=== block 1 ===
`src/rtl/bpsk_rx_pkg.sv`:
```
`default_nettype none
// ============================================================================
// Module      : bpsk_rx_pkg
// Description : Shared types and helpers for the BPSK frame receiver.
// Revision    : 1.0 - initial release
// ============================================================================
package bpsk_rx_pkg;

    typedef enum logic [0:0] {
        ST_HUNT    = 1'b0,
        ST_PAYLOAD = 1'b1
    } rx_state_t;

    localparam logic [7:0] c_default_sync = 8'hD5;

    // Ceiling log2 usable in constant expressions; returns 0 for values <= 1.
    function automatic int clog2(input int value);
        int result;
        result = 0;
        for (int v = value - 1; v > 0; v = v >> 1) begin
            result = result + 1;
        end
        return result;
    endfunction

endpackage
`default_nettype wire

```
`src/rtl/bpsk_integrate_dump.sv`:
```
`default_nettype none
// ============================================================================
// Module      : bpsk_integrate_dump
// Description : Integrates signed samples over each bit period and emits a hard bit decision.
// Revision    : 1.0 - initial release
// ============================================================================
module bpsk_integrate_dump
    import bpsk_rx_pkg::*;
#(
    parameter int SAMPLE_W = 8,
    parameter int SPB      = 8
) (
    input  logic                clk,
    input  logic                reset_n,
    input  logic                i_sample_valid,
    input  logic [SAMPLE_W-1:0] i_sample,
    output logic                o_bit_valid,
    output logic                o_bit_val
);

    localparam int c_ph_w  = clog2(SPB);
    localparam int c_acc_w = SAMPLE_W + clog2(SPB) + 1;

    logic signed [c_acc_w-1:0] r_acc;
    logic        [c_ph_w-1:0]  r_phase;
    logic signed [c_acc_w-1:0] w_sample_ext;
    logic signed [c_acc_w-1:0] w_sum;
    logic                      w_last;

    assign w_sample_ext = {{(c_acc_w-SAMPLE_W){i_sample[SAMPLE_W-1]}}, i_sample};
    assign w_sum        = r_acc + w_sample_ext;
    assign w_last       = (r_phase == c_ph_w'(SPB - 1));

    // Decision uses the sum including the current sample; zero counts as a 0 bit.
    assign o_bit_valid  = i_sample_valid && w_last;
    assign o_bit_val    = !w_sum[c_acc_w-1] && (w_sum != '0);

    always_ff @(posedge clk or negedge reset_n) begin
        if (!reset_n) begin
            r_acc   <= '0;
            r_phase <= '0;
        end else if (i_sample_valid) begin
            if (w_last) begin
                r_acc   <= '0;
                r_phase <= '0;
            end else begin
                r_acc   <= w_sum;
                r_phase <= r_phase + 1'b1;
            end
        end
    end

endmodule
`default_nettype wire

```
`src/rtl/bpsk_frame_rx.sv`:
```
`default_nettype none
// ============================================================================
// Module      : bpsk_frame_rx
// Description : BPSK demodulator with sliding sync-byte hunt and MSB-first payload assembly.
// Revision    : 1.0 - initial release
// ============================================================================
module bpsk_frame_rx
    import bpsk_rx_pkg::*;
#(
    parameter int         SAMPLE_W    = 8,
    parameter int         SPB         = 8,
    parameter logic [7:0] SYNC_WORD   = c_default_sync,
    parameter int         FRAME_BYTES = 4
) (
    input  logic                clk,
    input  logic                reset_n,
    input  logic                sample_valid,
    input  logic [SAMPLE_W-1:0] sample_in,
    output logic [7:0]          data_out,
    output logic                data_valid,
    output logic                frame_start,
    output logic                locked
);

    localparam int c_bc_w = clog2(FRAME_BYTES + 1);

    rx_state_t           r_state;
    logic [7:0]          r_window;
    logic [7:0]          r_byte;
    logic [2:0]          r_bit_cnt;
    logic [c_bc_w-1:0]   r_byte_cnt;
    logic                w_bit_valid;
    logic                w_bit_val;
    logic [7:0]          w_window_next;
    logic [7:0]          w_byte_next;

    bpsk_integrate_dump #(
        .SAMPLE_W (SAMPLE_W),
        .SPB      (SPB)
    ) u_integrate_dump (
        .clk            (clk),
        .reset_n        (reset_n),
        .i_sample_valid (sample_valid),
        .i_sample       (sample_in),
        .o_bit_valid    (w_bit_valid),
        .o_bit_val      (w_bit_val)
    );

    assign w_window_next = {r_window[6:0], w_bit_val};
    assign w_byte_next   = {r_byte[6:0], w_bit_val};

    always_ff @(posedge clk or negedge reset_n) begin
        if (!reset_n) begin
            r_state     <= ST_HUNT;
            r_window    <= ~SYNC_WORD;
            r_byte      <= '0;
            r_bit_cnt   <= '0;
            r_byte_cnt  <= '0;
            data_out    <= '0;
            data_valid  <= 1'b0;
            frame_start <= 1'b0;
            locked      <= 1'b0;
        end else begin
            data_valid  <= 1'b0;
            frame_start <= 1'b0;
            locked      <= (r_state == ST_PAYLOAD);
            if (w_bit_valid) begin
                case (r_state)
                    ST_HUNT: begin
                        r_window <= w_window_next;
                        if (w_window_next == SYNC_WORD) begin
                            r_state     <= ST_PAYLOAD;
                            frame_start <= 1'b1;
                            r_bit_cnt   <= '0;
                            r_byte_cnt  <= '0;
                        end
                    end
                    ST_PAYLOAD: begin
                        r_byte    <= w_byte_next;
                        r_bit_cnt <= r_bit_cnt + 1'b1;
                        if (r_bit_cnt == 3'd7) begin
                            data_out   <= w_byte_next;
                            data_valid <= 1'b1;
                            r_byte_cnt <= r_byte_cnt + 1'b1;
                            // Window restarts clean so payload bits cannot form the next sync.
                            if (r_byte_cnt == c_bc_w'(FRAME_BYTES - 1)) begin
                                r_state    <= ST_HUNT;
                                r_window   <= ~SYNC_WORD;
                                r_byte_cnt <= '0;
                            end
                        end
                    end
                    default: r_state <= ST_HUNT;
                endcase
            end
        end
    end

endmodule
`default_nettype wire
```
`config.mk`:
```
export PLATFORM = sky130hd
export DESIGN_NAME = bpsk_frame_rx
export DESIGN_NICKNAME = d
export VERILOG_FILES = /design/src/rtl/bpsk_rx_pkg.sv /design/src/rtl/bpsk_integrate_dump.sv /design/src/rtl/bpsk_frame_rx.sv
export SDC_FILE = /design/constraint.sdc
export NUM_CORES = 1
export LEC_CHECK = 0
export CORE_ASPECT_RATIO = 2
export CORE_MARGIN = 5
export CORE_UTILIZATION = 50
export DETAILED_ROUTE_END_ITERATION = 12
export PLACE_DENSITY = 0.8
export SYNTH_ARGS = -nofsm -noshare
export SYNTH_HDL_FRONTEND = slang
export SYNTH_SLANG_ARGS = --single-unit
```
`constraint.sdc`:
```
create_clock -name clk -period 6.91 [get_ports clk]
set_input_delay 2.073 -clock clk [delete_from_list [all_inputs] [get_ports clk]]
set_output_delay 2.073 -clock clk [all_outputs]
set_load 0.005 [all_outputs]
```
Block 1, placed cells, one colour a class:
Bar = 20 µm.
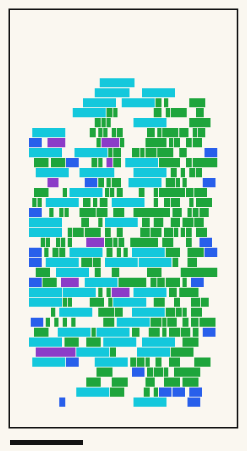
- blue: remaining buffers and delay cells (cells 21; share of their area 6.9%)
- cyan: sequential cells (cells 47; share of their area 40%)
- green: combinational and other logic (cells 202; share of their area 49%)
- purple: clock drivers and dummy loads (cells 8; share of their area 3.8%)

==> impl_metrics.env <==
# yosys + openroad results
export IMPL_status="finished clean"
export IMPL_p_leak_nw=1.36
export IMPL_area_growth_pct=12.7
export IMPL_pwr_share_clk_pct=17.0
export IMPL_fin_nets=305
export IMPL_stdcell_count=336
export IMPL_cts_tree="done"
export IMPL_fp_dieW_um=61.8
export IMPL_logic_gate_count=184
export IMPL_placed_area_um2=2920
export IMPL_grt_pass1_vias=2046
export IMPL_comb_share_pct=45.9
export IMPL_swShare_pct=40.6
export IMPL_cts_root_buffer="clkbuf_8"
export IMPL_synth_largest_area_cell="dfrtp_1"
export IMPL_final_hold_viol_count=0
export IMPL_ioPinCount=22
export IMPL_portBuffers=21
export IMPL_wl_met3_um=157
export IMPL_hold_path_endpoint="locked$_DFF_PN0_"
export IMPL_crit_arrival_ns=4.75
export IMPL_core_area_um2=5180
export IMPL_largest_reg_flops=12
export IMPL_top_register="u_integrate_dump.r_acc"
export IMPL_clk_power_uw=200
export IMPL_wl_per_cell_um=16.0
export IMPL_htree_levels=2
export IMPL_crit_chain="clkdlybuf4s50_1 > ha_1 > fa_1 > a21oi_1 > o211ai_1 > o41ai_1 > xor2_1 > nand4_4 > nand4_4 > a32o_2"
export IMPL_worstRegToRegCells=9

=== block 2 ===
File: src/rtl/apb_pkg.sv
// Shared types for the core-side to APB master bridge: FSM states, the
// response payload and the fixed APB data width.
package apb_pkg;

    localparam int APB_DATA_WIDTH = 64;

    typedef enum logic [1:0] {
        IDLE   = 2'd0,
        SETUP  = 2'd1,
        ACCESS = 2'd2
    } apb_state_e;

    typedef struct packed {
        logic [APB_DATA_WIDTH-1:0] rdata;
        logic                      err;
    } apb_rsp_t;

endpackage

File: src/rtl/apb_master_bridge.sv
// Single-outstanding req/gnt/rvalid to 64-bit APB master bridge with a
// PREADY timeout and an 8-byte alignment check.
module apb_master_bridge
    import apb_pkg::*;
#(
    parameter int APB_ADDR_WIDTH = 12,
    parameter int TIMEOUT_CYCLES = 255
) (
    input  logic                      HCLK,
    input  logic                      HRESETn,
    input  logic                      req_i,
    input  logic                      we_i,
    input  logic [APB_ADDR_WIDTH-1:0] addr_i,
    input  logic [APB_DATA_WIDTH-1:0] wdata_i,
    output logic                      gnt_o,
    output logic                      rvalid_o,
    output logic [APB_DATA_WIDTH-1:0] rdata_o,
    output logic                      err_o,
    output logic [APB_ADDR_WIDTH-1:0] PADDR,
    output logic [APB_DATA_WIDTH-1:0] PWDATA,
    output logic                      PWRITE,
    output logic                      PSEL,
    output logic                      PENABLE,
    input  logic [APB_DATA_WIDTH-1:0] PRDATA,
    input  logic                      PREADY,
    input  logic                      PSLVERR
);

    localparam int CNT_RAW = $clog2(TIMEOUT_CYCLES + 1);
    localparam int CNT_W   = (CNT_RAW < 8) ? 8 : ((CNT_RAW > 32) ? 32 : CNT_RAW);
    localparam logic [CNT_W-1:0] CNT_LAST =
        CNT_W'((TIMEOUT_CYCLES == 0) ? 0 : (TIMEOUT_CYCLES - 1));
    localparam bit TIMEOUT_EN = (TIMEOUT_CYCLES != 0);

    apb_state_e                state_q, state_d;
    logic [CNT_W-1:0]          cnt_q, cnt_d;
    logic [APB_ADDR_WIDTH-1:0] paddr_q, paddr_d;
    logic [APB_DATA_WIDTH-1:0] pwdata_q, pwdata_d;
    logic                      pwrite_q, pwrite_d;
    logic                      rvalid_q, rvalid_d;
    apb_rsp_t                  rsp_q, rsp_d;
    logic                      err_pend_q, err_pend_d;

    logic in_access;
    logic timeout_hit;
    logic complete;
    logic accept;
    logic misaligned;
    logic mis_acc;

    assign in_access   = (state_q == ACCESS);
    assign timeout_hit = TIMEOUT_EN && in_access && (cnt_q == CNT_LAST) && !PREADY;
    assign complete    = in_access && (PREADY || timeout_hit);
    assign gnt_o       = (state_q == IDLE) || complete;
    assign accept      = req_i && gnt_o;
    assign misaligned  = (addr_i[2:0] != 3'b000);
    assign mis_acc     = accept && misaligned;

    always_comb begin
        state_d    = state_q;
        cnt_d      = cnt_q;
        paddr_d    = paddr_q;
        pwdata_d   = pwdata_q;
        pwrite_d   = pwrite_q;
        rvalid_d   = 1'b0;
        rsp_d      = '0;
        err_pend_d = 1'b0;

        case (state_q)
            IDLE: state_d = IDLE;
            SETUP: begin
                state_d = ACCESS;
                cnt_d   = '0;
            end
            ACCESS: begin
                if (complete) begin
                    state_d = IDLE;
                end else begin
                    cnt_d = cnt_q + 1'b1;
                end
            end
            default: state_d = IDLE;
        endcase

        if (accept) begin
            paddr_d  = addr_i;
            pwrite_d = we_i;
            pwdata_d = wdata_i;
            state_d  = misaligned ? IDLE : SETUP;
        end

        // A misaligned accept that coincides with a bus completion (or with a
        // still-pending misaligned error) is deferred one cycle to keep order.
        rvalid_d = complete || err_pend_q || mis_acc;
        if (complete) begin
            rsp_d.err   = timeout_hit ? 1'b1 : PSLVERR;
            rsp_d.rdata = (pwrite_q || timeout_hit) ? '0 : PRDATA;
            err_pend_d  = mis_acc;
        end else if (err_pend_q) begin
            rsp_d.err   = 1'b1;
            err_pend_d  = mis_acc;
        end else if (mis_acc) begin
            rsp_d.err   = 1'b1;
        end
    end

    always_ff @(posedge HCLK or negedge HRESETn) begin
        if (!HRESETn) begin
            state_q    <= IDLE;
            cnt_q      <= '0;
            paddr_q    <= '0;
            pwdata_q   <= '0;
            pwrite_q   <= 1'b0;
            rvalid_q   <= 1'b0;
            rsp_q      <= '0;
            err_pend_q <= 1'b0;
        end else begin
            state_q    <= state_d;
            cnt_q      <= cnt_d;
            paddr_q    <= paddr_d;
            pwdata_q   <= pwdata_d;
            pwrite_q   <= pwrite_d;
            rvalid_q   <= rvalid_d;
            rsp_q      <= rsp_d;
            err_pend_q <= err_pend_d;
        end
    end

    assign PSEL     = (state_q == SETUP) || (state_q == ACCESS);
    assign PENABLE  = (state_q == ACCESS);
    assign PADDR    = paddr_q;
    assign PWDATA   = pwdata_q;
    assign PWRITE   = pwrite_q;
    assign rvalid_o = rvalid_q;
    assign rdata_o  = rsp_q.rdata;
    assign err_o    = rsp_q.err;

endmodule

File: config.mk
export PLATFORM = sky130hd
export DESIGN_NAME = apb_master_bridge
export DESIGN_NICKNAME = d
export VERILOG_FILES = /design/src/rtl/apb_pkg.sv /design/src/rtl/apb_master_bridge.sv
export SDC_FILE = /design/constraint.sdc
export NUM_CORES = 1
export LEC_CHECK = 0
export ABC_CLOCK_PERIOD_IN_PS = 1650
export CAP_MARGIN = 20
export CORE_AREA = 3 3 99 172
export DETAILED_ROUTE_END_ITERATION = 7
export DIE_AREA = 0 0 102 175
export GPL_TIMING_DRIVEN = 0
export HOLD_SLACK_MARGIN = 0.1
export PLACE_DENSITY_LB_ADDON = 0.05
export SYNTH_ARGS = -nofsm -noshare
export SYNTH_HDL_FRONTEND = slang
export SYNTH_SLANG_ARGS = --single-unit
export TNS_END_PERCENT = 5
File: constraint.sdc
create_clock -name HCLK -period 1.65 [get_ports HCLK]
set_input_delay 0.165 -clock HCLK [delete_from_list [all_inputs] [get_ports HCLK]]
set_output_delay 0.165 -clock HCLK [all_outputs]
set_load 0.05 [all_outputs]
Block 2, sequential cells coloured by netlist name:
Bar = 20 µm. Other sequential cells in the stronger grey, the rest of the logic in the fainter grey.
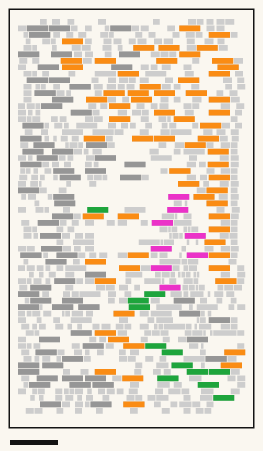
- magenta: cnt_q (placed flops 8)
- orange: PWDATA (placed flops 64)
- green: PADDR (placed flops 12)

==> impl_metrics.env <==
# yosys + openroad results
export IMPL_yosysSeqAreaShare_pct=68.4
export IMPL_peakVddDrop_mv=0.641
export IMPL_hp_class="in2reg"
export IMPL_worst_slack_ns=-0.163
export IMPL_setup_viol=81
export IMPL_routed_wl_met2_um=9050
export IMPL_non_clock_buffer_count=318
export IMPL_core_area_um2=15900
export IMPL_yosys_cells=372
export IMPL_p_int_mw=7.16
export IMPL_grt_pass1_wl_um=24000
export IMPL_status="finished, violations left"
export IMPL_initCoreUtil_pct=35.5
export IMPL_reg2reg_to="PADDR[5]$_DFFE_PN0P_"
export IMPL_violations="setup timing"
export IMPL_path_depth=8
export IMPL_fp_dieW_um=102
export IMPL_cts_tree="done"
export IMPL_area_leaders="dfrtp_1 68%, mux2_2 14%, and2_1 7.1%, mux2_4 2.1%, ha_1 1.1%"
export IMPL_drv_cap=0
export IMPL_mux_share_pct=17.2
export IMPL_via_per_inst=4.54
export IMPL_cts_root_buffer="clkbuf_16"
export IMPL_final_cell_mix="154 x dfrtp_1, 144 x clkdlybuf4s50_1, 143 x dlygate4sd2_1"
export IMPL_fin_util_pct=59.5
Block 2, placed cells, one colour a class:
Bar = 20 µm.
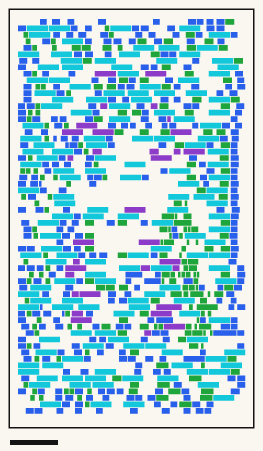
- green: combinational and other logic (cells 203; share of their area 19%)
- purple: clock drivers and dummy loads (cells 32; share of their area 6.4%)
- blue: remaining buffers and delay cells (cells 318; share of their area 33%)
- cyan: sequential cells (cells 154; share of their area 42%)


=== block 3 ===
Block 3, track usage over the die:
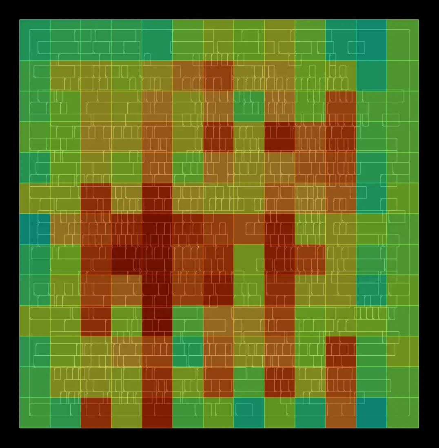
Block 3, sequential cells coloured by netlist name:
Bar = 20 µm. Other sequential cells in the stronger grey, the rest of the logic in the fainter grey.
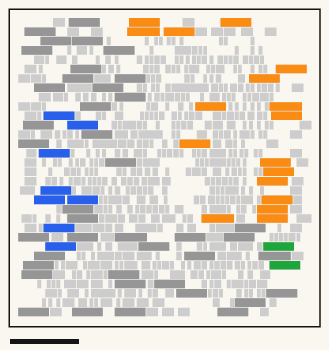
===== config.mk =====
export PLATFORM = sky130hd
export DESIGN_NAME = spi_cmd_wb_master
export DESIGN_NICKNAME = d
export VERILOG_FILES = /design/src/rtl/spi_cmd_wb_master.sv
export SDC_FILE = /design/constraint.sdc
export NUM_CORES = 1
export LEC_CHECK = 0
export ABC_AREA = 1
export CAP_MARGIN = 25
export CORE_AREA = 2 2 88 90
export CTS_CLUSTER_SIZE = 10
export DETAILED_ROUTE_END_ITERATION = 10
export DIE_AREA = 0 0 90 92
export GPL_TIMING_DRIVEN = 0
export PLACE_DENSITY = 0.79
export SLEW_MARGIN = 20
export SYNTH_ARGS = -nofsm -noshare
export SYNTH_HDL_FRONTEND = slang
export SYNTH_SLANG_ARGS = --single-unit

===== constraint.sdc =====
create_clock -name wb_clock_i -period 1.6 [get_ports wb_clock_i]
set_input_delay 0.16 -clock wb_clock_i [delete_from_list [all_inputs] [get_ports wb_clock_i]]
set_output_delay 0.16 -clock wb_clock_i [all_outputs]
set_load 0.01 [all_outputs]

===== src/rtl/spi_cmd_wb_master.sv =====
// Decodes SPI command bytes (read/write, absolute or auto-increment address) and
// issues single Wishbone B4 pipelined transactions, returning read bytes to the SPI side.
module spi_cmd_wb_master #(
    parameter int ADDR_WIDTH     = 17,
    parameter int DATA_WIDTH     = 8,
    parameter int TIMEOUT_CYCLES = 255
) (
    input  logic                  wb_clock_i,
    input  logic                  wb_reset_ni,
    input  logic [7:0]            rx_data_i,
    input  logic                  rx_valid_i,
    input  logic                  frame_start_i,
    output logic [7:0]            tx_data_o,
    output logic                  tx_valid_o,
    output logic                  busy_o,
    output logic                  err_o,
    output logic [ADDR_WIDTH-1:0] wbm_addr_o,
    output logic [DATA_WIDTH-1:0] wbm_data_o,
    input  logic [DATA_WIDTH-1:0] wbm_data_i,
    output logic                  wbm_we_o,
    output logic                  wbm_cycle_o,
    output logic                  wbm_strobe_o,
    input  logic                  wbm_stall_i,
    input  logic                  wbm_ack_i
);

    typedef enum logic [1:0] {P_CMD, P_ADDR_HI, P_ADDR_LO, P_DATA} pstate_t;
    typedef enum logic [1:0] {B_IDLE, B_REQ, B_WAIT_ACK} bstate_t;

    pstate_t               pstate_q, pstate_d, ps;
    bstate_t               bstate_q, bstate_d;
    logic                  wr_q, wr_d, at_q, at_d, a16_q, a16_d;
    logic [7:0]            hi_q, hi_d, lo_q, lo_d;
    logic [ADDR_WIDTH-1:0] addr_q, addr_d;
    logic [DATA_WIDTH-1:0] wdata_q, wdata_d;
    logic                  we_q, we_d, cyc_q, cyc_d, stb_q, stb_d;
    logic [7:0]            cnt_q, cnt_d;
    logic [7:0]            tx_data_q, tx_data_d;
    logic                  tx_valid_q, tx_valid_d, err_q, err_d;

    logic                  issue, issue_we;
    logic [ADDR_WIDTH-1:0] issue_addr;
    logic [DATA_WIDTH-1:0] issue_data;

    always_comb begin
        wr_d       = wr_q;
        at_d       = at_q;
        a16_d      = a16_q;
        hi_d       = hi_q;
        lo_d       = lo_q;
        addr_d     = addr_q;
        wdata_d    = wdata_q;
        we_d       = we_q;
        cyc_d      = cyc_q;
        stb_d      = stb_q;
        cnt_d      = cnt_q;
        tx_data_d  = tx_data_q;
        tx_valid_d = 1'b0;
        err_d      = err_q;
        bstate_d   = bstate_q;
        issue      = 1'b0;
        issue_we   = 1'b0;
        issue_addr = '0;
        issue_data = '0;

        // A frame start resyncs the parser before any byte arriving with it is decoded
        ps       = frame_start_i ? P_CMD : pstate_q;
        pstate_d = ps;
        if (frame_start_i)
            err_d = 1'b0;

        if (rx_valid_i) begin
            if (cyc_q) begin
                err_d = 1'b1;
            end else begin
                case (ps)
                    P_CMD: begin
                        case (rx_data_i[7:4])
                            4'h8: begin wr_d = 1'b1; at_d = 1'b1; a16_d = rx_data_i[0]; pstate_d = P_ADDR_HI; end
                            4'h3: begin wr_d = 1'b0; at_d = 1'b1; a16_d = rx_data_i[0]; pstate_d = P_ADDR_HI; end
                            4'h4: begin wr_d = 1'b1; at_d = 1'b0; pstate_d = P_DATA; end
                            4'h2: begin issue = 1'b1; issue_addr = addr_q + 1'b1; end
                            default: err_d = 1'b1;
                        endcase
                    end
                    P_ADDR_HI: begin
                        hi_d     = rx_data_i;
                        pstate_d = P_ADDR_LO;
                    end
                    P_ADDR_LO: begin
                        lo_d = rx_data_i;
                        if (wr_q) begin
                            pstate_d = P_DATA;
                        end else begin
                            issue      = 1'b1;
                            issue_addr = ADDR_WIDTH'({a16_q, hi_q, rx_data_i});
                            pstate_d   = P_CMD;
                        end
                    end
                    default: begin
                        issue      = 1'b1;
                        issue_we   = 1'b1;
                        issue_data = DATA_WIDTH'(rx_data_i);
                        issue_addr = at_q ? ADDR_WIDTH'({a16_q, hi_q, lo_q}) : addr_q + 1'b1;
                        pstate_d   = P_CMD;
                    end
                endcase
            end
        end

        case (bstate_q)
            B_IDLE: begin
                if (issue) begin
                    addr_d   = issue_addr;
                    wdata_d  = issue_we ? issue_data : wdata_q;
                    we_d     = issue_we;
                    cyc_d    = 1'b1;
                    stb_d    = 1'b1;
                    cnt_d    = 8'd0;
                    bstate_d = B_REQ;
                end
            end
            default: begin
                if (wbm_ack_i) begin
                    cyc_d    = 1'b0;
                    stb_d    = 1'b0;
                    bstate_d = B_IDLE;
                    if (!we_q) begin
                        tx_data_d  = wbm_data_i[7:0];
                        tx_valid_d = 1'b1;
                    end
                end else if (cnt_q == 8'(TIMEOUT_CYCLES - 1)) begin
                    cyc_d    = 1'b0;
                    stb_d    = 1'b0;
                    err_d    = 1'b1;
                    bstate_d = B_IDLE;
                end else begin
                    cnt_d = cnt_q + 8'd1;
                    if (bstate_q == B_REQ && !wbm_stall_i) begin
                        stb_d    = 1'b0;
                        bstate_d = B_WAIT_ACK;
                    end
                end
            end
        endcase
    end

    always_ff @(posedge wb_clock_i or negedge wb_reset_ni) begin
        if (!wb_reset_ni) begin
            pstate_q   <= P_CMD;
            bstate_q   <= B_IDLE;
            wr_q       <= 1'b0;
            at_q       <= 1'b0;
            a16_q      <= 1'b0;
            hi_q       <= 8'd0;
            lo_q       <= 8'd0;
            addr_q     <= '0;
            wdata_q    <= '0;
            we_q       <= 1'b0;
            cyc_q      <= 1'b0;
            stb_q      <= 1'b0;
            cnt_q      <= 8'd0;
            tx_data_q  <= 8'd0;
            tx_valid_q <= 1'b0;
            err_q      <= 1'b0;
        end else begin
            pstate_q   <= pstate_d;
            bstate_q   <= bstate_d;
            wr_q       <= wr_d;
            at_q       <= at_d;
            a16_q      <= a16_d;
            hi_q       <= hi_d;
            lo_q       <= lo_d;
            addr_q     <= addr_d;
            wdata_q    <= wdata_d;
            we_q       <= we_d;
            cyc_q      <= cyc_d;
            stb_q      <= stb_d;
            cnt_q      <= cnt_d;
            tx_data_q  <= tx_data_d;
            tx_valid_q <= tx_valid_d;
            err_q      <= err_d;
        end
    end

    assign tx_data_o    = tx_data_q;
    assign tx_valid_o   = tx_valid_q;
    assign busy_o       = cyc_q;
    assign err_o        = err_q;
    assign wbm_addr_o   = addr_q;
    assign wbm_data_o   = wdata_q;
    assign wbm_we_o     = we_q;
    assign wbm_cycle_o  = cyc_q;
    assign wbm_strobe_o = stb_q;

endmodule


==> impl_metrics.env <==
# yosys + openroad results
export IMPL_cts_hold_buf=1
export IMPL_rsz0062_at_grt="yes"
export IMPL_ctsResizeCount=9
export IMPL_mux_share_pct=0.260
export IMPL_cts_buffers=9
export IMPL_floorplan_nets=550
export IMPL_gr_total_overflow=0
export IMPL_synth_largest_area_cell="dfrtp_1"
export IMPL_ys_top_logic_family="simple AND/OR/NAND/NOR gates"
export IMPL_r2r_start="wbm_addr_o[1]$_DFFE_PN0P_"
export IMPL_yosysChipArea_um2=3850
export IMPL_comb_share_pct=38.5
export IMPL_worst_pin_slew_ns=0.385
export IMPL_yosysSeqAreaShare_pct=44.2
export IMPL_whs_ns=0.253
export IMPL_cp_startpoint="wbm_addr_o[1]$_DFFE_PN0P_"
export IMPL_drv_cap=0
export IMPL_portBuffers=60
export IMPL_p_int_mw=3.99
export IMPL_status="finished clean"
export IMPL_crit_path_top_delay_cell="dfrtp_1"
export IMPL_hp_class="in2reg"
export IMPL_path_buffers=0
export IMPL_flop_cell="dfrtp_1"
export IMPL_cts_tree="done"
export IMPL_wl_met1_um=4790
Notes on 'track usage over the die' of block 3 above:
Final Util: 67.7%
met3 Usage GRT: 4.93%
wire per inst: 15.1 µm
GRT met2 Usage: 42.5%

Notes on 'sequential cells coloured by netlist name' of block 3 above:
- blue: lo_q (placed flops 8)
- green: bstate_q (placed flops 2)
- orange: wbm_addr_o (placed flops 17)
- not coloured: 41


=== block 4 ===
Block 4, sequential cells coloured by netlist name:
Bar = 50 µm. Other sequential cells in the stronger grey, the rest of the logic in the fainter grey.
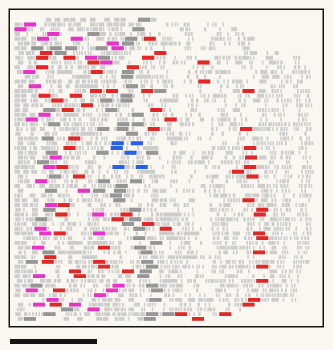
Block 4, gate families picked out:
Bar = 50 µm.
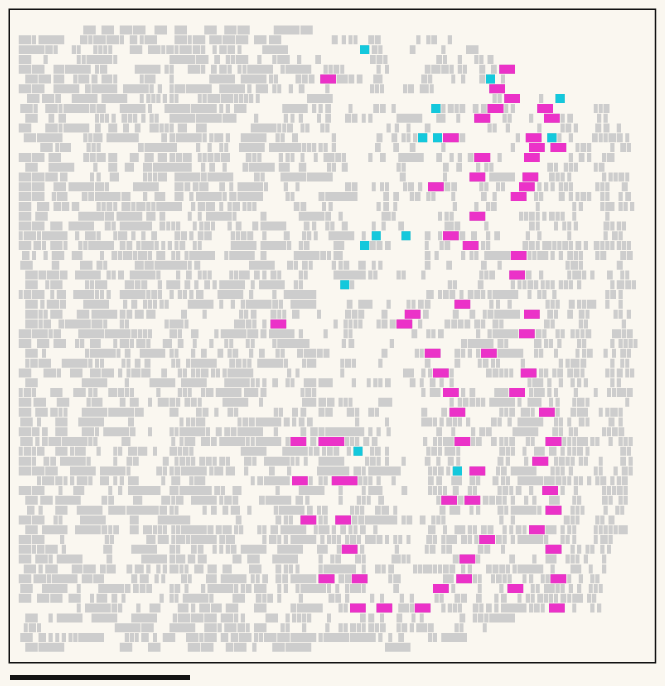
--- config.mk ---
export PLATFORM = sky130hd
export DESIGN_NAME = mult_div_unit
export DESIGN_NICKNAME = d
export VERILOG_FILES = /design/src/rtl/mult_div_unit.sv
export SDC_FILE = /design/constraint.sdc
export NUM_CORES = 1
export LEC_CHECK = 0
export ABC_AREA = 1
export CORE_AREA = 2 2 177 179
export DETAILED_ROUTE_END_ITERATION = 7
export DIE_AREA = 0 0 179 181
export GPL_TIMING_DRIVEN = 0
export PLACE_DENSITY = 0.75
export SLEW_MARGIN = 0
export SYNTH_ARGS = -nofsm -noshare
export SYNTH_HDL_FRONTEND = slang
export SYNTH_SLANG_ARGS = --single-unit
--- constraint.sdc ---
create_clock -name clk -period 4.3 [get_ports clk]
set_input_delay 1.075 -clock clk [delete_from_list [all_inputs] [get_ports clk]]
set_output_delay 1.075 -clock clk [all_outputs]
set_load 0.01 [all_outputs]
--- src/rtl/mult_div_unit.sv ---
// mult_div_unit: iterative unsigned multiply/divide with HI/LO registers and pipeline stall.
module mult_div_unit #(
    parameter int               WIDTH   = 32,
    parameter logic [WIDTH-1:0] DIV0_LO = '1
) (
    input  logic             clk,
    input  logic             rst,
    input  logic             valid,
    input  logic [3:0]       alu_ctrl,
    input  logic [WIDTH-1:0] a,
    input  logic [WIDTH-1:0] b,
    output logic [WIDTH-1:0] rd_data,
    output logic             stall,
    output logic             busy,
    output logic             done,
    output logic [WIDTH-1:0] hi,
    output logic [WIDTH-1:0] lo
);
    localparam int CW = $clog2(WIDTH) + 1;
    localparam logic [3:0] MULTU = 4'd7, DIVU = 4'd8, MFHI = 4'd9, MFLO = 4'd10;
    typedef enum logic [1:0] {IDLE, MUL, DIV} state_t;
    state_t             r_state, w_state_nxt;
    logic [CW-1:0]      r_cnt;
    logic [2*WIDTH-1:0] r_acc, w_acc_nxt;
    logic [WIDTH-1:0]   r_opb, r_hi, r_lo;
    logic               r_done;
    logic               w_mul_go, w_div_go, w_div0, w_last;
    logic [WIDTH:0]     w_sum, w_trial;
    assign w_mul_go = r_state == IDLE && valid && alu_ctrl == MULTU;
    assign w_div_go = r_state == IDLE && valid && alu_ctrl == DIVU && b != '0;
    assign w_div0   = r_state == IDLE && valid && alu_ctrl == DIVU && b == '0;
    assign w_last   = r_cnt == CW'(WIDTH - 1);
    // MUL: r_acc = {partial product, remaining multiplier}; DIV: r_acc = {remainder, quotient}
    assign w_sum    = {1'b0, r_acc[2*WIDTH-1:WIDTH]} + (r_acc[0] ? {1'b0, r_opb} : '0);
    assign w_trial  = r_acc[2*WIDTH-1:WIDTH-1] - {1'b0, r_opb};
    always_comb begin
        w_acc_nxt   = r_state == MUL ? {w_sum, r_acc[WIDTH-1:1]} :
                      w_trial[WIDTH] ? {r_acc[2*WIDTH-2:0], 1'b0} :
                                       {w_trial[WIDTH-1:0], r_acc[WIDTH-2:0], 1'b1};
        w_state_nxt = r_state == IDLE ? (w_mul_go ? MUL : w_div_go ? DIV : IDLE) :
                      w_last ? IDLE : r_state;
    end
    always_ff @(posedge clk) begin
        if (rst) begin
            r_state <= IDLE;
            r_cnt   <= '0;
            r_acc   <= '0;
            r_opb   <= '0;
            r_hi    <= '0;
            r_lo    <= '0;
            r_done  <= 1'b0;
        end else begin
            r_state <= w_state_nxt;
            r_done  <= w_div0 || (r_state != IDLE && w_last);
            if (w_mul_go) begin
                r_acc <= {{WIDTH{1'b0}}, b};
                r_opb <= a;
                r_cnt <= '0;
            end else if (w_div_go) begin
                r_acc <= {{WIDTH{1'b0}}, a};
                r_opb <= b;
                r_cnt <= '0;
            end else if (r_state != IDLE) begin
                r_acc <= w_acc_nxt;
                r_cnt <= r_cnt + CW'(1);
            end
            if (w_div0) begin
                r_hi <= a;
                r_lo <= DIV0_LO;
            end else if (r_state != IDLE && w_last) begin
                r_hi <= w_acc_nxt[2*WIDTH-1:WIDTH];
                r_lo <= w_acc_nxt[WIDTH-1:0];
            end
        end
    end
    assign busy    = r_state != IDLE;
    assign done    = r_done;
    assign hi      = r_hi;
    assign lo      = r_lo;
    assign stall   = busy && valid && (alu_ctrl == MULTU || alu_ctrl == DIVU ||
                                       alu_ctrl == MFHI || alu_ctrl == MFLO);
    assign rd_data = alu_ctrl == MFHI ? r_hi : alu_ctrl == MFLO ? r_lo : '0;
endmodule

==> impl_metrics.env <==
# yosys + openroad results
export IMPL_slew_viol_final=0
export IMPL_pre_cts_ws_ns=-0.0722
export IMPL_nonClockInverterCount=378
export IMPL_synth_cells=2220
export IMPL_drive_gt1_share_pct=3.97
export IMPL_crit_family="buffers and inverters"
export IMPL_layout_min_cycle_time_ns=4.12
export IMPL_cts_path_max_buffers=2
export IMPL_floorplan_nets=2358
export IMPL_route_vias_total=15700
export IMPL_clkTransAtPathRegs_ns=0.07
export IMPL_grtUsageTotal_pct=35.4
export IMPL_status="finished clean"
export IMPL_path_buffers=4
export IMPL_drc=0
export IMPL_final_cell_mix="657 x nand2_1, 368 x inv_1, 169 x dfxtp_1, 169 x clkdlybuf4s50_1, 168 x a21oi_1"
export IMPL_synth_async_reset_ratio_pct=0
export IMPL_placed_area_um2=15500
export IMPL_crit_path_top_delay_cell="clkdlybuf4s50_1"
export IMPL_aoi_share_pct=19.7
export IMPL_seq_share_pct=21.0
export IMPL_via_per_inst=5.58
export IMPL_yosysSeqAreaShare_pct=25.5
export IMPL_drt_iter0_drc=1731
export IMPL_grt_max_degree=17
export IMPL_cts_sinks=169
export IMPL_dp_hpwl_um=47400
export IMPL_power_mw=5.47
export IMPL_grt_pass1_wl_um=87200
## Picture notes: 'sequential cells coloured by netlist name' of block 4
- red: r_acc (placed flops 64; where widely spread)
- blue: r_cnt (placed flops 6)
- magenta: lo (placed flops 32)
- not coloured: 67

## Picture notes: 'gate families picked out' of block 4
- cyan: non-inverting ao/oa cells (cells 13)
- magenta: fa/ha/maj cells (cells 67)


=== block 5 ===
Block 5, track usage over the die:
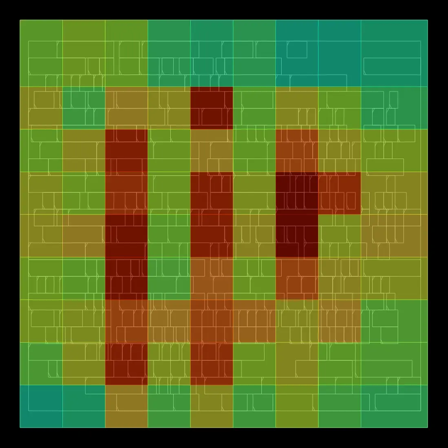
Block 5, cell sizes after repair:
Bar = 20 µm.
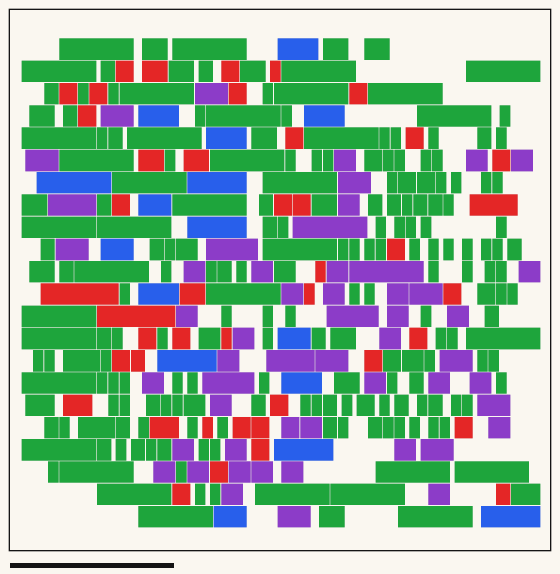
### config.mk
export PLATFORM = sky130hd
export DESIGN_NAME = uart_rx_flat
export DESIGN_NICKNAME = d
export VERILOG_FILES = /design/src/rtl/uart_rx_if.sv /design/src/rtl/uart_rx.sv /design/src/flat_wrapper.sv
export SDC_FILE = /design/constraint.sdc
export NUM_CORES = 1
export LEC_CHECK = 0
export ABC_AREA = 1
export CORE_UTILIZATION = 50
export DETAILED_ROUTE_END_ITERATION = 6
export MAX_ROUTING_LAYER = met4
export PLACE_DENSITY = 0.7
export SLEW_MARGIN = 20
export SYNTH_ARGS = -nofsm -noshare
export SYNTH_HDL_FRONTEND = slang
export SYNTH_SLANG_ARGS = --single-unit
### constraint.sdc
create_clock -name clk -period 1.5 [get_ports clk]
set_input_delay 0.3 -clock clk [delete_from_list [all_inputs] [get_ports clk]]
set_output_delay 0.3 -clock clk [all_outputs]
set_load 0.02 [all_outputs]
### src/rtl/uart_rx_if.sv
// rtl/uart_rx_if.sv - serial line and received-byte signals of the UART receiver
interface uart_rx_if;
   logic       rxd;
   logic [7:0] rx_byte;
   logic       rx_valid;
   logic       rx_frame_err;
   logic       rx_busy;

   modport master (
      output rxd,
      input  rx_byte,
      input  rx_valid,
      input  rx_frame_err,
      input  rx_busy
   );

   modport slave (
      input  rxd,
      output rx_byte,
      output rx_valid,
      output rx_frame_err,
      output rx_busy
   );
endinterface

### src/rtl/uart_rx.sv
// rtl/uart_rx.sv - 8N1 UART receiver with mid-bit sampling and framing-error strobe
module uart_rx #(
   parameter int BAUD_DIV = 103
) (
   input  logic     clk,
   input  logic     rst_n,
   uart_rx_if.slave rx
);

   localparam logic [11:0] DIV  = 12'(BAUD_DIV);
   localparam logic [11:0] HALF = 12'(BAUD_DIV / 2);

   typedef enum logic [2:0] {
      WAIT_IDLE,
      IDLE,
      START,
      DATA,
      STOP
   } state_t;

   state_t      state_q, state_d;
   logic [11:0] cnt_q, cnt_d;
   logic [2:0]  idx_q, idx_d;
   logic [7:0]  shift_q, shift_d;
   logic [7:0]  byte_q, byte_d;
   logic        valid_q, valid_d;
   logic        err_q, err_d;
   logic        sync1_q, sync2_q;
   logic        rxd_s;

   // Sync flops reset high so a reset never looks like a start bit.
   always_ff @(posedge clk or negedge rst_n) begin
      if (!rst_n) begin
         sync1_q <= 1'b1;
         sync2_q <= 1'b1;
      end else begin
         sync1_q <= rx.rxd;
         sync2_q <= sync1_q;
      end
   end

   assign rxd_s = sync2_q;

   always_ff @(posedge clk or negedge rst_n) begin
      if (!rst_n) begin
         state_q <= WAIT_IDLE;
         cnt_q   <= '0;
         idx_q   <= '0;
         shift_q <= '0;
         byte_q  <= '0;
         valid_q <= 1'b0;
         err_q   <= 1'b0;
      end else begin
         state_q <= state_d;
         cnt_q   <= cnt_d;
         idx_q   <= idx_d;
         shift_q <= shift_d;
         byte_q  <= byte_d;
         valid_q <= valid_d;
         err_q   <= err_d;
      end
   end

   always_comb begin
      state_d = state_q;
      cnt_d   = cnt_q;
      idx_d   = idx_q;
      shift_d = shift_q;
      byte_d  = byte_q;
      valid_d = 1'b0;
      err_d   = 1'b0;

      case (state_q)
         WAIT_IDLE: begin
            if (rxd_s) state_d = IDLE;
         end
         IDLE: begin
            if (!rxd_s) begin
               state_d = START;
               cnt_d   = HALF;
            end
         end
         START: begin
            if (cnt_q != 12'd0) begin
               cnt_d = cnt_q - 12'd1;
            end else if (!rxd_s) begin
               state_d = DATA;
               cnt_d   = DIV;
               idx_d   = 3'd0;
            end else begin
               state_d = IDLE;
            end
         end
         DATA: begin
            if (cnt_q != 12'd0) begin
               cnt_d = cnt_q - 12'd1;
            end else begin
               shift_d = {rxd_s, shift_q[7:1]};
               cnt_d   = DIV;
               if (idx_q == 3'd7) state_d = STOP;
               else               idx_d   = idx_q + 3'd1;
            end
         end
         STOP: begin
            // Leaving at mid-stop re-arms IDLE early enough for back-to-back frames.
            if (cnt_q != 12'd0) begin
               cnt_d = cnt_q - 12'd1;
            end else if (rxd_s) begin
               byte_d  = shift_q;
               valid_d = 1'b1;
               state_d = IDLE;
            end else begin
               err_d   = 1'b1;
               state_d = WAIT_IDLE;
            end
         end
         default: state_d = WAIT_IDLE;
      endcase
   end

   assign rx.rx_byte      = byte_q;
   assign rx.rx_valid     = valid_q;
   assign rx.rx_frame_err = err_q;
   assign rx.rx_busy      = (state_q == START) || (state_q == DATA) || (state_q == STOP);

endmodule
### src/flat_wrapper.sv
// flat-port wrapper written by rule: the top's interface ports become plain ports
module uart_rx_flat 
#(
   parameter int BAUD_DIV = 103
)
  (clk, rst_n, rx_rxd, rx_rx_byte, rx_rx_valid, rx_rx_frame_err, rx_rx_busy);
  uart_rx_if rx_i ();
  input  logic clk;
  input  logic rst_n;
  input wire logic [$bits(rx_i.rxd)-1:0] rx_rxd;
  output wire logic [$bits(rx_i.rx_byte)-1:0] rx_rx_byte;
  output wire logic [$bits(rx_i.rx_valid)-1:0] rx_rx_valid;
  output wire logic [$bits(rx_i.rx_frame_err)-1:0] rx_rx_frame_err;
  output wire logic [$bits(rx_i.rx_busy)-1:0] rx_rx_busy;
  assign rx_i.rxd = rx_rxd;
  assign rx_rx_byte = rx_i.rx_byte;
  assign rx_rx_valid = rx_i.rx_valid;
  assign rx_rx_frame_err = rx_i.rx_frame_err;
  assign rx_rx_busy = rx_i.rx_busy;
  uart_rx #(.BAUD_DIV(BAUD_DIV)) u_core (.clk(clk), .rst_n(rst_n), .rx(rx_i));
endmodule
==> impl_metrics.env <==
# yosys + openroad results
export IMPL_synth_flops=38
export IMPL_synth_cells=257
export IMPL_status="finished, violations left"
export IMPL_antenna_cells=0
export IMPL_edf_count=0
export IMPL_clkTransAtPathRegs_ns=0.08
export IMPL_slew_headroom_pct=73.7
export IMPL_crit_fanout=8
export IMPL_setup_viol=1
export IMPL_violations="setup timing"
export IMPL_crit_path_top_delay_cell="dfrtp_1"
export IMPL_path_depth=9
export IMPL_powerComb_mw=2.20
export IMPL_cts_root_buffer="clkbuf_8"
export IMPL_synth_largest_area_cell="dfrtp_1"
export IMPL_yosysWarnings=0
export IMPL_hp_start="u_core.sync1_q$_DFF_PN1_"
export IMPL_area_leaders="dfrtp_1 44%, nand2_1 17%, inv_1 5.3%, nor2_1 3.7%, o21ai_0 3.4%"
export IMPL_cts_sinks=38
export IMPL_worst_slack_ns=-0.00930
export IMPL_fin_util_pct=75.3
export IMPL_initCoreUtil_pct=53.9
export IMPL_path_class="reg2reg"
export IMPL_grtUsageMet2_pct=42.2
## Picture notes: 'track usage over the die' of block 5
met3 Usage GRT: 4.31%
GR Util All Layers: 24.2%
gr busiest metal: met2
wire per inst: 13.2 µm

## Picture notes: 'cell sizes after repair' of block 5
- green: _0 and _1 cells (cells 205; share 65%)
- red: _2 cells (cells 43; share 14%)
- purple: _3 and _4 cells (cells 53; share 17%)
- blue: _6 and larger (cells 16; share 5.0%)


=== block 6 ===
File: src/rtl/audio_sample_player_pkg.sv
// Shared types and helpers for the audio sample player: FSM states,
// datapath widths and the linear interpolation between adjacent samples.
package audio_sample_player_pkg;

  localparam int unsigned FRAC_W   = 4;
  localparam int unsigned SAMPLE_W = 8;
  localparam int unsigned OUT_W    = 16;
  localparam int unsigned INTERP_W = 12;
  localparam int unsigned ACC_W    = 13;
  localparam int unsigned GAIN_W   = 5;

  typedef enum logic [1:0] {
    IDLE  = 2'd0,
    PRIME = 2'd1,
    PLAY  = 2'd2
  } state_t;

  // cur*16 + (nxt-cur)*frac; always lands in 0..4080, so mod-2^13 math is exact
  function automatic logic [INTERP_W-1:0] interp_sample(
    input logic [SAMPLE_W-1:0] cur,
    input logic [SAMPLE_W-1:0] nxt,
    input logic [FRAC_W-1:0]   frac
  );
    logic signed [ACC_W-1:0] base;
    logic signed [ACC_W-1:0] diff;
    logic signed [ACC_W-1:0] prod;
    logic signed [ACC_W-1:0] sum;
    base = $signed({1'b0, cur, {FRAC_W{1'b0}}});
    diff = $signed(ACC_W'(nxt)) - $signed(ACC_W'(cur));
    prod = diff * $signed(ACC_W'(frac));
    sum  = base + prod;
    return sum[INTERP_W-1:0];
  endfunction

endpackage

File: src/rtl/audio_rate_ticker.sv
// Reload down-counter: pulses tick_c for one clock every reload+1 enabled
// clocks; load presets the count without producing a tick.
module audio_rate_ticker #(
  parameter int unsigned RATE_W = 12
) (
  input  logic              clk,
  input  logic              rst_n,
  input  logic              en,
  input  logic              load,
  input  logic [RATE_W-1:0] reload,
  output logic              tick_c
);

  logic [RATE_W-1:0] cnt;

  always_ff @(posedge clk or negedge rst_n) begin
    if (!rst_n) begin
      cnt <= '0;
    end else if (load) begin
      cnt <= reload;
    end else if (en) begin
      cnt <= (cnt == '0) ? reload : cnt - RATE_W'(1);
    end
  end

  assign tick_c = en && !load && (cnt == '0);

endmodule

File: src/rtl/audio_sample_player.sv
// Sample ROM player: primes cur/next from the ROM, then interpolates 16
// sub-steps per sample at the programmed rate and scales by volume.
module audio_sample_player
  import audio_sample_player_pkg::*;
#(
  parameter int unsigned ADDR_W    = 8,
  parameter int unsigned LAST_ADDR = 255,
  parameter int unsigned RATE_W    = 12,
  parameter int unsigned ROM_LAT   = 2
) (
  input  logic                clk,
  input  logic                rst_n,
  input  logic                start,
  input  logic                stop,
  input  logic                loop_en,
  input  logic [RATE_W-1:0]   rate_div,
  input  logic [3:0]          volume,
  output logic [ADDR_W-1:0]   rom_addr,
  input  logic [SAMPLE_W-1:0] rom_data,
  output logic [OUT_W-1:0]    sample_out,
  output logic                sample_strobe,
  output logic                busy,
  output logic                done
);

  localparam int unsigned LAT_W = 3;
  localparam logic [LAT_W-1:0]  LAT_RELOAD = LAT_W'(ROM_LAT - 1);
  localparam logic [ADDR_W-1:0] LAST       = ADDR_W'(LAST_ADDR);

  state_t                state, state_d;
  logic [ADDR_W-1:0]     rom_addr_d;
  logic [ADDR_W-1:0]     play_addr, play_addr_d;
  logic [SAMPLE_W-1:0]   cur, cur_d;
  logic [SAMPLE_W-1:0]   nxt, nxt_d;
  logic [FRAC_W-1:0]     frac, frac_d;
  logic [LAT_W-1:0]      lat_cnt, lat_d;
  logic                  fetch_pend, fetch_d;
  logic                  prime_ph, prime_ph_d;
  logic [OUT_W-1:0]      sample_d;
  logic                  strobe_d, busy_d, done_d;

  logic                  tick_c;
  logic                  load_c;
  logic [INTERP_W-1:0]   interp_c;
  logic [GAIN_W-1:0]     gain_c;
  logic [OUT_W-1:0]      scaled_c;
  logic [ADDR_W-1:0]     new_addr_c;

  function automatic logic [ADDR_W-1:0] next_addr(input logic [ADDR_W-1:0] a);
    return (a == LAST) ? '0 : a + ADDR_W'(1);
  endfunction

  audio_rate_ticker #(.RATE_W(RATE_W)) u_ticker (
    .clk    (clk),
    .rst_n  (rst_n),
    .en     (state == PLAY),
    .load   (load_c),
    .reload (rate_div),
    .tick_c (tick_c)
  );

  always_ff @(posedge clk or negedge rst_n) begin
    if (!rst_n) begin
      state         <= IDLE;
      rom_addr      <= '0;
      play_addr     <= '0;
      cur           <= '0;
      nxt           <= '0;
      frac          <= '0;
      lat_cnt       <= '0;
      fetch_pend    <= 1'b0;
      prime_ph      <= 1'b0;
      sample_out    <= '0;
      sample_strobe <= 1'b0;
      busy          <= 1'b0;
      done          <= 1'b0;
    end else begin
      state         <= state_d;
      rom_addr      <= rom_addr_d;
      play_addr     <= play_addr_d;
      cur           <= cur_d;
      nxt           <= nxt_d;
      frac          <= frac_d;
      lat_cnt       <= lat_d;
      fetch_pend    <= fetch_d;
      prime_ph      <= prime_ph_d;
      sample_out    <= sample_d;
      sample_strobe <= strobe_d;
      busy          <= busy_d;
      done          <= done_d;
    end
  end

  always_comb begin
    state_d     = state;
    rom_addr_d  = rom_addr;
    play_addr_d = play_addr;
    cur_d       = cur;
    nxt_d       = nxt;
    frac_d      = frac;
    lat_d       = lat_cnt;
    fetch_d     = fetch_pend;
    prime_ph_d  = prime_ph;
    sample_d    = sample_out;
    strobe_d    = 1'b0;
    done_d      = 1'b0;
    load_c      = 1'b0;
    interp_c    = interp_sample(cur, nxt, frac);
    gain_c      = {1'b0, volume} + GAIN_W'(1);
    scaled_c    = OUT_W'(interp_c) * OUT_W'(gain_c);
    new_addr_c  = next_addr(play_addr);

    if (stop) begin
      state_d = IDLE;
      fetch_d = 1'b0;
    end else if (start) begin
      state_d     = PRIME;
      rom_addr_d  = '0;
      play_addr_d = '0;
      lat_d       = LAT_RELOAD;
      prime_ph_d  = 1'b0;
      fetch_d     = 1'b0;
      frac_d      = '0;
    end else begin
      case (state)
        PRIME: begin
          if (lat_cnt != '0) begin
            lat_d = lat_cnt - LAT_W'(1);
          end else if (!prime_ph) begin
            cur_d      = rom_data;
            rom_addr_d = next_addr('0);
            lat_d      = LAT_RELOAD;
            prime_ph_d = 1'b1;
          end else begin
            // a one-entry one-shot table plays flat from the start
            nxt_d   = ((play_addr == LAST) && !loop_en) ? cur : rom_data;
            frac_d  = '0;
            load_c  = 1'b1;
            state_d = PLAY;
          end
        end
        PLAY: begin
          if (fetch_pend) begin
            if (lat_cnt != '0) begin
              lat_d = lat_cnt - LAT_W'(1);
            end else begin
              nxt_d   = rom_data;
              fetch_d = 1'b0;
            end
          end
          if (tick_c) begin
            sample_d = scaled_c;
            strobe_d = 1'b1;
            frac_d   = frac + FRAC_W'(1);
            if (frac == '1) begin
              if ((play_addr == LAST) && !loop_en) begin
                state_d = IDLE;
                done_d  = 1'b1;
                fetch_d = 1'b0;
              end else begin
                play_addr_d = new_addr_c;
                cur_d       = nxt;
                // last sample of a one-shot interpolates toward itself
                if ((new_addr_c == LAST) && !loop_en) begin
                  nxt_d   = nxt;
                  fetch_d = 1'b0;
                end else begin
                  rom_addr_d = next_addr(new_addr_c);
                  lat_d      = LAT_RELOAD;
                  fetch_d    = 1'b1;
                end
              end
            end
          end
        end
        IDLE:    ;
        default: state_d = IDLE;
      endcase
    end

    busy_d = (state_d != IDLE);
  end

endmodule

File: config.mk
export PLATFORM = sky130hd
export DESIGN_NAME = audio_sample_player
export DESIGN_NICKNAME = d
export VERILOG_FILES = /design/src/rtl/audio_sample_player_pkg.sv /design/src/rtl/audio_rate_ticker.sv /design/src/rtl/audio_sample_player.sv
export SDC_FILE = /design/constraint.sdc
export NUM_CORES = 1
export LEC_CHECK = 0
export CAP_MARGIN = 10
export CORE_MARGIN = 4
export CORE_UTILIZATION = 30
export CTS_CLUSTER_SIZE = 30
export DETAILED_ROUTE_END_ITERATION = 12
export MAX_ROUTING_LAYER = met4
export SYNTH_ARGS = -nofsm -noshare
export SYNTH_HDL_FRONTEND = slang
export SYNTH_SLANG_ARGS = --single-unit
File: constraint.sdc
create_clock -name clk -period 10.7 [get_ports clk]
set_input_delay 1.07 -clock clk [delete_from_list [all_inputs] [get_ports clk]]
set_output_delay 1.07 -clock clk [all_outputs]
set_load 0.01 [all_outputs]
Block 6, cell sizes after repair:
Bar = 50 µm.
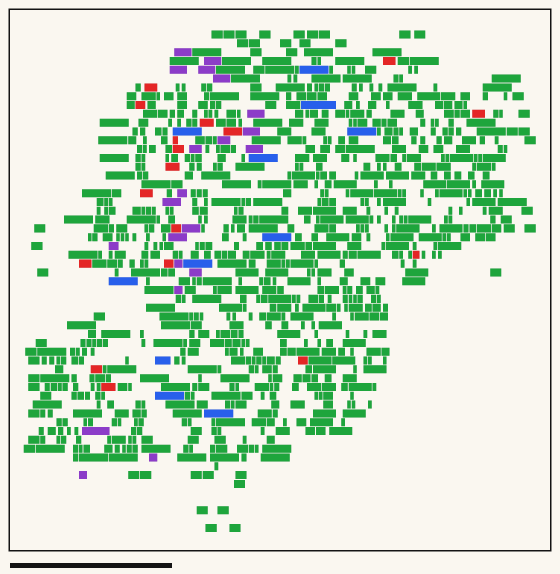
- green: _0 and _1 cells (cells 858; share 95%)
- purple: _3 and _4 cells (cells 21; share 2.3%)
- blue: _6 and larger (cells 11; share 1.2%)
- red: _2 cells (cells 17; share 1.9%)

==> impl_metrics.env <==
# yosys + openroad results
export IMPL_status="finished clean"
export IMPL_crit_fanout=5
export IMPL_yosysSeqAreaShare_pct=24.5
export IMPL_nClkBuffers=12
export IMPL_area_dominant_class="multi-input combinational cells"
export IMPL_yosysChipArea_um2=7550
export IMPL_ys_sh_adder_pct=24.6
export IMPL_r2r_start="cur[1]$_DFFE_PN0P_"
export IMPL_grt_pass1_wl_um=29100
export IMPL_reg2reg_to="sample_out[15]$_DFFE_PN0P_"
export IMPL_whs_ns=0.478
export IMPL_avgSynthCellArea_um2=8.76
export IMPL_slowest_delay_ns=0.56
export IMPL_crit_arrival_ns=8.49
export IMPL_ctsResizeCount=0
export IMPL_nonClockInverterCount=100
Block 6, gate families picked out:
Bar = 50 µm.
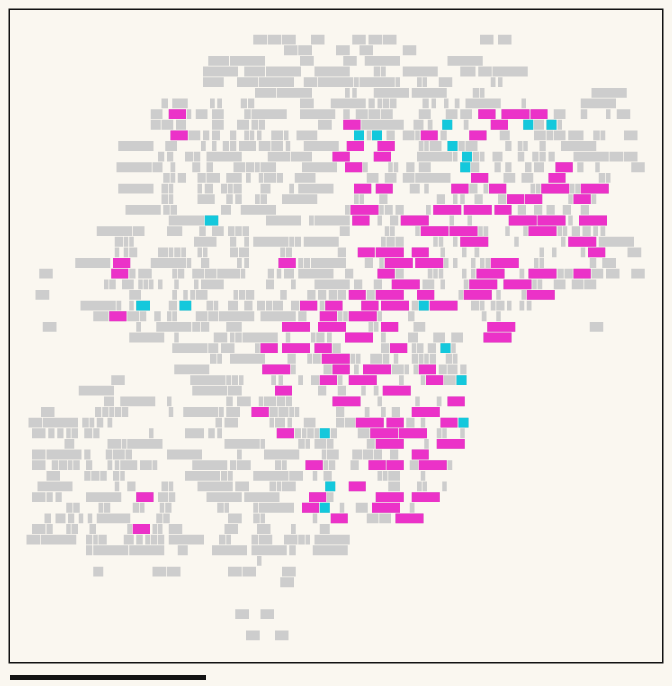
- magenta: fa/ha/maj cells (cells 117)
- cyan: non-inverting ao/oa cells (cells 18)


=== block 7 ===
Block 7, sequential cells coloured by netlist name:
Bar = 20 µm. Other sequential cells in the stronger grey, the rest of the logic in the fainter grey.
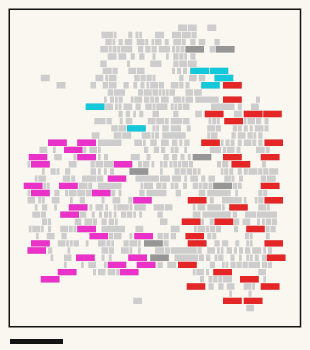
Block 7, gate families picked out:
Bar = 20 µm.
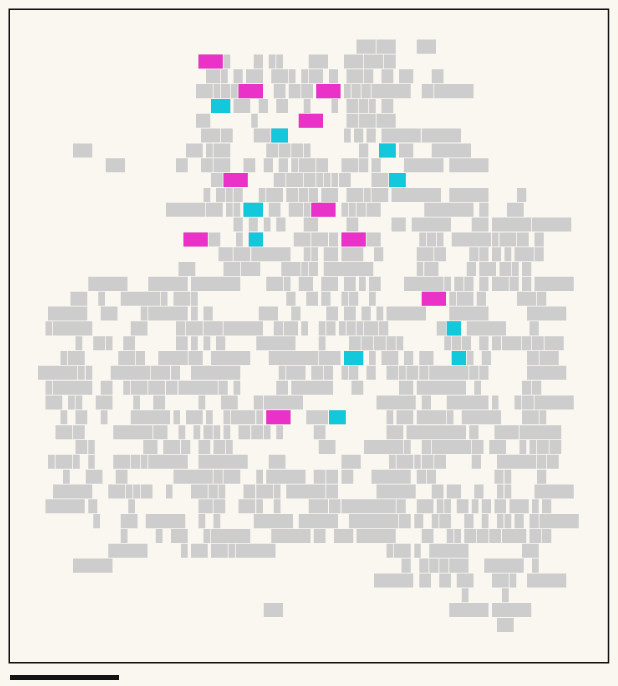
Block 7, track usage over the die:
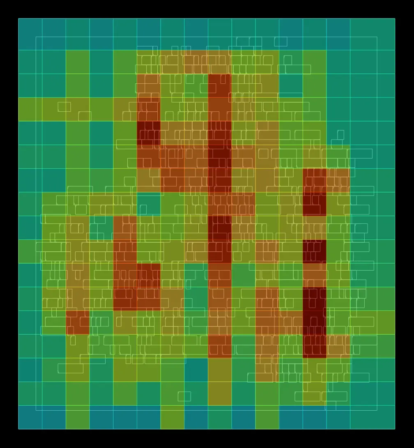
[src/rtl/microwave_timer_ctrl.sv]
// Cook-timer controller for the microwave front panel.
// Phases: IDLE (no time set), SET (time being entered), RUN (magnetron on, counting down),
// PAUSE (countdown frozen) and DONE (finite beep, then back to IDLE).
//
// Ports:
//   clk          system clock
//   reset        synchronous, active-high reset
//   BTNC         start/pause button (debounced, synchronous)
//   BTNU         add STEP_SEC seconds
//   BTND         subtract STEP_SEC seconds
//   BTNR         cancel/clear
//   i_door_open  door interlock level, 1 = open
//   o_sec        remaining seconds, saturates at MAX_SEC
//   o_running    magnetron enable, high only in RUN
//   o_beep       done buzzer, high only in DONE
//   o_state      IDLE=0, SET=1, RUN=2, PAUSE=3, DONE=4
//
// Each cycle performs at most one action, chosen by BTNR > door-open > BTNC > BTNU > BTND.
module microwave_timer_ctrl #(
  parameter int unsigned TICK_DIV    = 100_000_000,
  parameter int unsigned MAX_SEC     = 60,
  parameter int unsigned STEP_SEC    = 10,
  parameter int unsigned BEEP_CYCLES = 300_000_000
) (
  input  logic                         clk,
  input  logic                         reset,
  input  logic                         BTNC,
  input  logic                         BTNU,
  input  logic                         BTND,
  input  logic                         BTNR,
  input  logic                         i_door_open,
  output logic [$clog2(MAX_SEC+1)-1:0] o_sec,
  output logic                         o_running,
  output logic                         o_beep,
  output logic [2:0]                   o_state
);

  localparam int unsigned SW     = $clog2(MAX_SEC + 1);
  localparam int unsigned TW     = (TICK_DIV > 1) ? $clog2(TICK_DIV) : 1;
  localparam int unsigned BW     = (BEEP_CYCLES > 1) ? $clog2(BEEP_CYCLES) : 1;
  // A step larger than MAX_SEC saturates identically, and clamping keeps all sums in SW+1 bits.
  localparam int unsigned STEP_C = (STEP_SEC > MAX_SEC) ? MAX_SEC : STEP_SEC;

  localparam logic [SW:0]   LP_MAX       = (SW + 1)'(MAX_SEC);
  localparam logic [SW:0]   LP_STEP      = (SW + 1)'(STEP_C);
  localparam logic [TW-1:0] LP_TICK_LAST = TW'(TICK_DIV - 1);
  localparam logic [BW-1:0] LP_BEEP_LAST = BW'(BEEP_CYCLES - 1);

  typedef enum logic [2:0] {
    StIdle  = 3'd0,
    StSet   = 3'd1,
    StRun   = 3'd2,
    StPause = 3'd3,
    StDone  = 3'd4
  } state_e;

  state_e        r_state;
  logic [SW-1:0] r_sec;
  logic [TW-1:0] r_tick;
  logic [BW-1:0] r_beep_cnt;
  logic          r_btnc_prev;
  logic          r_btnu_prev;
  logic          r_btnd_prev;
  logic          r_btnr_prev;

  state_e        w_state_next;
  logic [SW-1:0] w_sec_next;
  logic [TW-1:0] w_tick_next;
  logic [BW-1:0] w_beep_next;

  logic          w_press_c;
  logic          w_press_u;
  logic          w_press_d;
  logic          w_press_r;
  logic          w_tick;

  logic [SW:0]   w_sec_ext;
  logic [SW:0]   w_sum;
  logic [SW:0]   w_diff;
  logic [SW:0]   w_tick_sum;
  logic [SW-1:0] w_sec_add;
  logic [SW-1:0] w_sec_sub;
  logic [SW-1:0] w_sec_tick_add;

  // Rising-edge detection: previous samples reset to 1 so a button held through reset is ignored.
  assign w_press_c = BTNC & ~r_btnc_prev;
  assign w_press_u = BTNU & ~r_btnu_prev;
  assign w_press_d = BTND & ~r_btnd_prev;
  assign w_press_r = BTNR & ~r_btnr_prev;

  assign w_tick = (r_tick == LP_TICK_LAST);

  // Saturating arithmetic at SW+1 bits; the borrow bit of w_diff flags underflow.
  assign w_sec_ext      = {1'b0, r_sec};
  assign w_sum          = w_sec_ext + LP_STEP;
  assign w_diff         = w_sec_ext - LP_STEP;
  assign w_tick_sum     = w_sec_ext + LP_STEP - (SW + 1)'(1);
  assign w_sec_add      = (w_sum > LP_MAX) ? LP_MAX[SW-1:0] : w_sum[SW-1:0];
  assign w_sec_sub      = w_diff[SW] ? '0 : w_diff[SW-1:0];
  assign w_sec_tick_add = (w_tick_sum > LP_MAX) ? LP_MAX[SW-1:0] : w_tick_sum[SW-1:0];

  always_ff @(posedge clk) begin
    if (reset) begin
      r_state     <= StIdle;
      r_sec       <= '0;
      r_tick      <= '0;
      r_beep_cnt  <= '0;
      r_btnc_prev <= 1'b1;
      r_btnu_prev <= 1'b1;
      r_btnd_prev <= 1'b1;
      r_btnr_prev <= 1'b1;
    end else begin
      r_state     <= w_state_next;
      r_sec       <= w_sec_next;
      r_tick      <= w_tick_next;
      r_beep_cnt  <= w_beep_next;
      r_btnc_prev <= BTNC;
      r_btnu_prev <= BTNU;
      r_btnd_prev <= BTND;
      r_btnr_prev <= BTNR;
    end
  end

  always_comb begin
    w_state_next = r_state;
    w_sec_next   = r_sec;
    w_tick_next  = r_tick;
    w_beep_next  = r_beep_cnt;

    unique case (r_state)
      StIdle: begin
        if (w_press_u) begin
          w_sec_next   = SW'(STEP_C);
          w_state_next = StSet;
        end
      end

      // SET and PAUSE differ only in how they were entered; the tick counter is
      // untouched here and cleared on the way into RUN.
      StSet, StPause: begin
        if (w_press_r) begin
          w_sec_next   = '0;
          w_state_next = StIdle;
        end else if (w_press_c) begin
          // Start with the door open is swallowed, not passed down to BTNU/BTND.
          if (!i_door_open) begin
            w_tick_next  = '0;
            w_state_next = StRun;
          end
        end else if (w_press_u) begin
          w_sec_next   = w_sec_add;
          w_state_next = StSet;
          if (r_state == StPause) w_state_next = StPause;
        end else if (w_press_d) begin
          w_sec_next = w_sec_sub;
          if (w_sec_sub == '0) w_state_next = StIdle;
        end
      end

      StRun: begin
        w_tick_next = w_tick ? '0 : r_tick + TW'(1);
        if (w_press_r) begin
          w_sec_next   = '0;
          w_state_next = StIdle;
        end else if (i_door_open || w_press_c) begin
          w_state_next = StPause;
        end else if (w_tick && w_press_u) begin
          w_sec_next = w_sec_tick_add;
        end else if (w_tick) begin
          w_sec_next = r_sec - SW'(1);
          if (r_sec == SW'(1)) begin
            w_beep_next  = '0;
            w_state_next = StDone;
          end
        end else if (w_press_u) begin
          w_sec_next = w_sec_add;
        end
      end

      StDone: begin
        w_sec_next = '0;
        if (w_press_r || i_door_open || w_press_c || w_press_u || w_press_d ||
            (r_beep_cnt == LP_BEEP_LAST)) begin
          w_beep_next  = '0;
          w_state_next = StIdle;
        end else begin
          w_beep_next = r_beep_cnt + BW'(1);
        end
      end

      default: begin
        w_sec_next   = '0;
        w_state_next = StIdle;
      end
    endcase
  end

  assign o_sec     = r_sec;
  assign o_state   = r_state;
  assign o_running = (r_state == StRun);
  assign o_beep    = (r_state == StDone);

endmodule

[config.mk]
export PLATFORM = sky130hd
export DESIGN_NAME = microwave_timer_ctrl
export DESIGN_NICKNAME = d
export VERILOG_FILES = /design/src/rtl/microwave_timer_ctrl.sv
export SDC_FILE = /design/constraint.sdc
export NUM_CORES = 1
export LEC_CHECK = 0
export CAP_MARGIN = 10
export CORE_ASPECT_RATIO = 1.1
export CORE_MARGIN = 5
export CORE_UTILIZATION = 40
export DETAILED_ROUTE_END_ITERATION = 10
export PLACE_DENSITY = 0.65
export SYNTH_ARGS = -nofsm -noshare
export SYNTH_HDL_FRONTEND = slang
export SYNTH_SLANG_ARGS = --single-unit
[constraint.sdc]
create_clock -name clk -period 6.58 [get_ports clk]
set_input_delay 1.974 -clock clk [delete_from_list [all_inputs] [get_ports clk]]
set_output_delay 1.974 -clock clk [all_outputs]
set_load 0.05 [all_outputs]
==> impl_metrics.env <==
# yosys + openroad results
export IMPL_status="finished clean"
export IMPL_core_rowCount=40
export IMPL_fp_dieW_um=110
export IMPL_portBuffers=17
export IMPL_fmax_ghz=0.233
export IMPL_grt_pass1_wl_um=18900
export IMPL_path_class="in2reg"
export IMPL_cts_sinks=69
export IMPL_edf_count=0
export IMPL_cp_endpoint="r_beep_cnt[25]$_SDFFE_PP0P_"
export IMPL_stdcell_count=721
export IMPL_non_clock_buffer_count=21
export IMPL_swShare_pct=32.3
export IMPL_pwr_share_clk_pct=41.0
export IMPL_aoi_share_pct=18.4
export IMPL_crit_family="simple AND/OR/NAND/NOR gates"
export IMPL_grtUsageMet2_pct=28.8
export IMPL_cts_hold_buf=0
export IMPL_tns_ns=0
export IMPL_crit_chain="clkdlybuf4s50_1 > nand2b_1 > nand4_1 > nor3_1 > a21oi_2 > and4bb_2 > xnor2_1 > nor2_1"
export IMPL_synth_largest_area_cell="dfxtp_1"
export IMPL_crit_arrival_ns=4.51
export IMPL_clkTransAtPathRegs_ns=0.06
export IMPL_wl_met1_um=4990
export IMPL_rsz0062_at_grt="no"
export IMPL_hp_class="reg2reg"
export IMPL_cts_tree="done"
export IMPL_ys_sh_simple_pct=34.3
export IMPL_clock_latency_ns=0.33
Notes on 'sequential cells coloured by netlist name' of block 7 above:
- red: r_beep_cnt (placed flops 29)
- cyan: o_sec (placed flops 6)
- magenta: r_tick (placed flops 27)
- not coloured: 7

Notes on 'gate families picked out' of block 7 above:
- cyan: non-inverting ao/oa cells (cells 10)
- magenta: fa/ha/maj cells (cells 10)

Notes on 'track usage over the die' of block 7 above:
met3 Usage GRT: 4.30%
Final Util: 45.7%
gr busiest metal: met2
met1 Usage GRT: 22.1%


=== block 8 ===
Block 8, track usage over the die:
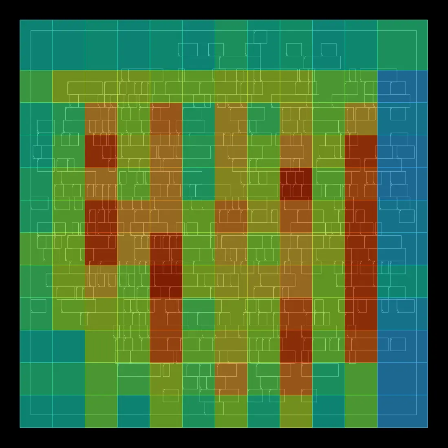
===== config.mk =====
export PLATFORM = sky130hd
export DESIGN_NAME = odo_round_key_sequencer
export DESIGN_NICKNAME = d
export VERILOG_FILES = /design/src/rtl/odo_round_key_sequencer.sv
export SDC_FILE = /design/constraint.sdc
export NUM_CORES = 1
export LEC_CHECK = 0
export ABC_AREA = 1
export CORE_MARGIN = 2
export CORE_UTILIZATION = 33
export CTS_BUF_LIST = sky130_fd_sc_hd__clkbuf_8
export DETAILED_ROUTE_END_ITERATION = 16
export GPL_TIMING_DRIVEN = 0
export PLACE_DENSITY = 0.56
export SETUP_SLACK_MARGIN = 0.2
export SLEW_MARGIN = 15
export SYNTH_ARGS = -nofsm -noshare
export SYNTH_HDL_FRONTEND = slang
export SYNTH_SLANG_ARGS = --single-unit

===== constraint.sdc =====
create_clock -name clk -period 1.7 [get_ports clk]
set_clock_uncertainty 0.05 [all_clocks]
set_input_delay 0.34 -clock clk [delete_from_list [all_inputs] [get_ports clk]]
set_output_delay 0.34 -clock clk [all_outputs]
set_load 0.005 [all_outputs]

===== src/rtl/odo_round_key_sequencer.sv =====
// Round-key sequencer: walks periods 0..lim through an external round-key ROM
// and presents the keys in order through a 2-entry valid/ready buffer.
module odo_round_key_sequencer (
    input  logic       clk,
    input  logic       reset,
    input  logic       start,
    input  logic [3:0] last_period,
    output logic [3:0] rom_period,
    input  logic [9:0] rom_key,
    output logic [9:0] key_out,
    output logic [3:0] key_period,
    output logic       key_valid,
    input  logic       key_ready,
    output logic       busy,
    output logic       done
);

    typedef enum logic [1:0] {IDLE, RUN, DRAIN} state_t;

    state_t     state;
    logic [3:0] lim;
    logic [3:0] cnt;
    logic [3:0] rom_period_q;
    logic       inflight;
    logic [1:0] count;
    logic [9:0] e0_key, e1_key;
    logic [3:0] e0_per, e1_per;

    logic       xfer;
    logic       issue;
    logic       push;
    logic [1:0] occ;

    always_comb begin
        xfer  = (count != 2'd0) && key_ready;
        occ   = count + {1'b0, inflight};
        issue = (state == RUN) && ((occ < 2'd2) || ((occ == 2'd2) && xfer));
        push  = inflight;
        // The period is shown in the issue cycle itself so the ROM samples it
        // at the closing edge; otherwise the last issued period is held.
        rom_period = issue ? cnt : rom_period_q;
    end

    assign key_valid  = (count != 2'd0);
    assign key_out    = e0_key;
    assign key_period = e0_per;
    assign busy       = (state != IDLE);

    always_ff @(posedge clk) begin
        if (reset) begin
            state        <= IDLE;
            lim          <= '0;
            cnt          <= '0;
            rom_period_q <= '0;
            inflight     <= 1'b0;
            count        <= '0;
            e0_key       <= '0;
            e1_key       <= '0;
            e0_per       <= '0;
            e1_per       <= '0;
            done         <= 1'b0;
        end else begin
            done <= 1'b0;
            case (state)
                IDLE: begin
                    if (start) begin
                        lim   <= (last_period > 4'd8) ? 4'd8 : last_period;
                        cnt   <= '0;
                        state <= RUN;
                    end
                end
                RUN: begin
                    if (issue) begin
                        cnt <= cnt + 4'd1;
                        if (cnt == lim) begin
                            state <= DRAIN;
                        end
                    end
                end
                DRAIN: begin
                    if (xfer && (e0_per == lim)) begin
                        state <= IDLE;
                        done  <= 1'b1;
                    end
                end
                default: state <= IDLE;
            endcase

            if (issue) begin
                rom_period_q <= cnt;
            end
            inflight <= issue;

            // Entry 0 is the head; it only changes on a pop or when the buffer is empty.
            case ({push, xfer})
                2'b10: begin
                    if (count == 2'd0) begin
                        e0_key <= rom_key;
                        e0_per <= rom_period_q;
                    end else begin
                        e1_key <= rom_key;
                        e1_per <= rom_period_q;
                    end
                    count <= count + 2'd1;
                end
                2'b01: begin
                    e0_key <= e1_key;
                    e0_per <= e1_per;
                    count  <= count - 2'd1;
                end
                2'b11: begin
                    if (count == 2'd1) begin
                        e0_key <= rom_key;
                        e0_per <= rom_period_q;
                    end else begin
                        e0_key <= e1_key;
                        e0_per <= e1_per;
                        e1_key <= rom_key;
                        e1_per <= rom_period_q;
                    end
                end
                default: ;
            endcase
        end
    end

endmodule


==> impl_metrics.env <==
# yosys + openroad results
export IMPL_status="finished, violations left"
export IMPL_violations="setup timing"
export IMPL_hp_start="e1_key[4]$_SDFFE_PP0P_"
export IMPL_drive_gt1_share_pct=34.0
export IMPL_cts_hold_buf=0
export IMPL_xor_share_pct=0.779
export IMPL_cts_path_max_buffers=2
export IMPL_ys_top_logic_family="AND-OR/OR-AND gates"
export IMPL_ctsResizeCount=87
export IMPL_fp_dieW_um=86.5
export IMPL_mux_share_pct=0
export IMPL_worst_slack_ns=-0.323
export IMPL_grt_pass1_wl_um=9690
export IMPL_crit_path_top_delay_cell="dfxtp_4"
export IMPL_grt_util_met3_pct=3.14
export IMPL_slowest_delay_ns=0.38
export IMPL_setup_viol=32
export IMPL_via_per_inst=4.75
export IMPL_slew_headroom_pct=65.7
About 'track usage over the die' of block 8:
GR Util All Layers: 16.3%
GRT met2 Usage: 28.4%
Final Util: 50.5%
met1 Usage GRT: 21.2%
wire per inst: 13.0 µm


=== block 9 ===
Block 9, gate families picked out:
Bar = 20 µm.
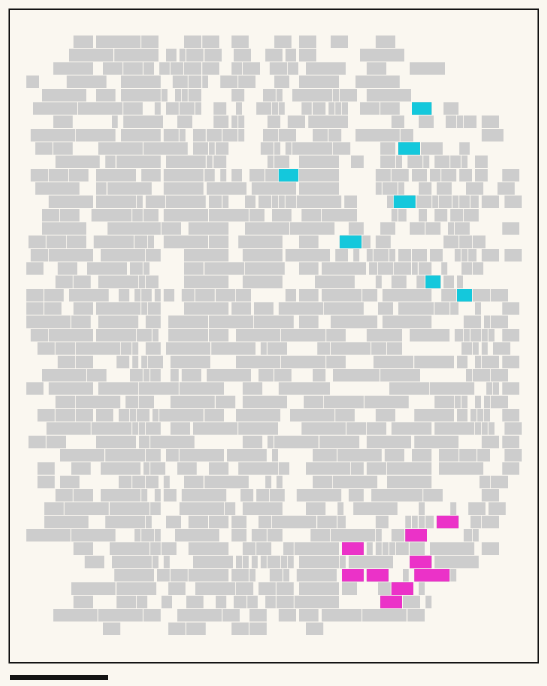
Block 9, cell sizes after repair:
Bar = 20 µm.
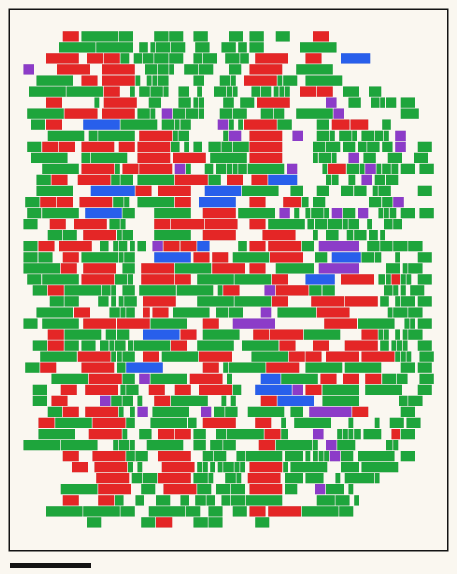
Block 9, track usage over the die:
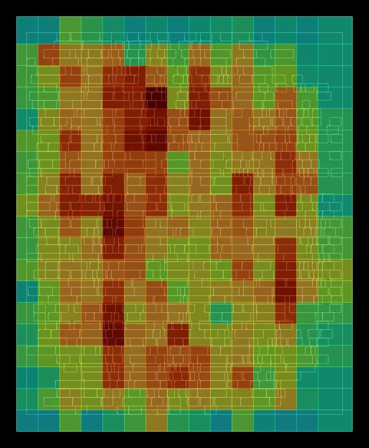
`config.mk`:
```
export PLATFORM = sky130hd
export DESIGN_NAME = rf_write_buffer
export DESIGN_NICKNAME = d
export VERILOG_FILES = /design/src/rtl/rf_write_buffer.sv
export SDC_FILE = /design/constraint.sdc
export NUM_CORES = 1
export LEC_CHECK = 0
export ABC_CLOCK_PERIOD_IN_PS = 5350
export CORE_ASPECT_RATIO = 1.25
export CORE_MARGIN = 3
export CORE_UTILIZATION = 55
export DETAILED_ROUTE_END_ITERATION = 10
export HOLD_SLACK_MARGIN = 0.05
export PLACE_DENSITY = 0.78
export SYNTH_ARGS = -nofsm -noshare
export SYNTH_HDL_FRONTEND = slang
export SYNTH_SLANG_ARGS = --single-unit
```
`constraint.sdc`:
```
create_clock -name clk -period 5.35 [get_ports clk]
set_clock_uncertainty 0.2 [all_clocks]
set_input_delay 1.07 -clock clk [delete_from_list [all_inputs] [get_ports clk]]
set_output_delay 1.07 -clock clk [all_outputs]
set_load 0.01 [all_outputs]
```
`src/rtl/rf_write_buffer.sv`:
```
// Register-file write buffer: a circular FIFO between writeback and the bit-cell array write port,
// with youngest-match bypass of pending writes onto two read ports.
module rf_write_buffer #(
  parameter int unsigned DEPTH = 4,
  parameter int unsigned NREG  = 16,
  parameter int unsigned W     = 16
) (
  input  logic                     clk,
  input  logic                     rst,
  input  logic                     wb_valid,
  output logic                     wb_ready,
  input  logic [$clog2(NREG)-1:0]  wb_reg,
  input  logic [W-1:0]             wb_data,
  input  logic                     rf_busy,
  output logic [NREG-1:0]          rf_wr_en,
  output logic [W-1:0]             rf_wr_data,
  input  logic [$clog2(NREG)-1:0]  rd_reg1,
  input  logic [$clog2(NREG)-1:0]  rd_reg2,
  output logic                     byp_hit1,
  output logic                     byp_hit2,
  output logic [W-1:0]             byp_data1,
  output logic [W-1:0]             byp_data2,
  output logic [$clog2(DEPTH):0]   count,
  output logic                     empty
);

  localparam int unsigned RW = $clog2(NREG);
  localparam int unsigned PW = $clog2(DEPTH);
  localparam int unsigned CW = PW + 1;

  logic [RW-1:0] ent_reg_q  [DEPTH];
  logic [W-1:0]  ent_data_q [DEPTH];
  logic [PW-1:0] head_q, tail_q;
  logic [CW-1:0] count_q;

  logic          push, pop, wr_go;
  logic [PW-1:0] byp_idx;

  assign count    = count_q;
  assign empty    = (count_q == '0);
  assign wb_ready = (count_q < CW'(DEPTH));

  // Writes to R0 handshake normally but are dropped here.
  assign push = wb_valid && wb_ready && (wb_reg != '0);

  // Stored entries never target R0, so a non-empty, non-busy buffer always writes a row.
  assign wr_go      = !empty && !rf_busy;
  assign rf_wr_en   = wr_go ? (NREG'(1) << ent_reg_q[head_q]) : '0;
  assign rf_wr_data = wr_go ? ent_data_q[head_q] : '0;
  assign pop        = |rf_wr_en;

  always_ff @(posedge clk or negedge rst) begin
    if (!rst) begin
      head_q  <= '0;
      tail_q  <= '0;
      count_q <= '0;
      for (int i = 0; i < DEPTH; i++) begin
        ent_reg_q[i]  <= '0;
        ent_data_q[i] <= '0;
      end
    end else begin
      if (push) begin
        ent_reg_q[tail_q]  <= wb_reg;
        ent_data_q[tail_q] <= wb_data;
        tail_q             <= tail_q + PW'(1);
      end
      if (pop) begin
        head_q <= head_q + PW'(1);
      end
      count_q <= count_q + CW'(push) - CW'(pop);
    end
  end

  // Scan oldest to youngest so the last match (youngest) wins; the head entry being drained
  // this cycle is still included.
  always_comb begin
    byp_hit1  = 1'b0;
    byp_hit2  = 1'b0;
    byp_data1 = '0;
    byp_data2 = '0;
    byp_idx   = '0;
    for (int unsigned i = 0; i < DEPTH; i++) begin
      byp_idx = head_q + PW'(i);
      if (CW'(i) < count_q) begin
        if ((rd_reg1 != '0) && (ent_reg_q[byp_idx] == rd_reg1)) begin
          byp_hit1  = 1'b1;
          byp_data1 = ent_data_q[byp_idx];
        end
        if ((rd_reg2 != '0) && (ent_reg_q[byp_idx] == rd_reg2)) begin
          byp_hit2  = 1'b1;
          byp_data2 = ent_data_q[byp_idx];
        end
      end
    end
  end

endmodule

```
==> impl_metrics.env <==
# yosys + openroad results
export IMPL_status="finished clean"
export IMPL_ys_top_logic_family="multiplexers"
export IMPL_pwr_share_clk_pct=9.9
export IMPL_yosysSeqAreaShare_pct=30.7
export IMPL_grtUsageTotal_pct=27.7
export IMPL_core_rowCount=45
export IMPL_ys_sh_adder_pct=1.69
export IMPL_worst_pin_slew_ns=0.891
export IMPL_drtAntennaViolNets=0
export IMPL_floorplan_nets=645
export IMPL_cp_end_kind="output port"
export IMPL_clk_share_pct=3.45
export IMPL_synth_flops=87
export IMPL_clock_latency_ns=0.33
export IMPL_yosys_cells=604
export IMPL_chip_area_um2=14300
export IMPL_synthDominantCellAreaShare_pct=30.7
export IMPL_powerComb_mw=4.30
export IMPL_p_sw_mw=2.64
export IMPL_fmax_ghz=0.192
Notes on 'gate families picked out' of block 9 above:
- cyan: non-inverting ao/oa cells (cells 7)
- magenta: fa/ha/maj cells (cells 9; where bottom right)

Notes on 'cell sizes after repair' of block 9 above:
- green: _0 and _1 cells (cells 488; share 69%)
- purple: _3 and _4 cells (cells 34; share 4.8%)
- blue: _6 and larger (cells 16; share 2.3%)
- red: _2 cells (cells 165; share 23%)

Notes on 'track usage over the die' of block 9 above:
wire per inst: 22.4 µm
met1 Usage GRT: 35.5%
GRT met2 Usage: 48.4%
Final Util: 70.0%
gr busiest metal: met2


=== block 10 ===
==> config.mk <==
export PLATFORM = sky130hd
export DESIGN_NAME = toggle_stream_rx
export DESIGN_NICKNAME = d
export VERILOG_FILES = /design/src/rtl/toggle_rx_pkg.sv /design/src/rtl/toggle_decode.sv /design/src/rtl/toggle_stream_rx.sv
export SDC_FILE = /design/constraint.sdc
export NUM_CORES = 1
export LEC_CHECK = 0
export ABC_AREA = 1
export CAP_MARGIN = 20
export CELL_PAD_IN_SITES_DETAIL_PLACEMENT = 0
export CELL_PAD_IN_SITES_GLOBAL_PLACEMENT = 2
export CORE_ASPECT_RATIO = 2
export CORE_MARGIN = 3
export CORE_UTILIZATION = 27
export CTS_BUF_LIST = sky130_fd_sc_hd__clkbuf_8 sky130_fd_sc_hd__clkbuf_16
export CTS_CLUSTER_SIZE = 25
export DETAILED_ROUTE_END_ITERATION = 8
export GPL_ROUTABILITY_DRIVEN = 0
export GPL_TIMING_DRIVEN = 0
export PLACE_DENSITY = 0.85
export RECOVER_POWER = 50
export SKIP_LAST_GASP = 1
export SLEW_MARGIN = 20
export SYNTH_ARGS = -nofsm -noshare
export SYNTH_HDL_FRONTEND = slang
export SYNTH_SLANG_ARGS = --single-unit
export TNS_END_PERCENT = 30
==> constraint.sdc <==
create_clock -name clk -period 1.4 [get_ports clk]
set_clock_uncertainty 0.05 [all_clocks]
set_input_delay 0.21 -clock clk [delete_from_list [all_inputs] [get_ports clk]]
set_output_delay 0.21 -clock clk [all_outputs]
set_load 0.01 [all_outputs]
==> src/rtl/toggle_rx_pkg.sv <==
// Shared types and constants for the toggle-coded serial receiver.
// Holds the framing FSM encoding, the framing bit values and the parity helper.
package toggle_rx_pkg;

    typedef enum logic [1:0] {
        IDLE   = 2'd0,
        DATA   = 2'd1,
        PARITY = 2'd2,
        STOP   = 2'd3
    } rx_state_t;

    localparam logic START_BIT = 1'b1;
    localparam logic STOP_BIT  = 1'b0;

    // Even parity bit: the value that makes the total count of ones even.
    function automatic logic even_parity(input logic [31:0] d);
        return ^d;
    endfunction

endpackage

==> src/rtl/toggle_decode.sv <==
// toggle_decode: recovers the transmitted bit as line XOR previous line level.
// Latency: combinational; bit_dat is valid in the same cycle as bit_stb.
// Backpressure: none; every strobe yields one bit that must be consumed.
module toggle_decode (
    input  logic clk,
    input  logic rst,
    input  logic bit_en,
    input  logic line_in,
    output logic bit_dat,
    output logic bit_stb
);

    logic prev_line;

    // Reset captures the current level so no phantom toggle is seen afterwards.
    always_ff @(posedge clk) begin
        if (!rst) begin
            prev_line <= line_in;
        end else if (bit_en) begin
            prev_line <= line_in;
        end
    end

    assign bit_dat = line_in ^ prev_line;
    assign bit_stb = bit_en;

endmodule

==> src/rtl/toggle_stream_rx.sv <==
// toggle_stream_rx: frames toggle-decoded bits into WIDTH-bit words (optional even parity: TOGGLE_RX_PARITY_EN).
// Latency: data_valid rises 1 clk after the stop-bit strobe.
// Backpressure: single holding register; a word completing while it is full and not being read is dropped (overrun).
module toggle_stream_rx
    import toggle_rx_pkg::*;
#(
    parameter int WIDTH = 8
) (
    input  logic             clk,
    input  logic             rst,
    input  logic             bit_en,
    input  logic             line_in,
    output logic [WIDTH-1:0] data_out,
    output logic             data_valid,
    input  logic             data_ready,
    output logic             busy,
    output logic             frame_err,
    output logic             overrun
);

    localparam int             CW   = (WIDTH > 1) ? $clog2(WIDTH) : 1;
    localparam logic [CW-1:0]  LAST = CW'(WIDTH - 1);

    rx_state_t        state;
    rx_state_t        state_nxt;
    logic [CW-1:0]    cnt;
    logic [WIDTH-1:0] sreg;
    logic             par_err;
    logic             bit_dat;
    logic             bit_stb;
    logic             word_done;
    logic             stop_bad;

    toggle_decode u_decode (
        .clk     (clk),
        .rst     (rst),
        .bit_en  (bit_en),
        .line_in (line_in),
        .bit_dat (bit_dat),
        .bit_stb (bit_stb)
    );

    always_ff @(posedge clk) begin
        if (!rst) begin
            state <= IDLE;
        end else begin
            state <= state_nxt;
        end
    end

    always_comb begin
        state_nxt = state;
        word_done = 1'b0;
        stop_bad  = 1'b0;
        if (bit_stb) begin
            case (state)
                IDLE: begin
                    if (bit_dat == START_BIT) begin
                        state_nxt = DATA;
                    end
                end
                DATA: begin
                    if (cnt == LAST) begin
`ifdef TOGGLE_RX_PARITY_EN
                        state_nxt = PARITY;
`else
                        state_nxt = STOP;
`endif
                    end
                end
                PARITY: begin
                    state_nxt = STOP;
                end
                STOP: begin
                    // A bad stop bit is consumed here and never re-read as a start bit.
                    state_nxt = IDLE;
                    if (bit_dat == STOP_BIT && !par_err) begin
                        word_done = 1'b1;
                    end else begin
                        stop_bad = 1'b1;
                    end
                end
                default: begin
                    state_nxt = IDLE;
                end
            endcase
        end
    end

    always_ff @(posedge clk) begin
        if (!rst) begin
            cnt  <= '0;
            sreg <= '0;
        end else if (bit_stb) begin
            if (state == IDLE) begin
                cnt <= '0;
            end else if (state == DATA) begin
                sreg[cnt] <= bit_dat;
                cnt       <= cnt + 1'b1;
            end
        end
    end

`ifdef TOGGLE_RX_PARITY_EN
    always_ff @(posedge clk) begin
        if (!rst) begin
            par_err <= 1'b0;
        end else if (bit_stb) begin
            if (state == IDLE) begin
                par_err <= 1'b0;
            end else if (state == PARITY) begin
                par_err <= (bit_dat != even_parity(32'(sreg)));
            end
        end
    end
`else
    assign par_err = 1'b0;
`endif

    // Holding register: a read in the completion cycle frees the slot for the new word.
    always_ff @(posedge clk) begin
        if (!rst) begin
            data_out   <= '0;
            data_valid <= 1'b0;
            frame_err  <= 1'b0;
            overrun    <= 1'b0;
        end else begin
            frame_err <= stop_bad;
            overrun   <= 1'b0;
            if (word_done) begin
                if (!data_valid || data_ready) begin
                    data_out   <= sreg;
                    data_valid <= 1'b1;
                end else begin
                    overrun <= 1'b1;
                end
            end else if (data_valid && data_ready) begin
                data_valid <= 1'b0;
            end
        end
    end

    assign busy = (state != IDLE);

endmodule

Block 10, track usage over the die:
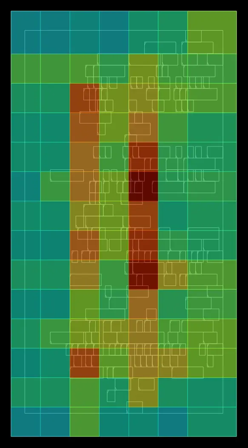
GRT met2 Usage: 21.2%
met1 Usage GRT: 10.5%
Final Util: 36.3%

Block 10, sequential cells coloured by netlist name:
Bar = 20 µm. Other sequential cells in the stronger grey, the rest of the logic in the fainter grey.
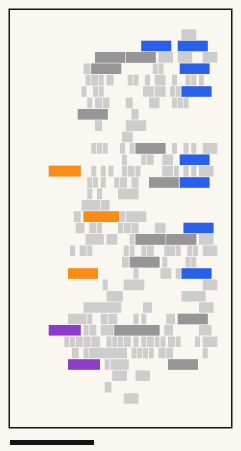
- blue: data_out (placed flops 8)
- orange: cnt (placed flops 3)
- purple: state (placed flops 2)
- not coloured: 12

==> impl_metrics.env <==
# yosys + openroad results
export IMPL_cp_end_kind="output port"
export IMPL_drc=0
export IMPL_rsz0062_at_grt="yes"
export IMPL_stdcell_count=237
export IMPL_worstRegToRegCells=7
export IMPL_wl_met1_um=1020
export IMPL_crit_family="buffers and inverters"
export IMPL_portBuffers=16
export IMPL_worst_slack_ns=-0.0120
export IMPL_aoi_share_pct=7.49
export IMPL_top_cells_by_count="36 x nor2_1, 33 x nand2_1, 24 x dfxtp_1, 14 x a21oi_1"
export IMPL_fp_dieH_um=99.7
export IMPL_min_period_over_period_pct=101
export IMPL_status="finished, violations left"
export IMPL_dp_cells=231
export IMPL_powerComb_uw=227
export IMPL_clock_latency_ns=0.28
export IMPL_antenna_cells=0
export IMPL_peakVddDrop_mv=0.330
export IMPL_grt_pass1_vias=1015
export IMPL_wl_met3_um=58
export IMPL_logic_gate_count=121
export IMPL_grt_util_met3_pct=1.80
export IMPL_tns_ns=-0.0260
export IMPL_cts_root_buffer="clkbuf_8"
export IMPL_violations="setup timing"
export IMPL_yosys_cells=163
export IMPL_setup_viol=4
export IMPL_synth_largest_area_cell="dfxtp_1"

=== block 11 ===
Block 11, gate families picked out:
Bar = 100 µm.
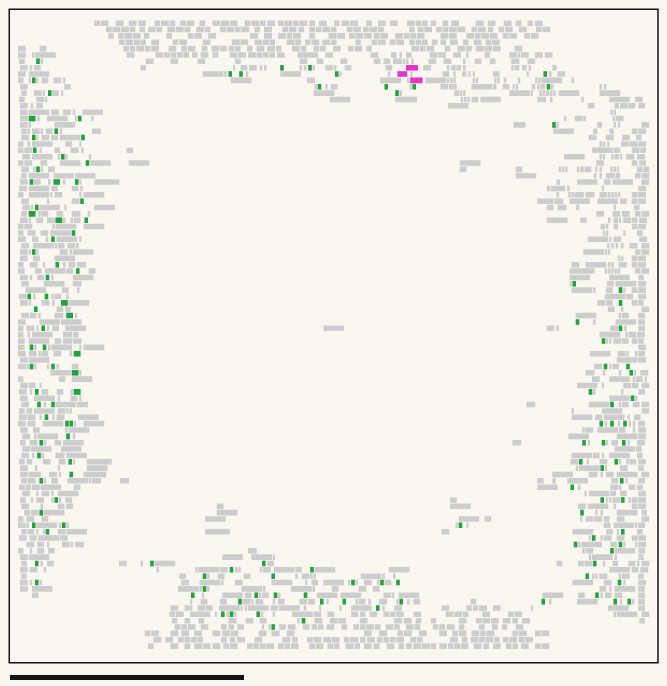
Block 11, sequential cells coloured by netlist name:
Bar = 100 µm. Other sequential cells in the stronger grey, the rest of the logic in the fainter grey.
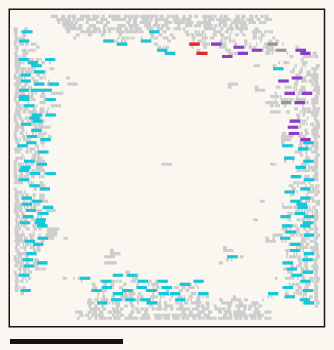
==> config.mk <==
export PLATFORM = sky130hd
export DESIGN_NAME = l2_arbiter
export DESIGN_NICKNAME = d
export VERILOG_FILES = /design/src/rtl/l2_arbiter_pkg.sv /design/src/rtl/l2_arbiter_control.sv /design/src/rtl/l2_arbiter.sv
export SDC_FILE = /design/constraint.sdc
export NUM_CORES = 1
export LEC_CHECK = 0
export ABC_AREA = 1
export CORE_AREA = 3 3 274 276
export CTS_CLUSTER_SIZE = 24
export DETAILED_ROUTE_END_ITERATION = 6
export DIE_AREA = 0 0 277 279
export GPL_TIMING_DRIVEN = 0
export SYNTH_ARGS = -nofsm -noshare
export SYNTH_HDL_FRONTEND = slang
export SYNTH_SLANG_ARGS = --single-unit
==> constraint.sdc <==
create_clock -name clk -period 2.05 [get_ports clk]
set_clock_uncertainty 0.2 [all_clocks]
set_input_delay 0.41 -clock clk [delete_from_list [all_inputs] [get_ports clk]]
set_output_delay 0.41 -clock clk [all_outputs]
set_load 0.02 [all_outputs]
==> src/rtl/l2_arbiter_pkg.sv <==
// Shared LC-3b memory-hierarchy types, including the L2 arbiter state and side encodings.
package lc3b_types;

  typedef logic [15:0]  lc3b_word;
  typedef logic [127:0] lc3b_cache_line;

  typedef enum logic [1:0] {
    IDLE    = 2'd0,
    SERVE_I = 2'd1,
    SERVE_D = 2'd2
  } lc3b_arb_state;

  typedef enum logic {
    GRANT_I = 1'b0,
    GRANT_D = 1'b1
  } lc3b_arb_side;

endpackage

==> src/rtl/l2_arbiter_control.sv <==
// L2 arbiter control: grant selection, serve FSM, last-grant tracking and response steering.
module l2_arbiter_control
  import lc3b_types::*;
#(
  parameter bit FAIR = 1'b1
) (
  input  logic          clk,
  input  logic          reset_n,
  input  logic          i_i_req,
  input  logic          i_d_req,
  input  logic          i_l2_resp,
  output logic          o_grant_i,
  output logic          o_grant_d,
  output logic          o_icache_resp,
  output logic          o_dcache_resp,
  output lc3b_arb_state o_state
);

  lc3b_arb_state r_state;
  lc3b_arb_side  r_last_grant;
  logic          w_pick_d;

  // With both sides pending, fair mode hands the grant to whoever did not win last.
  always_comb begin
    w_pick_d = i_d_req;
    if (i_d_req && i_i_req) begin
      w_pick_d = FAIR ? (r_last_grant == GRANT_I) : 1'b1;
    end
  end

  assign o_grant_d = (r_state == IDLE) && i_d_req && w_pick_d;
  assign o_grant_i = (r_state == IDLE) && i_i_req && !w_pick_d;

  always_ff @(posedge clk or negedge reset_n) begin
    if (!reset_n) begin
      r_state      <= IDLE;
      r_last_grant <= GRANT_I;
    end else begin
      case (r_state)
        IDLE: begin
          if (o_grant_d) begin
            r_state      <= SERVE_D;
            r_last_grant <= GRANT_D;
          end else if (o_grant_i) begin
            r_state      <= SERVE_I;
            r_last_grant <= GRANT_I;
          end
        end
        SERVE_I, SERVE_D: begin
          if (i_l2_resp) begin
            r_state <= IDLE;
          end
        end
        default: r_state <= IDLE;
      endcase
    end
  end

  // Responses pass straight through in the L2 resp cycle; an L2 resp seen in IDLE is dropped.
  assign o_icache_resp = (r_state == SERVE_I) && i_l2_resp;
  assign o_dcache_resp = (r_state == SERVE_D) && i_l2_resp;
  assign o_state       = r_state;

endmodule

==> src/rtl/l2_arbiter.sv <==
// Two-port L1-to-L2 arbiter: latches the granted command and holds it on the L2 port until resp.
module l2_arbiter
  import lc3b_types::*;
#(
  parameter bit FAIR = 1'b1
) (
  input  logic           clk,
  input  logic           reset_n,
  input  lc3b_word       icache_pmem_address,
  input  logic           icache_pmem_read,
  output lc3b_cache_line icache_pmem_rdata,
  output logic           icache_pmem_resp,
  input  lc3b_word       dcache_pmem_address,
  input  logic           dcache_pmem_read,
  input  logic           dcache_pmem_write,
  input  lc3b_cache_line dcache_pmem_wdata,
  output lc3b_cache_line dcache_pmem_rdata,
  output logic           dcache_pmem_resp,
  output lc3b_word       l2arb_mem_address,
  output logic           l2arb_mem_read,
  output logic           l2arb_mem_write,
  output lc3b_cache_line l2arb_mem_wdata,
  input  lc3b_cache_line l2arb_mem_rdata,
  input  logic           l2arb_mem_resp,
  output lc3b_arb_state  o_dbg_state
);

  logic           w_grant_i;
  logic           w_grant_d;
  logic           w_serving;
  lc3b_word       r_addr;
  logic           r_read;
  logic           r_write;
  lc3b_cache_line r_wdata;

  l2_arbiter_control #(
    .FAIR(FAIR)
  ) u_control (
    .clk           (clk),
    .reset_n       (reset_n),
    .i_i_req       (icache_pmem_read),
    .i_d_req       (dcache_pmem_read | dcache_pmem_write),
    .i_l2_resp     (l2arb_mem_resp),
    .o_grant_i     (w_grant_i),
    .o_grant_d     (w_grant_d),
    .o_icache_resp (icache_pmem_resp),
    .o_dcache_resp (dcache_pmem_resp),
    .o_state       (o_dbg_state)
  );

  assign w_serving = (o_dbg_state != IDLE);

  // A D-side read+write request is illegal; the write wins and the read is dropped.
  always_ff @(posedge clk or negedge reset_n) begin
    if (!reset_n) begin
      r_addr  <= '0;
      r_read  <= 1'b0;
      r_write <= 1'b0;
      r_wdata <= '0;
    end else if (w_grant_d) begin
      r_addr  <= dcache_pmem_address;
      r_read  <= dcache_pmem_read & ~dcache_pmem_write;
      r_write <= dcache_pmem_write;
      r_wdata <= dcache_pmem_wdata;
    end else if (w_grant_i) begin
      r_addr  <= icache_pmem_address;
      r_read  <= 1'b1;
      r_write <= 1'b0;
    end else if (w_serving && l2arb_mem_resp) begin
      r_read  <= 1'b0;
      r_write <= 1'b0;
    end
  end

  assign l2arb_mem_address = r_addr;
  assign l2arb_mem_read    = r_read;
  assign l2arb_mem_write   = r_write;
  assign l2arb_mem_wdata   = r_wdata;

  assign icache_pmem_rdata = l2arb_mem_rdata;
  assign dcache_pmem_rdata = l2arb_mem_rdata;

endmodule
==> impl_metrics.env <==
# yosys + openroad results
export IMPL_status="finished clean"
export IMPL_cp_startpoint="u_control.o_state[0]$_DFFE_PN0P_"
export IMPL_ys_top_logic_family="buffers and inverters"
export IMPL_cts_root_buffer="clkbuf_16"
export IMPL_grt_use_met1_pct=9.72
export IMPL_fin_util_pct=21.5
export IMPL_stdcell_count=2526
export IMPL_largest_reg_flops=128
export IMPL_nonClockInverterCount=138
export IMPL_ys_sh_simple_pct=12.1
export IMPL_path_class="reg2out"
export IMPL_final_hold_viol_count=0
export IMPL_setup_viol=0
export IMPL_dp_cells=2491
export IMPL_slew_viol_final=0
export IMPL_logic_gate_count=381
export IMPL_antenna_cells=1
export IMPL_pre_cts_ws_ns=-0.435
export IMPL_worstRegToRegCells=7
export IMPL_r2r_start="u_control.o_state[0]$_DFFE_PN0P_"
export IMPL_cts_sinks=149
export IMPL_clk_share_pct=4.06
export IMPL_yosys_cells=960
export IMPL_p_sw_mw=7.65
Notes on 'gate families picked out' of block 11 above:
- magenta: fa/ha/maj cells (cells 3)
- green: aoi and oai cells (cells 133; where widely spread)

Notes on 'sequential cells coloured by netlist name' of block 11 above:
- purple: l2arb_mem_address (placed flops 16; where top right)
- red: u_control.o_state (placed flops 2)
- cyan: l2arb_mem_wdata (placed flops 128; where widely spread)


=== block 12 ===
### config.mk
export PLATFORM = sky130hd
export DESIGN_NAME = conv3x3_acc_stream
export DESIGN_NICKNAME = d
export VERILOG_FILES = /design/src/rtl/conv3x3_acc_stream.sv
export SDC_FILE = /design/constraint.sdc
export NUM_CORES = 1
export LEC_CHECK = 0
export CORE_MARGIN = 5
export CORE_UTILIZATION = 54
export CTS_CLUSTER_SIZE = 40
export DETAILED_ROUTE_END_ITERATION = 8
export GPL_ROUTABILITY_DRIVEN = 0
export GPL_TIMING_DRIVEN = 0
export PLACE_DENSITY = 0.79
export SETUP_SLACK_MARGIN = 0.2
export SLEW_MARGIN = 20
export SYNTH_ARGS = -nofsm -noshare
export SYNTH_HDL_FRONTEND = slang
export SYNTH_SLANG_ARGS = --single-unit
### constraint.sdc
create_clock -name CLK -period 7.4 [get_ports CLK]
set_input_delay 1.48 -clock CLK [delete_from_list [all_inputs] [get_ports CLK]]
set_output_delay 1.48 -clock CLK [all_outputs]
set_load 0.03 [all_outputs]
### src/rtl/conv3x3_acc_stream.sv
// conv3x3_acc_stream
//   Producer end of the requantization path. Multiplies a stream of signed
//   pixel/weight tap pairs and accumulates the TAPS products of one window,
//   plus a per-window bias, into a signed ACC_W-bit sum. Each finished sum is
//   presented on TEMP through a single-entry valid/ready output slot.
//
//   Optional feature: define CONV_ACC_RELU_EN to clamp negative sums to zero
//   when TEMP is loaded. Counting and timing are unchanged.
//
// Ports:
//   CLK        clock, rising edge
//   RST        asynchronous reset, active-high
//   IN_VALID   tap pair valid
//   IN_READY   block can accept a tap
//   PIX, WGT   signed pixel / weight (DATA_W)
//   BIAS       signed bias (BIAS_W), sampled only with tap 0 of a window
//   OUT_VALID  TEMP holds a finished window sum
//   OUT_READY  downstream consumes TEMP
//   TEMP       signed window sum (ACC_W)
//   WIN_CNT    windows delivered, wraps modulo 2^CNT_W
module conv3x3_acc_stream #(
    parameter int DATA_W = 8,
    parameter int ACC_W  = 64,
    parameter int BIAS_W = 32,
    parameter int TAPS   = 9,
    parameter int CNT_W  = 16
) (
    input  logic                     CLK,
    input  logic                     RST,
    input  logic                     IN_VALID,
    output logic                     IN_READY,
    input  logic signed [DATA_W-1:0] PIX,
    input  logic signed [DATA_W-1:0] WGT,
    input  logic signed [BIAS_W-1:0] BIAS,
    output logic                     OUT_VALID,
    input  logic                     OUT_READY,
    output logic signed [ACC_W-1:0]  TEMP,
    output logic [CNT_W-1:0]         WIN_CNT
);

    localparam int PROD_W = 2 * DATA_W;
    localparam int TAP_W  = (TAPS > 1) ? $clog2(TAPS) : 1;
    localparam logic [TAP_W-1:0] TAP_LAST = TAP_W'(TAPS - 1);

    typedef enum logic [1:0] {
        S_IDLE,
        S_ACCUM,
        S_DRAIN
    } state_t;

    state_t state;
    state_t state_next;

    logic [TAP_W-1:0] tap_cnt;
    logic             accept;
    logic             tap_first;
    logic             tap_last;
    logic             slot_free;
    logic             load;

    logic signed [PROD_W-1:0] pix_ext;
    logic signed [PROD_W-1:0] wgt_ext;

    logic signed [PROD_W-1:0] prod_p0;
    logic signed [BIAS_W-1:0] bias_p0;
    logic                     vld_p0;
    logic                     first_p0;
    logic                     last_p0;

    logic signed [ACC_W-1:0]  prod_ext;
    logic signed [ACC_W-1:0]  bias_ext;
    logic signed [ACC_W-1:0]  acc_p1;
    logic                     done_p1;

    // Output clamp applied as TEMP is loaded.
    function automatic logic signed [ACC_W-1:0] relu(input logic signed [ACC_W-1:0] v);
`ifdef CONV_ACC_RELU_EN
        return v[ACC_W-1] ? '0 : v;
`else
        return v;
`endif
    endfunction

    assign accept    = IN_VALID & IN_READY;
    assign tap_first = (tap_cnt == '0);
    assign tap_last  = (tap_cnt == TAP_LAST);
    // The slot may be reloaded on the same edge that the consumer empties it.
    assign slot_free = !OUT_VALID || OUT_READY;

    assign pix_ext  = {{DATA_W{PIX[DATA_W-1]}}, PIX};
    assign wgt_ext  = {{DATA_W{WGT[DATA_W-1]}}, WGT};
    assign prod_ext = {{(ACC_W - PROD_W){prod_p0[PROD_W-1]}}, prod_p0};
    assign bias_ext = {{(ACC_W - BIAS_W){bias_p0[BIAS_W-1]}}, bias_p0};

    always_ff @(posedge CLK or posedge RST) begin
        if (RST) begin
            state <= S_IDLE;
        end else begin
            state <= state_next;
        end
    end

    // S_IDLE only exists so that IN_READY rises one edge after reset release.
    always_comb begin
        state_next = state;
        IN_READY   = 1'b0;
        load       = 1'b0;
        case (state)
            S_IDLE: begin
                state_next = S_ACCUM;
            end
            S_ACCUM: begin
                IN_READY = 1'b1;
                if (IN_VALID && tap_last) begin
                    state_next = S_DRAIN;
                end
            end
            S_DRAIN: begin
                if (done_p1 && slot_free) begin
                    load       = 1'b1;
                    state_next = S_ACCUM;
                end
            end
            default: begin
                state_next = S_IDLE;
            end
        endcase
    end

    always_ff @(posedge CLK or posedge RST) begin
        if (RST) begin
            tap_cnt <= '0;
        end else if (load) begin
            tap_cnt <= '0;
        end else if (accept) begin
            tap_cnt <= tap_last ? '0 : tap_cnt + 1'b1;
        end
    end

    // ---- stage p0: product, window tags, bias capture ----
    always_ff @(posedge CLK or posedge RST) begin
        if (RST) begin
            prod_p0  <= '0;
            bias_p0  <= '0;
            vld_p0   <= 1'b0;
            first_p0 <= 1'b0;
            last_p0  <= 1'b0;
        end else begin
            vld_p0 <= accept;
            if (accept) begin
                prod_p0  <= pix_ext * wgt_ext;
                first_p0 <= tap_first;
                last_p0  <= tap_last;
                if (tap_first) begin
                    bias_p0 <= BIAS;
                end
            end
        end
    end

    // ---- stage p1: accumulate; done_p1 marks a complete window sum ----
    always_ff @(posedge CLK or posedge RST) begin
        if (RST) begin
            acc_p1  <= '0;
            done_p1 <= 1'b0;
        end else begin
            if (vld_p0) begin
                acc_p1 <= first_p0 ? (bias_ext + prod_ext) : (acc_p1 + prod_ext);
            end
            if (vld_p0 && last_p0) begin
                done_p1 <= 1'b1;
            end else if (load) begin
                done_p1 <= 1'b0;
            end
        end
    end

    // ---- output slot ----
    always_ff @(posedge CLK or posedge RST) begin
        if (RST) begin
            TEMP      <= '0;
            OUT_VALID <= 1'b0;
            WIN_CNT   <= '0;
        end else if (load) begin
            TEMP      <= relu(acc_p1);
            OUT_VALID <= 1'b1;
            WIN_CNT   <= WIN_CNT + 1'b1;
        end else if (OUT_READY) begin
            OUT_VALID <= 1'b0;
        end
    end

endmodule

==> impl_metrics.env <==
# yosys + openroad results
export IMPL_cp_startpoint="WGT[7]"
export IMPL_wl_per_cell_um=17.7
export IMPL_synth_cells=1827
export IMPL_layout_cell_area_non_filler_um2=18500
export IMPL_initCoreUtil_pct=54.8
export IMPL_routed_wl_met2_um=20700
export IMPL_cts_hold_buf=0
export IMPL_nonClockInverterCount=122
export IMPL_synth_flops=203
export IMPL_layout_min_cycle_time_ns=6.21
export IMPL_crit_path_top_delay_cell="clkdlybuf4s50_1"
export IMPL_status="finished clean"
export IMPL_ys_sh_adder_pct=17.3
export IMPL_tns_ns=0
export IMPL_tool_warnings=27
export IMPL_crit_family="adder cells"
export IMPL_drt_iter0_drc=1170
export IMPL_p_seq_share_pct=19.4
export IMPL_r2r_setup_slack_ns=2.87
export IMPL_core_area_um2=28800
export IMPL_fin_nets=2224
Block 12, placed cells, one colour a class:
Bar = 50 µm.
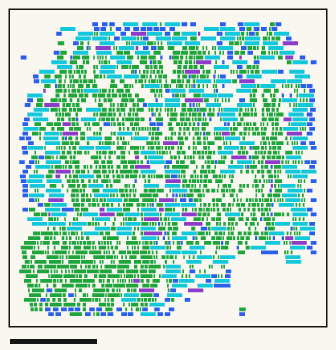
- cyan: sequential cells (cells 203; share of their area 28%)
- blue: remaining buffers and delay cells (cells 210; share of their area 9.7%)
- purple: clock drivers and dummy loads (cells 42; share of their area 4.5%)
- green: combinational and other logic (cells 1550; share of their area 58%)

Block 12, sequential cells coloured by netlist name:
Bar = 50 µm. Other sequential cells in the stronger grey, the rest of the logic in the fainter grey.
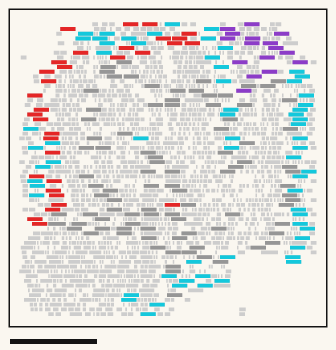
- purple: WIN_CNT (placed flops 16; where top right)
- cyan: TEMP (placed flops 64; where widely spread)
- red: bias_p0 (placed flops 32)
- not coloured: 91


=== block 13 ===
Block 13, gate families picked out:
Bar = 20 µm.
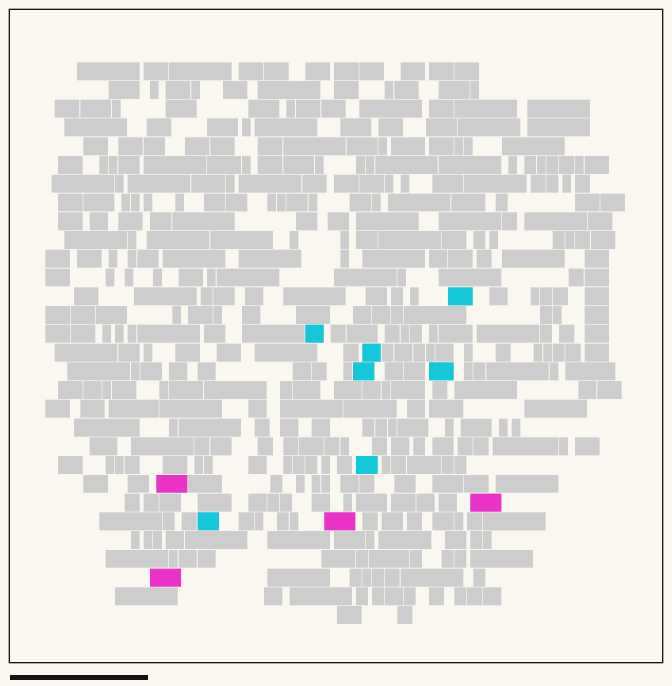
Block 13, sequential cells coloured by netlist name:
Bar = 20 µm. Other sequential cells in the stronger grey, the rest of the logic in the fainter grey.
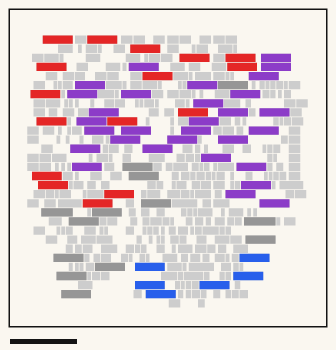
===== config.mk =====
export PLATFORM = sky130hd
export DESIGN_NAME = mii_mdio_master
export DESIGN_NICKNAME = d
export VERILOG_FILES = /design/src/rtl/mii_mdio_pkg.sv /design/src/rtl/mii_mdio_clkdiv.sv /design/src/rtl/mii_mdio_master.sv
export SDC_FILE = /design/constraint.sdc
export NUM_CORES = 1
export LEC_CHECK = 0
export CAP_MARGIN = 10
export CORE_MARGIN = 5
export CORE_UTILIZATION = 50
export DETAILED_ROUTE_END_ITERATION = 16
export PLACE_DENSITY = 0.75
export SYNTH_ARGS = -nofsm -noshare
export SYNTH_HDL_FRONTEND = slang
export SYNTH_HIERARCHICAL = 1
export SYNTH_SLANG_ARGS = --single-unit

===== constraint.sdc =====
create_clock -name sig_CLK -period 3 [get_ports sig_CLK]
set_clock_uncertainty 0.2 [all_clocks]
set_input_delay 0.6 -clock sig_CLK [delete_from_list [all_inputs] [get_ports sig_CLK]]
set_output_delay 0.6 -clock sig_CLK [all_outputs]
set_load 0.05 [all_outputs]

===== src/rtl/mii_mdio_pkg.sv =====
// Shared definitions for the Clause 22 MDIO management master.
// FSM state encoding, frame field constants and phase lengths.
package mii_mdio_pkg;

  typedef enum logic [2:0] {IDLE, PRE, HDR, TA, DATA, DONE} state_e;

  localparam logic [1:0] MDIO_ST    = 2'b01;
  localparam logic [1:0] MDIO_OP_WR = 2'b01;
  localparam logic [1:0] MDIO_OP_RD = 2'b10;
  localparam logic [1:0] MDIO_TA_WR = 2'b10;

  localparam int HDR_BITS  = 14;
  localparam int TA_BITS   = 2;
  localparam int DATA_BITS = 16;
  // OP, PHYAD, REGAD, TA, DATA; the constant ST bits are not stored.
  localparam int SR_W      = 30;

endpackage


===== src/rtl/mii_mdio_clkdiv.sv =====
// MDC generator: CLK_DIV cycles low then CLK_DIV cycles high per bit, with
// single-cycle strobes on the system edges where MDC rises and falls.
module mii_mdio_clkdiv #(
  parameter int CLK_DIV = 10
) (
  input  logic clk,
  input  logic rst,
  input  logic en,
  output logic mdc,
  output logic rise_stb,
  output logic fall_stb
);

  localparam int            CW      = (CLK_DIV > 1) ? $clog2(CLK_DIV) : 1;
  localparam logic [CW-1:0] CNT_MAX = CW'(CLK_DIV - 1);

  logic [CW-1:0] cnt;
  logic          wrap;

  assign wrap     = en && (cnt == CNT_MAX);
  assign rise_stb = wrap && !mdc;
  assign fall_stb = wrap && mdc;

  // Dropping enable parks the divider at count 0 with MDC low, so every
  // frame starts with a full low phase.
  always_ff @(posedge clk or posedge rst) begin
    if (rst) begin
      cnt <= '0;
      mdc <= 1'b0;
    end else if (!en) begin
      cnt <= '0;
      mdc <= 1'b0;
    end else if (wrap) begin
      cnt <= '0;
      mdc <= ~mdc;
    end else begin
      cnt <= cnt + 1'b1;
    end
  end

endmodule


===== src/rtl/mii_mdio_master.sv =====
// IEEE 802.3 Clause 22 MDIO master: serialises one register read or write
// per request onto MDC/MDIO and returns read data with a turnaround error flag.
module mii_mdio_master
  import mii_mdio_pkg::*;
#(
  parameter int CLK_DIV = 10,
  parameter int PRE_LEN = 32
) (
  input  logic        sig_CLK,
  input  logic        sig_RESET,
  input  logic        sig_REQ_VALID,
  output logic        sig_REQ_READY,
  input  logic        sig_REQ_WRITE,
  input  logic [4:0]  sig_REQ_PHYAD,
  input  logic [4:0]  sig_REQ_REGAD,
  input  logic [15:0] sig_REQ_WDATA,
  output logic        sig_RSP_VALID,
  output logic [15:0] sig_RSP_RDATA,
  output logic        sig_RSP_ERR,
  output logic        sig_BUSY,
  output logic        sig_MDCLK,
  output logic        sig_MDIO_O,
  output logic        sig_MDIO_OE,
  input  logic        sig_MDIO_I
);

  state_e          state, state_nxt;
  logic [5:0]      bit_cnt, bit_cnt_nxt, last_bit;
  logic [SR_W-1:0] sr, sr_nxt;
  logic            is_wr, is_wr_nxt;
  logic            sample, sample_nxt;
  logic            mdio_o_nxt, mdio_oe_nxt;
  logic [15:0]     rdata_nxt;
  logic            err_nxt;
  logic            clk_en, rise_stb, fall_stb, from_sr;

  assign clk_en        = state inside {PRE, HDR, TA, DATA};
  assign sig_REQ_READY = (state == IDLE);
  assign sig_BUSY      = !sig_REQ_READY;
  assign sig_RSP_VALID = (state == DONE);
  // Bits that came out of the shift register; the two ST bits are constants.
  assign from_sr       = (state == HDR && bit_cnt >= 6'd2) || state == TA || state == DATA;

  mii_mdio_clkdiv #(.CLK_DIV(CLK_DIV)) u_clkdiv (
    .clk      (sig_CLK),
    .rst      (sig_RESET),
    .en       (clk_en),
    .mdc      (sig_MDCLK),
    .rise_stb (rise_stb),
    .fall_stb (fall_stb)
  );

  // Line drive {oe, o} for bit c of state s; reads release TA and DATA.
  function automatic logic [1:0] drive_bit(state_e s, logic [5:0] c, logic msb, logic wr);
    case (s)
      PRE:     drive_bit = 2'b11;
      HDR:     drive_bit = {1'b1, (c < 6'd2) ? MDIO_ST[~c[0]] : msb};
      TA,
      DATA:    drive_bit = wr ? {1'b1, msb} : 2'b01;
      default: drive_bit = 2'b01;
    endcase
  endfunction

  always_comb begin
    case (state)
      PRE:     last_bit = 6'(PRE_LEN - 1);
      HDR:     last_bit = 6'(HDR_BITS - 1);
      TA:      last_bit = 6'(TA_BITS - 1);
      default: last_bit = 6'(DATA_BITS - 1);
    endcase
  end

  // NOTE: combinational logic uses blocking assignments and gives every
  // variable a default first, so no latch can be inferred; only the register
  // block below uses non-blocking assignments.
  always_comb begin
    state_nxt                  = state;
    bit_cnt_nxt                = bit_cnt;
    sr_nxt                     = sr;
    is_wr_nxt                  = is_wr;
    sample_nxt                 = sample;
    rdata_nxt                  = sig_RSP_RDATA;
    err_nxt                    = sig_RSP_ERR;
    {mdio_oe_nxt, mdio_o_nxt}  = {sig_MDIO_OE, sig_MDIO_O};
    unique case (state)
      IDLE: begin
        if (sig_REQ_VALID) begin
          is_wr_nxt   = sig_REQ_WRITE;
          sr_nxt      = {sig_REQ_WRITE ? MDIO_OP_WR : MDIO_OP_RD, sig_REQ_PHYAD, sig_REQ_REGAD,
                         sig_REQ_WRITE ? MDIO_TA_WR : 2'b11,
                         sig_REQ_WRITE ? sig_REQ_WDATA : 16'h0000};
          state_nxt   = (PRE_LEN > 0) ? PRE : HDR;
          bit_cnt_nxt = '0;
          {mdio_oe_nxt, mdio_o_nxt} = drive_bit(state_nxt, 6'd0, 1'b0, sig_REQ_WRITE);
        end
      end
      DONE: state_nxt = IDLE;
      default: begin
        if (rise_stb) sample_nxt = sig_MDIO_I;
        if (fall_stb) begin
          // Samples enter at the bottom as frame bits leave the top; after the
          // final shift [15:0] is the read data and [16] the second TA bit.
          if (from_sr) sr_nxt = {sr[SR_W-2:0], sample};
          if (bit_cnt == last_bit) begin
            bit_cnt_nxt = '0;
            case (state)
              PRE:     state_nxt = HDR;
              HDR:     state_nxt = TA;
              TA:      state_nxt = DATA;
              default: state_nxt = DONE;
            endcase
          end else begin
            bit_cnt_nxt = bit_cnt + 6'd1;
          end
          {mdio_oe_nxt, mdio_o_nxt} = drive_bit(state_nxt, bit_cnt_nxt, sr_nxt[SR_W-1], is_wr);
          if (state_nxt == DONE) begin
            rdata_nxt = is_wr ? 16'h0000 : sr_nxt[15:0];
            err_nxt   = !is_wr && sr_nxt[16];
          end
        end
      end
    endcase
  end

  always_ff @(posedge sig_CLK or posedge sig_RESET) begin
    if (sig_RESET) begin
      state         <= IDLE;
      bit_cnt       <= '0;
      sr            <= '0;
      is_wr         <= 1'b0;
      sample        <= 1'b1;
      sig_MDIO_O    <= 1'b1;
      sig_MDIO_OE   <= 1'b0;
      sig_RSP_RDATA <= '0;
      sig_RSP_ERR   <= 1'b0;
    end else begin
      state         <= state_nxt;
      bit_cnt       <= bit_cnt_nxt;
      sr            <= sr_nxt;
      is_wr         <= is_wr_nxt;
      sample        <= sample_nxt;
      sig_MDIO_O    <= mdio_o_nxt;
      sig_MDIO_OE   <= mdio_oe_nxt;
      sig_RSP_RDATA <= rdata_nxt;
      sig_RSP_ERR   <= err_nxt;
    end
  end

endmodule


==> impl_metrics.env <==
# yosys + openroad results
export IMPL_status="finished clean"
export IMPL_portBuffers=53
export IMPL_grt_use_met1_pct=28.1
export IMPL_ys_sh_adder_pct=1.40
export IMPL_routed_wl_um=8500
export IMPL_wl_met3_um=436
export IMPL_power_density_nw_per_um2=370
export IMPL_path_common_cell="inv_1"
export IMPL_grtUsageMet2_pct=31.0
export IMPL_yosysWarnings=6
export IMPL_mux_share_pct=6.62
export IMPL_hold_path_cell_count=2
export IMPL_yosys_cells=367
export IMPL_swShare_pct=22.8
export IMPL_routed_wl_met2_um=3970
export IMPL_antenna_cells=0
export IMPL_ys_sh_simple_pct=18.2
export IMPL_fin_nets=452
export IMPL_crit_fanout=13
export IMPL_tool_warnings=28
export IMPL_xor_share_pct=1.23
export IMPL_aoi_share_pct=22.2
export IMPL_avgSynthCellArea_um2=9.74
export IMPL_busiest_layer="met2"
## Picture notes: 'gate families picked out' of block 13
- magenta: fa/ha/maj cells (cells 4)
- cyan: non-inverting ao/oa cells (cells 7; where middle)

## Picture notes: 'sequential cells coloured by netlist name' of block 13
- red: sig_RSP_RDATA (placed flops 16)
- blue: bit_cnt (placed flops 6; where bottom middle)
- purple: sr (placed flops 30)


=== block 14 ===
<file path="src/rtl/stream_min_finder.sv">
// Framed unsigned min/argmin finder: reports the frame minimum, the index of its first
// occurrence, the beat count and an overflow flag, holding the result until accepted.

module less #(
    parameter int WIDTH  = 12,
    parameter int METHOD = 0
) (
    input  logic [WIDTH-1:0] a,
    input  logic [WIDTH-1:0] b,
    output logic             lt
);

    generate
        if (METHOD == 1) begin : g_sub
            logic [WIDTH:0] diff;
            assign diff = {1'b0, a} - {1'b0, b};
            assign lt   = diff[WIDTH];
        end else if (METHOD == 2) begin : g_msb
            // MSB-first scan: the first differing bit decides the result.
            logic decided;
            always_comb begin
                lt      = 1'b0;
                decided = 1'b0;
                for (int i = WIDTH - 1; i >= 0; i--) begin
                    if (!decided && (a[i] != b[i])) begin
                        lt      = b[i];
                        decided = 1'b1;
                    end
                end
            end
        end else if (METHOD == 3) begin : g_ripple
            logic [WIDTH:0] chain;
            assign chain[0] = 1'b0;
            for (genvar i = 0; i < WIDTH; i++) begin : g_bit
                assign chain[i+1] = (~a[i] & b[i]) | (~(a[i] ^ b[i]) & chain[i]);
            end
            assign lt = chain[WIDTH];
        end else if (METHOD == 4) begin : g_add
            // a + ~b + 1 carries out exactly when a >= b.
            logic [WIDTH:0] sum;
            assign sum = {1'b0, a} + {1'b0, ~b} + (WIDTH + 1)'(1);
            assign lt  = ~sum[WIDTH];
        end else begin : g_direct
            assign lt = (a < b);
        end
    endgenerate

endmodule

module stream_min_finder #(
    parameter int WIDTH  = 12,
    parameter int IDX_W  = 4,
    parameter int METHOD = 0
) (
    input  logic             clk,
    input  logic             reset,
    input  logic             in_valid,
    output logic             in_ready,
    input  logic [WIDTH-1:0] in_data,
    input  logic             in_last,
    output logic             out_valid,
    input  logic             out_ready,
    output logic [WIDTH-1:0] out_min,
    output logic [IDX_W-1:0] out_idx,
    output logic [IDX_W:0]   out_count,
    output logic             out_ovf
);

    typedef enum logic [1:0] {IDLE, ACCUM, HOLD} state_t;

    state_t           state;
    logic [WIDTH-1:0] min_r;
    logic [IDX_W-1:0] idx_r;
    logic [IDX_W:0]   cnt_r;
    logic             ovf_r;

    logic             lt;
    logic             accept;
    logic             full;
    logic [WIDTH-1:0] nxt_min;
    logic [IDX_W-1:0] nxt_idx;
    logic [IDX_W:0]   nxt_cnt;
    logic             nxt_ovf;

    assign in_ready = !reset && (state != HOLD);
    assign accept   = in_valid && in_ready;
    // Top count bit set means 2**IDX_W beats are already in: later beats are only counted.
    assign full     = cnt_r[IDX_W];

    less #(
        .WIDTH (WIDTH),
        .METHOD(METHOD)
    ) u_less (
        .a (in_data),
        .b (min_r),
        .lt(lt)
    );

    always_comb begin
        nxt_min = min_r;
        nxt_idx = idx_r;
        nxt_cnt = cnt_r;
        nxt_ovf = ovf_r;
        if (state == IDLE) begin
            nxt_min = in_data;
            nxt_idx = '0;
            nxt_cnt = (IDX_W + 1)'(1);
            nxt_ovf = 1'b0;
        end else begin
            nxt_ovf = ovf_r | full;
            nxt_cnt = (&cnt_r) ? cnt_r : cnt_r + (IDX_W + 1)'(1);
            // Strict less-than: ties keep the earlier index.
            if (!full && lt) begin
                nxt_min = in_data;
                nxt_idx = cnt_r[IDX_W-1:0];
            end
        end
    end

    always_ff @(posedge clk) begin
        if (reset) begin
            state     <= IDLE;
            min_r     <= '0;
            idx_r     <= '0;
            cnt_r     <= '0;
            ovf_r     <= 1'b0;
            out_valid <= 1'b0;
            out_min   <= '0;
            out_idx   <= '0;
            out_count <= '0;
            out_ovf   <= 1'b0;
        end else begin
            case (state)
                IDLE, ACCUM: begin
                    if (accept) begin
                        min_r <= nxt_min;
                        idx_r <= nxt_idx;
                        cnt_r <= nxt_cnt;
                        ovf_r <= nxt_ovf;
                        if (in_last) begin
                            out_min   <= nxt_min;
                            out_idx   <= nxt_idx;
                            out_count <= nxt_cnt;
                            out_ovf   <= nxt_ovf;
                            out_valid <= 1'b1;
                            state     <= HOLD;
                        end else begin
                            state <= ACCUM;
                        end
                    end
                end
                HOLD: begin
                    if (out_valid && out_ready) begin
                        out_valid <= 1'b0;
                        state     <= IDLE;
                    end
                end
                default: state <= IDLE;
            endcase
        end
    end

endmodule

</file>
<file path="config.mk">
export PLATFORM = sky130hd
export DESIGN_NAME = stream_min_finder
export DESIGN_NICKNAME = d
export VERILOG_FILES = /design/src/rtl/stream_min_finder.sv
export SDC_FILE = /design/constraint.sdc
export NUM_CORES = 1
export LEC_CHECK = 0
export ABC_AREA = 1
export CORE_MARGIN = 4
export CORE_UTILIZATION = 57
export CTS_CLUSTER_DIAMETER = 40
export DETAILED_ROUTE_END_ITERATION = 16
export GPL_ROUTABILITY_DRIVEN = 0
export PLACE_DENSITY = 0.92
export SLEW_MARGIN = 20
export SYNTH_ARGS = -nofsm -noshare
export SYNTH_HDL_FRONTEND = slang
export SYNTH_SLANG_ARGS = --single-unit
export TNS_END_PERCENT = 30
</file>
<file path="constraint.sdc">
create_clock -name clk -period 4.1 [get_ports clk]
set_clock_uncertainty 0.15 [all_clocks]
set_input_delay 0.82 -clock clk [delete_from_list [all_inputs] [get_ports clk]]
set_output_delay 0.82 -clock clk [all_outputs]
set_load 0.02 [all_outputs]
</file>
==> impl_metrics.env <==
# yosys + openroad results
export IMPL_avgSynthCellArea_um2=7.05
export IMPL_cp_startpoint="reset"
export IMPL_fmax_ghz=0.317
export IMPL_route_vias_total=2256
export IMPL_pre_cts_ws_ns=0.849
export IMPL_ys_top_logic_family="simple AND/OR/NAND/NOR gates"
export IMPL_swShare_pct=30.7
export IMPL_ys_types=22
export IMPL_grt_max_degree=40
export IMPL_hold_path_endpoint="ovf_r$_SDFFE_PP0P_"
export IMPL_power_density_nw_per_um2=341
export IMPL_non_clock_buffer_count=43
export IMPL_layout_cell_area_non_filler_um2=2920
export IMPL_cp_endpoint="in_ready"
export IMPL_area_dominant_class="multi-input combinational cells"
export IMPL_worst_slack_ns=0.942
export IMPL_crit_fanout=10
export IMPL_grtUsageTotal_pct=21.5
export IMPL_crit_arrival_ns=2.19
export IMPL_top_cells_by_count="82 x nand2_1, 52 x nand3_1, 47 x dfxtp_1, 46 x inv_1, 20 x o21ai_0"
export IMPL_placed_area_um2=2840
export IMPL_status="finished clean"
Block 14, cell sizes after repair:
Bar = 20 µm.
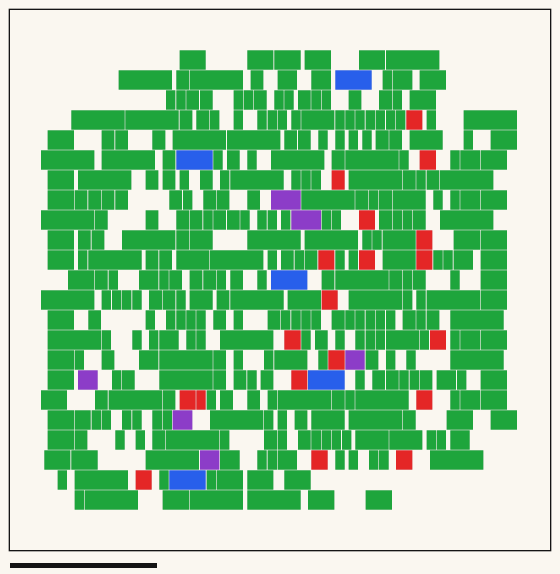
- red: _2 cells (cells 19; share 5.0%)
- green: _0 and _1 cells (cells 352; share 92%)
- purple: _3 and _4 cells (cells 6; share 1.6%)
- blue: _6 and larger (cells 5; share 1.3%)

Block 14, track usage over the die:
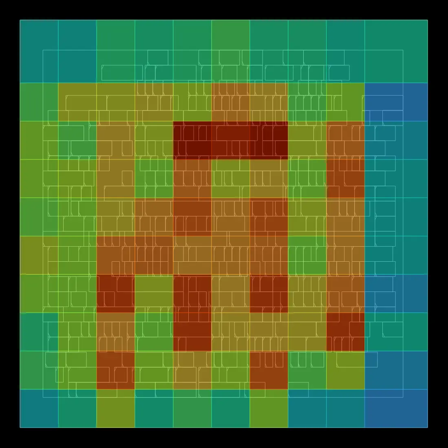
Final Util: 72.0%
gr busiest metal: met2
GRT met2 Usage: 39.4%

Block 14, placed cells, one colour a class:
Bar = 20 µm.
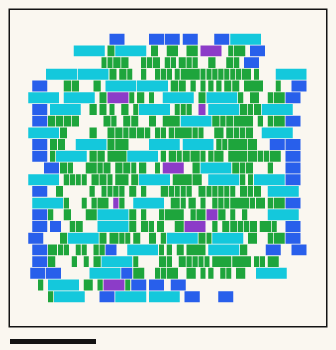
- blue: remaining buffers and delay cells (cells 43; share of their area 15%)
- purple: clock drivers and dummy loads (cells 8; share of their area 3.0%)
- green: combinational and other logic (cells 284; share of their area 49%)
- cyan: sequential cells (cells 47; share of their area 33%)


=== block 15 ===
Block 15, cell sizes after repair:
Bar = 20 µm.
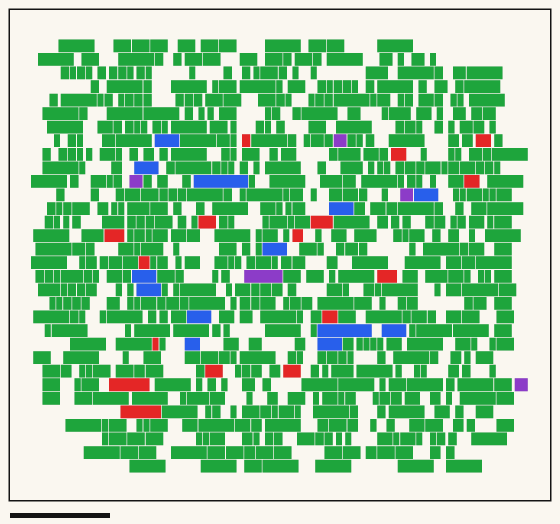
Block 15, placed cells, one colour a class:
Bar = 20 µm.
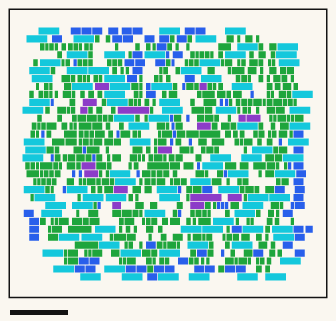
$ cat config.mk
export PLATFORM = sky130hd
export DESIGN_NAME = packet_header_dec
export DESIGN_NICKNAME = d
export VERILOG_FILES = /design/src/rtl/jpc_t2_pkg.sv /design/src/rtl/phd_bit_reader.sv /design/src/rtl/packet_header_dec.sv
export SDC_FILE = /design/constraint.sdc
export NUM_CORES = 1
export LEC_CHECK = 0
export CORE_ASPECT_RATIO = 0.9
export CORE_MARGIN = 4
export CORE_UTILIZATION = 56
export CTS_BUF_LIST = sky130_fd_sc_hd__clkbuf_4 sky130_fd_sc_hd__clkbuf_8
export DETAILED_ROUTE_END_ITERATION = 10
export GPL_TIMING_DRIVEN = 0
export PLACE_DENSITY = 0.79
export RECOVER_POWER = 25
export SETUP_SLACK_MARGIN = 0.1
export SLEW_MARGIN = 20
export SYNTH_ARGS = -nofsm -noshare
export SYNTH_HDL_FRONTEND = slang
export SYNTH_SLANG_ARGS = --single-unit
$ cat constraint.sdc
create_clock -name clk -period 9.24 [get_ports clk]
set_input_delay 1.386 -clock clk [delete_from_list [all_inputs] [get_ports clk]]
set_output_delay 1.386 -clock clk [all_outputs]
set_load 0.02 [all_outputs]
$ cat src/rtl/jpc_t2_pkg.sv
// Shared tier-2 definitions: parser state encoding, NPASS codeword prefix
// bases, initial Lblock value and a small floor(log2) helper.
package jpc_t2_pkg;

  typedef enum logic [3:0] {
    ST_IDLE,
    ST_NONEMPTY,
    ST_INCL,
    ST_ZBP,
    ST_NPASS,
    ST_LBLK,
    ST_LEN,
    ST_ALIGN,
    ST_DONE
  } phd_state_t;

  // Position inside an NPASS codeword: two single prefix bits, then one of
  // the 2/5/7-bit value fields.
  typedef enum logic [2:0] {
    NP_B0,
    NP_B1,
    NP_F2,
    NP_F5,
    NP_F7
  } npass_phase_t;

  localparam logic [7:0] NPASS_BASE_2B = 8'd3;
  localparam logic [7:0] NPASS_BASE_5B = 8'd6;
  localparam logic [7:0] NPASS_BASE_7B = 8'd37;
  localparam logic [7:0] NPASS_MAX     = 8'd164;
  localparam logic [7:0] LBLOCK_INIT   = 8'd3;

  function automatic logic [2:0] floor_log2_8(input logic [7:0] v);
    logic [2:0] r;
    r = 3'd0;
    for (int i = 1; i < 8; i++) begin
      if (v[i]) r = 3'(i);
    end
    return r;
  endfunction

endpackage

$ cat src/rtl/phd_bit_reader.sv
// Header bit reader: byte handshake, removal of the stuffed MSB after 0xFF,
// bit counter, end-of-header alignment and accepted-byte count.
module phd_bit_reader (
  input  logic        clk,
  input  logic        rstn,
  input  logic        clear,
  input  logic        fetch_en,
  input  logic        bit_take,
  input  logic        align_req,
  input  logic [7:0]  byte_in,
  input  logic        byte_in_valid,
  output logic        byte_in_ready,
  output logic        bit_valid,
  output logic        bit_val,
  output logic        stuff_err,
  output logic        align_done,
  output logic        align_err,
  output logic [15:0] byte_cnt
);

  logic [7:0] byte_q;
  logic [3:0] cnt;
  logic       last_ff;
  logic [2:0] bit_idx;
  logic       xfer;

  // cnt counts bits still to deliver; a stuffed byte starts at 7 so bit 7 is skipped
  assign bit_idx       = cnt[2:0] - 3'd1;
  assign bit_valid     = (cnt != 4'd0);
  assign bit_val       = byte_q[bit_idx];
  // while aligning, a byte is only wanted when the last byte was 0xFF
  assign byte_in_ready = (fetch_en & ~bit_valid) | (align_req & last_ff);
  assign xfer          = byte_in_valid & byte_in_ready;
  assign stuff_err     = fetch_en & xfer & last_ff & byte_in[7];
  assign align_done    = align_req & (~last_ff | byte_in_valid);
  assign align_err     = align_req & last_ff & xfer & (byte_in != 8'h00);

  // byte load, bit consumption, alignment flush and byte counting
  always_ff @(posedge clk) begin
    if (!rstn) begin
      byte_q   <= 8'h00;
      cnt      <= 4'd0;
      last_ff  <= 1'b0;
      byte_cnt <= 16'd0;
    end else if (clear) begin
      cnt      <= 4'd0;
      last_ff  <= 1'b0;
      byte_cnt <= 16'd0;
    end else begin
      if (xfer) byte_cnt <= byte_cnt + 16'd1;
      if (align_req) begin
        cnt <= 4'd0;
        if (xfer) last_ff <= 1'b0;
      end else if (xfer) begin
        byte_q  <= byte_in;
        cnt     <= last_ff ? 4'd7 : 4'd8;
        last_ff <= (byte_in == 8'hFF);
      end else if (bit_take) begin
        cnt <= cnt - 4'd1;
      end
    end
  end

endmodule

$ cat src/rtl/packet_header_dec.sv
// Tier-2 packet header decoder for a single-layer, single-code-block precinct.
// Recovers empty flag, zero-bitplane count, coding passes and codeword length.
// Optional build macro JPC_PHD_ERROR_CHECK_EN enables stream error detection;
// without it `error` stays 0 and fields decode as-is.
//
// state       | meaning
// ------------+-----------------------------------------------------------
// ST_IDLE     | waiting for go
// ST_NONEMPTY | first bit: 0 = empty packet
// ST_INCL     | single-node inclusion tag tree bit
// ST_ZBP      | counting zero-bitplane 0s up to the terminating 1
// ST_NPASS    | coding-pass codeword (prefix bits, then 2/5/7-bit value)
// ST_LBLK     | Lblock increments (1s) until the terminating 0
// ST_LEN      | Lblock + floor(log2(passes)) length bits, MSB first
// ST_ALIGN    | drop rest of byte; eat 0x00 after a final 0xFF
// ST_DONE     | done pulse cycle
module packet_header_dec
  import jpc_t2_pkg::*;
#(
  parameter int LEN_W = 16
) (
  input  logic             clk,
  input  logic             rstn,
  input  logic             go,
  input  logic [7:0]       byte_in,
  input  logic             byte_in_valid,
  output logic             byte_in_ready,
  output logic             done,
  output logic             empty_packet,
  output logic [7:0]       zero_bitplanes,
  output logic [7:0]       pass_num,
  output logic [LEN_W-1:0] codeword_len,
  output logic [15:0]      hdr_bytes,
  output logic             error
);

`ifdef JPC_PHD_ERROR_CHECK_EN
  localparam bit CHECK_EN = 1'b1;
`else
  localparam bit CHECK_EN = 1'b0;
`endif

  phd_state_t   state;
  npass_phase_t np_phase;
  logic [6:0]   field;
  logic [2:0]   fcnt;
  logic [7:0]   lblock;
  logic [8:0]   len_left;

  logic         parse;
  logic         bit_take;
  logic         bit_valid;
  logic         bit_val;
  logic         stuff_err;
  logic         align_done;
  logic         align_err;
  logic [6:0]   field_nx;
  logic [8:0]   len_bits;
  logic [7:0]   pass_7b;

  assign parse    = (state inside {ST_NONEMPTY, ST_INCL, ST_ZBP, ST_NPASS, ST_LBLK, ST_LEN});
  assign bit_take = parse & bit_valid;
  assign field_nx = {field[5:0], bit_val};
  assign len_bits = {1'b0, lblock} + {6'd0, floor_log2_8(pass_num)};
  assign pass_7b  = NPASS_BASE_7B + {1'b0, field_nx};

  phd_bit_reader u_reader (
    .clk           (clk),
    .rstn          (rstn),
    .clear         ((state == ST_IDLE) & go),
    .fetch_en      (parse),
    .bit_take      (bit_take),
    .align_req     (state == ST_ALIGN),
    .byte_in       (byte_in),
    .byte_in_valid (byte_in_valid),
    .byte_in_ready (byte_in_ready),
    .bit_valid     (bit_valid),
    .bit_val       (bit_val),
    .stuff_err     (stuff_err),
    .align_done    (align_done),
    .align_err     (align_err),
    .byte_cnt      (hdr_bytes)
  );

  // header parser: one bit per cycle while the reader holds bits
  always_ff @(posedge clk) begin
    if (!rstn) begin
      state          <= ST_IDLE;
      np_phase       <= NP_B0;
      field          <= 7'd0;
      fcnt           <= 3'd0;
      lblock         <= 8'd0;
      len_left       <= 9'd0;
      done           <= 1'b0;
      empty_packet   <= 1'b0;
      zero_bitplanes <= 8'd0;
      pass_num       <= 8'd0;
      codeword_len   <= '0;
      error          <= 1'b0;
    end else begin
      done <= 1'b0;
      case (state)
        ST_IDLE: begin
          if (go) begin
            state          <= ST_NONEMPTY;
            np_phase       <= NP_B0;
            lblock         <= LBLOCK_INIT;
            empty_packet   <= 1'b0;
            zero_bitplanes <= 8'd0;
            pass_num       <= 8'd0;
            codeword_len   <= '0;
            error          <= 1'b0;
          end
        end
        ST_ALIGN: begin
          if (CHECK_EN && align_err) error <= 1'b1;
          if (align_done) begin
            done  <= 1'b1;
            state <= ST_DONE;
          end
        end
        ST_DONE: state <= ST_IDLE;
        default: begin
          if (CHECK_EN && stuff_err) begin
            error <= 1'b1;
            state <= ST_ALIGN;
          end else if (bit_valid) begin
            case (state)
              ST_NONEMPTY: begin
                if (bit_val) state <= ST_INCL;
                else begin
                  empty_packet <= 1'b1;
                  state        <= ST_ALIGN;
                end
              end
              ST_INCL: begin
                if (CHECK_EN && !bit_val) begin
                  error <= 1'b1;
                  state <= ST_ALIGN;
                end else begin
                  state <= ST_ZBP;
                end
              end
              ST_ZBP: begin
                if (bit_val) state <= ST_NPASS;
                else zero_bitplanes <= zero_bitplanes + 8'd1;
              end
              ST_NPASS: begin
                case (np_phase)
                  NP_B0: begin
                    if (bit_val) np_phase <= NP_B1;
                    else begin
                      pass_num <= 8'd1;
                      state    <= ST_LBLK;
                    end
                  end
                  NP_B1: begin
                    if (bit_val) begin
                      np_phase <= NP_F2;
                      field    <= 7'd0;
                      fcnt     <= 3'd2;
                    end else begin
                      pass_num <= 8'd2;
                      state    <= ST_LBLK;
                    end
                  end
                  default: begin
                    if (fcnt != 3'd1) begin
                      field <= field_nx;
                      fcnt  <= fcnt - 3'd1;
                    end else if (np_phase == NP_F2) begin
                      // an all-ones value field is the escape to the next, longer field
                      if (field_nx[1:0] == 2'b11) begin
                        np_phase <= NP_F5;
                        field    <= 7'd0;
                        fcnt     <= 3'd5;
                      end else begin
                        pass_num <= NPASS_BASE_2B + {6'd0, field_nx[1:0]};
                        state    <= ST_LBLK;
                      end
                    end else if (np_phase == NP_F5) begin
                      if (field_nx[4:0] == 5'h1F) begin
                        np_phase <= NP_F7;
                        field    <= 7'd0;
                        fcnt     <= 3'd7;
                      end else begin
                        pass_num <= NPASS_BASE_5B + {3'd0, field_nx[4:0]};
                        state    <= ST_LBLK;
                      end
                    end else begin
                      pass_num <= pass_7b;
                      if (CHECK_EN && (pass_7b > NPASS_MAX)) begin
                        error <= 1'b1;
                        state <= ST_ALIGN;
                      end else begin
                        state <= ST_LBLK;
                      end
                    end
                  end
                endcase
              end
              ST_LBLK: begin
                if (bit_val) begin
                  if (lblock != 8'hFF) lblock <= lblock + 8'd1;
                end else if (CHECK_EN && (len_bits > 9'(LEN_W))) begin
                  error <= 1'b1;
                  state <= ST_ALIGN;
                end else begin
                  len_left     <= len_bits;
                  codeword_len <= '0;
                  state        <= ST_LEN;
                end
              end
              ST_LEN: begin
                codeword_len <= {codeword_len[LEN_W-2:0], bit_val};
                len_left     <= len_left - 9'd1;
                if (len_left == 9'd1) state <= ST_ALIGN;
              end
              default: state <= ST_IDLE;
            endcase
          end
        end
      endcase
    end
  end

endmodule

==> impl_metrics.env <==
# yosys + openroad results
export IMPL_status="finished clean"
export IMPL_fp_dieW_um=108
export IMPL_required_ns=7.85
export IMPL_xor_share_pct=5.35
export IMPL_routed_wl_met2_um=6390
export IMPL_wl_per_cell_um=16.2
export IMPL_register_area_um2=1920
export IMPL_ys_top_logic_family="simple AND/OR/NAND/NOR gates"
export IMPL_top_power_group="combinational cells"
export IMPL_aoi_share_pct=19.1
export IMPL_clk_power_uw=313
export IMPL_worst_pin_slew_ns=1.25
export IMPL_top_cells_by_count="96 x dfxtp_1, 65 x nand2_1, 64 x a21oi_1, 64 x nor2_1, 47 x nand3_1"
export IMPL_ff_count=96
export IMPL_drt_iter0_drc=382
export IMPL_crit_path_top_delay_cell="nor3b_1"
export IMPL_ioPinCount=64
export IMPL_cts_path_max_buffers=2
export IMPL_grtUsageMet2_pct=41.8
export IMPL_grtUsageTotal_pct=25.3
export IMPL_ys_sh_simple_pct=25.3
export IMPL_final_hold_viol_count=0
export IMPL_crit_chain="inv_1 > ha_1 > nor3b_1 > a32o_1 > clkdlybuf4s50_1"
export IMPL_layout_cell_area_non_filler_um2=6050
export IMPL_finalClockSkew_ns=0.0176
About 'cell sizes after repair' of block 15:
- green: _0 and _1 cells (cells 672; share 95%)
- blue: _6 and larger (cells 13; share 1.8%)
- purple: _3 and _4 cells (cells 5; share 0.71%)
- red: _2 cells (cells 16; share 2.3%)

About 'placed cells, one colour a class' of block 15:
- blue: remaining buffers and delay cells (cells 98; share of their area 13%)
- purple: clock drivers and dummy loads (cells 16; share of their area 3.9%)
- green: combinational and other logic (cells 496; share of their area 51%)
- cyan: sequential cells (cells 96; share of their area 33%)


=== block 16 ===
Block 16, placed cells, one colour a class:
Bar = 20 µm.
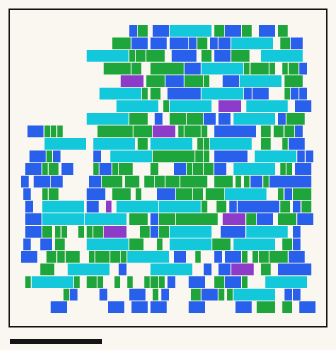
Block 16, sequential cells coloured by netlist name:
Bar = 20 µm. Other sequential cells in the stronger grey, the rest of the logic in the fainter grey.
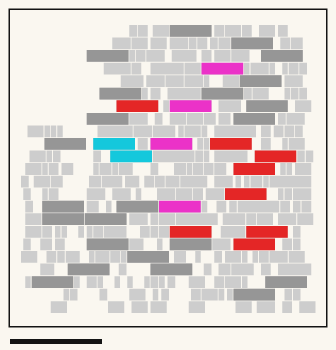
Block 16, gate families picked out:
Bar = 20 µm.
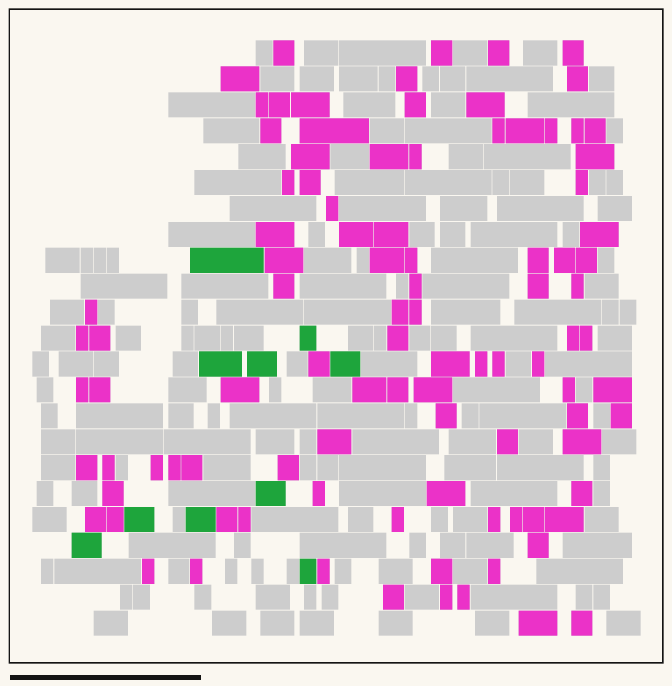
[config.mk]
export PLATFORM = sky130hd
export DESIGN_NAME = alu_op_sequencer_flat
export DESIGN_NICKNAME = d
export VERILOG_FILES = /design/src/rtl/alu_op_sequencer_pkg.sv /design/src/rtl/alu_op_sequencer_if.sv /design/src/rtl/alu_op_sequencer.sv /design/src/flat_wrapper.sv
export SDC_FILE = /design/constraint.sdc
export NUM_CORES = 1
export LEC_CHECK = 0
export ABC_AREA = 1
export CAP_MARGIN = 20
export CORE_MARGIN = 2
export CORE_UTILIZATION = 38
export CTS_CLUSTER_DIAMETER = 50
export DETAILED_ROUTE_END_ITERATION = 12
export HOLD_SLACK_MARGIN = 0.15
export PLACE_DENSITY = 0.76
export SYNTH_ARGS = -nofsm -noshare
export SYNTH_HDL_FRONTEND = slang
export SYNTH_SLANG_ARGS = --single-unit
[constraint.sdc]
create_clock -name clk -period 1.13 [get_ports clk]
set_input_delay 0.226 -clock clk [delete_from_list [all_inputs] [get_ports clk]]
set_output_delay 0.226 -clock clk [all_outputs]
set_load 0.01 [all_outputs]
[src/rtl/alu_op_sequencer_pkg.sv]
// Shared types and constants for the ALU command sequencer.
// Build option: ALU_SEQ_ACC_EN adds accumulator-sourced operand a.
package alu_seq_pkg;

    localparam int DEF_DATA_W = 8;
    localparam int DEF_SEL_W  = 4;
    localparam int CNT_W      = 4;

    typedef enum logic [1:0] {
        IDLE   = 2'd0,
        SETTLE = 2'd1,
        RESP   = 2'd2
    } seq_state_t;

endpackage

[src/rtl/alu_op_sequencer_if.sv]
// Command/response handshake bundle between a host and the ALU sequencer.
// Build option: ALU_SEQ_ACC_EN adds the cmd_use_acc signal.
interface alu_op_sequencer_if #(
    parameter int DATA_W = alu_seq_pkg::DEF_DATA_W,
    parameter int SEL_W  = alu_seq_pkg::DEF_SEL_W
);

    logic              cmd_valid;
    logic              cmd_ready;
    logic [DATA_W-1:0] cmd_a;
    logic [DATA_W-1:0] cmd_b;
    logic              cmd_cin;
    logic              cmd_chain;
    logic [SEL_W-1:0]  cmd_sel;
`ifdef ALU_SEQ_ACC_EN
    logic              cmd_use_acc;
`endif

    logic              rsp_valid;
    logic              rsp_ready;
    logic [DATA_W-1:0] rsp_s;
    logic              rsp_cout;
    logic              rsp_zero;

    // Host side: issues commands, consumes responses.
    modport master (
        output cmd_valid, cmd_a, cmd_b, cmd_cin, cmd_chain, cmd_sel,
`ifdef ALU_SEQ_ACC_EN
        output cmd_use_acc,
`endif
        input  cmd_ready,
        input  rsp_valid, rsp_s, rsp_cout, rsp_zero,
        output rsp_ready
    );

    modport slave (
        input  cmd_valid, cmd_a, cmd_b, cmd_cin, cmd_chain, cmd_sel,
`ifdef ALU_SEQ_ACC_EN
        input  cmd_use_acc,
`endif
        output cmd_ready,
        output rsp_valid, rsp_s, rsp_cout, rsp_zero,
        input  rsp_ready
    );

endinterface

[src/rtl/alu_op_sequencer.sv]
// Sequences one operation at a time into a gate-level ALU, waits for the carry
// chain to settle, then returns the result. Build option: ALU_SEQ_ACC_EN.
module alu_op_sequencer
    import alu_seq_pkg::*;
#(
    parameter int DATA_W     = DEF_DATA_W,
    parameter int SEL_W      = DEF_SEL_W,
    parameter int SETTLE_CYC = 2
) (
    input  logic              clk,
    input  logic              rst_n,
    alu_op_sequencer_if.slave bus,
    output logic [DATA_W-1:0] alu_a,
    output logic [DATA_W-1:0] alu_b,
    output logic              alu_cin,
    output logic [SEL_W-1:0]  alu_sel,
    input  logic [DATA_W-1:0] alu_s,
    input  logic              alu_cout
);

    seq_state_t        r_state;
    seq_state_t        w_next_state;
    logic [CNT_W-1:0]  r_settle_cnt;
    logic              r_carry;
    logic [DATA_W-1:0] r_alu_a;
    logic [DATA_W-1:0] r_alu_b;
    logic              r_alu_cin;
    logic [SEL_W-1:0]  r_alu_sel;
    logic [DATA_W-1:0] r_rsp_s;
    logic              r_rsp_cout;
    logic              r_rsp_zero;

    logic              w_accept;
    logic              w_capture;
    logic              w_rsp_done;
    logic [DATA_W-1:0] w_a_src;

    assign w_accept   = bus.cmd_valid && (r_state == IDLE);
    assign w_capture  = (r_state == SETTLE) && (r_settle_cnt == '0);
    assign w_rsp_done = bus.rsp_ready && (r_state == RESP);

`ifdef ALU_SEQ_ACC_EN
    assign w_a_src = bus.cmd_use_acc ? r_rsp_s : bus.cmd_a;
`else
    assign w_a_src = bus.cmd_a;
`endif

    // NOTE: all state uses non-blocking assignments so every register samples
    // pre-edge values, independent of statement order.
    always_ff @(posedge clk or negedge rst_n) begin
        if (!rst_n) begin
            r_state <= IDLE;
        end else begin
            r_state <= w_next_state;
        end
    end

    // NOTE: default assignment first, so no path through the case leaves
    // w_next_state unassigned and no latch is inferred.
    always_comb begin
        w_next_state = r_state;
        case (r_state)
            IDLE:    if (w_accept)   w_next_state = SETTLE;
            SETTLE:  if (w_capture)  w_next_state = RESP;
            RESP:    if (w_rsp_done) w_next_state = IDLE;
            default: w_next_state = IDLE;
        endcase
    end

    // Ready and valid are pure state decodes: no combinational path from
    // cmd_valid or rsp_ready.
    always_comb begin
        bus.cmd_ready = (r_state == IDLE);
        bus.rsp_valid = (r_state == RESP);
    end

    // NOTE: every datapath register is asynchronously reset so an aborted
    // operation leaves nothing behind on the ALU or response ports.
    always_ff @(posedge clk or negedge rst_n) begin
        if (!rst_n) begin
            r_alu_a      <= '0;
            r_alu_b      <= '0;
            r_alu_cin    <= 1'b0;
            r_alu_sel    <= '0;
            r_settle_cnt <= '0;
        end else if (w_accept) begin
            r_alu_a      <= w_a_src;
            r_alu_b      <= bus.cmd_b;
            r_alu_cin    <= bus.cmd_chain ? r_carry : bus.cmd_cin;
            r_alu_sel    <= bus.cmd_sel;
            r_settle_cnt <= CNT_W'(SETTLE_CYC - 1);
        end else if ((r_state == SETTLE) && (r_settle_cnt != '0)) begin
            r_settle_cnt <= r_settle_cnt - 1'b1;
        end
    end

    // Capture registers keep their values after the handshake; only the
    // next capture overwrites them.
    always_ff @(posedge clk or negedge rst_n) begin
        if (!rst_n) begin
            r_rsp_s    <= '0;
            r_rsp_cout <= 1'b0;
            r_rsp_zero <= 1'b0;
            r_carry    <= 1'b0;
        end else if (w_capture) begin
            r_rsp_s    <= alu_s;
            r_rsp_cout <= alu_cout;
            r_rsp_zero <= (alu_s == '0);
            r_carry    <= alu_cout;
        end
    end

    assign alu_a        = r_alu_a;
    assign alu_b        = r_alu_b;
    assign alu_cin      = r_alu_cin;
    assign alu_sel      = r_alu_sel;
    assign bus.rsp_s    = r_rsp_s;
    assign bus.rsp_cout = r_rsp_cout;
    assign bus.rsp_zero = r_rsp_zero;

endmodule

[src/flat_wrapper.sv]
// flat-port wrapper written by rule: the top's interface ports become plain ports
module alu_op_sequencer_flat import alu_seq_pkg::*;
#(
    parameter int DATA_W     = DEF_DATA_W,
    parameter int SEL_W      = DEF_SEL_W,
    parameter int SETTLE_CYC = 2
)
  (clk, rst_n, alu_a, alu_b, alu_cin, alu_sel, alu_s, alu_cout, bus_cmd_valid, bus_cmd_a, bus_cmd_b, bus_cmd_cin, bus_cmd_chain, bus_cmd_sel, bus_cmd_ready, bus_rsp_valid, bus_rsp_s, bus_rsp_cout, bus_rsp_zero, bus_rsp_ready);
  alu_op_sequencer_if #(.DATA_W(DATA_W), .SEL_W(SEL_W)) bus_i ();
  input  logic clk;
  input  logic rst_n;
  output logic [DATA_W-1:0] alu_a;
  output logic [DATA_W-1:0] alu_b;
  output logic alu_cin;
  output logic [SEL_W-1:0] alu_sel;
  input  logic [DATA_W-1:0] alu_s;
  input  logic alu_cout;
  input wire logic [$bits(bus_i.cmd_valid)-1:0] bus_cmd_valid;
  input wire logic [$bits(bus_i.cmd_a)-1:0] bus_cmd_a;
  input wire logic [$bits(bus_i.cmd_b)-1:0] bus_cmd_b;
  input wire logic [$bits(bus_i.cmd_cin)-1:0] bus_cmd_cin;
  input wire logic [$bits(bus_i.cmd_chain)-1:0] bus_cmd_chain;
  input wire logic [$bits(bus_i.cmd_sel)-1:0] bus_cmd_sel;
  output wire logic [$bits(bus_i.cmd_ready)-1:0] bus_cmd_ready;
  output wire logic [$bits(bus_i.rsp_valid)-1:0] bus_rsp_valid;
  output wire logic [$bits(bus_i.rsp_s)-1:0] bus_rsp_s;
  output wire logic [$bits(bus_i.rsp_cout)-1:0] bus_rsp_cout;
  output wire logic [$bits(bus_i.rsp_zero)-1:0] bus_rsp_zero;
  input wire logic [$bits(bus_i.rsp_ready)-1:0] bus_rsp_ready;
  assign bus_i.cmd_valid = bus_cmd_valid;
  assign bus_i.cmd_a = bus_cmd_a;
  assign bus_i.cmd_b = bus_cmd_b;
  assign bus_i.cmd_cin = bus_cmd_cin;
  assign bus_i.cmd_chain = bus_cmd_chain;
  assign bus_i.cmd_sel = bus_cmd_sel;
  assign bus_cmd_ready = bus_i.cmd_ready;
  assign bus_rsp_valid = bus_i.rsp_valid;
  assign bus_rsp_s = bus_i.rsp_s;
  assign bus_rsp_cout = bus_i.rsp_cout;
  assign bus_rsp_zero = bus_i.rsp_zero;
  assign bus_i.rsp_ready = bus_rsp_ready;
  alu_op_sequencer #(.DATA_W(DATA_W), .SEL_W(SEL_W), .SETTLE_CYC(SETTLE_CYC)) u_core (.clk(clk), .rst_n(rst_n), .bus(bus_i), .alu_a(alu_a), .alu_b(alu_b), .alu_cin(alu_cin), .alu_sel(alu_sel), .alu_s(alu_s), .alu_cout(alu_cout));
endmodule
==> impl_metrics.env <==
# yosys + openroad results
export IMPL_core_rowCount=23
export IMPL_crit_chain="nor2_2 > buf_6 > nand2_8 > clkbuf_16 > nand2_1 > nand2_1"
export IMPL_yosysChipArea_um2=1580
export IMPL_tool_warnings=30
export IMPL_synth_async_reset_ratio_pct=100
export IMPL_cp_end_kind="flop"
export IMPL_ff_count=37
export IMPL_grtUsageMet2_pct=31.6
export IMPL_dp_cells=304
export IMPL_grt_util_met3_pct=6.91
export IMPL_peakVddDrop_mv=1.21
export IMPL_fin_nets=312
export IMPL_drv_cap=0
export IMPL_p_int_mw=4.51
export IMPL_status="finished, violations left"
export IMPL_grt_pass1_wl_um=6190
export IMPL_violations="setup timing"
export IMPL_grt_use_met1_pct=21.4
export IMPL_setup_viol=38
export IMPL_p_leak_nw=1.49
export IMPL_aoi_share_pct=4.68
export IMPL_layout_cell_area_non_filler_um2=2850
export IMPL_worst_slack_ns=-0.111
export IMPL_taps=50
About 'placed cells, one colour a class' of block 16:
- purple: clock drivers and dummy loads (cells 7; share of their area 3.1%)
- green: combinational and other logic (cells 136; share of their area 34%)
- blue: remaining buffers and delay cells (cells 95; share of their area 30%)
- cyan: sequential cells (cells 37; share of their area 33%)

About 'sequential cells coloured by netlist name' of block 16:
- cyan: u_core.r_state (placed flops 2)
- magenta: u_core.r_settle_cnt (placed flops 4)
- red: u_core.alu_a (placed flops 8; where right middle)

About 'gate families picked out' of block 16:
- magenta: nand cells (cells 98; where widely spread)
- green: aoi and oai cells (cells 10)


=== block 17 ===
Block 17, cell sizes after repair:
Bar = 20 µm.
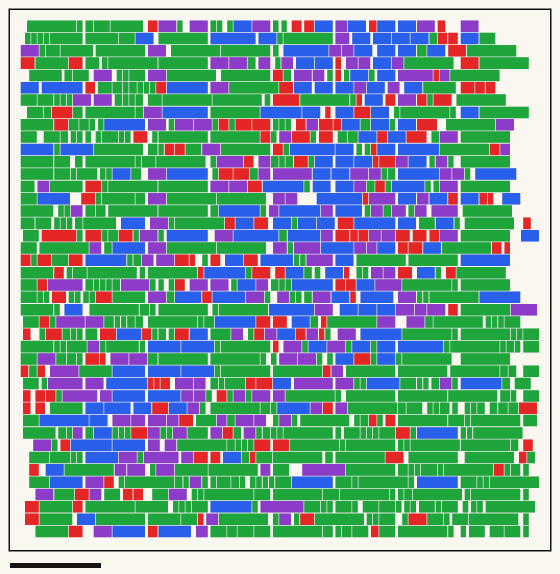
Block 17, sequential cells coloured by netlist name:
Bar = 20 µm. Other sequential cells in the stronger grey, the rest of the logic in the fainter grey.
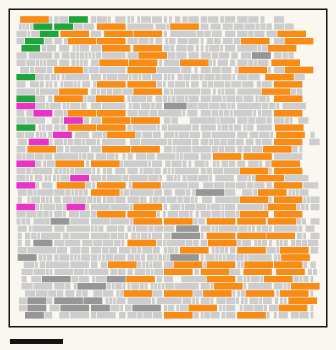
===== config.mk =====
export PLATFORM = sky130hd
export DESIGN_NAME = mandel_pixel_scheduler
export DESIGN_NICKNAME = d
export VERILOG_FILES = /design/src/rtl/mandel_pixel_scheduler.sv
export SDC_FILE = /design/constraint.sdc
export NUM_CORES = 1
export LEC_CHECK = 0
export ABC_AREA = 1
export CAP_MARGIN = 10
export CORE_MARGIN = 2
export CORE_UTILIZATION = 55
export DETAILED_ROUTE_END_ITERATION = 8
export GPL_TIMING_DRIVEN = 1
export PLACE_DENSITY = 0.79
export SETUP_SLACK_MARGIN = 0.2
export SYNTH_ARGS = -nofsm -noshare
export SYNTH_HDL_FRONTEND = slang
export SYNTH_SLANG_ARGS = --single-unit

===== constraint.sdc =====
create_clock -name out_stream_aclk -period 2.4 [get_ports out_stream_aclk]
set_clock_uncertainty 0.2 [all_clocks]
set_input_delay 0.48 -clock out_stream_aclk [delete_from_list [all_inputs] [get_ports out_stream_aclk]]
set_output_delay 0.48 -clock out_stream_aclk [all_outputs]
set_load 0.005 [all_outputs]

===== src/rtl/mandel_pixel_scheduler.sv =====
// Dispatches raster Mandelbrot pixel jobs round-robin to NUM_ENGINES iteration engines
// and retires their iteration counts strictly in raster order through a valid/ready port.
module mandel_pixel_scheduler #(
  parameter int NUM_ENGINES = 4,
  parameter int X_SIZE      = 640,
  parameter int Y_SIZE      = 480,
  parameter int ITER_W      = 8
) (
  input  logic                          out_stream_aclk,
  input  logic                          periph_resetn,
  input  logic                          enable,
  output logic [NUM_ENGINES-1:0]        eng_req_valid,
  input  logic [NUM_ENGINES-1:0]        eng_req_ready,
  output logic [9:0]                    eng_x,
  output logic [8:0]                    eng_y,
  input  logic [NUM_ENGINES-1:0]        eng_done,
  input  logic [NUM_ENGINES*ITER_W-1:0] eng_iter,
  output logic                          pix_valid,
  input  logic                          pix_ready,
  output logic [ITER_W-1:0]             pix_iter,
  output logic [9:0]                    pix_x,
  output logic [8:0]                    pix_y,
  output logic                          pix_sof,
  output logic                          pix_eol,
  output logic                          frame_done,
  output logic                          busy,
  output logic                          err_sticky
);

  localparam int          PTR_W  = $clog2(NUM_ENGINES);
  localparam logic [9:0]  X_LAST = 10'(X_SIZE - 1);
  localparam logic [8:0]  Y_LAST = 9'(Y_SIZE - 1);

  typedef enum logic [1:0] {TOP_IDLE, TOP_RUN, TOP_DRAIN} top_state_e;
  typedef enum logic [1:0] {SLOT_FREE, SLOT_RUN, SLOT_DONE} slot_state_e;

  typedef struct packed {
    logic [9:0]        x;
    logic [8:0]        y;
    logic [ITER_W-1:0] iter;
  } slot_data_t;

  function automatic logic [PTR_W-1:0] ptr_inc(input logic [PTR_W-1:0] p);
    return (p == PTR_W'(NUM_ENGINES - 1)) ? '0 : p + 1'b1;
  endfunction

  top_state_e             top_state;
  top_state_e             top_next;
  slot_state_e            slot_state [NUM_ENGINES];
  slot_data_t             slot_data  [NUM_ENGINES];
  logic [PTR_W-1:0]       dp;
  logic [PTR_W-1:0]       rp;
  logic [9:0]             gx;
  logic [8:0]             gy;

  logic [NUM_ENGINES-1:0] slot_free_vec;
  logic [NUM_ENGINES-1:0] slot_run_vec;
  logic [NUM_ENGINES-1:0] dispatch_sel;
  logic [NUM_ENGINES-1:0] retire_sel;
  logic                   dispatch_fire;
  logic                   retire_fire;
  logic                   last_job;
  logic                   all_free;

  // NOTE: defaults are assigned first so no path through a combinational block leaves a variable unassigned and infers a latch.
  always_comb begin
    slot_free_vec = '0;
    slot_run_vec  = '0;
    for (int k = 0; k < NUM_ENGINES; k++) begin
      slot_free_vec[k] = (slot_state[k] == SLOT_FREE);
      slot_run_vec[k]  = (slot_state[k] == SLOT_RUN);
    end
  end

  assign all_free      = &slot_free_vec;
  assign dispatch_sel  = eng_req_valid & eng_req_ready;
  assign dispatch_fire = |dispatch_sel;
  assign last_job      = (gx == X_LAST) && (gy == Y_LAST);

  // Retire side reads only registered slot state, so pix_valid has no path from any input.
  assign pix_valid   = (slot_state[rp] == SLOT_DONE);
  assign pix_x       = slot_data[rp].x;
  assign pix_y       = slot_data[rp].y;
  assign pix_iter    = slot_data[rp].iter;
  assign pix_sof     = pix_valid && (pix_x == '0) && (pix_y == '0);
  assign pix_eol     = pix_valid && (pix_x == X_LAST);
  assign retire_fire = pix_valid && pix_ready;

  always_comb begin
    retire_sel     = '0;
    retire_sel[rp] = retire_fire;
  end

  assign eng_x = gx;
  assign eng_y = gy;

  // Top FSM: state register.
  // NOTE: sequential state uses non-blocking assignments so every flop samples pre-edge values regardless of block order.
  always_ff @(posedge out_stream_aclk) begin
    if (!periph_resetn) top_state <= TOP_IDLE;
    else                top_state <= top_next;
  end

  // Top FSM: next-state logic. Dropping enable only takes effect at the frame boundary.
  always_comb begin
    top_next = top_state;
    unique case (top_state)
      TOP_IDLE:  if (enable) top_next = TOP_RUN;
      TOP_RUN:   if (dispatch_fire && last_job && !enable) top_next = TOP_DRAIN;
      TOP_DRAIN: if (all_free) top_next = TOP_IDLE;
      default:   top_next = TOP_IDLE;
    endcase
  end

  // Top FSM: outputs. Only the slot under dp is ever offered, so the offer is one-hot.
  always_comb begin
    eng_req_valid = '0;
    if (top_state == TOP_RUN && slot_state[dp] == SLOT_FREE) eng_req_valid[dp] = 1'b1;
    busy = (top_state != TOP_IDLE) || !all_free;
  end

  // Job coordinate generator and round-robin pointers.
  always_ff @(posedge out_stream_aclk) begin
    if (!periph_resetn) begin
      gx <= '0;
      gy <= '0;
      dp <= '0;
      rp <= '0;
    end else begin
      if (top_state == TOP_IDLE && enable) begin
        gx <= '0;
        gy <= '0;
      end else if (dispatch_fire) begin
        dp <= ptr_inc(dp);
        if (gx == X_LAST) begin
          gx <= '0;
          gy <= (gy == Y_LAST) ? '0 : gy + 1'b1;
        end else begin
          gx <= gx + 1'b1;
        end
      end
      if (retire_fire) rp <= ptr_inc(rp);
    end
  end

  always_ff @(posedge out_stream_aclk) begin
    if (!periph_resetn) begin
      frame_done <= 1'b0;
      err_sticky <= 1'b0;
    end else begin
      frame_done <= retire_fire && (pix_x == X_LAST) && (pix_y == Y_LAST);
      if (|(eng_done & ~slot_run_vec)) err_sticky <= 1'b1;
    end
  end

  // Per-slot lifecycle FREE -> RUN -> DONE -> FREE; each transition owns exactly one slot state.
  // NOTE: slot storage is reset because pix_* are read straight from it and must be 0 out of reset.
  always_ff @(posedge out_stream_aclk) begin
    if (!periph_resetn) begin
      for (int k = 0; k < NUM_ENGINES; k++) begin
        slot_state[k] <= SLOT_FREE;
        slot_data[k]  <= '0;
      end
    end else begin
      for (int k = 0; k < NUM_ENGINES; k++) begin
        unique case (slot_state[k])
          SLOT_FREE: if (dispatch_sel[k]) begin
            slot_state[k]  <= SLOT_RUN;
            slot_data[k].x <= gx;
            slot_data[k].y <= gy;
          end
          SLOT_RUN: if (eng_done[k]) begin
            slot_state[k]     <= SLOT_DONE;
            slot_data[k].iter <= eng_iter[k*ITER_W +: ITER_W];
          end
          SLOT_DONE: if (retire_sel[k]) slot_state[k] <= SLOT_FREE;
          default:   slot_state[k] <= SLOT_FREE;
        endcase
      end
    end
  end

endmodule


==> impl_metrics.env <==
# yosys + openroad results
export IMPL_crit_arrival_ns=3.43
export IMPL_fillers=361
export IMPL_worst_slack_ns=-0.869
export IMPL_setup_viol=217
export IMPL_grtUsageMet2_pct=57.4
export IMPL_powerComb_mw=2.16
export IMPL_crit_fanout=8
export IMPL_flop_cell="edfxtp_1"
export IMPL_grtUsageTotal_pct=35.4
export IMPL_register_area_um2=4110
export IMPL_status="finished, violations left"
export IMPL_violations="setup timing"
export IMPL_p_seq_share_pct=37.8
export IMPL_seq_share_pct=34.0
export IMPL_avgSynthCellArea_um2=9.14
export IMPL_p_sw_mw=2.42
export IMPL_wl_per_cell_um=31.2
export IMPL_edf_count=116
export IMPL_area_growth_pct=65.9
export IMPL_slew_headroom_pct=56.9
## Picture notes: 'cell sizes after repair' of block 17
- blue: _6 and larger (cells 155; share 14%)
- red: _2 cells (cells 165; share 15%)
- purple: _3 and _4 cells (cells 171; share 16%)
- green: _0 and _1 cells (cells 586; share 54%)

## Picture notes: 'sequential cells coloured by netlist name' of block 17
- green: eng_y (placed flops 9; where top left)
- orange: slot_data (placed flops 108; where widely spread)
- magenta: eng_x (placed flops 10; where left middle)


=== block 18 ===
Block 18, gate families picked out:
Bar = 20 µm.
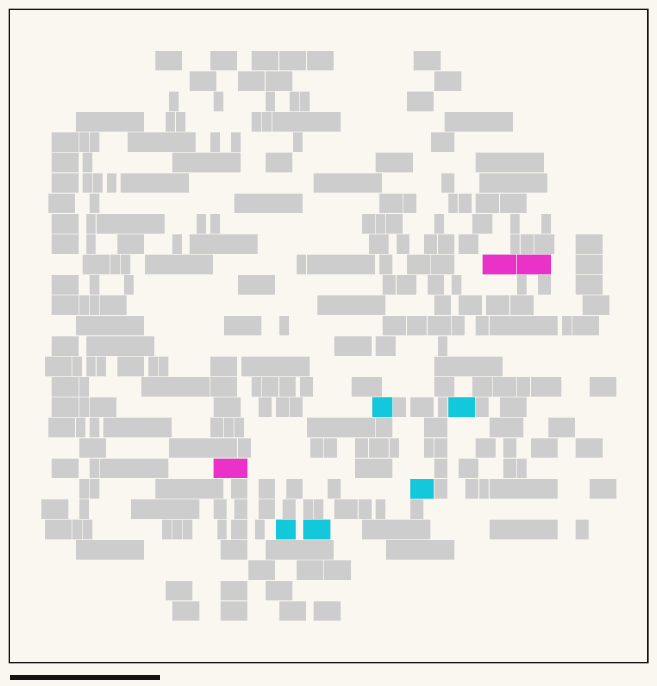
Block 18, sequential cells coloured by netlist name:
Bar = 20 µm. Other sequential cells in the stronger grey, the rest of the logic in the fainter grey.
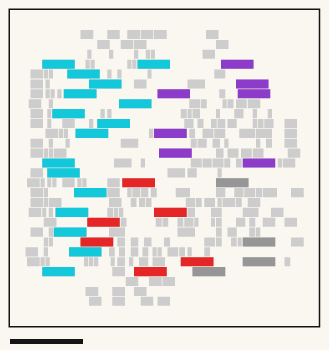
**config.mk**
```make
export PLATFORM = sky130hd
export DESIGN_NAME = ram_stream_reader
export DESIGN_NICKNAME = d
export VERILOG_FILES = /design/src/rtl/ram_stream_reader.sv
export SDC_FILE = /design/constraint.sdc
export NUM_CORES = 1
export LEC_CHECK = 0
export CORE_AREA = 4 4 81 83
export CTS_CLUSTER_DIAMETER = 120
export CTS_CLUSTER_SIZE = 10
export DETAILED_ROUTE_END_ITERATION = 8
export DIE_AREA = 0 0 85 87
export GPL_TIMING_DRIVEN = 0
export PLACE_DENSITY = 0.58
export SLEW_MARGIN = 10
export SYNTH_ARGS = -nofsm -noshare
export SYNTH_HDL_FRONTEND = slang
export SYNTH_SLANG_ARGS = --single-unit
```
**constraint.sdc**
```tcl
create_clock -name clock -period 2.23 [get_ports clock]
set_input_delay 0.223 -clock clock [delete_from_list [all_inputs] [get_ports clock]]
set_output_delay 0.223 -clock clock [all_outputs]
set_load 0.005 [all_outputs]
```
**src/rtl/ram_stream_reader.sv**
```systemverilog
// ram_stream_reader
//
// Sequential read engine for a small single-port RAM with a registered write
// and a combinational read. On a start command it takes ownership of the RAM
// address and walks a contiguous range, wrapping modulo the RAM depth. Each
// word is presented on a valid/ready output stream.
//
// Ports:
//   clock       rising-edge clock, shared with the RAM
//   reset_n     asynchronous active-low reset
//   start       burst request, only honoured while idle
//   start_addr  first RAM address of the burst
//   length      word count (0 = empty burst, clamps at the RAM depth)
//   abort       synchronous burst cancel, no done pulse
//   mem_addr    registered address driven to the RAM
//   mem_rdata   RAM read data, combinational on mem_addr
//   out_data    stream data
//   out_valid   stream valid
//   out_ready   stream ready
//   busy        high while a burst is in progress
//   done        one-cycle pulse when a burst completes normally

module ram_stream_reader #(
    parameter int ADDR_WIDTH = 6,
    parameter int DATA_WIDTH = 16
) (
    input  logic                  clock,
    input  logic                  reset_n,
    input  logic                  start,
    input  logic [ADDR_WIDTH-1:0] start_addr,
    input  logic [ADDR_WIDTH:0]   length,
    input  logic                  abort,
    output logic [ADDR_WIDTH-1:0] mem_addr,
    input  logic [DATA_WIDTH-1:0] mem_rdata,
    output logic [DATA_WIDTH-1:0] out_data,
    output logic                  out_valid,
    input  logic                  out_ready,
    output logic                  busy,
    output logic                  done
);

    typedef enum logic [1:0] {
        IDLE,
        READ,
        DRAIN
    } state_t;

    localparam logic [ADDR_WIDTH:0] DEPTH = {1'b1, {ADDR_WIDTH{1'b0}}};

    state_t state;
    state_t state_next;

    logic [ADDR_WIDTH:0] remaining;
    logic [ADDR_WIDTH:0] length_clamped;
    logic                xfer;
    logic                load_word;

    // Any length with the top bit set is at least the full depth; a longer
    // burst would only revisit the same words, so it is cut to one lap.
    assign length_clamped = length[ADDR_WIDTH] ? DEPTH : length;

    assign xfer = out_valid && out_ready;

    // A new word may be fetched whenever the output register is empty or is
    // being emptied this edge; abort suppresses the fetch entirely.
    assign load_word = (state == READ) && !abort && (!out_valid || out_ready);

    // State register.
    always_ff @(posedge clock or negedge reset_n) begin
        if (!reset_n) begin
            state <= IDLE;
        end else begin
            state <= state_next;
        end
    end

    // Next-state logic.
    always_comb begin
        state_next = state;
        case (state)
            IDLE: begin
                if (start && (length != '0)) begin
                    state_next = READ;
                end
            end
            READ: begin
                if (abort) begin
                    state_next = IDLE;
                end else if (load_word && (remaining == (ADDR_WIDTH+1)'(1))) begin
                    state_next = DRAIN;
                end
            end
            DRAIN: begin
                if (abort || xfer) begin
                    state_next = IDLE;
                end
            end
            default: begin
                state_next = IDLE;
            end
        endcase
    end

    // Outputs that depend only on the state.
    always_comb begin
        busy = 1'b0;
        if (state != IDLE) begin
            busy = 1'b1;
        end
    end

    // Address, word counter and output stream registers. The output register
    // is only rewritten when it is empty or its word is being accepted, which
    // keeps out_data stable under back-pressure.
    always_ff @(posedge clock or negedge reset_n) begin
        if (!reset_n) begin
            mem_addr  <= '0;
            out_data  <= '0;
            out_valid <= 1'b0;
            remaining <= '0;
            done      <= 1'b0;
        end else begin
            done <= 1'b0;
            case (state)
                IDLE: begin
                    if (start) begin
                        if (length == '0) begin
                            done <= 1'b1;
                        end else begin
                            mem_addr  <= start_addr;
                            remaining <= length_clamped;
                        end
                    end
                end
                READ: begin
                    if (abort) begin
                        out_valid <= 1'b0;
                        remaining <= '0;
                    end else if (load_word) begin
                        out_data  <= mem_rdata;
                        out_valid <= 1'b1;
                        mem_addr  <= mem_addr + ADDR_WIDTH'(1);
                        remaining <= remaining - (ADDR_WIDTH+1)'(1);
                    end
                end
                DRAIN: begin
                    if (abort) begin
                        out_valid <= 1'b0;
                        remaining <= '0;
                    end else if (xfer) begin
                        out_valid <= 1'b0;
                        done      <= 1'b1;
                    end
                end
                default: begin
                    out_valid <= 1'b0;
                    remaining <= '0;
                end
            endcase
        end
    end

endmodule

```
==> impl_metrics.env <==
# yosys + openroad results
export IMPL_status="finished clean"
export IMPL_r2r_start="state[1]$_DFFE_PN0P_"
export IMPL_yosysChipArea_um2=1700
export IMPL_slew_headroom_pct=49.9
export IMPL_place_congestion=0.808
export IMPL_antenna_found_initial=0
export IMPL_cp_start_kind="flop"
export IMPL_dp_cells=324
export IMPL_pre_cts_ws_ns=0.0164
export IMPL_power_mw=2.93
export IMPL_nonClockInverterCount=8
export IMPL_crit_arrival_ns=2.08
export IMPL_synth_largest_area_cell="dfrtp_1"
export IMPL_cts_sinks=33
export IMPL_top_regs="out_data x16, remaining x7, mem_addr x6"
export IMPL_stdcell_count=332
export IMPL_hp_class="in2async"
export IMPL_swShare_pct=36.8
export IMPL_ioPinCount=59
export IMPL_fmax_ghz=0.518
export IMPL_taps=75
export IMPL_initCoreUtil_pct=29.1
export IMPL_htree_levels=2
export IMPL_final_comb_area_um2=788
export IMPL_cts_path_max_buffers=2
export IMPL_nClkBuffers=6
export IMPL_pg_seq_mw=1.08
export IMPL_grt_util_met3_pct=4.16
export IMPL_required_ns=2.38
export IMPL_layout_min_cycle_time_ns=1.93
## Picture notes: 'gate families picked out' of block 18
- cyan: non-inverting ao/oa cells (cells 5; where bottom middle)
- magenta: fa/ha/maj cells (cells 3)

## Picture notes: 'sequential cells coloured by netlist name' of block 18
- red: mem_addr (placed flops 6)
- purple: remaining (placed flops 7; where top right)
- cyan: out_data (placed flops 16)
- not coloured: 4


=== block 19 ===
Block 19, track usage over the die:
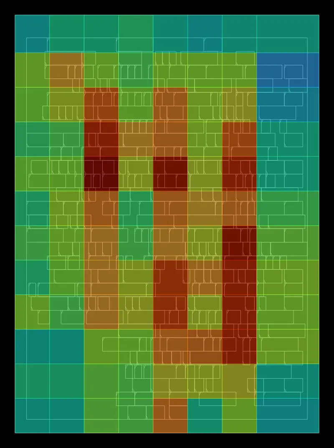
Block 19, sequential cells coloured by netlist name:
Bar = 20 µm. Other sequential cells in the stronger grey, the rest of the logic in the fainter grey.
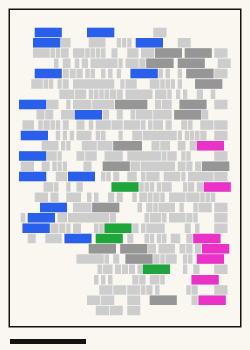
[src/rtl/sevenseg_pkg.sv]
// Shared constants and helpers for the multiplexed seven-segment display.
// Segment vectors are ordered {g,f,e,d,c,b,a} and are active-low.
package sevenseg_pkg;

  localparam logic [6:0] SEG_BLANK = 7'h7F;
  localparam logic [6:0] SEG_MINUS = 7'b0111111;
  localparam logic [6:0] SEG_E     = 7'b0000110;

  // Scan position; the value doubles as the anode bit number.
  typedef enum logic [1:0] {
    IdxOnes     = 2'd0,
    IdxTens     = 2'd1,
    IdxHundreds = 2'd2,
    IdxSign     = 2'd3
  } digit_idx_e;

  // Digit pattern ROM; any non-BCD code shows "E".
  function automatic logic [6:0] digit_rom(input logic [3:0] digit);
    logic [6:0] pattern;
    case (digit)
      4'd0:    pattern = 7'b1000000;
      4'd1:    pattern = 7'b1111001;
      4'd2:    pattern = 7'b0100100;
      4'd3:    pattern = 7'b0110000;
      4'd4:    pattern = 7'b0011001;
      4'd5:    pattern = 7'b0010010;
      4'd6:    pattern = 7'b0000010;
      4'd7:    pattern = 7'b1111000;
      4'd8:    pattern = 7'b0000000;
      4'd9:    pattern = 7'b0010000;
      default: pattern = SEG_E;
    endcase
    return pattern;
  endfunction

  // Active-low one-hot anode select; an[3] is the leftmost (sign) digit.
  function automatic logic [3:0] idx_to_an(input logic [1:0] idx);
    logic [3:0] an;
    unique case (digit_idx_e'(idx))
      IdxOnes:     an = 4'b1110;
      IdxTens:     an = 4'b1101;
      IdxHundreds: an = 4'b1011;
      IdxSign:     an = 4'b0111;
      default:     an = 4'b1111;
    endcase
    return an;
  endfunction

endpackage

[src/rtl/seg7_decode.sv]
// Combinational BCD digit to active-low seven-segment decoder with blanking.
// Invalid codes (10..15) always show "E", even when blank is requested.
module seg7_decode
  import sevenseg_pkg::*;
(
  input  logic [3:0] digit,
  input  logic       blank,
  output logic [6:0] pattern
);

  // Decode the digit; blanking only applies to valid BCD codes.
  always_comb begin
    pattern = digit_rom(digit);
    if (blank && (digit <= 4'd9)) begin
      pattern = SEG_BLANK;
    end
  end

endmodule

[src/rtl/bcd_sevenseg_scan.sv]
// Latches a signed BCD conversion result and scans it onto a 4-digit
// common-anode display (sign, hundreds, tens, ones from left to right),
// with leading-zero blanking, anti-ghosting guard time and a busy dot.
module bcd_sevenseg_scan
  import sevenseg_pkg::*;
#(
  parameter int unsigned REFRESH_DIV = 50000,
  parameter int unsigned GUARD       = 500
) (
  input  logic       clk,
  input  logic       rst,
  input  logic       sign,
  input  logic [3:0] hundreds,
  input  logic [3:0] tens,
  input  logic [3:0] ones,
  input  logic       data_ready,
  output logic [6:0] seg,
  output logic [3:0] an,
  output logic       dp
);

  localparam logic [15:0] DivLast  = 16'(REFRESH_DIV - 1);
  localparam logic [15:0] GuardCnt = 16'(GUARD);

  logic [15:0] div_cnt;
  logic [1:0]  idx;
  logic        div_wrap;

  logic        valid;
  logic        disp_sign;
  logic [3:0]  disp_hundreds;
  logic [3:0]  disp_tens;
  logic [3:0]  disp_ones;

  logic [3:0]  dec_digit;
  logic        dec_blank;
  logic [6:0]  dec_pattern;

  logic [6:0]  seg_next;
  logic [3:0]  an_next;
  logic        dp_next;

  assign div_wrap = (div_cnt == DivLast);

  // Refresh divider and scan index; idx steps on the divider wrap cycle.
  always_ff @(posedge clk) begin
    if (rst) begin
      div_cnt <= '0;
      idx     <= 2'd0;
    end else if (div_wrap) begin
      div_cnt <= '0;
      idx     <= idx + 2'd1;
    end else begin
      div_cnt <= div_cnt + 16'd1;
    end
  end

  // Capture registers: sample the converter whenever its result is valid.
  always_ff @(posedge clk) begin
    if (rst) begin
      valid         <= 1'b0;
      disp_sign     <= 1'b0;
      disp_hundreds <= 4'd0;
      disp_tens     <= 4'd0;
      disp_ones     <= 4'd0;
    end else if (data_ready) begin
      valid         <= 1'b1;
      disp_sign     <= sign;
      disp_hundreds <= hundreds;
      disp_tens     <= tens;
      disp_ones     <= ones;
    end
  end

  // Select the digit under scan and its leading-zero blank condition.
  // A non-zero (including invalid) higher digit keeps lower digits visible.
  always_comb begin
    dec_digit = 4'd0;
    dec_blank = 1'b1;
    unique case (digit_idx_e'(idx))
      IdxOnes: begin
        dec_digit = disp_ones;
        dec_blank = 1'b0;
      end
      IdxTens: begin
        dec_digit = disp_tens;
        dec_blank = (disp_hundreds == 4'd0) && (disp_tens == 4'd0);
      end
      IdxHundreds: begin
        dec_digit = disp_hundreds;
        dec_blank = (disp_hundreds == 4'd0);
      end
      IdxSign: begin
        dec_digit = 4'd0;
        dec_blank = 1'b1;
      end
      default: begin
        dec_digit = 4'd0;
        dec_blank = 1'b1;
      end
    endcase
  end

  seg7_decode u_seg7_decode (
    .digit   (dec_digit),
    .blank   (dec_blank),
    .pattern (dec_pattern)
  );

  // Next output values; anodes stay dark before the first capture and
  // during the guard window at the start of each slot.
  always_comb begin
    seg_next = SEG_BLANK;
    an_next  = 4'hF;
    dp_next  = 1'b1;

    if (valid) begin
      if (digit_idx_e'(idx) == IdxSign) begin
        seg_next = disp_sign ? SEG_MINUS : SEG_BLANK;
      end else begin
        seg_next = dec_pattern;
      end
    end

    if (valid && !(div_cnt < GuardCnt)) begin
      an_next = idx_to_an(idx);
    end

    // Busy dot on the ones digit while the converter is mid-conversion.
    if ((digit_idx_e'(idx) == IdxOnes) && valid && !data_ready) begin
      dp_next = 1'b0;
    end
  end

  // Output registers.
  always_ff @(posedge clk) begin
    if (rst) begin
      seg <= SEG_BLANK;
      an  <= 4'hF;
      dp  <= 1'b1;
    end else begin
      seg <= seg_next;
      an  <= an_next;
      dp  <= dp_next;
    end
  end

endmodule

[config.mk]
export PLATFORM = sky130hd
export DESIGN_NAME = bcd_sevenseg_scan
export DESIGN_NICKNAME = d
export VERILOG_FILES = /design/src/rtl/sevenseg_pkg.sv /design/src/rtl/seg7_decode.sv /design/src/rtl/bcd_sevenseg_scan.sv
export SDC_FILE = /design/constraint.sdc
export NUM_CORES = 1
export LEC_CHECK = 0
export ABC_AREA = 1
export CAP_MARGIN = 5
export CORE_ASPECT_RATIO = 1.4
export CORE_MARGIN = 2
export CORE_UTILIZATION = 49
export DETAILED_ROUTE_END_ITERATION = 7
export GPL_ROUTABILITY_DRIVEN = 0
export PLACE_DENSITY = 0.75
export SLEW_MARGIN = 20
export SYNTH_ARGS = -nofsm -noshare
export SYNTH_HDL_FRONTEND = slang
export SYNTH_SLANG_ARGS = --single-unit
[constraint.sdc]
create_clock -name clk -period 1.9 [get_ports clk]
set_input_delay 0.38 -clock clk [delete_from_list [all_inputs] [get_ports clk]]
set_output_delay 0.38 -clock clk [all_outputs]
set_load 0.02 [all_outputs]
==> impl_metrics.env <==
# yosys + openroad results
export IMPL_status="finished clean"
export IMPL_layout_min_cycle_time_ns=1.77
export IMPL_wl_per_cell_um=12.0
export IMPL_edf_count=0
export IMPL_aoi_share_pct=12.1
export IMPL_comb_share_pct=42.5
export IMPL_ff_count=44
export IMPL_fp_dieH_um=83.4
export IMPL_htree_levels=2
export IMPL_nClkBuffers=5
export IMPL_cts_tree="done"
export IMPL_yosys_cells=277
export IMPL_power_mw=2.01
export IMPL_logic_gate_count=190
export IMPL_yosysSeqAreaShare_pct=39.9
export IMPL_yosysChipArea_um2=2210
export IMPL_final_cell_mix="51 x nand2_1, 42 x dfxtp_1, 31 x inv_1"
export IMPL_drc=0
export IMPL_final_comb_area_um2=1200
## Picture notes: 'track usage over the die' of block 19
GR Util All Layers: 19.8%
met3 Usage GRT: 4.52%
met1 Usage GRT: 20.5%
GRT met2 Usage: 36.9%
Final Util: 66.0%

## Picture notes: 'sequential cells coloured by netlist name' of block 19
- blue: div_cnt (placed flops 16)
- magenta: seg (placed flops 7)
- green: disp_tens (placed flops 4)
- not coloured: 17


=== block 20 ===
Block 20, gate families picked out:
Bar = 10 µm.
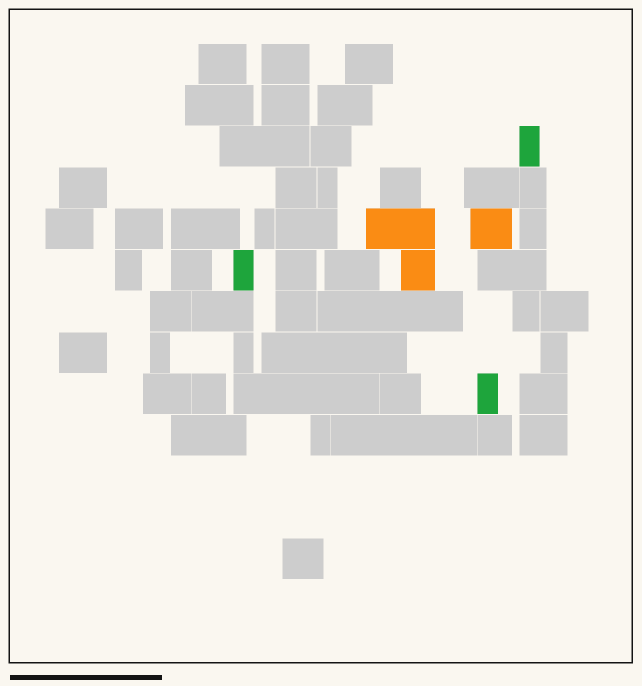
Block 20, cell sizes after repair:
Bar = 10 µm.
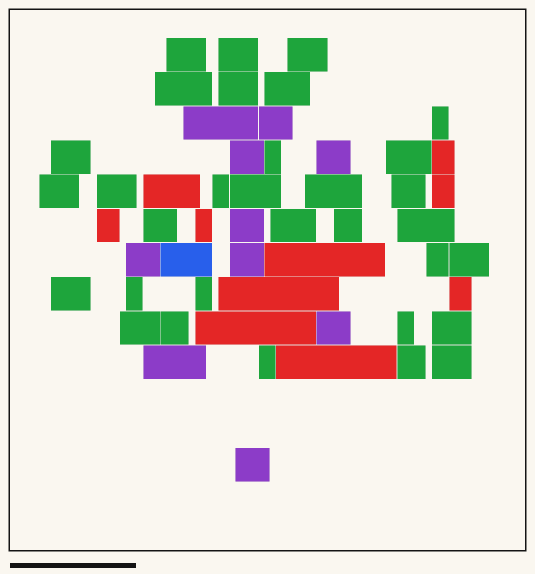
$ cat config.mk
export PLATFORM = sky130hd
export DESIGN_NAME = booth_ctrl_flat
export DESIGN_NICKNAME = d
export VERILOG_FILES = /design/src/rtl/booth_ctrl_if.sv /design/src/rtl/booth_ctrl.sv /design/src/flat_wrapper.sv
export SDC_FILE = /design/constraint.sdc
export NUM_CORES = 1
export LEC_CHECK = 0
export CAP_MARGIN = 25
export CORE_AREA = 2 2 39 41
export DETAILED_ROUTE_END_ITERATION = 8
export DIE_AREA = 0 0 41 43
export GPL_ROUTABILITY_DRIVEN = 0
export SYNTH_ARGS = -nofsm -noshare
export SYNTH_HDL_FRONTEND = slang
export SYNTH_SLANG_ARGS = --single-unit
$ cat constraint.sdc
create_clock -name clk -period 2 [get_ports clk]
set_input_delay 0.6 -clock clk [delete_from_list [all_inputs] [get_ports clk]]
set_output_delay 0.6 -clock clk [all_outputs]
set_load 0.005 [all_outputs]
$ cat src/rtl/booth_ctrl_if.sv
// booth_ctrl_if: request, datapath-status and strobe bundle between the Booth
// controller and its requester/datapath.
// The arith_cnt signal exists only when BOOTH_CTRL_STATS_EN is defined.
// master = requester/datapath side, slave = booth_ctrl.
interface booth_ctrl_if #(
  parameter int CNTW = 5
);
  logic start;
  logic q0;
  logic qm1;
  logic eqz;
  logic lda;
  logic ldq;
  logic ldm;
  logic clra;
  logic clrq;
  logic clrff;
  logic sfta;
  logic sftq;
  logic addsub;
  logic ldcnt;
  logic decr;
  logic busy;
  logic done;
`ifdef BOOTH_CTRL_STATS_EN
  logic [CNTW-1:0] arith_cnt;
`endif

  modport master (
    output start, q0, qm1, eqz,
    input  lda, ldq, ldm, clra, clrq, clrff, sfta, sftq,
    input  addsub, ldcnt, decr, busy,
`ifdef BOOTH_CTRL_STATS_EN
    input  arith_cnt,
`endif
    input  done
  );

  modport slave (
    input  start, q0, qm1, eqz,
    output lda, ldq, ldm, clra, clrq, clrff, sfta, sftq,
    output addsub, ldcnt, decr, busy,
`ifdef BOOTH_CTRL_STATS_EN
    output arith_cnt,
`endif
    output done
  );
endinterface

$ cat src/rtl/booth_ctrl.sv
// booth_ctrl: control FSM for the 16-bit Booth multiplier datapath.
// Loads M then Q, runs NBITS check/shift iterations and pulses done.
// Every multiply takes a fixed 36 cycles regardless of operand values.
// Optional feature macro: BOOTH_CTRL_STATS_EN adds arith_cnt, the number of
// add/subtract iterations taken by the last multiply.
//
// state  | meaning
// IDLE   | waiting for start, ALU idles in add mode
// LDM    | load multiplicand, clear A and Q[-1], load counter with NBITS
// LDQ    | load multiplier
// CHECK  | eqz ends the run, else add/sub M into A per {Q0,Q-1}
// SHIFT  | arithmetic right shift of {A,Q,Q-1}, decrement counter
// DONE   | product valid in {A,Q}, one-cycle done pulse
module booth_ctrl #(
  parameter int NBITS = 16,
  parameter int CNTW  = 5
) (
  input  logic        clk,
  input  logic        rst,
  booth_ctrl_if.slave bus
);

  typedef enum logic [2:0] {
    S_IDLE  = 3'd0,
    S_LDM   = 3'd1,
    S_LDQ   = 3'd2,
    S_CHECK = 3'd3,
    S_SHIFT = 3'd4,
    S_DONE  = 3'd5
  } state_t;

  state_t state_q, state_d;

  // set while reset is held, cleared by the first clock after release
  logic rst_exit_q;

  // shifts seen since LDM; only used to cross-check the datapath counter
  logic [CNTW-1:0] shift_cnt_q, shift_cnt_d;

  logic lda_c, ldq_c, ldm_c, clra_c, clrff_c;
  logic sfta_c, sftq_c, addsub_c, ldcnt_c, decr_c, done_c;

  // state register
  always_ff @(posedge clk or posedge rst) begin
    if (rst) begin
      state_q <= S_IDLE;
    end else begin
      state_q <= state_d;
    end
  end

  // reset-exit marker used to clear a stale Q once after reset
  always_ff @(posedge clk or posedge rst) begin
    if (rst) begin
      rst_exit_q <= 1'b1;
    end else begin
      rst_exit_q <= 1'b0;
    end
  end

  // next state and strobe decode; lda/addsub also look at {q0,qm1} in CHECK
  always_comb begin
    state_d  = state_q;
    lda_c    = 1'b0;
    ldq_c    = 1'b0;
    ldm_c    = 1'b0;
    clra_c   = 1'b0;
    clrff_c  = 1'b0;
    sfta_c   = 1'b0;
    sftq_c   = 1'b0;
    addsub_c = 1'b1;
    ldcnt_c  = 1'b0;
    decr_c   = 1'b0;
    done_c   = 1'b0;
    case (state_q)
      S_IDLE: begin
        if (bus.start) begin
          state_d = S_LDM;
        end
      end
      S_LDM: begin
        ldm_c   = 1'b1;
        clra_c  = 1'b1;
        clrff_c = 1'b1;
        ldcnt_c = 1'b1;
        state_d = S_LDQ;
      end
      S_LDQ: begin
        ldq_c   = 1'b1;
        state_d = S_CHECK;
      end
      S_CHECK: begin
        if (bus.eqz) begin
          state_d = S_DONE;
        end else begin
          state_d = S_SHIFT;
          case ({bus.q0, bus.qm1})
            2'b10: begin
              lda_c    = 1'b1;
              addsub_c = 1'b0;
            end
            2'b01: begin
              lda_c    = 1'b1;
            end
            default: begin
              lda_c    = 1'b0;
            end
          endcase
        end
      end
      S_SHIFT: begin
        sfta_c  = 1'b1;
        sftq_c  = 1'b1;
        decr_c  = 1'b1;
        state_d = S_CHECK;
      end
      S_DONE: begin
        done_c  = 1'b1;
        state_d = S_IDLE;
      end
      default: begin
        state_d = S_IDLE;
      end
    endcase
  end

  // addsub defaults high, so it is forced low while reset is held to keep
  // every output at 0 in reset
  assign bus.lda    = lda_c;
  assign bus.ldq    = ldq_c;
  assign bus.ldm    = ldm_c;
  assign bus.clra   = clra_c;
  assign bus.clrff  = clrff_c;
  assign bus.sfta   = sfta_c;
  assign bus.sftq   = sftq_c;
  assign bus.addsub = addsub_c & ~rst;
  assign bus.ldcnt  = ldcnt_c;
  assign bus.decr   = decr_c;
  assign bus.done   = done_c;
  assign bus.busy   = (state_q != S_IDLE);
  assign bus.clrq   = rst_exit_q & ~rst;

  // shift tally next value: restart in LDM, count every SHIFT
  always_comb begin
    shift_cnt_d = shift_cnt_q;
    if (state_q == S_LDM) begin
      shift_cnt_d = '0;
    end else if (state_q == S_SHIFT) begin
      shift_cnt_d = shift_cnt_q + CNTW'(1);
    end
  end

  // shift tally register
  always_ff @(posedge clk or posedge rst) begin
    if (rst) begin
      shift_cnt_q <= '0;
    end else begin
      shift_cnt_q <= shift_cnt_d;
    end
  end

`ifdef BOOTH_CTRL_STATS_EN
  logic [CNTW-1:0] arith_cnt_q, arith_cnt_d;

  // arith_cnt next value: clear in LDM, count CHECK cycles that load A
  always_comb begin
    arith_cnt_d = arith_cnt_q;
    if (state_q == S_LDM) begin
      arith_cnt_d = '0;
    end else if (lda_c) begin
      arith_cnt_d = arith_cnt_q + CNTW'(1);
    end
  end

  // arith_cnt register; holds from DONE until the next LDM
  always_ff @(posedge clk or posedge rst) begin
    if (rst) begin
      arith_cnt_q <= '0;
    end else begin
      arith_cnt_q <= arith_cnt_d;
    end
  end

  assign bus.arith_cnt = arith_cnt_q;
`endif

  // the datapath counter must reach zero exactly after NBITS shifts
  a_eqz_after_nbits: assert property (@(posedge clk) disable iff (rst)
    (state_q == S_CHECK && bus.eqz) |-> (shift_cnt_q == CNTW'(NBITS)));

  // A is never loaded and shifted in the same cycle
  a_lda_sfta_excl: assert property (@(posedge clk) disable iff (rst)
    !(bus.lda && bus.sfta));

  // the stale-Q clear never overlaps an operation
  a_clrq_idle: assert property (@(posedge clk) disable iff (rst)
    bus.clrq |-> !bus.busy);

endmodule

$ cat src/flat_wrapper.sv
// flat-port wrapper written by rule: the top's interface ports become plain ports
module booth_ctrl_flat 
#(
  parameter int NBITS = 16,
  parameter int CNTW  = 5
)
  (clk, rst, bus_start, bus_q0, bus_qm1, bus_eqz, bus_lda, bus_ldq, bus_ldm, bus_clra, bus_clrq, bus_clrff, bus_sfta, bus_sftq, bus_addsub, bus_ldcnt, bus_decr, bus_busy, bus_done);
  booth_ctrl_if #(.CNTW(CNTW)) bus_i ();
  input  logic clk;
  input  logic rst;
  input wire logic [$bits(bus_i.start)-1:0] bus_start;
  input wire logic [$bits(bus_i.q0)-1:0] bus_q0;
  input wire logic [$bits(bus_i.qm1)-1:0] bus_qm1;
  input wire logic [$bits(bus_i.eqz)-1:0] bus_eqz;
  output wire logic [$bits(bus_i.lda)-1:0] bus_lda;
  output wire logic [$bits(bus_i.ldq)-1:0] bus_ldq;
  output wire logic [$bits(bus_i.ldm)-1:0] bus_ldm;
  output wire logic [$bits(bus_i.clra)-1:0] bus_clra;
  output wire logic [$bits(bus_i.clrq)-1:0] bus_clrq;
  output wire logic [$bits(bus_i.clrff)-1:0] bus_clrff;
  output wire logic [$bits(bus_i.sfta)-1:0] bus_sfta;
  output wire logic [$bits(bus_i.sftq)-1:0] bus_sftq;
  output wire logic [$bits(bus_i.addsub)-1:0] bus_addsub;
  output wire logic [$bits(bus_i.ldcnt)-1:0] bus_ldcnt;
  output wire logic [$bits(bus_i.decr)-1:0] bus_decr;
  output wire logic [$bits(bus_i.busy)-1:0] bus_busy;
  output wire logic [$bits(bus_i.done)-1:0] bus_done;
  assign bus_i.start = bus_start;
  assign bus_i.q0 = bus_q0;
  assign bus_i.qm1 = bus_qm1;
  assign bus_i.eqz = bus_eqz;
  assign bus_lda = bus_i.lda;
  assign bus_ldq = bus_i.ldq;
  assign bus_ldm = bus_i.ldm;
  assign bus_clra = bus_i.clra;
  assign bus_clrq = bus_i.clrq;
  assign bus_clrff = bus_i.clrff;
  assign bus_sfta = bus_i.sfta;
  assign bus_sftq = bus_i.sftq;
  assign bus_addsub = bus_i.addsub;
  assign bus_ldcnt = bus_i.ldcnt;
  assign bus_decr = bus_i.decr;
  assign bus_busy = bus_i.busy;
  assign bus_done = bus_i.done;
  booth_ctrl #(.NBITS(NBITS), .CNTW(CNTW)) u_core (.clk(clk), .rst(rst), .bus(bus_i));
endmodule
==> impl_metrics.env <==
# yosys + openroad results
export IMPL_comb_share_pct=29.6
export IMPL_status="finished clean"
export IMPL_drtPass1Iterations=4
export IMPL_non_clock_buffer_count=24
export IMPL_register_area_um2=105
export IMPL_core_area_um2=1380
export IMPL_crit_arrival_ns=1.32
export IMPL_drv_cap=0
export IMPL_cts_tree="done"
export IMPL_clk_power_uw=112
export IMPL_grtUsageTotal_pct=8.38
export IMPL_area_share_nonclk_buffers_pct=38.6
export IMPL_grt_util_met3_pct=3.14
export IMPL_grt_pass1_vias=241
export IMPL_area_leaders="dfrtp_1 24%, buf_4 12%, buf_6 11%, dfstp_2 8.4%, nor3b_1 4.8%"
export IMPL_tool_warnings=27
export IMPL_nonClockInverterCount=3
export IMPL_final_cell_mix="11 x dlygate4sd2_1, 5 x buf_4, 3 x clkbuf_4, 3 x dfrtp_2"
export IMPL_fmax_ghz=0.522
export IMPL_postCtsSetupBuffers=0
export IMPL_edf_count=0
export IMPL_ioPinCount=19
export IMPL_finalClockSkew_ns=0.00296
export IMPL_path_buffers=1
export IMPL_p_int_uw=456
Notes on 'gate families picked out' of block 20 above:
- orange: and/or cells (cells 3)
- green: inv cells (cells 3)

Notes on 'cell sizes after repair' of block 20 above:
- blue: _6 and larger (cells 1; share 1.9%)
- purple: _3 and _4 cells (cells 10; share 19%)
- green: _0 and _1 cells (cells 32; share 60%)
- red: _2 cells (cells 10; share 19%)


=== block 21 ===
**src/rtl/arb_pkg.sv**
```systemverilog
// rtl/arb_pkg.sv - shared state encoding and width helper for the round-robin arbiter
//
// Purpose: common definitions imported by rr_pick and rr_arbiter.
//   arb_state_e : arbiter FSM encoding (ARB_IDLE / ARB_GRANT)
//   clog2       : ceiling log2 used to derive index and counter widths
package arb_pkg;

  typedef enum logic {
    ARB_IDLE  = 1'b0,
    ARB_GRANT = 1'b1
  } arb_state_e;

  // Ceiling log2, never below 1 so every derived vector keeps at least one bit
  // (MAX_HOLD=0 would otherwise give a zero-width hold counter).
  function automatic int clog2(input int value);
    int result;
    result = 1;
    while ((1 << result) < value) begin
      result++;
    end
    return result;
  endfunction

endpackage

```
**src/rtl/rr_pick.sv**
```systemverilog
// rtl/rr_pick.sv - combinational round-robin picker starting at a pointer
//
// Purpose: find the first set bit of req scanning ptr, ptr+1, ..., N_REQ-1, 0, ...
// Ports:
//   req    in  [N_REQ-1:0] candidate requests
//   ptr    in  [IDX_W-1:0] highest-priority index
//   onehot out [N_REQ-1:0] one-hot of the picked index (zero when none)
//   idx    out [IDX_W-1:0] picked index (zero when none)
//   any    out             at least one request present
module rr_pick
  import arb_pkg::*;
#(
  parameter int N_REQ = 4,
  parameter int IDX_W = 2
) (
  input  logic [N_REQ-1:0] req,
  input  logic [IDX_W-1:0] ptr,
  output logic [N_REQ-1:0] onehot,
  output logic [IDX_W-1:0] idx,
  output logic             any
);

  localparam logic [N_REQ-1:0] REQ_ONE = {{(N_REQ-1){1'b0}}, 1'b1};
  localparam logic [IDX_W:0]   N_WIDE  = (IDX_W+1)'(N_REQ);

  logic [2*N_REQ-1:0] doubled;
  logic [N_REQ-1:0]   rotated;
  logic [IDX_W:0]     offset;
  logic [IDX_W:0]     sum;

  always_comb begin
    // Doubling the vector makes the wrap-around a plain right shift:
    // rotated[0] is req[ptr], rotated[1] is req[ptr+1], and so on.
    doubled = {req, req};
    rotated = N_REQ'(doubled >> ptr);

    offset = '0;
    any    = 1'b0;
    // Scan from the top so the lowest set offset is the one left standing.
    for (int i = N_REQ - 1; i >= 0; i--) begin
      if (rotated[i]) begin
        offset = (IDX_W+1)'(i);
        any    = 1'b1;
      end
    end

    // Convert the offset back to an absolute index, modulo N_REQ.
    sum = {1'b0, ptr} + offset;
    if (sum >= N_WIDE) begin
      sum = sum - N_WIDE;
    end

    idx    = any ? sum[IDX_W-1:0] : '0;
    onehot = any ? (REQ_ONE << idx) : '0;
  end

endmodule

```
**src/rtl/rr_arbiter.sv**
```systemverilog
// rtl/rr_arbiter.sv - N-requester round-robin arbiter with grant hold and hold limit
//
// Purpose: grants one shared resource to one of N_REQ masters; the owner keeps
// the grant while it requests, up to MAX_HOLD cycles when others are waiting
// (MAX_HOLD=0: unlimited). Outputs are decoded from registered state only.
// Ports:
//   clk       in  clock, rising edge
//   rst_n     in  asynchronous active-low reset
//   req       in  [N_REQ-1:0] request vector
//   gnt       out [N_REQ-1:0] one-hot grant, zero when idle
//   gnt_valid out             OR of gnt
//   gnt_idx   out [IDX_W-1:0] granted index, zero when idle
module rr_arbiter
  import arb_pkg::*;
#(
  parameter int  N_REQ    = 4,
  parameter int  MAX_HOLD = 16,
  localparam int IDX_W    = clog2(N_REQ),
  localparam int CNT_W    = clog2(MAX_HOLD + 1)
) (
  input  logic             clk,
  input  logic             rst_n,
  input  logic [N_REQ-1:0] req,
  output logic [N_REQ-1:0] gnt,
  output logic             gnt_valid,
  output logic [IDX_W-1:0] gnt_idx
);

  localparam logic [CNT_W-1:0] HOLD_MAX  = CNT_W'(MAX_HOLD);
  localparam logic [CNT_W-1:0] HOLD_ONE  = CNT_W'(1);
  localparam logic [IDX_W-1:0] LAST_IDX  = IDX_W'(N_REQ - 1);
  localparam logic             HOLD_LIM  = (MAX_HOLD != 0);

  arb_state_e       fsm, fsm_nxt;
  logic [IDX_W-1:0] owner, owner_nxt;
  logic [N_REQ-1:0] owner_oh, owner_oh_nxt;   // one-hot copy of owner, drives gnt
  logic [IDX_W-1:0] ptr, ptr_nxt;
  logic [CNT_W-1:0] hold_cnt, hold_cnt_nxt;

  logic [N_REQ-1:0] others;
  logic             owner_req;

  logic [N_REQ-1:0] all_oh, oth_oh;
  logic [IDX_W-1:0] all_idx, oth_idx;
  logic             all_any, oth_any;

  assign others    = req & ~owner_oh;
  assign owner_req = |(req & owner_oh);

  rr_pick #(.N_REQ(N_REQ), .IDX_W(IDX_W)) u_pick_all (
    .req    (req),
    .ptr    (ptr),
    .onehot (all_oh),
    .idx    (all_idx),
    .any    (all_any)
  );

  rr_pick #(.N_REQ(N_REQ), .IDX_W(IDX_W)) u_pick_oth (
    .req    (others),
    .ptr    (ptr),
    .onehot (oth_oh),
    .idx    (oth_idx),
    .any    (oth_any)
  );

  function automatic logic [IDX_W-1:0] ptr_after(input logic [IDX_W-1:0] k);
    return (k == LAST_IDX) ? '0 : k + 1'b1;
  endfunction

  always_ff @(posedge clk or negedge rst_n) begin
    if (!rst_n) begin
      fsm      <= ARB_IDLE;
      owner    <= '0;
      owner_oh <= '0;
      ptr      <= '0;
      hold_cnt <= '0;
    end else begin
      fsm      <= fsm_nxt;
      owner    <= owner_nxt;
      owner_oh <= owner_oh_nxt;
      ptr      <= ptr_nxt;
      hold_cnt <= hold_cnt_nxt;
    end
  end

  always_comb begin
    fsm_nxt      = fsm;
    owner_nxt    = owner;
    owner_oh_nxt = owner_oh;
    ptr_nxt      = ptr;
    hold_cnt_nxt = hold_cnt;

    case (fsm)
      ARB_IDLE: begin
        if (all_any) begin
          fsm_nxt      = ARB_GRANT;
          owner_nxt    = all_idx;
          owner_oh_nxt = all_oh;
          ptr_nxt      = ptr_after(all_idx);
          hold_cnt_nxt = HOLD_ONE;
        end
      end

      ARB_GRANT: begin
        if (!owner_req) begin
          // Release takes priority over the hold limit; a waiting requester
          // takes over on the same edge so there is no dead cycle.
          if (oth_any) begin
            owner_nxt    = oth_idx;
            owner_oh_nxt = oth_oh;
            ptr_nxt      = ptr_after(oth_idx);
            hold_cnt_nxt = HOLD_ONE;
          end else begin
            fsm_nxt      = ARB_IDLE;
            owner_oh_nxt = '0;
            hold_cnt_nxt = '0;
          end
        end else if (HOLD_LIM && (hold_cnt == HOLD_MAX) && oth_any) begin
          owner_nxt    = oth_idx;
          owner_oh_nxt = oth_oh;
          ptr_nxt      = ptr_after(oth_idx);
          hold_cnt_nxt = HOLD_ONE;
        end else if (HOLD_LIM && (hold_cnt != HOLD_MAX)) begin
          hold_cnt_nxt = hold_cnt + 1'b1;
        end
      end

      default: begin
        fsm_nxt      = ARB_IDLE;
        owner_oh_nxt = '0;
        hold_cnt_nxt = '0;
      end
    endcase
  end

  always_comb begin
    gnt       = '0;
    gnt_valid = 1'b0;
    gnt_idx   = '0;
    if (fsm == ARB_GRANT) begin
      gnt       = owner_oh;
      gnt_valid = 1'b1;
      gnt_idx   = owner;
    end
  end

endmodule
```
**config.mk**
```make
export PLATFORM = sky130hd
export DESIGN_NAME = rr_arbiter
export DESIGN_NICKNAME = d
export VERILOG_FILES = /design/src/rtl/arb_pkg.sv /design/src/rtl/rr_pick.sv /design/src/rtl/rr_arbiter.sv
export SDC_FILE = /design/constraint.sdc
export NUM_CORES = 1
export LEC_CHECK = 0
export ABC_AREA = 1
export CORE_AREA = 4 4 56 58
export CTS_BUF_LIST = sky130_fd_sc_hd__clkbuf_8 sky130_fd_sc_hd__clkbuf_16
export DETAILED_ROUTE_END_ITERATION = 10
export DIE_AREA = 0 0 60 62
export HOLD_SLACK_MARGIN = 0.15
export PLACE_DENSITY = 0.78
export SYNTH_ARGS = -nofsm -noshare
export SYNTH_HDL_FRONTEND = slang
export SYNTH_HIERARCHICAL = 1
export SYNTH_SLANG_ARGS = --single-unit
```
**constraint.sdc**
```tcl
create_clock -name clk -period 2.3 [get_ports clk]
set_input_delay 0.345 -clock clk [delete_from_list [all_inputs] [get_ports clk]]
set_output_delay 0.345 -clock clk [all_outputs]
set_load 0.02 [all_outputs]
```
Block 21, track usage over the die:
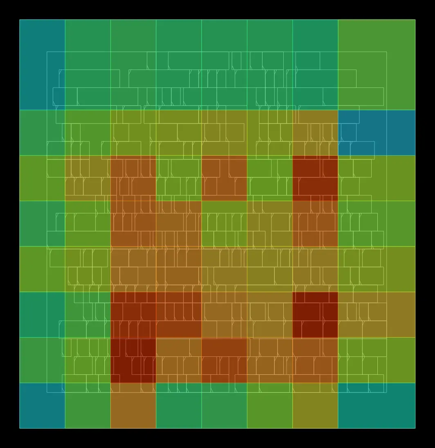
met3 Usage GRT: 2.89%
GR Util All Layers: 22.1%

Block 21, cell sizes after repair:
Bar = 20 µm.
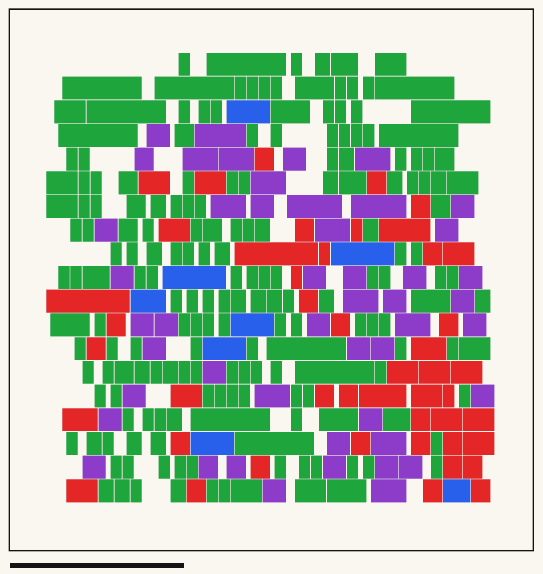
- green: _0 and _1 cells (cells 188; share 65%)
- purple: _3 and _4 cells (cells 48; share 17%)
- blue: _6 and larger (cells 8; share 2.8%)
- red: _2 cells (cells 46; share 16%)

==> impl_metrics.env <==
# yosys + openroad results
export IMPL_grt_use_met1_pct=28.8
export IMPL_antenna_cells=0
export IMPL_layout_min_cycle_time_ns=2.29
export IMPL_cp_startpoint="ptr[0]$_DFFE_PN0P_"
export IMPL_status="finished clean"
export IMPL_cp_start_kind="flop"
export IMPL_crit_family="simple AND/OR/NAND/NOR gates"
export IMPL_pre_cts_ws_ns=-0.386
export IMPL_final_comb_area_um2=1110
export IMPL_edf_count=0
export IMPL_wl_met3_um=160
export IMPL_wl_per_cell_um=13.2
export IMPL_routed_wl_um=4220
export IMPL_area_growth_pct=41.1
export IMPL_area_leaders="nand2_1 25%, dfrtp_1 23%, nand3_1 9.4%, inv_1 8.5%, nand2_4 3.8%"
export IMPL_core_rowCount=19
export IMPL_nonClockInverterCount=40
export IMPL_peakVddDrop_mv=1.41
export IMPL_core_area_um2=2660
export IMPL_yosysSeqAreaShare_pct=23.4
export IMPL_avgSynthCellArea_um2=6.15
export IMPL_cp_end_kind="flop"
export IMPL_p_comb_share_pct=80.5
export IMPL_stdcell_count=321
export IMPL_drtAntennaViolNets=0
export IMPL_final_cell_mix="87 x nand2_1, 32 x inv_1, 31 x buf_4"

=== block 22 ===
Block 22, track usage over the die:
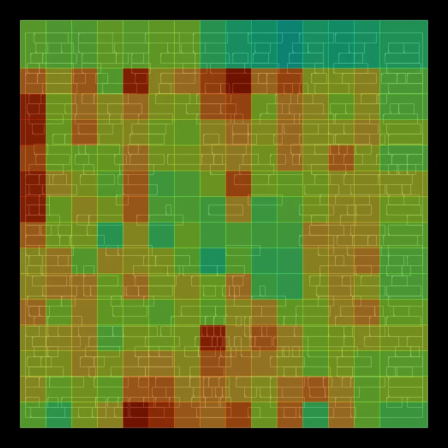
Block 22, cell sizes after repair:
Bar = 20 µm.
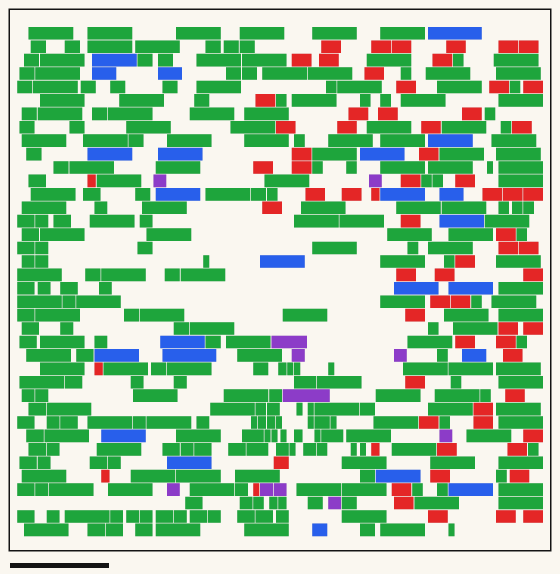
--- src/rtl/mem_arb_pkg.sv ---
// Shared types and default constants for the fetch / load-store memory port arbiter.
package mem_arb_pkg;

  localparam int DEF_ADDR_W     = 32;
  localparam int DEF_DATA_W     = 32;
  localparam int DEF_STARVE_MAX = 4;
  localparam int DEF_TIMEOUT    = 16;

  typedef enum logic [1:0] {
    ST_IDLE    = 2'd0,
    ST_IF_BUSY = 2'd1,
    ST_LS_BUSY = 2'd2
  } state_t;

  typedef enum logic {
    OWN_IF = 1'b0,
    OWN_LS = 1'b1
  } owner_t;

endpackage

--- src/rtl/mem_arb_prio.sv ---
// Priority select between fetch and load/store with a saturating fetch-starvation counter.
module mem_arb_prio
  import mem_arb_pkg::*;
#(
  parameter int STARVE_MAX = DEF_STARVE_MAX
) (
  input  logic   clk,
  input  logic   reset,
  input  logic   if_req,
  input  logic   ls_req,
  input  logic   if_gnt,
  input  logic   ls_gnt,
  output owner_t sel_owner,
  output logic   sel_valid
);

  localparam int CW = $clog2(STARVE_MAX + 1);

  logic [CW-1:0] starve_cnt;
  logic          starved;

  assign starved = (starve_cnt == CW'(STARVE_MAX));

  // Load/store normally wins; fetch wins once it has been passed over STARVE_MAX times.
  always_comb begin
    sel_valid = if_req | ls_req;
    sel_owner = OWN_LS;
    if (if_req && (starved || !ls_req)) sel_owner = OWN_IF;
  end

  always_ff @(posedge clk or posedge reset) begin
    if (reset) begin
      starve_cnt <= '0;
    end else if (if_gnt) begin
      starve_cnt <= '0;
    end else if (ls_gnt && if_req && !starved) begin
      starve_cnt <= starve_cnt + 1'b1;
    end
  end

endmodule

--- src/rtl/mem_port_arbiter.sv ---
// Two-requester (fetch, load/store) single-outstanding memory port arbiter.
// Optional ack timeout with err pulse is enabled by defining ARB_TIMEOUT_EN.
// Handshake: a requester holds req and fields until its gnt (combinational, IDLE only);
// mem_req and mem_* hold until mem_ack is sampled high; rvalid pulses the cycle after.
module mem_port_arbiter
  import mem_arb_pkg::*;
#(
  parameter int ADDR_W     = DEF_ADDR_W,
  parameter int DATA_W     = DEF_DATA_W,
  parameter int STARVE_MAX = DEF_STARVE_MAX,
  parameter int TIMEOUT    = DEF_TIMEOUT
) (
  input  logic                clk,
  input  logic                reset,
  input  logic                if_req,
  input  logic [ADDR_W-1:0]   if_addr,
  output logic                if_gnt,
  output logic                if_rvalid,
  output logic [DATA_W-1:0]   if_rdata,
  input  logic                ls_req,
  input  logic                ls_we,
  input  logic [ADDR_W-1:0]   ls_addr,
  input  logic [DATA_W-1:0]   ls_wdata,
  input  logic [DATA_W/8-1:0] ls_be,
  output logic                ls_gnt,
  output logic                ls_rvalid,
  output logic [DATA_W-1:0]   ls_rdata,
  output logic                mem_req,
  output logic                mem_we,
  output logic [ADDR_W-1:0]   mem_addr,
  output logic [DATA_W-1:0]   mem_wdata,
  output logic [DATA_W/8-1:0] mem_be,
  input  logic                mem_ack,
  input  logic [DATA_W-1:0]   mem_rdata,
  output logic                err,
  output state_t              dbg_state
);

  localparam int TW = (TIMEOUT > 1) ? $clog2(TIMEOUT) : 1;

  state_t state, state_nxt;
  owner_t sel_owner;
  logic   sel_valid;
  logic   timeout_hit;
  logic   done;

  mem_arb_prio #(.STARVE_MAX(STARVE_MAX)) u_prio (
    .clk       (clk),
    .reset     (reset),
    .if_req    (if_req),
    .ls_req    (ls_req),
    .if_gnt    (if_gnt),
    .ls_gnt    (ls_gnt),
    .sel_owner (sel_owner),
    .sel_valid (sel_valid)
  );

`ifdef ARB_TIMEOUT_EN
  logic [TW-1:0] to_cnt;

  always_ff @(posedge clk or posedge reset) begin
    if (reset) to_cnt <= '0;
    else if (!mem_req || mem_ack) to_cnt <= '0;
    else to_cnt <= to_cnt + 1'b1;
  end

  assign timeout_hit = mem_req && !mem_ack && (to_cnt == TW'(TIMEOUT - 1));
`else
  logic [TW-1:0] unused_timeout_w;
  assign unused_timeout_w = '0;
  assign timeout_hit      = 1'b0;
  assign err              = 1'b0;
`endif

  // mem_req is high exactly while busy, so an ack with mem_req low never completes anything.
  assign done      = mem_req && (mem_ack || timeout_hit);
  assign dbg_state = state;

  always_ff @(posedge clk or posedge reset) begin
    if (reset) state <= ST_IDLE;
    else       state <= state_nxt;
  end

  always_comb begin
    state_nxt = state;
    case (state)
      ST_IDLE: begin
        if (if_gnt)      state_nxt = ST_IF_BUSY;
        else if (ls_gnt) state_nxt = ST_LS_BUSY;
      end
      ST_IF_BUSY, ST_LS_BUSY: begin
        if (done) state_nxt = ST_IDLE;
      end
      default: state_nxt = ST_IDLE;
    endcase
  end

  // Grants are combinational but forced low while reset is asserted.
  always_comb begin
    if_gnt = 1'b0;
    ls_gnt = 1'b0;
    if (!reset && state == ST_IDLE && sel_valid) begin
      if (sel_owner == OWN_IF) if_gnt = 1'b1;
      else                     ls_gnt = 1'b1;
    end
  end

  always_ff @(posedge clk or posedge reset) begin
    if (reset) begin
      mem_req   <= 1'b0;
      mem_we    <= 1'b0;
      mem_addr  <= '0;
      mem_wdata <= '0;
      mem_be    <= '0;
      if_rvalid <= 1'b0;
      if_rdata  <= '0;
      ls_rvalid <= 1'b0;
      ls_rdata  <= '0;
`ifdef ARB_TIMEOUT_EN
      err       <= 1'b0;
`endif
    end else begin
      if_rvalid <= 1'b0;
      ls_rvalid <= 1'b0;
`ifdef ARB_TIMEOUT_EN
      err       <= 1'b0;
`endif
      if (if_gnt) begin
        mem_req   <= 1'b1;
        mem_we    <= 1'b0;
        mem_addr  <= if_addr;
        mem_wdata <= '0;
        mem_be    <= '1;
      end else if (ls_gnt) begin
        mem_req   <= 1'b1;
        mem_we    <= ls_we;
        mem_addr  <= ls_addr;
        mem_wdata <= ls_wdata;
        mem_be    <= ls_be;
      end else if (done) begin
        mem_req <= 1'b0;
`ifdef ARB_TIMEOUT_EN
        err     <= timeout_hit;
`endif
        if (state == ST_IF_BUSY) begin
          if_rvalid <= 1'b1;
          if_rdata  <= timeout_hit ? '0 : mem_rdata;
        end else begin
          ls_rvalid <= 1'b1;
          ls_rdata  <= (timeout_hit || mem_we) ? '0 : mem_rdata;
        end
      end
    end
  end

endmodule

--- config.mk ---
export PLATFORM = sky130hd
export DESIGN_NAME = mem_port_arbiter
export DESIGN_NICKNAME = d
export VERILOG_FILES = /design/src/rtl/mem_arb_pkg.sv /design/src/rtl/mem_arb_prio.sv /design/src/rtl/mem_port_arbiter.sv
export SDC_FILE = /design/constraint.sdc
export NUM_CORES = 1
export LEC_CHECK = 0
export CORE_MARGIN = 1
export CORE_UTILIZATION = 50
export DETAILED_ROUTE_END_ITERATION = 10
export DONT_BUFFER_PORTS = 1
export PLACE_DENSITY = 0.66
export SLEW_MARGIN = 5
export SYNTH_ARGS = -nofsm -noshare
export SYNTH_HDL_FRONTEND = slang
export SYNTH_SLANG_ARGS = --single-unit
--- constraint.sdc ---
create_clock -name clk -period 10.6 [get_ports clk]
set_input_delay 2.12 -clock clk [delete_from_list [all_inputs] [get_ports clk]]
set_output_delay 2.12 -clock clk [all_outputs]
set_load 0.01 [all_outputs]
==> impl_metrics.env <==
# yosys + openroad results
export IMPL_tool_warnings=28
export IMPL_yosys_cells=413
export IMPL_synth_flops=141
export IMPL_crit_fanout=67
export IMPL_p_int_mw=1.42
export IMPL_drtPass1Iterations=4
export IMPL_cts_buffers=17
export IMPL_placed_area_um2=5840
export IMPL_busiest_layer="met2"
export IMPL_final_cell_mix="141 x dfrtp_1, 64 x mux2_2, 33 x a22o_1, 33 x a21boi_0"
export IMPL_top_cells_by_count="141 x dfrtp_1, 64 x mux2_2, 33 x a21boi_0, 33 x a22o_1, 33 x nor2b_1"
export IMPL_grt_max_degree=75
export IMPL_portBuffers=0
export IMPL_ys_sh_simple_pct=5.05
export IMPL_nClkBuffers=21
export IMPL_area_share_nonclk_buffers_pct=0.583
export IMPL_hold_path_cell_count=1
export IMPL_status="finished clean"
export IMPL_p_sw_uw=744
export IMPL_area_growth_pct=11.5
export IMPL_taps=140
export IMPL_p_comb_share_pct=21.0
export IMPL_postCtsSetupBuffers=0
export IMPL_crit_path_top_delay_cell="buf_4"
export IMPL_htree_levels=4
export IMPL_pwr_share_clk_pct=27.1
export IMPL_cts_path_max_buffers=2
export IMPL_crit_family="buffers and inverters"
Notes on 'track usage over the die' of block 22 above:
GR Util All Layers: 23.8%
met3 Usage GRT: 10.0%
met1 Usage GRT: 26.6%

Notes on 'cell sizes after repair' of block 22 above:
- red: _2 cells (cells 71; share 17%)
- green: _0 and _1 cells (cells 313; share 75%)
- purple: _3 and _4 cells (cells 11; share 2.6%)
- blue: _6 and larger (cells 24; share 5.7%)


=== block 23 ===
Block 23, track usage over the die:
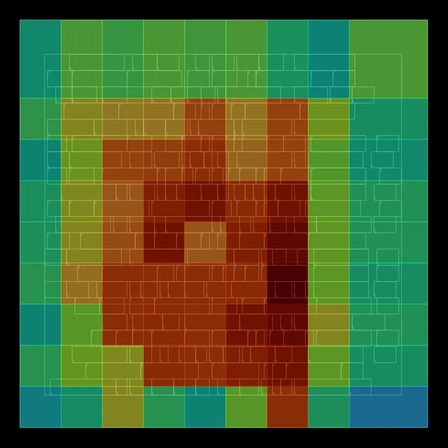
Block 23, placed cells, one colour a class:
Bar = 20 µm.
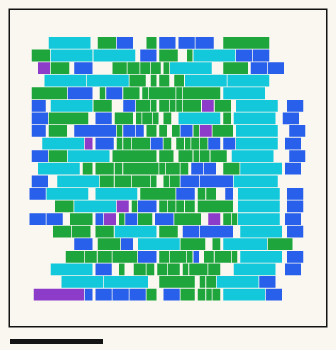
--- config.mk ---
export PLATFORM = sky130hd
export DESIGN_NAME = mem_ls_ctrl_flat
export DESIGN_NICKNAME = d
export VERILOG_FILES = /design/src/rtl/mem_ls_pkg.sv /design/src/rtl/mem_ls_ctrl_if.sv /design/src/rtl/mem_ls_ctrl_reg_sel_dec.sv /design/src/rtl/mem_ls_ctrl.sv /design/src/flat_wrapper.sv
export SDC_FILE = /design/constraint.sdc
export NUM_CORES = 1
export LEC_CHECK = 0
export CORE_MARGIN = 4
export CORE_UTILIZATION = 52
export CTS_BUF_LIST = sky130_fd_sc_hd__clkbuf_2 sky130_fd_sc_hd__clkbuf_4 sky130_fd_sc_hd__clkbuf_8
export DETAILED_ROUTE_END_ITERATION = 8
export GPL_ROUTABILITY_DRIVEN = 0
export GPL_TIMING_DRIVEN = 0
export PLACE_DENSITY = 0.91
export SETUP_SLACK_MARGIN = 0.5
export SYNTH_ARGS = -nofsm -noshare
export SYNTH_HDL_FRONTEND = slang
export SYNTH_SLANG_ARGS = --single-unit
export TNS_END_PERCENT = 100
--- constraint.sdc ---
create_clock -name clk -period 2.14 [get_ports clk]
set_input_delay 0.321 -clock clk [delete_from_list [all_inputs] [get_ports clk]]
set_output_delay 0.321 -clock clk [all_outputs]
set_load 0.01 [all_outputs]
--- src/rtl/mem_ls_pkg.sv ---
// Shared types and constants for the load/store sequencer.
// Holds the state enum, default opcodes and instruction field-slicing helpers.
package mem_ls_pkg;

  typedef enum logic [3:0] {
    IDLE,
    ADDR,
    MAR,
    S_DRV,
    S_WR,
    S_WAIT,
    L_WAIT,
    L_CAP,
    L_DRV,
    L_WB,
    DONE
  } state_t;

  localparam int INSTR_W_D = 16;
  localparam int OP_W_D    = 4;
  localparam int FIELD_W_D = 6;
  localparam int NUM_SEL_D = 5;
  localparam int TIMEOUT_D = 16;

  localparam logic [3:0] OP_STORE_D = 4'b0011;
  localparam logic [3:0] OP_LOAD_D  = 4'b0100;

  // Opcode occupies the top OP_W bits, p1 the next FIELD_W bits below it.
  function automatic int op_lsb(int iw, int ow);
    return iw - ow;
  endfunction

  function automatic int p1_lsb(int iw, int ow, int fw);
    return iw - ow - fw;
  endfunction

endpackage

--- src/rtl/mem_ls_ctrl_if.sv ---
// Handshake and datapath-strobe bundle of the load/store sequencer.
// master drives start/instr/mfc; slave (the sequencer) drives all strobes.
interface mem_ls_ctrl_if
  import mem_ls_pkg::*;
#(
  parameter int INSTR_W = INSTR_W_D,
  parameter int NUM_SEL = NUM_SEL_D
);

  logic               start;
  logic [INSTR_W-1:0] instr;
  logic               mfc;
  logic               busy;
  logic               pc_inc;
  logic               mar_en;
  logic               mem_en;
  logic               mem_rw;
  logic               mdr_en_read;
  logic               mdr_en_write;
  logic               mdr_out;
  logic [NUM_SEL-1:0] reg_out;
  logic [NUM_SEL-1:0] reg_in;
  logic               done;
  logic               err;

  modport master (
    output start, instr, mfc,
    input  busy, pc_inc, mar_en, mem_en, mem_rw,
    input  mdr_en_read, mdr_en_write, mdr_out,
    input  reg_out, reg_in, done, err
  );

  modport slave (
    input  start, instr, mfc,
    output busy, pc_inc, mar_en, mem_en, mem_rw,
    output mdr_en_read, mdr_en_write, mdr_out,
    output reg_out, reg_in, done, err
  );

endinterface

--- src/rtl/mem_ls_ctrl_reg_sel_dec.sv ---
// Register-select decoder: FIELD_W code + enable -> NUM_SEL one-hot.
// legal reflects code < NUM_SEL regardless of en; one-hot is zero if illegal.
module reg_sel_dec #(
  parameter int FIELD_W = 6,
  parameter int NUM_SEL = 5
) (
  input  logic [FIELD_W-1:0] code,
  input  logic               en,
  output logic [NUM_SEL-1:0] onehot,
  output logic               legal
);

  localparam logic [FIELD_W:0] LIM = (FIELD_W+1)'(NUM_SEL);

  assign legal = ({1'b0, code} < LIM);

  always_comb begin
    onehot = '0;
    for (int i = 0; i < NUM_SEL; i++) begin
      if (en && legal && code == FIELD_W'(i))
        onehot[i] = 1'b1;
    end
  end

endmodule

--- src/rtl/mem_ls_ctrl.sv ---
// Load/store sequencer: accepts one LOAD/STORE, walks the bus strobes, ends with done/err.
// Ports: clk, rst (async active-low), bus (mem_ls_ctrl_if.slave). Option: MEMLS_TIMEOUT_EN.
module mem_ls_ctrl
  import mem_ls_pkg::*;
#(
  parameter int              INSTR_W     = INSTR_W_D,
  parameter int              OP_W        = OP_W_D,
  parameter int              FIELD_W     = FIELD_W_D,
  parameter int              NUM_SEL     = NUM_SEL_D,
  parameter logic [OP_W-1:0] OP_STORE    = OP_STORE_D,
  parameter logic [OP_W-1:0] OP_LOAD     = OP_LOAD_D,
  parameter int              TIMEOUT_CYC = TIMEOUT_D
) (
  input  logic         clk,
  input  logic         rst,
  mem_ls_ctrl_if.slave bus
);

  localparam int OP_LSB = op_lsb(INSTR_W, OP_W);
  localparam int P1_LSB = p1_lsb(INSTR_W, OP_W, FIELD_W);

  state_t             state;
  state_t             nx;
  logic [OP_W-1:0]    op_q;
  logic [FIELD_W-1:0] p1_q;
  logic [FIELD_W-1:0] p2_q;

  logic [OP_W-1:0]    op_in;
  logic [FIELD_W-1:0] p1_in;
  logic [FIELD_W-1:0] p2_in;

  logic               acc;
  logic               sel_ok;
  logic               err_nx;
  logic               expire;

  logic [FIELD_W-1:0] ro_code;
  logic               ro_en;
  logic [NUM_SEL-1:0] ro_oh;
  logic               ro_legal;
  logic [FIELD_W-1:0] ri_code;
  logic               ri_en;
  logic [NUM_SEL-1:0] ri_oh;
  logic               ri_legal;

  assign op_in = bus.instr[OP_LSB +: OP_W];
  assign p1_in = bus.instr[P1_LSB +: FIELD_W];
  assign p2_in = bus.instr[FIELD_W-1:0];

  assign acc = (state == IDLE) && bus.start &&
               (op_in == OP_LOAD || op_in == OP_STORE);

  // In IDLE the decoders see the raw instr fields so the legality
  // check happens on accept; afterwards they see the latched fields.
  // Code source keys off the current state to keep the loop open.
  assign ro_code = (state == IDLE) ? p2_in :
                   (state == ADDR) ? p2_q  : p1_q;
  assign ri_code = (state == IDLE) ? p1_in : p1_q;

  assign ro_en = (nx == ADDR) || (nx == MAR) ||
                 (nx == S_DRV) || (nx == S_WR);
  assign ri_en = (nx == L_WB);

  assign sel_ok = ro_legal && ri_legal;

  reg_sel_dec #(
    .FIELD_W (FIELD_W),
    .NUM_SEL (NUM_SEL)
  ) u_dec_out (
    .code   (ro_code),
    .en     (ro_en),
    .onehot (ro_oh),
    .legal  (ro_legal)
  );

  reg_sel_dec #(
    .FIELD_W (FIELD_W),
    .NUM_SEL (NUM_SEL)
  ) u_dec_in (
    .code   (ri_code),
    .en     (ri_en),
    .onehot (ri_oh),
    .legal  (ri_legal)
  );

`ifdef MEMLS_TIMEOUT_EN
  localparam int CW = $clog2(TIMEOUT_CYC + 1);

  logic [CW-1:0] wcnt;

  // Counter holds the number of completed wait cycles; it is zero on
  // the first wait cycle, so expiry falls on wait cycle TIMEOUT_CYC.
  assign expire = (wcnt == CW'(TIMEOUT_CYC - 1));

  always_ff @(posedge clk or negedge rst) begin
    if (!rst) begin
      wcnt <= '0;
    end else if (nx != state) begin
      wcnt <= '0;
    end else if (state == S_WAIT || state == L_WAIT) begin
      wcnt <= wcnt + 1'b1;
    end
  end
`else
  assign expire = 1'b0;
`endif

  always_comb begin
    nx     = state;
    err_nx = 1'b0;
    unique case (state)
      IDLE: begin
        if (acc) begin
          nx     = sel_ok ? ADDR : DONE;
          err_nx = !sel_ok;
        end
      end
      ADDR:  nx = MAR;
      MAR:   nx = (op_q == OP_STORE) ? S_DRV : L_WAIT;
      S_DRV: nx = S_WR;
      S_WR:  nx = S_WAIT;
      S_WAIT: begin
        if (bus.mfc) begin
          nx = DONE;
        end else if (expire) begin
          nx     = DONE;
          err_nx = 1'b1;
        end
      end
      L_WAIT: begin
        if (bus.mfc) begin
          nx = L_CAP;
        end else if (expire) begin
          nx     = DONE;
          err_nx = 1'b1;
        end
      end
      L_CAP: nx = L_DRV;
      L_DRV: nx = L_WB;
      L_WB:  nx = DONE;
      DONE:  nx = IDLE;
      default: nx = IDLE;
    endcase
  end

  // Outputs are registered from the next-state decode, so each is a
  // clean Moore function of the state register and latched fields.
  always_ff @(posedge clk or negedge rst) begin
    if (!rst) begin
      state            <= IDLE;
      op_q             <= '0;
      p1_q             <= '0;
      p2_q             <= '0;
      bus.busy         <= 1'b0;
      bus.pc_inc       <= 1'b0;
      bus.mar_en       <= 1'b0;
      bus.mem_en       <= 1'b0;
      bus.mem_rw       <= 1'b0;
      bus.mdr_en_read  <= 1'b0;
      bus.mdr_en_write <= 1'b0;
      bus.mdr_out      <= 1'b0;
      bus.reg_out      <= '0;
      bus.reg_in       <= '0;
      bus.done         <= 1'b0;
      bus.err          <= 1'b0;
    end else begin
      state <= nx;
      if (acc) begin
        op_q <= op_in;
        p1_q <= p1_in;
        p2_q <= p2_in;
      end
      bus.busy         <= (nx != IDLE);
      bus.pc_inc       <= (nx == ADDR);
      bus.mar_en       <= (nx == MAR);
      bus.mem_en       <= (nx == S_WAIT) || (nx == L_WAIT) ||
                          (nx == L_CAP);
      bus.mem_rw       <= (nx == L_WAIT) || (nx == L_CAP);
      bus.mdr_en_read  <= (nx == L_CAP);
      bus.mdr_en_write <= (nx == S_WR);
      bus.mdr_out      <= (nx == L_DRV) || (nx == L_WB);
      bus.reg_out      <= ro_oh;
      bus.reg_in       <= ri_oh;
      bus.done         <= (nx == DONE);
      bus.err          <= err_nx;
    end
  end

endmodule

--- src/flat_wrapper.sv ---
// flat-port wrapper written by rule: the top's interface ports become plain ports
module mem_ls_ctrl_flat import mem_ls_pkg::*;
#(
  parameter int              INSTR_W     = INSTR_W_D,
  parameter int              OP_W        = OP_W_D,
  parameter int              FIELD_W     = FIELD_W_D,
  parameter int              NUM_SEL     = NUM_SEL_D,
  parameter logic [OP_W-1:0] OP_STORE    = OP_STORE_D,
  parameter logic [OP_W-1:0] OP_LOAD     = OP_LOAD_D,
  parameter int              TIMEOUT_CYC = TIMEOUT_D
)
  (clk, rst, bus_start, bus_instr, bus_mfc, bus_busy, bus_pc_inc, bus_mar_en, bus_mem_en, bus_mem_rw, bus_mdr_en_read, bus_mdr_en_write, bus_mdr_out, bus_reg_out, bus_reg_in, bus_done, bus_err);
  mem_ls_ctrl_if #(.INSTR_W(INSTR_W), .NUM_SEL(NUM_SEL)) bus_i ();
  input  logic clk;
  input  logic rst;
  input wire logic [$bits(bus_i.start)-1:0] bus_start;
  input wire logic [$bits(bus_i.instr)-1:0] bus_instr;
  input wire logic [$bits(bus_i.mfc)-1:0] bus_mfc;
  output wire logic [$bits(bus_i.busy)-1:0] bus_busy;
  output wire logic [$bits(bus_i.pc_inc)-1:0] bus_pc_inc;
  output wire logic [$bits(bus_i.mar_en)-1:0] bus_mar_en;
  output wire logic [$bits(bus_i.mem_en)-1:0] bus_mem_en;
  output wire logic [$bits(bus_i.mem_rw)-1:0] bus_mem_rw;
  output wire logic [$bits(bus_i.mdr_en_read)-1:0] bus_mdr_en_read;
  output wire logic [$bits(bus_i.mdr_en_write)-1:0] bus_mdr_en_write;
  output wire logic [$bits(bus_i.mdr_out)-1:0] bus_mdr_out;
  output wire logic [$bits(bus_i.reg_out)-1:0] bus_reg_out;
  output wire logic [$bits(bus_i.reg_in)-1:0] bus_reg_in;
  output wire logic [$bits(bus_i.done)-1:0] bus_done;
  output wire logic [$bits(bus_i.err)-1:0] bus_err;
  assign bus_i.start = bus_start;
  assign bus_i.instr = bus_instr;
  assign bus_i.mfc = bus_mfc;
  assign bus_busy = bus_i.busy;
  assign bus_pc_inc = bus_i.pc_inc;
  assign bus_mar_en = bus_i.mar_en;
  assign bus_mem_en = bus_i.mem_en;
  assign bus_mem_rw = bus_i.mem_rw;
  assign bus_mdr_en_read = bus_i.mdr_en_read;
  assign bus_mdr_en_write = bus_i.mdr_en_write;
  assign bus_mdr_out = bus_i.mdr_out;
  assign bus_reg_out = bus_i.reg_out;
  assign bus_reg_in = bus_i.reg_in;
  assign bus_done = bus_i.done;
  assign bus_err = bus_i.err;
  mem_ls_ctrl #(.INSTR_W(INSTR_W), .OP_W(OP_W), .FIELD_W(FIELD_W), .NUM_SEL(NUM_SEL), .OP_STORE(OP_STORE), .OP_LOAD(OP_LOAD), .TIMEOUT_CYC(TIMEOUT_CYC)) u_core (.clk(clk), .rst(rst), .bus(bus_i));
endmodule
==> impl_metrics.env <==
# yosys + openroad results
export IMPL_layout_min_cycle_time_ns=1.95
export IMPL_antenna_found_initial=0
export IMPL_path_class="reg2reg"
export IMPL_yosysSeqAreaShare_pct=52.9
export IMPL_worstRegToRegCells=6
export IMPL_status="finished clean"
export IMPL_cts_buffers=5
export IMPL_yosysChipArea_um2=1890
export IMPL_non_clock_buffer_count=66
export IMPL_final_hold_viol_count=0
export IMPL_clkTransAtPathRegs_ns=0.12
export IMPL_slew_viol_final=0
export IMPL_ff_count=40
export IMPL_core_rowCount=21
export IMPL_yosysWarnings=0
export IMPL_pg_seq_mw=1.28
export IMPL_mux_share_pct=11.0
About 'track usage over the die' of block 23:
Final Util: 84.0%
GRT met2 Usage: 36.8%

About 'placed cells, one colour a class' of block 23:
- green: combinational and other logic (cells 125; share of their area 38%)
- cyan: sequential cells (cells 40; share of their area 36%)
- blue: remaining buffers and delay cells (cells 66; share of their area 23%)
- purple: clock drivers and dummy loads (cells 8; share of their area 2.8%)


=== block 24 ===
===== src/rtl/mult_feeder.sv =====
// mult_feeder: buffers operand pairs in a 2-entry FIFO and feeds them, one
// at a time, to an external shift-and-add multiplier, then presents the
// product with a valid/ready handshake.
// Optional build macro: MULT_FEEDER_SIGNED_EN (two's complement operands;
// the multiplier sees magnitudes and the product sign is restored here).
module mult_feeder (
   input  logic        clock,
   input  logic        reset,
   input  logic        in_valid,
   output logic        in_ready,
   input  logic [31:0] in_a,
   input  logic [31:0] in_b,
   output logic        mul_start,
   input  logic        mul_ready,
   output logic [31:0] mul_a,
   output logic [31:0] mul_b,
   input  logic [63:0] mul_p,
   output logic        out_valid,
   input  logic        out_ready,
   output logic [63:0] out_p
);

   typedef enum logic [2:0] {
      S_IDLE,
      S_ISSUE,
      S_WAIT_BUSY,
      S_WAIT_DONE,
      S_HOLD
   } state_t;

   state_t      state_q, state_d;

   // Operand FIFO storage and bookkeeping
   logic [31:0] fifo_a_q [2];
   logic [31:0] fifo_b_q [2];
   logic        wr_ptr_q, wr_ptr_d;
   logic        rd_ptr_q, rd_ptr_d;
   logic [1:0]  count_q, count_d;

   logic [31:0] mul_a_q, mul_a_d;
   logic [31:0] mul_b_q, mul_b_d;
   logic [63:0] out_p_q, out_p_d;
   logic        out_valid_q, out_valid_d;

   logic        fifo_full;
   logic        fifo_empty;
   logic        push;
   logic        pop;
   logic        capture;
   logic [31:0] head_a;
   logic [31:0] head_b;
   logic [31:0] op_a;
   logic [31:0] op_b;
   logic [63:0] result;

   // Full/empty come from the registered count only, so a write into a full
   // FIFO is refused even if a pop happens on the same edge.
   assign fifo_full  = (count_q == 2'd2);
   assign fifo_empty = (count_q == 2'd0);
   assign in_ready   = !fifo_full;
   assign push       = in_valid && !fifo_full;
   assign pop        = (state_q == S_IDLE) && !fifo_empty && mul_ready;
   assign capture    = (state_q == S_WAIT_DONE) && mul_ready;
   assign head_a     = fifo_a_q[rd_ptr_q];
   assign head_b     = fifo_b_q[rd_ptr_q];

`ifdef MULT_FEEDER_SIGNED_EN
   logic sign_q, sign_d;

   // Magnitudes go to the multiplier; 0x80000000 negates to itself, which is
   // the correct unsigned magnitude.
   always_comb begin
      op_a   = head_a[31] ? (~head_a + 32'd1) : head_a;
      op_b   = head_b[31] ? (~head_b + 32'd1) : head_b;
      sign_d = pop ? (head_a[31] ^ head_b[31]) : sign_q;
      result = sign_q ? (~mul_p + 64'd1) : mul_p;
   end

   // Product sign, latched with the operands at issue time
   always_ff @(posedge clock or negedge reset) begin
      if (!reset) sign_q <= 1'b0;
      else        sign_q <= sign_d;
   end
`else
   // Unsigned build: operands and product pass straight through
   always_comb begin
      op_a   = head_a;
      op_b   = head_b;
      result = mul_p;
   end
`endif

   // Next-state and datapath-update logic
   always_comb begin
      state_d     = state_q;
      wr_ptr_d    = wr_ptr_q;
      rd_ptr_d    = rd_ptr_q;
      count_d     = count_q + {1'b0, push} - {1'b0, pop};
      mul_a_d     = mul_a_q;
      mul_b_d     = mul_b_q;
      out_p_d     = out_p_q;
      out_valid_d = out_valid_q;

      if (push) wr_ptr_d = !wr_ptr_q;
      if (pop) begin
         rd_ptr_d = !rd_ptr_q;
         mul_a_d  = op_a;
         mul_b_d  = op_b;
      end

      case (state_q)
         S_IDLE:      if (pop) state_d = S_ISSUE;
         S_ISSUE:     state_d = S_WAIT_BUSY;
         S_WAIT_BUSY: if (!mul_ready) state_d = S_WAIT_DONE;
         S_WAIT_DONE: begin
            if (capture) begin
               state_d     = S_HOLD;
               out_p_d     = result;
               out_valid_d = 1'b1;
            end
         end
         S_HOLD: begin
            if (out_ready) begin
               state_d     = S_IDLE;
               out_valid_d = 1'b0;
            end
         end
         default:     state_d = S_IDLE;
      endcase
   end

   // State, pointer and output registers; reset discards any queued work
   always_ff @(posedge clock or negedge reset) begin
      if (!reset) begin
         state_q     <= S_IDLE;
         wr_ptr_q    <= 1'b0;
         rd_ptr_q    <= 1'b0;
         count_q     <= 2'd0;
         mul_a_q     <= 32'd0;
         mul_b_q     <= 32'd0;
         out_p_q     <= 64'd0;
         out_valid_q <= 1'b0;
      end else begin
         state_q     <= state_d;
         wr_ptr_q    <= wr_ptr_d;
         rd_ptr_q    <= rd_ptr_d;
         count_q     <= count_d;
         mul_a_q     <= mul_a_d;
         mul_b_q     <= mul_b_d;
         out_p_q     <= out_p_d;
         out_valid_q <= out_valid_d;
      end
   end

   // FIFO entry write; contents are don't-care while the entry is unused
   always_ff @(posedge clock or negedge reset) begin
      if (!reset) begin
         for (int i = 0; i < 2; i++) begin
            fifo_a_q[i] <= 32'd0;
            fifo_b_q[i] <= 32'd0;
         end
      end else if (push) begin
         fifo_a_q[wr_ptr_q] <= in_a;
         fifo_b_q[wr_ptr_q] <= in_b;
      end
   end

   assign mul_start = (state_q == S_ISSUE);
   assign mul_a     = mul_a_q;
   assign mul_b     = mul_b_q;
   assign out_p     = out_p_q;
   assign out_valid = out_valid_q;

endmodule


===== config.mk =====
export PLATFORM = sky130hd
export DESIGN_NAME = mult_feeder
export DESIGN_NICKNAME = d
export VERILOG_FILES = /design/src/rtl/mult_feeder.sv
export SDC_FILE = /design/constraint.sdc
export NUM_CORES = 1
export LEC_CHECK = 0
export CORE_UTILIZATION = 25
export CTS_CLUSTER_SIZE = 25
export DETAILED_ROUTE_END_ITERATION = 8
export GPL_ROUTABILITY_DRIVEN = 0
export GPL_TIMING_DRIVEN = 0
export PLACE_DENSITY = 0.55
export RECOVER_POWER = 100
export SKIP_CTS_REPAIR_TIMING = 1
export SYNTH_ARGS = -nofsm -noshare
export SYNTH_HDL_FRONTEND = slang
export SYNTH_SLANG_ARGS = --single-unit

===== constraint.sdc =====
create_clock -name clock -period 2 [get_ports clock]
set_input_delay 0.4 -clock clock [delete_from_list [all_inputs] [get_ports clock]]
set_output_delay 0.4 -clock clock [all_outputs]
set_load 0.01 [all_outputs]

Block 24, placed cells, one colour a class:
Bar = 50 µm.
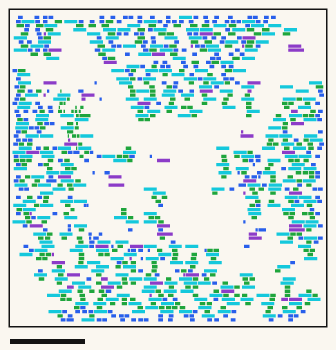
- blue: remaining buffers and delay cells (cells 304; share of their area 20%)
- cyan: sequential cells (cells 264; share of their area 45%)
- purple: clock drivers and dummy loads (cells 57; share of their area 7.6%)
- green: combinational and other logic (cells 346; share of their area 27%)

Block 24, gate families picked out:
Bar = 50 µm.
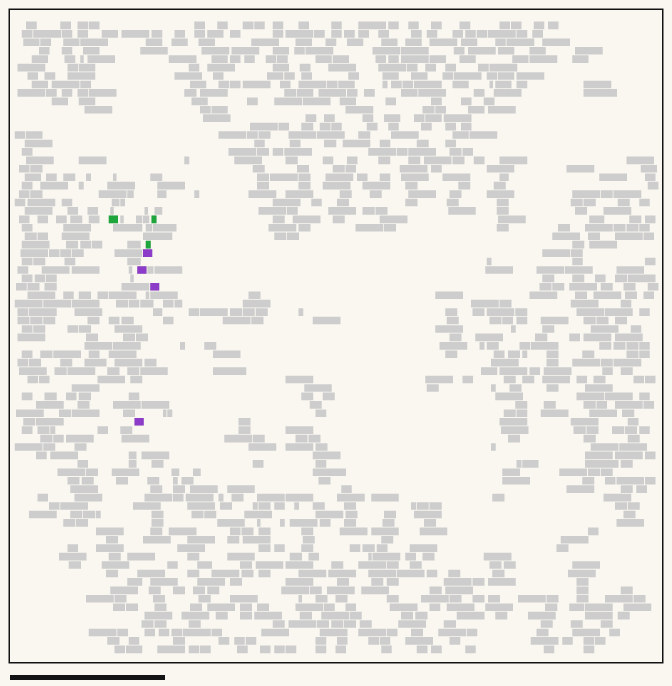
- green: aoi and oai cells (cells 3)
- purple: xor and xnor cells (cells 4; where left middle)

Block 24, cell sizes after repair:
Bar = 50 µm.
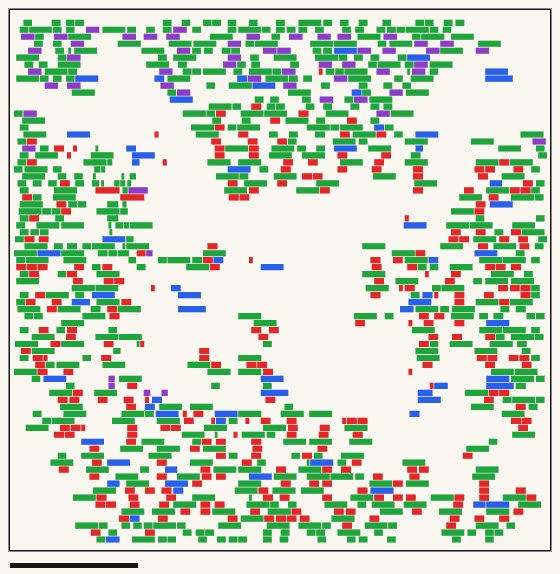
- purple: _3 and _4 cells (cells 55; share 5.7%)
- green: _0 and _1 cells (cells 565; share 58%)
- blue: _6 and larger (cells 64; share 6.6%)
- red: _2 cells (cells 287; share 30%)

==> impl_metrics.env <==
# yosys + openroad results
export IMPL_ys_types=26
export IMPL_yosysWarnings=0
export IMPL_rsz0062_at_grt="yes"
export IMPL_pre_cts_ws_ns=-0.953
export IMPL_fmax_ghz=0.513
export IMPL_routed_wl_met2_um=13000
export IMPL_logic_gate_count=345
export IMPL_core_area_um2=42400
export IMPL_clkTransAtPathRegs_ns=0.05
export IMPL_p_comb_share_pct=40.1
export IMPL_drt_iter0_drc=241
export IMPL_initCoreUtil_pct=25.6
export IMPL_crit_fanout=10
export IMPL_status="finished clean"
export IMPL_layout_cell_area_non_filler_um2=15400
export IMPL_cp_end_kind="flop"
export IMPL_final_hold_viol_count=0
export IMPL_portBuffers=263
export IMPL_flop_cell="dfrtp_1"
export IMPL_finalClockSkew_ns=0.0140
export IMPL_path_buffers=3
export IMPL_top_layer="met5"
export IMPL_routed_wl_um=26800
export IMPL_ys_top_logic_family="multiplexers"
export IMPL_cts_sinks=264
export IMPL_syn_area_um2=10900
export IMPL_area_dominant_class="flip-flops and latches"

=== block 25 ===
Block 25, track usage over the die:
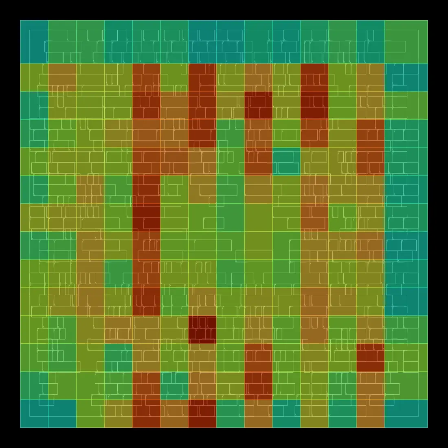
Block 25, placed cells, one colour a class:
Bar = 20 µm.
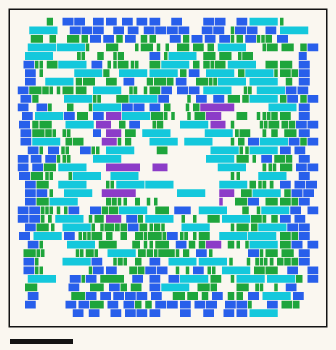
Block 25, cell sizes after repair:
Bar = 20 µm.
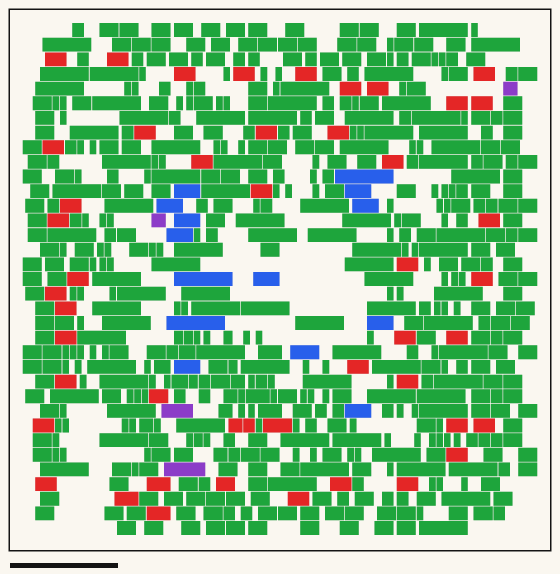
`src/rtl/pinwheel_tl_pkg.sv`:
```
// Shared definitions for the pinwheel TileLink-UL RAM responder.
// Holds the A/D channel opcode constants, the responder FSM state type and the
// byte-lane merge used for partial writes.
package pinwheel_tl_pkg;

   // A-channel opcodes
   localparam logic [2:0] OpPutFullData    = 3'd0;
   localparam logic [2:0] OpPutPartialData = 3'd1;
   localparam logic [2:0] OpGet            = 3'd4;

   // D-channel opcodes
   localparam logic [2:0] OpAccessAck     = 3'd0;
   localparam logic [2:0] OpAccessAckData = 3'd1;

   typedef enum logic [1:0] {
      StIdle,
      StRead,
      StMerge,
      StResp
   } tl_state_e;

   // Replace the bytes of old_word selected by mask with those of new_word.
   function automatic logic [31:0] byte_merge(input logic [31:0] old_word,
                                             input logic [31:0] new_word,
                                             input logic [3:0]  mask);
      logic [31:0] lanes;
      for (int i = 0; i < 4; i++) begin
         lanes[8*i +: 8] = {8{mask[i]}};
      end
      return (old_word & ~lanes) | (new_word & lanes);
   endfunction

endpackage

```
`src/rtl/pinwheel_ram_tl_responder.sv`:
```
// TileLink-UL responder in front of an external synchronous block RAM.
// One request outstanding at a time: Get reads a word, PutFullData writes a
// word, PutPartialData does a read-merge-write (or just a write for a full
// mask, or nothing for an empty mask). Out-of-range addresses and unknown
// opcodes are answered with d_error and never touch the RAM.
//
// Ports:
//   clk, rst_n            clock, asynchronous active-low reset
//   a_valid/a_ready       request handshake; a_opcode, a_address, a_mask, a_data
//   d_valid/d_ready       response handshake; d_opcode, d_data, d_error
//   ram_raddr/ram_rdata   RAM read port (rdata valid one cycle after raddr)
//   ram_waddr/ram_wdata/ram_wren  RAM write port
module pinwheel_ram_tl_responder
   import pinwheel_tl_pkg::*;
#(
   parameter int unsigned  size_bytes = 512,
   parameter logic [31:0]  base_addr  = 32'h0000_0000,
   localparam int unsigned addr_bits  = $clog2(size_bytes / 4)
) (
   input  logic                 clk,
   input  logic                 rst_n,
   input  logic                 a_valid,
   output logic                 a_ready,
   input  logic [2:0]           a_opcode,
   input  logic [31:0]          a_address,
   input  logic [3:0]           a_mask,
   input  logic [31:0]          a_data,
   output logic                 d_valid,
   input  logic                 d_ready,
   output logic [2:0]           d_opcode,
   output logic [31:0]          d_data,
   output logic                 d_error,
   output logic [addr_bits-1:0] ram_raddr,
   output logic [addr_bits-1:0] ram_waddr,
   input  logic [31:0]          ram_rdata,
   output logic [31:0]          ram_wdata,
   output logic                 ram_wren
);

   localparam int unsigned byte_bits = $clog2(size_bytes);

   tl_state_e state_q, state_d;

   logic [2:0]           op_q;
   logic [addr_bits-1:0] addr_q;
   logic [3:0]           mask_q;
   logic [31:0]          data_q;
   logic                 err_q;
   logic [31:0]          rdata_q;

   logic                 in_range;
   logic                 op_ok;
   logic                 req_err;
   logic                 a_fire;
   logic                 is_resp;
   logic [addr_bits-1:0] req_word;
   logic [3:0]           req_mask;

   // Byte offset within the word is irrelevant for word accesses.
   logic unused_addr_lsbs;
   assign unused_addr_lsbs = ^a_address[1:0];

   // base_addr is aligned to size_bytes, so range check is an upper-bit compare.
   assign in_range = (a_address[31:byte_bits] == base_addr[31:byte_bits]);
   assign op_ok    = (a_opcode == OpPutFullData) || (a_opcode == OpPutPartialData) ||
                     (a_opcode == OpGet);
   assign req_err  = !in_range || !op_ok;
   assign req_word = a_address[byte_bits-1:2];
   assign a_fire   = a_valid && (state_q == StIdle);
   assign is_resp  = (state_q == StResp);

   // A full write is just a merge with every lane enabled.
   assign req_mask = (a_opcode == OpPutFullData) ? 4'hF : a_mask;

   always_comb begin
      state_d = state_q;
      unique case (state_q)
         StIdle: begin
            if (a_valid) begin
               if (req_err) begin
                  state_d = StResp;
               end else if (a_opcode == OpGet) begin
                  state_d = StRead;
               end else if (req_mask == 4'hF) begin
                  state_d = StMerge;
               end else if (req_mask == 4'h0) begin
                  state_d = StResp;
               end else begin
                  state_d = StRead;
               end
            end
         end
         StRead:  state_d = (op_q == OpGet) ? StResp : StMerge;
         StMerge: state_d = StResp;
         StResp: begin
            if (d_ready) begin
               state_d = StIdle;
            end
         end
         default: state_d = StIdle;
      endcase
   end

   always_ff @(posedge clk or negedge rst_n) begin
      if (!rst_n) begin
         state_q <= StIdle;
         op_q    <= '0;
         addr_q  <= '0;
         mask_q  <= '0;
         data_q  <= '0;
         err_q   <= 1'b0;
         rdata_q <= '0;
      end else begin
         state_q <= state_d;
         if (a_fire) begin
            op_q   <= a_opcode;
            addr_q <= req_word;
            mask_q <= req_mask;
            data_q <= a_data;
            err_q  <= req_err;
         end
         if (state_q == StRead) begin
            rdata_q <= ram_rdata;
         end
      end
   end

   // The read address is presented in the accept cycle so the RAM data is
   // already valid during READ; it is then held from the latched address.
   always_comb begin
      ram_raddr = addr_q;
      if (state_q == StIdle) begin
         ram_raddr = '0;
         if (a_valid && !req_err && (a_opcode != OpPutFullData)) begin
            ram_raddr = req_word;
         end
      end
   end

   // Write strobe is decoded from state so an asynchronous reset during MERGE
   // removes it before the RAM can sample it.
   assign ram_wren  = (state_q == StMerge);
   assign ram_waddr = addr_q;
   assign ram_wdata = ram_wren ? byte_merge(rdata_q, data_q, mask_q) : 32'h0;

   assign a_ready  = (state_q == StIdle);
   assign d_valid  = is_resp;
   assign d_opcode = (is_resp && (op_q == OpGet)) ? OpAccessAckData : OpAccessAck;
   assign d_error  = is_resp && err_q;
   assign d_data   = (is_resp && (op_q == OpGet) && !err_q) ? rdata_q : 32'h0;

endmodule

```
`config.mk`:
```
export PLATFORM = sky130hd
export DESIGN_NAME = pinwheel_ram_tl_responder
export DESIGN_NICKNAME = d
export VERILOG_FILES = /design/src/rtl/pinwheel_tl_pkg.sv /design/src/rtl/pinwheel_ram_tl_responder.sv
export SDC_FILE = /design/constraint.sdc
export NUM_CORES = 1
export LEC_CHECK = 0
export CAP_MARGIN = 15
export CORE_MARGIN = 2
export CORE_UTILIZATION = 45
export DETAILED_ROUTE_END_ITERATION = 16
export PLACE_DENSITY = 0.83
export SLEW_MARGIN = 0
export SYNTH_ARGS = -nofsm -noshare
export SYNTH_HDL_FRONTEND = slang
export SYNTH_SLANG_ARGS = --single-unit
```
`constraint.sdc`:
```
create_clock -name clk -period 4.8 [get_ports clk]
set_input_delay 0.96 -clock clk [delete_from_list [all_inputs] [get_ports clk]]
set_output_delay 0.96 -clock clk [all_outputs]
set_load 0.005 [all_outputs]
```
==> impl_metrics.env <==
# yosys + openroad results
export IMPL_status="finished clean"
export IMPL_yosysWarnings=0
export IMPL_top_power_group="combinational cells"
export IMPL_grt_pass1_wl_um=17500
export IMPL_route_vias_total=3608
export IMPL_aoi_share_pct=3.51
export IMPL_clock_latency_ns=0.33
export IMPL_register_area_um2=2030
export IMPL_area_growth_pct=51.5
export IMPL_clk_share_pct=3.66
export IMPL_crit_fanout=7
export IMPL_nClkBuffers=11
export IMPL_ys_top_logic_family="simple AND/OR/NAND/NOR gates"
export IMPL_synthDominantCellAreaShare_pct=48.6
export IMPL_synth_largest_area_cell="dfrtp_1"
export IMPL_final_comb_area_um2=2010
export IMPL_p_int_mw=2.31
export IMPL_power_density_nw_per_um2=545
export IMPL_drtAntennaViolNets=0
export IMPL_cts_sinks=81
export IMPL_non_clock_buffer_count=189
export IMPL_cp_endpoint="ram_raddr[3]"
export IMPL_hp_start="data_q[26]$_DFFE_PN0P_"
export IMPL_nonClockInverterCount=4
export IMPL_core_rowCount=35
export IMPL_top_cells_by_count="140 x nand2_1, 81 x dfrtp_1, 35 x and2_1"
export IMPL_busiest_layer="met2"
export IMPL_slew_viol_final=0
About 'track usage over the die' of block 25:
met3 Usage GRT: 3.76%
wire per inst: 15.6 µm
GR Util All Layers: 22.1%

About 'placed cells, one colour a class' of block 25:
- cyan: sequential cells (cells 81; share of their area 33%)
- blue: remaining buffers and delay cells (cells 189; share of their area 31%)
- purple: clock drivers and dummy loads (cells 14; share of their area 3.7%)
- green: combinational and other logic (cells 319; share of their area 33%)

About 'cell sizes after repair' of block 25:
- purple: _3 and _4 cells (cells 4; share 0.66%)
- green: _0 and _1 cells (cells 538; share 89%)
- red: _2 cells (cells 47; share 7.8%)
- blue: _6 and larger (cells 14; share 2.3%)


=== block 26 ===
Block 26, placed cells, one colour a class:
Bar = 50 µm.
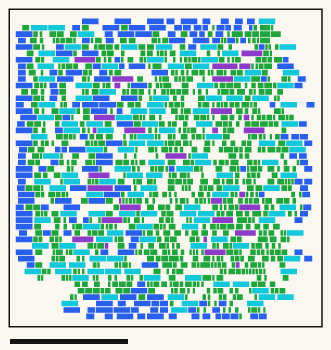
Block 26, track usage over the die:
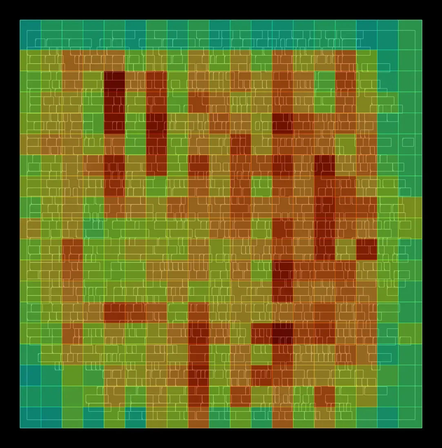
$ cat config.mk
export PLATFORM = sky130hd
export DESIGN_NAME = elbeth_fetch_unit
export DESIGN_NICKNAME = d
export VERILOG_FILES = /design/src/rtl/elbeth_fetch_unit.sv
export SDC_FILE = /design/constraint.sdc
export NUM_CORES = 1
export LEC_CHECK = 0
export CORE_AREA = 2 2 130 132
export DETAILED_ROUTE_END_ITERATION = 8
export DIE_AREA = 0 0 132 134
export PLACE_DENSITY = 0.75
export SLEW_MARGIN = 20
export SYNTH_ARGS = -nofsm -noshare
export SYNTH_HDL_FRONTEND = slang
export SYNTH_SLANG_ARGS = --single-unit
$ cat constraint.sdc
create_clock -name clk -period 4.2 [get_ports clk]
set_input_delay 1.05 -clock clk [delete_from_list [all_inputs] [get_ports clk]]
set_output_delay 1.05 -clock clk [all_outputs]
set_load 0.1 [all_outputs]
$ cat src/rtl/elbeth_fetch_unit.sv
// Instruction-fetch stage: owns the PC, runs the req/ack handshake to instruction
// memory and feeds IF/ID, holding data across stalls and discarding stale responses.
module elbeth_fetch_unit #(
  parameter logic [31:0] RESET_VECTOR = 32'h0000_0000
) (
  input  logic        clk,
  input  logic        rst,
  input  logic        ctrl_stall,
  input  logic        ctrl_pc_redirect,
  input  logic [31:0] ctrl_pc_target,
  output logic [31:0] imem_addr,
  output logic        imem_req,
  input  logic [31:0] imem_rdata,
  input  logic        imem_ack,
  input  logic        imem_error,
  output logic [31:0] if_instruction,
  output logic [31:0] if_pc,
  output logic        if_exception,
  output logic        if_stall_req
);

  typedef enum logic [1:0] {
    S_RESET,
    S_FETCH,
    S_HOLD,
    S_DISCARD
  } state_t;

  state_t      state;
  logic [31:0] pc;
  logic [31:0] hold_instr;
  logic [31:0] hold_pc;
  logic        hold_err;

  logic [31:0] target;
  logic [31:0] fetch_instr;

  assign target      = {ctrl_pc_target[31:2], 2'b00};
  assign fetch_instr = imem_error ? 32'h0 : imem_rdata;

  always_ff @(posedge clk) begin
    if (rst) begin
      state      <= S_RESET;
      pc         <= RESET_VECTOR;
      imem_addr  <= RESET_VECTOR;
      hold_instr <= 32'h0;
      hold_pc    <= 32'h0;
      hold_err   <= 1'b0;
    end else begin
      unique case (state)
        S_RESET: state <= S_FETCH;

        // A redirect with no ack leaves req/addr untouched until the bus answers.
        S_FETCH: begin
          if (ctrl_pc_redirect) begin
            pc <= target;
            if (imem_ack) imem_addr <= target;
            else          state     <= S_DISCARD;
          end else if (imem_ack) begin
            if (ctrl_stall) begin
              hold_instr <= fetch_instr;
              hold_pc    <= imem_addr;
              hold_err   <= imem_error;
              state      <= S_HOLD;
            end else begin
              pc        <= pc + 32'd4;
              imem_addr <= pc + 32'd4;
            end
          end
        end

        S_HOLD: begin
          if (ctrl_pc_redirect) begin
            pc        <= target;
            imem_addr <= target;
            state     <= S_FETCH;
          end else if (!ctrl_stall) begin
            pc        <= hold_pc + 32'd4;
            imem_addr <= hold_pc + 32'd4;
            state     <= S_FETCH;
          end
        end

        // Newest redirect wins; the stale response is dropped when it lands.
        S_DISCARD: begin
          if (ctrl_pc_redirect) pc <= target;
          if (imem_ack) begin
            imem_addr <= ctrl_pc_redirect ? target : pc;
            state     <= S_FETCH;
          end
        end

        default: state <= S_RESET;
      endcase
    end
  end

  always_comb begin
    imem_req       = 1'b0;
    if_instruction = 32'h0;
    if_pc          = 32'h0;
    if_exception   = 1'b0;
    if_stall_req   = 1'b0;
    unique case (state)
      S_RESET: if_stall_req = 1'b1;

      S_FETCH: begin
        imem_req     = 1'b1;
        if_stall_req = !imem_ack;
        if (imem_ack && !ctrl_pc_redirect) begin
          if_instruction = fetch_instr;
          if_pc          = imem_addr;
          if_exception   = imem_error;
        end
      end

      S_HOLD: begin
        if (!ctrl_pc_redirect) begin
          if_instruction = hold_instr;
          if_pc          = hold_pc;
          if_exception   = hold_err;
        end
      end

      S_DISCARD: begin
        imem_req     = 1'b1;
        if_stall_req = 1'b1;
      end

      default: if_stall_req = 1'b1;
    endcase
  end

endmodule

==> impl_metrics.env <==
# yosys + openroad results
export IMPL_required_ns=3.15
export IMPL_status="finished clean"
export IMPL_hp_start="hold_instr[30]$_SDFFE_PP0P_"
export IMPL_p_int_mw=2.51
export IMPL_slew_headroom_pct=32.1
export IMPL_top_cells_by_count="147 x nand2_1, 131 x dfxtp_1, 102 x a21oi_1, 91 x clkbuf_1, 91 x nor2_1"
export IMPL_top_power_group="clock"
export IMPL_path_common_cell="buf_12"
export IMPL_crit_arrival_ns=2.77
export IMPL_p_seq_share_pct=37.5
export IMPL_r2r_start="state[0]$_SDFFE_PP0P_"
export IMPL_fillers=1348
export IMPL_area_dominant_class="multi-input combinational cells"
export IMPL_pwr_share_clk_pct=38.6
export IMPL_hold_path_endpoint="hold_instr[30]$_SDFFE_PP0P_"
export IMPL_p_comb_share_pct=23.9
export IMPL_drv_cap=0
export IMPL_fp_dieH_um=134
export IMPL_antenna_found_initial=0
export IMPL_peakVddDrop_mv=0.323
## Picture notes: 'placed cells, one colour a class' of block 26
- purple: clock drivers and dummy loads (cells 30; share of their area 5.2%)
- blue: remaining buffers and delay cells (cells 186; share of their area 23%)
- green: combinational and other logic (cells 852; share of their area 48%)
- cyan: sequential cells (cells 131; share of their area 24%)

## Picture notes: 'track usage over the die' of block 26
Final Util: 68.4%
met1 Usage GRT: 40.7%
GRT met2 Usage: 46.5%
wire per inst: 18.9 µm



==> screenshots <==
Sequential cells coloured by netlist name.
Plate I
Bar = 20 µm. Other sequential cells in the stronger grey, the rest of the logic in the fainter grey.
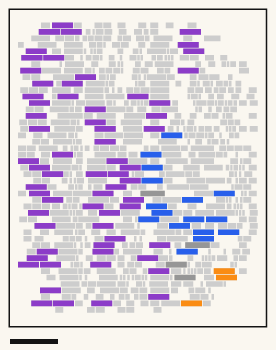
Plate II
Bar = 20 µm. Other sequential cells in the stronger grey, the rest of the logic in the fainter grey.
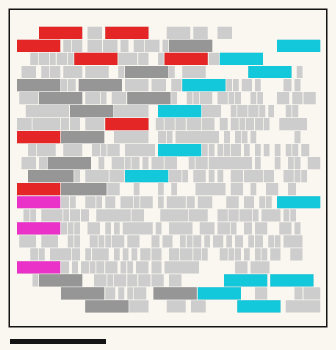
Plate III
Bar = 50 µm. Other sequential cells in the stronger grey, the rest of the logic in the fainter grey.
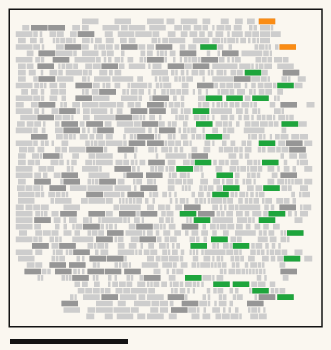
Plate IV
Bar = 20 µm. Other sequential cells in the stronger grey, the rest of the logic in the fainter grey.
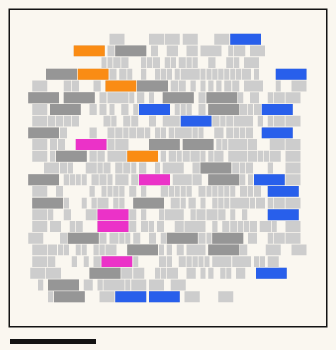
Plate V
Bar = 20 µm. Other sequential cells in the stronger grey, the rest of the logic in the fainter grey.
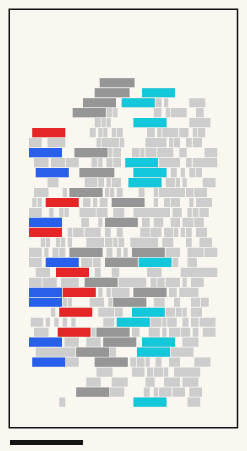
Plate VI
Bar = 20 µm. Other sequential cells in the stronger grey, the rest of the logic in the fainter grey.
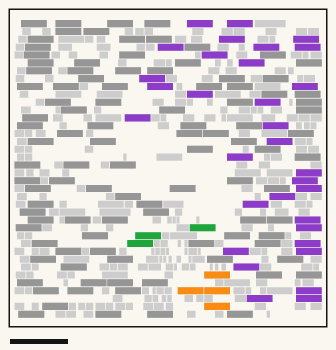
| picture | from |
|---|---|
| Plate III | block 26 |
| Plate II | block 5 |
| Plate I | block 9 |
| Plate VI | block 22 |
| Plate V | block 1 |
| Plate IV | block 14 |

Key to Plate III:
- green: pc (placed flops 32)
- orange: state (placed flops 2)


==> gallery <==
Placed cells, one colour a class.
(a)
Bar = 20 µm.
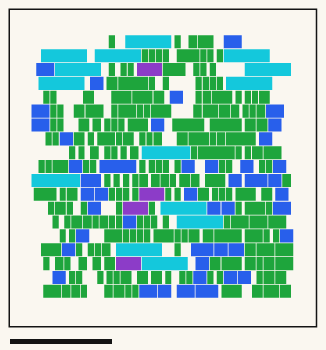
(b)
Bar = 50 µm.
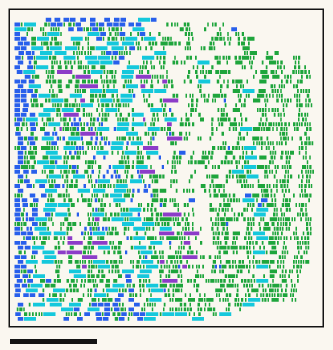
(c)
Bar = 20 µm.
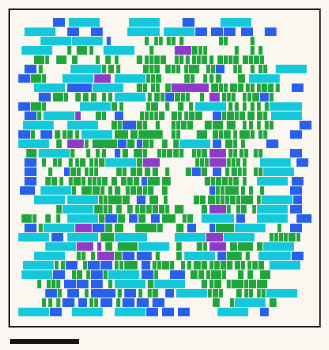
(d)
Bar = 20 µm.
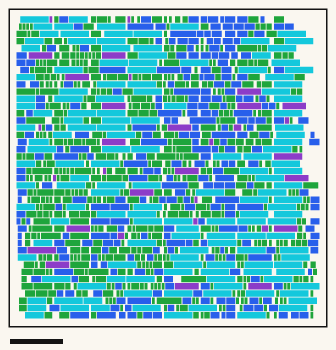
(e)
Bar = 20 µm.
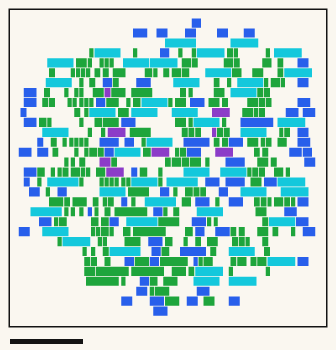
(f)
Bar = 20 µm.
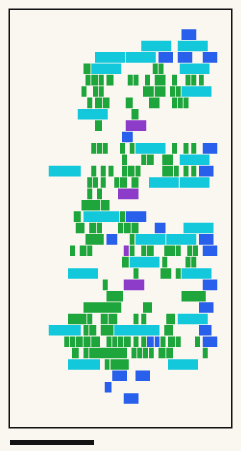
| picture | from |
|---|---|
| (c) | block 3 |
| (e) | block 8 |
| (d) | block 17 |
| (b) | block 4 |
| (f) | block 10 |
| (a) | block 21 |
- fewest cells: (f)
- most cells: (b)

Key to (c):
- green: combinational and other logic (cells 444; share of their area 44%)
- blue: remaining buffers and delay cells (cells 90; share of their area 17%)
- cyan: sequential cells (cells 68; share of their area 35%)
- purple: clock drivers and dummy loads (cells 16; share of their area 4.3%)

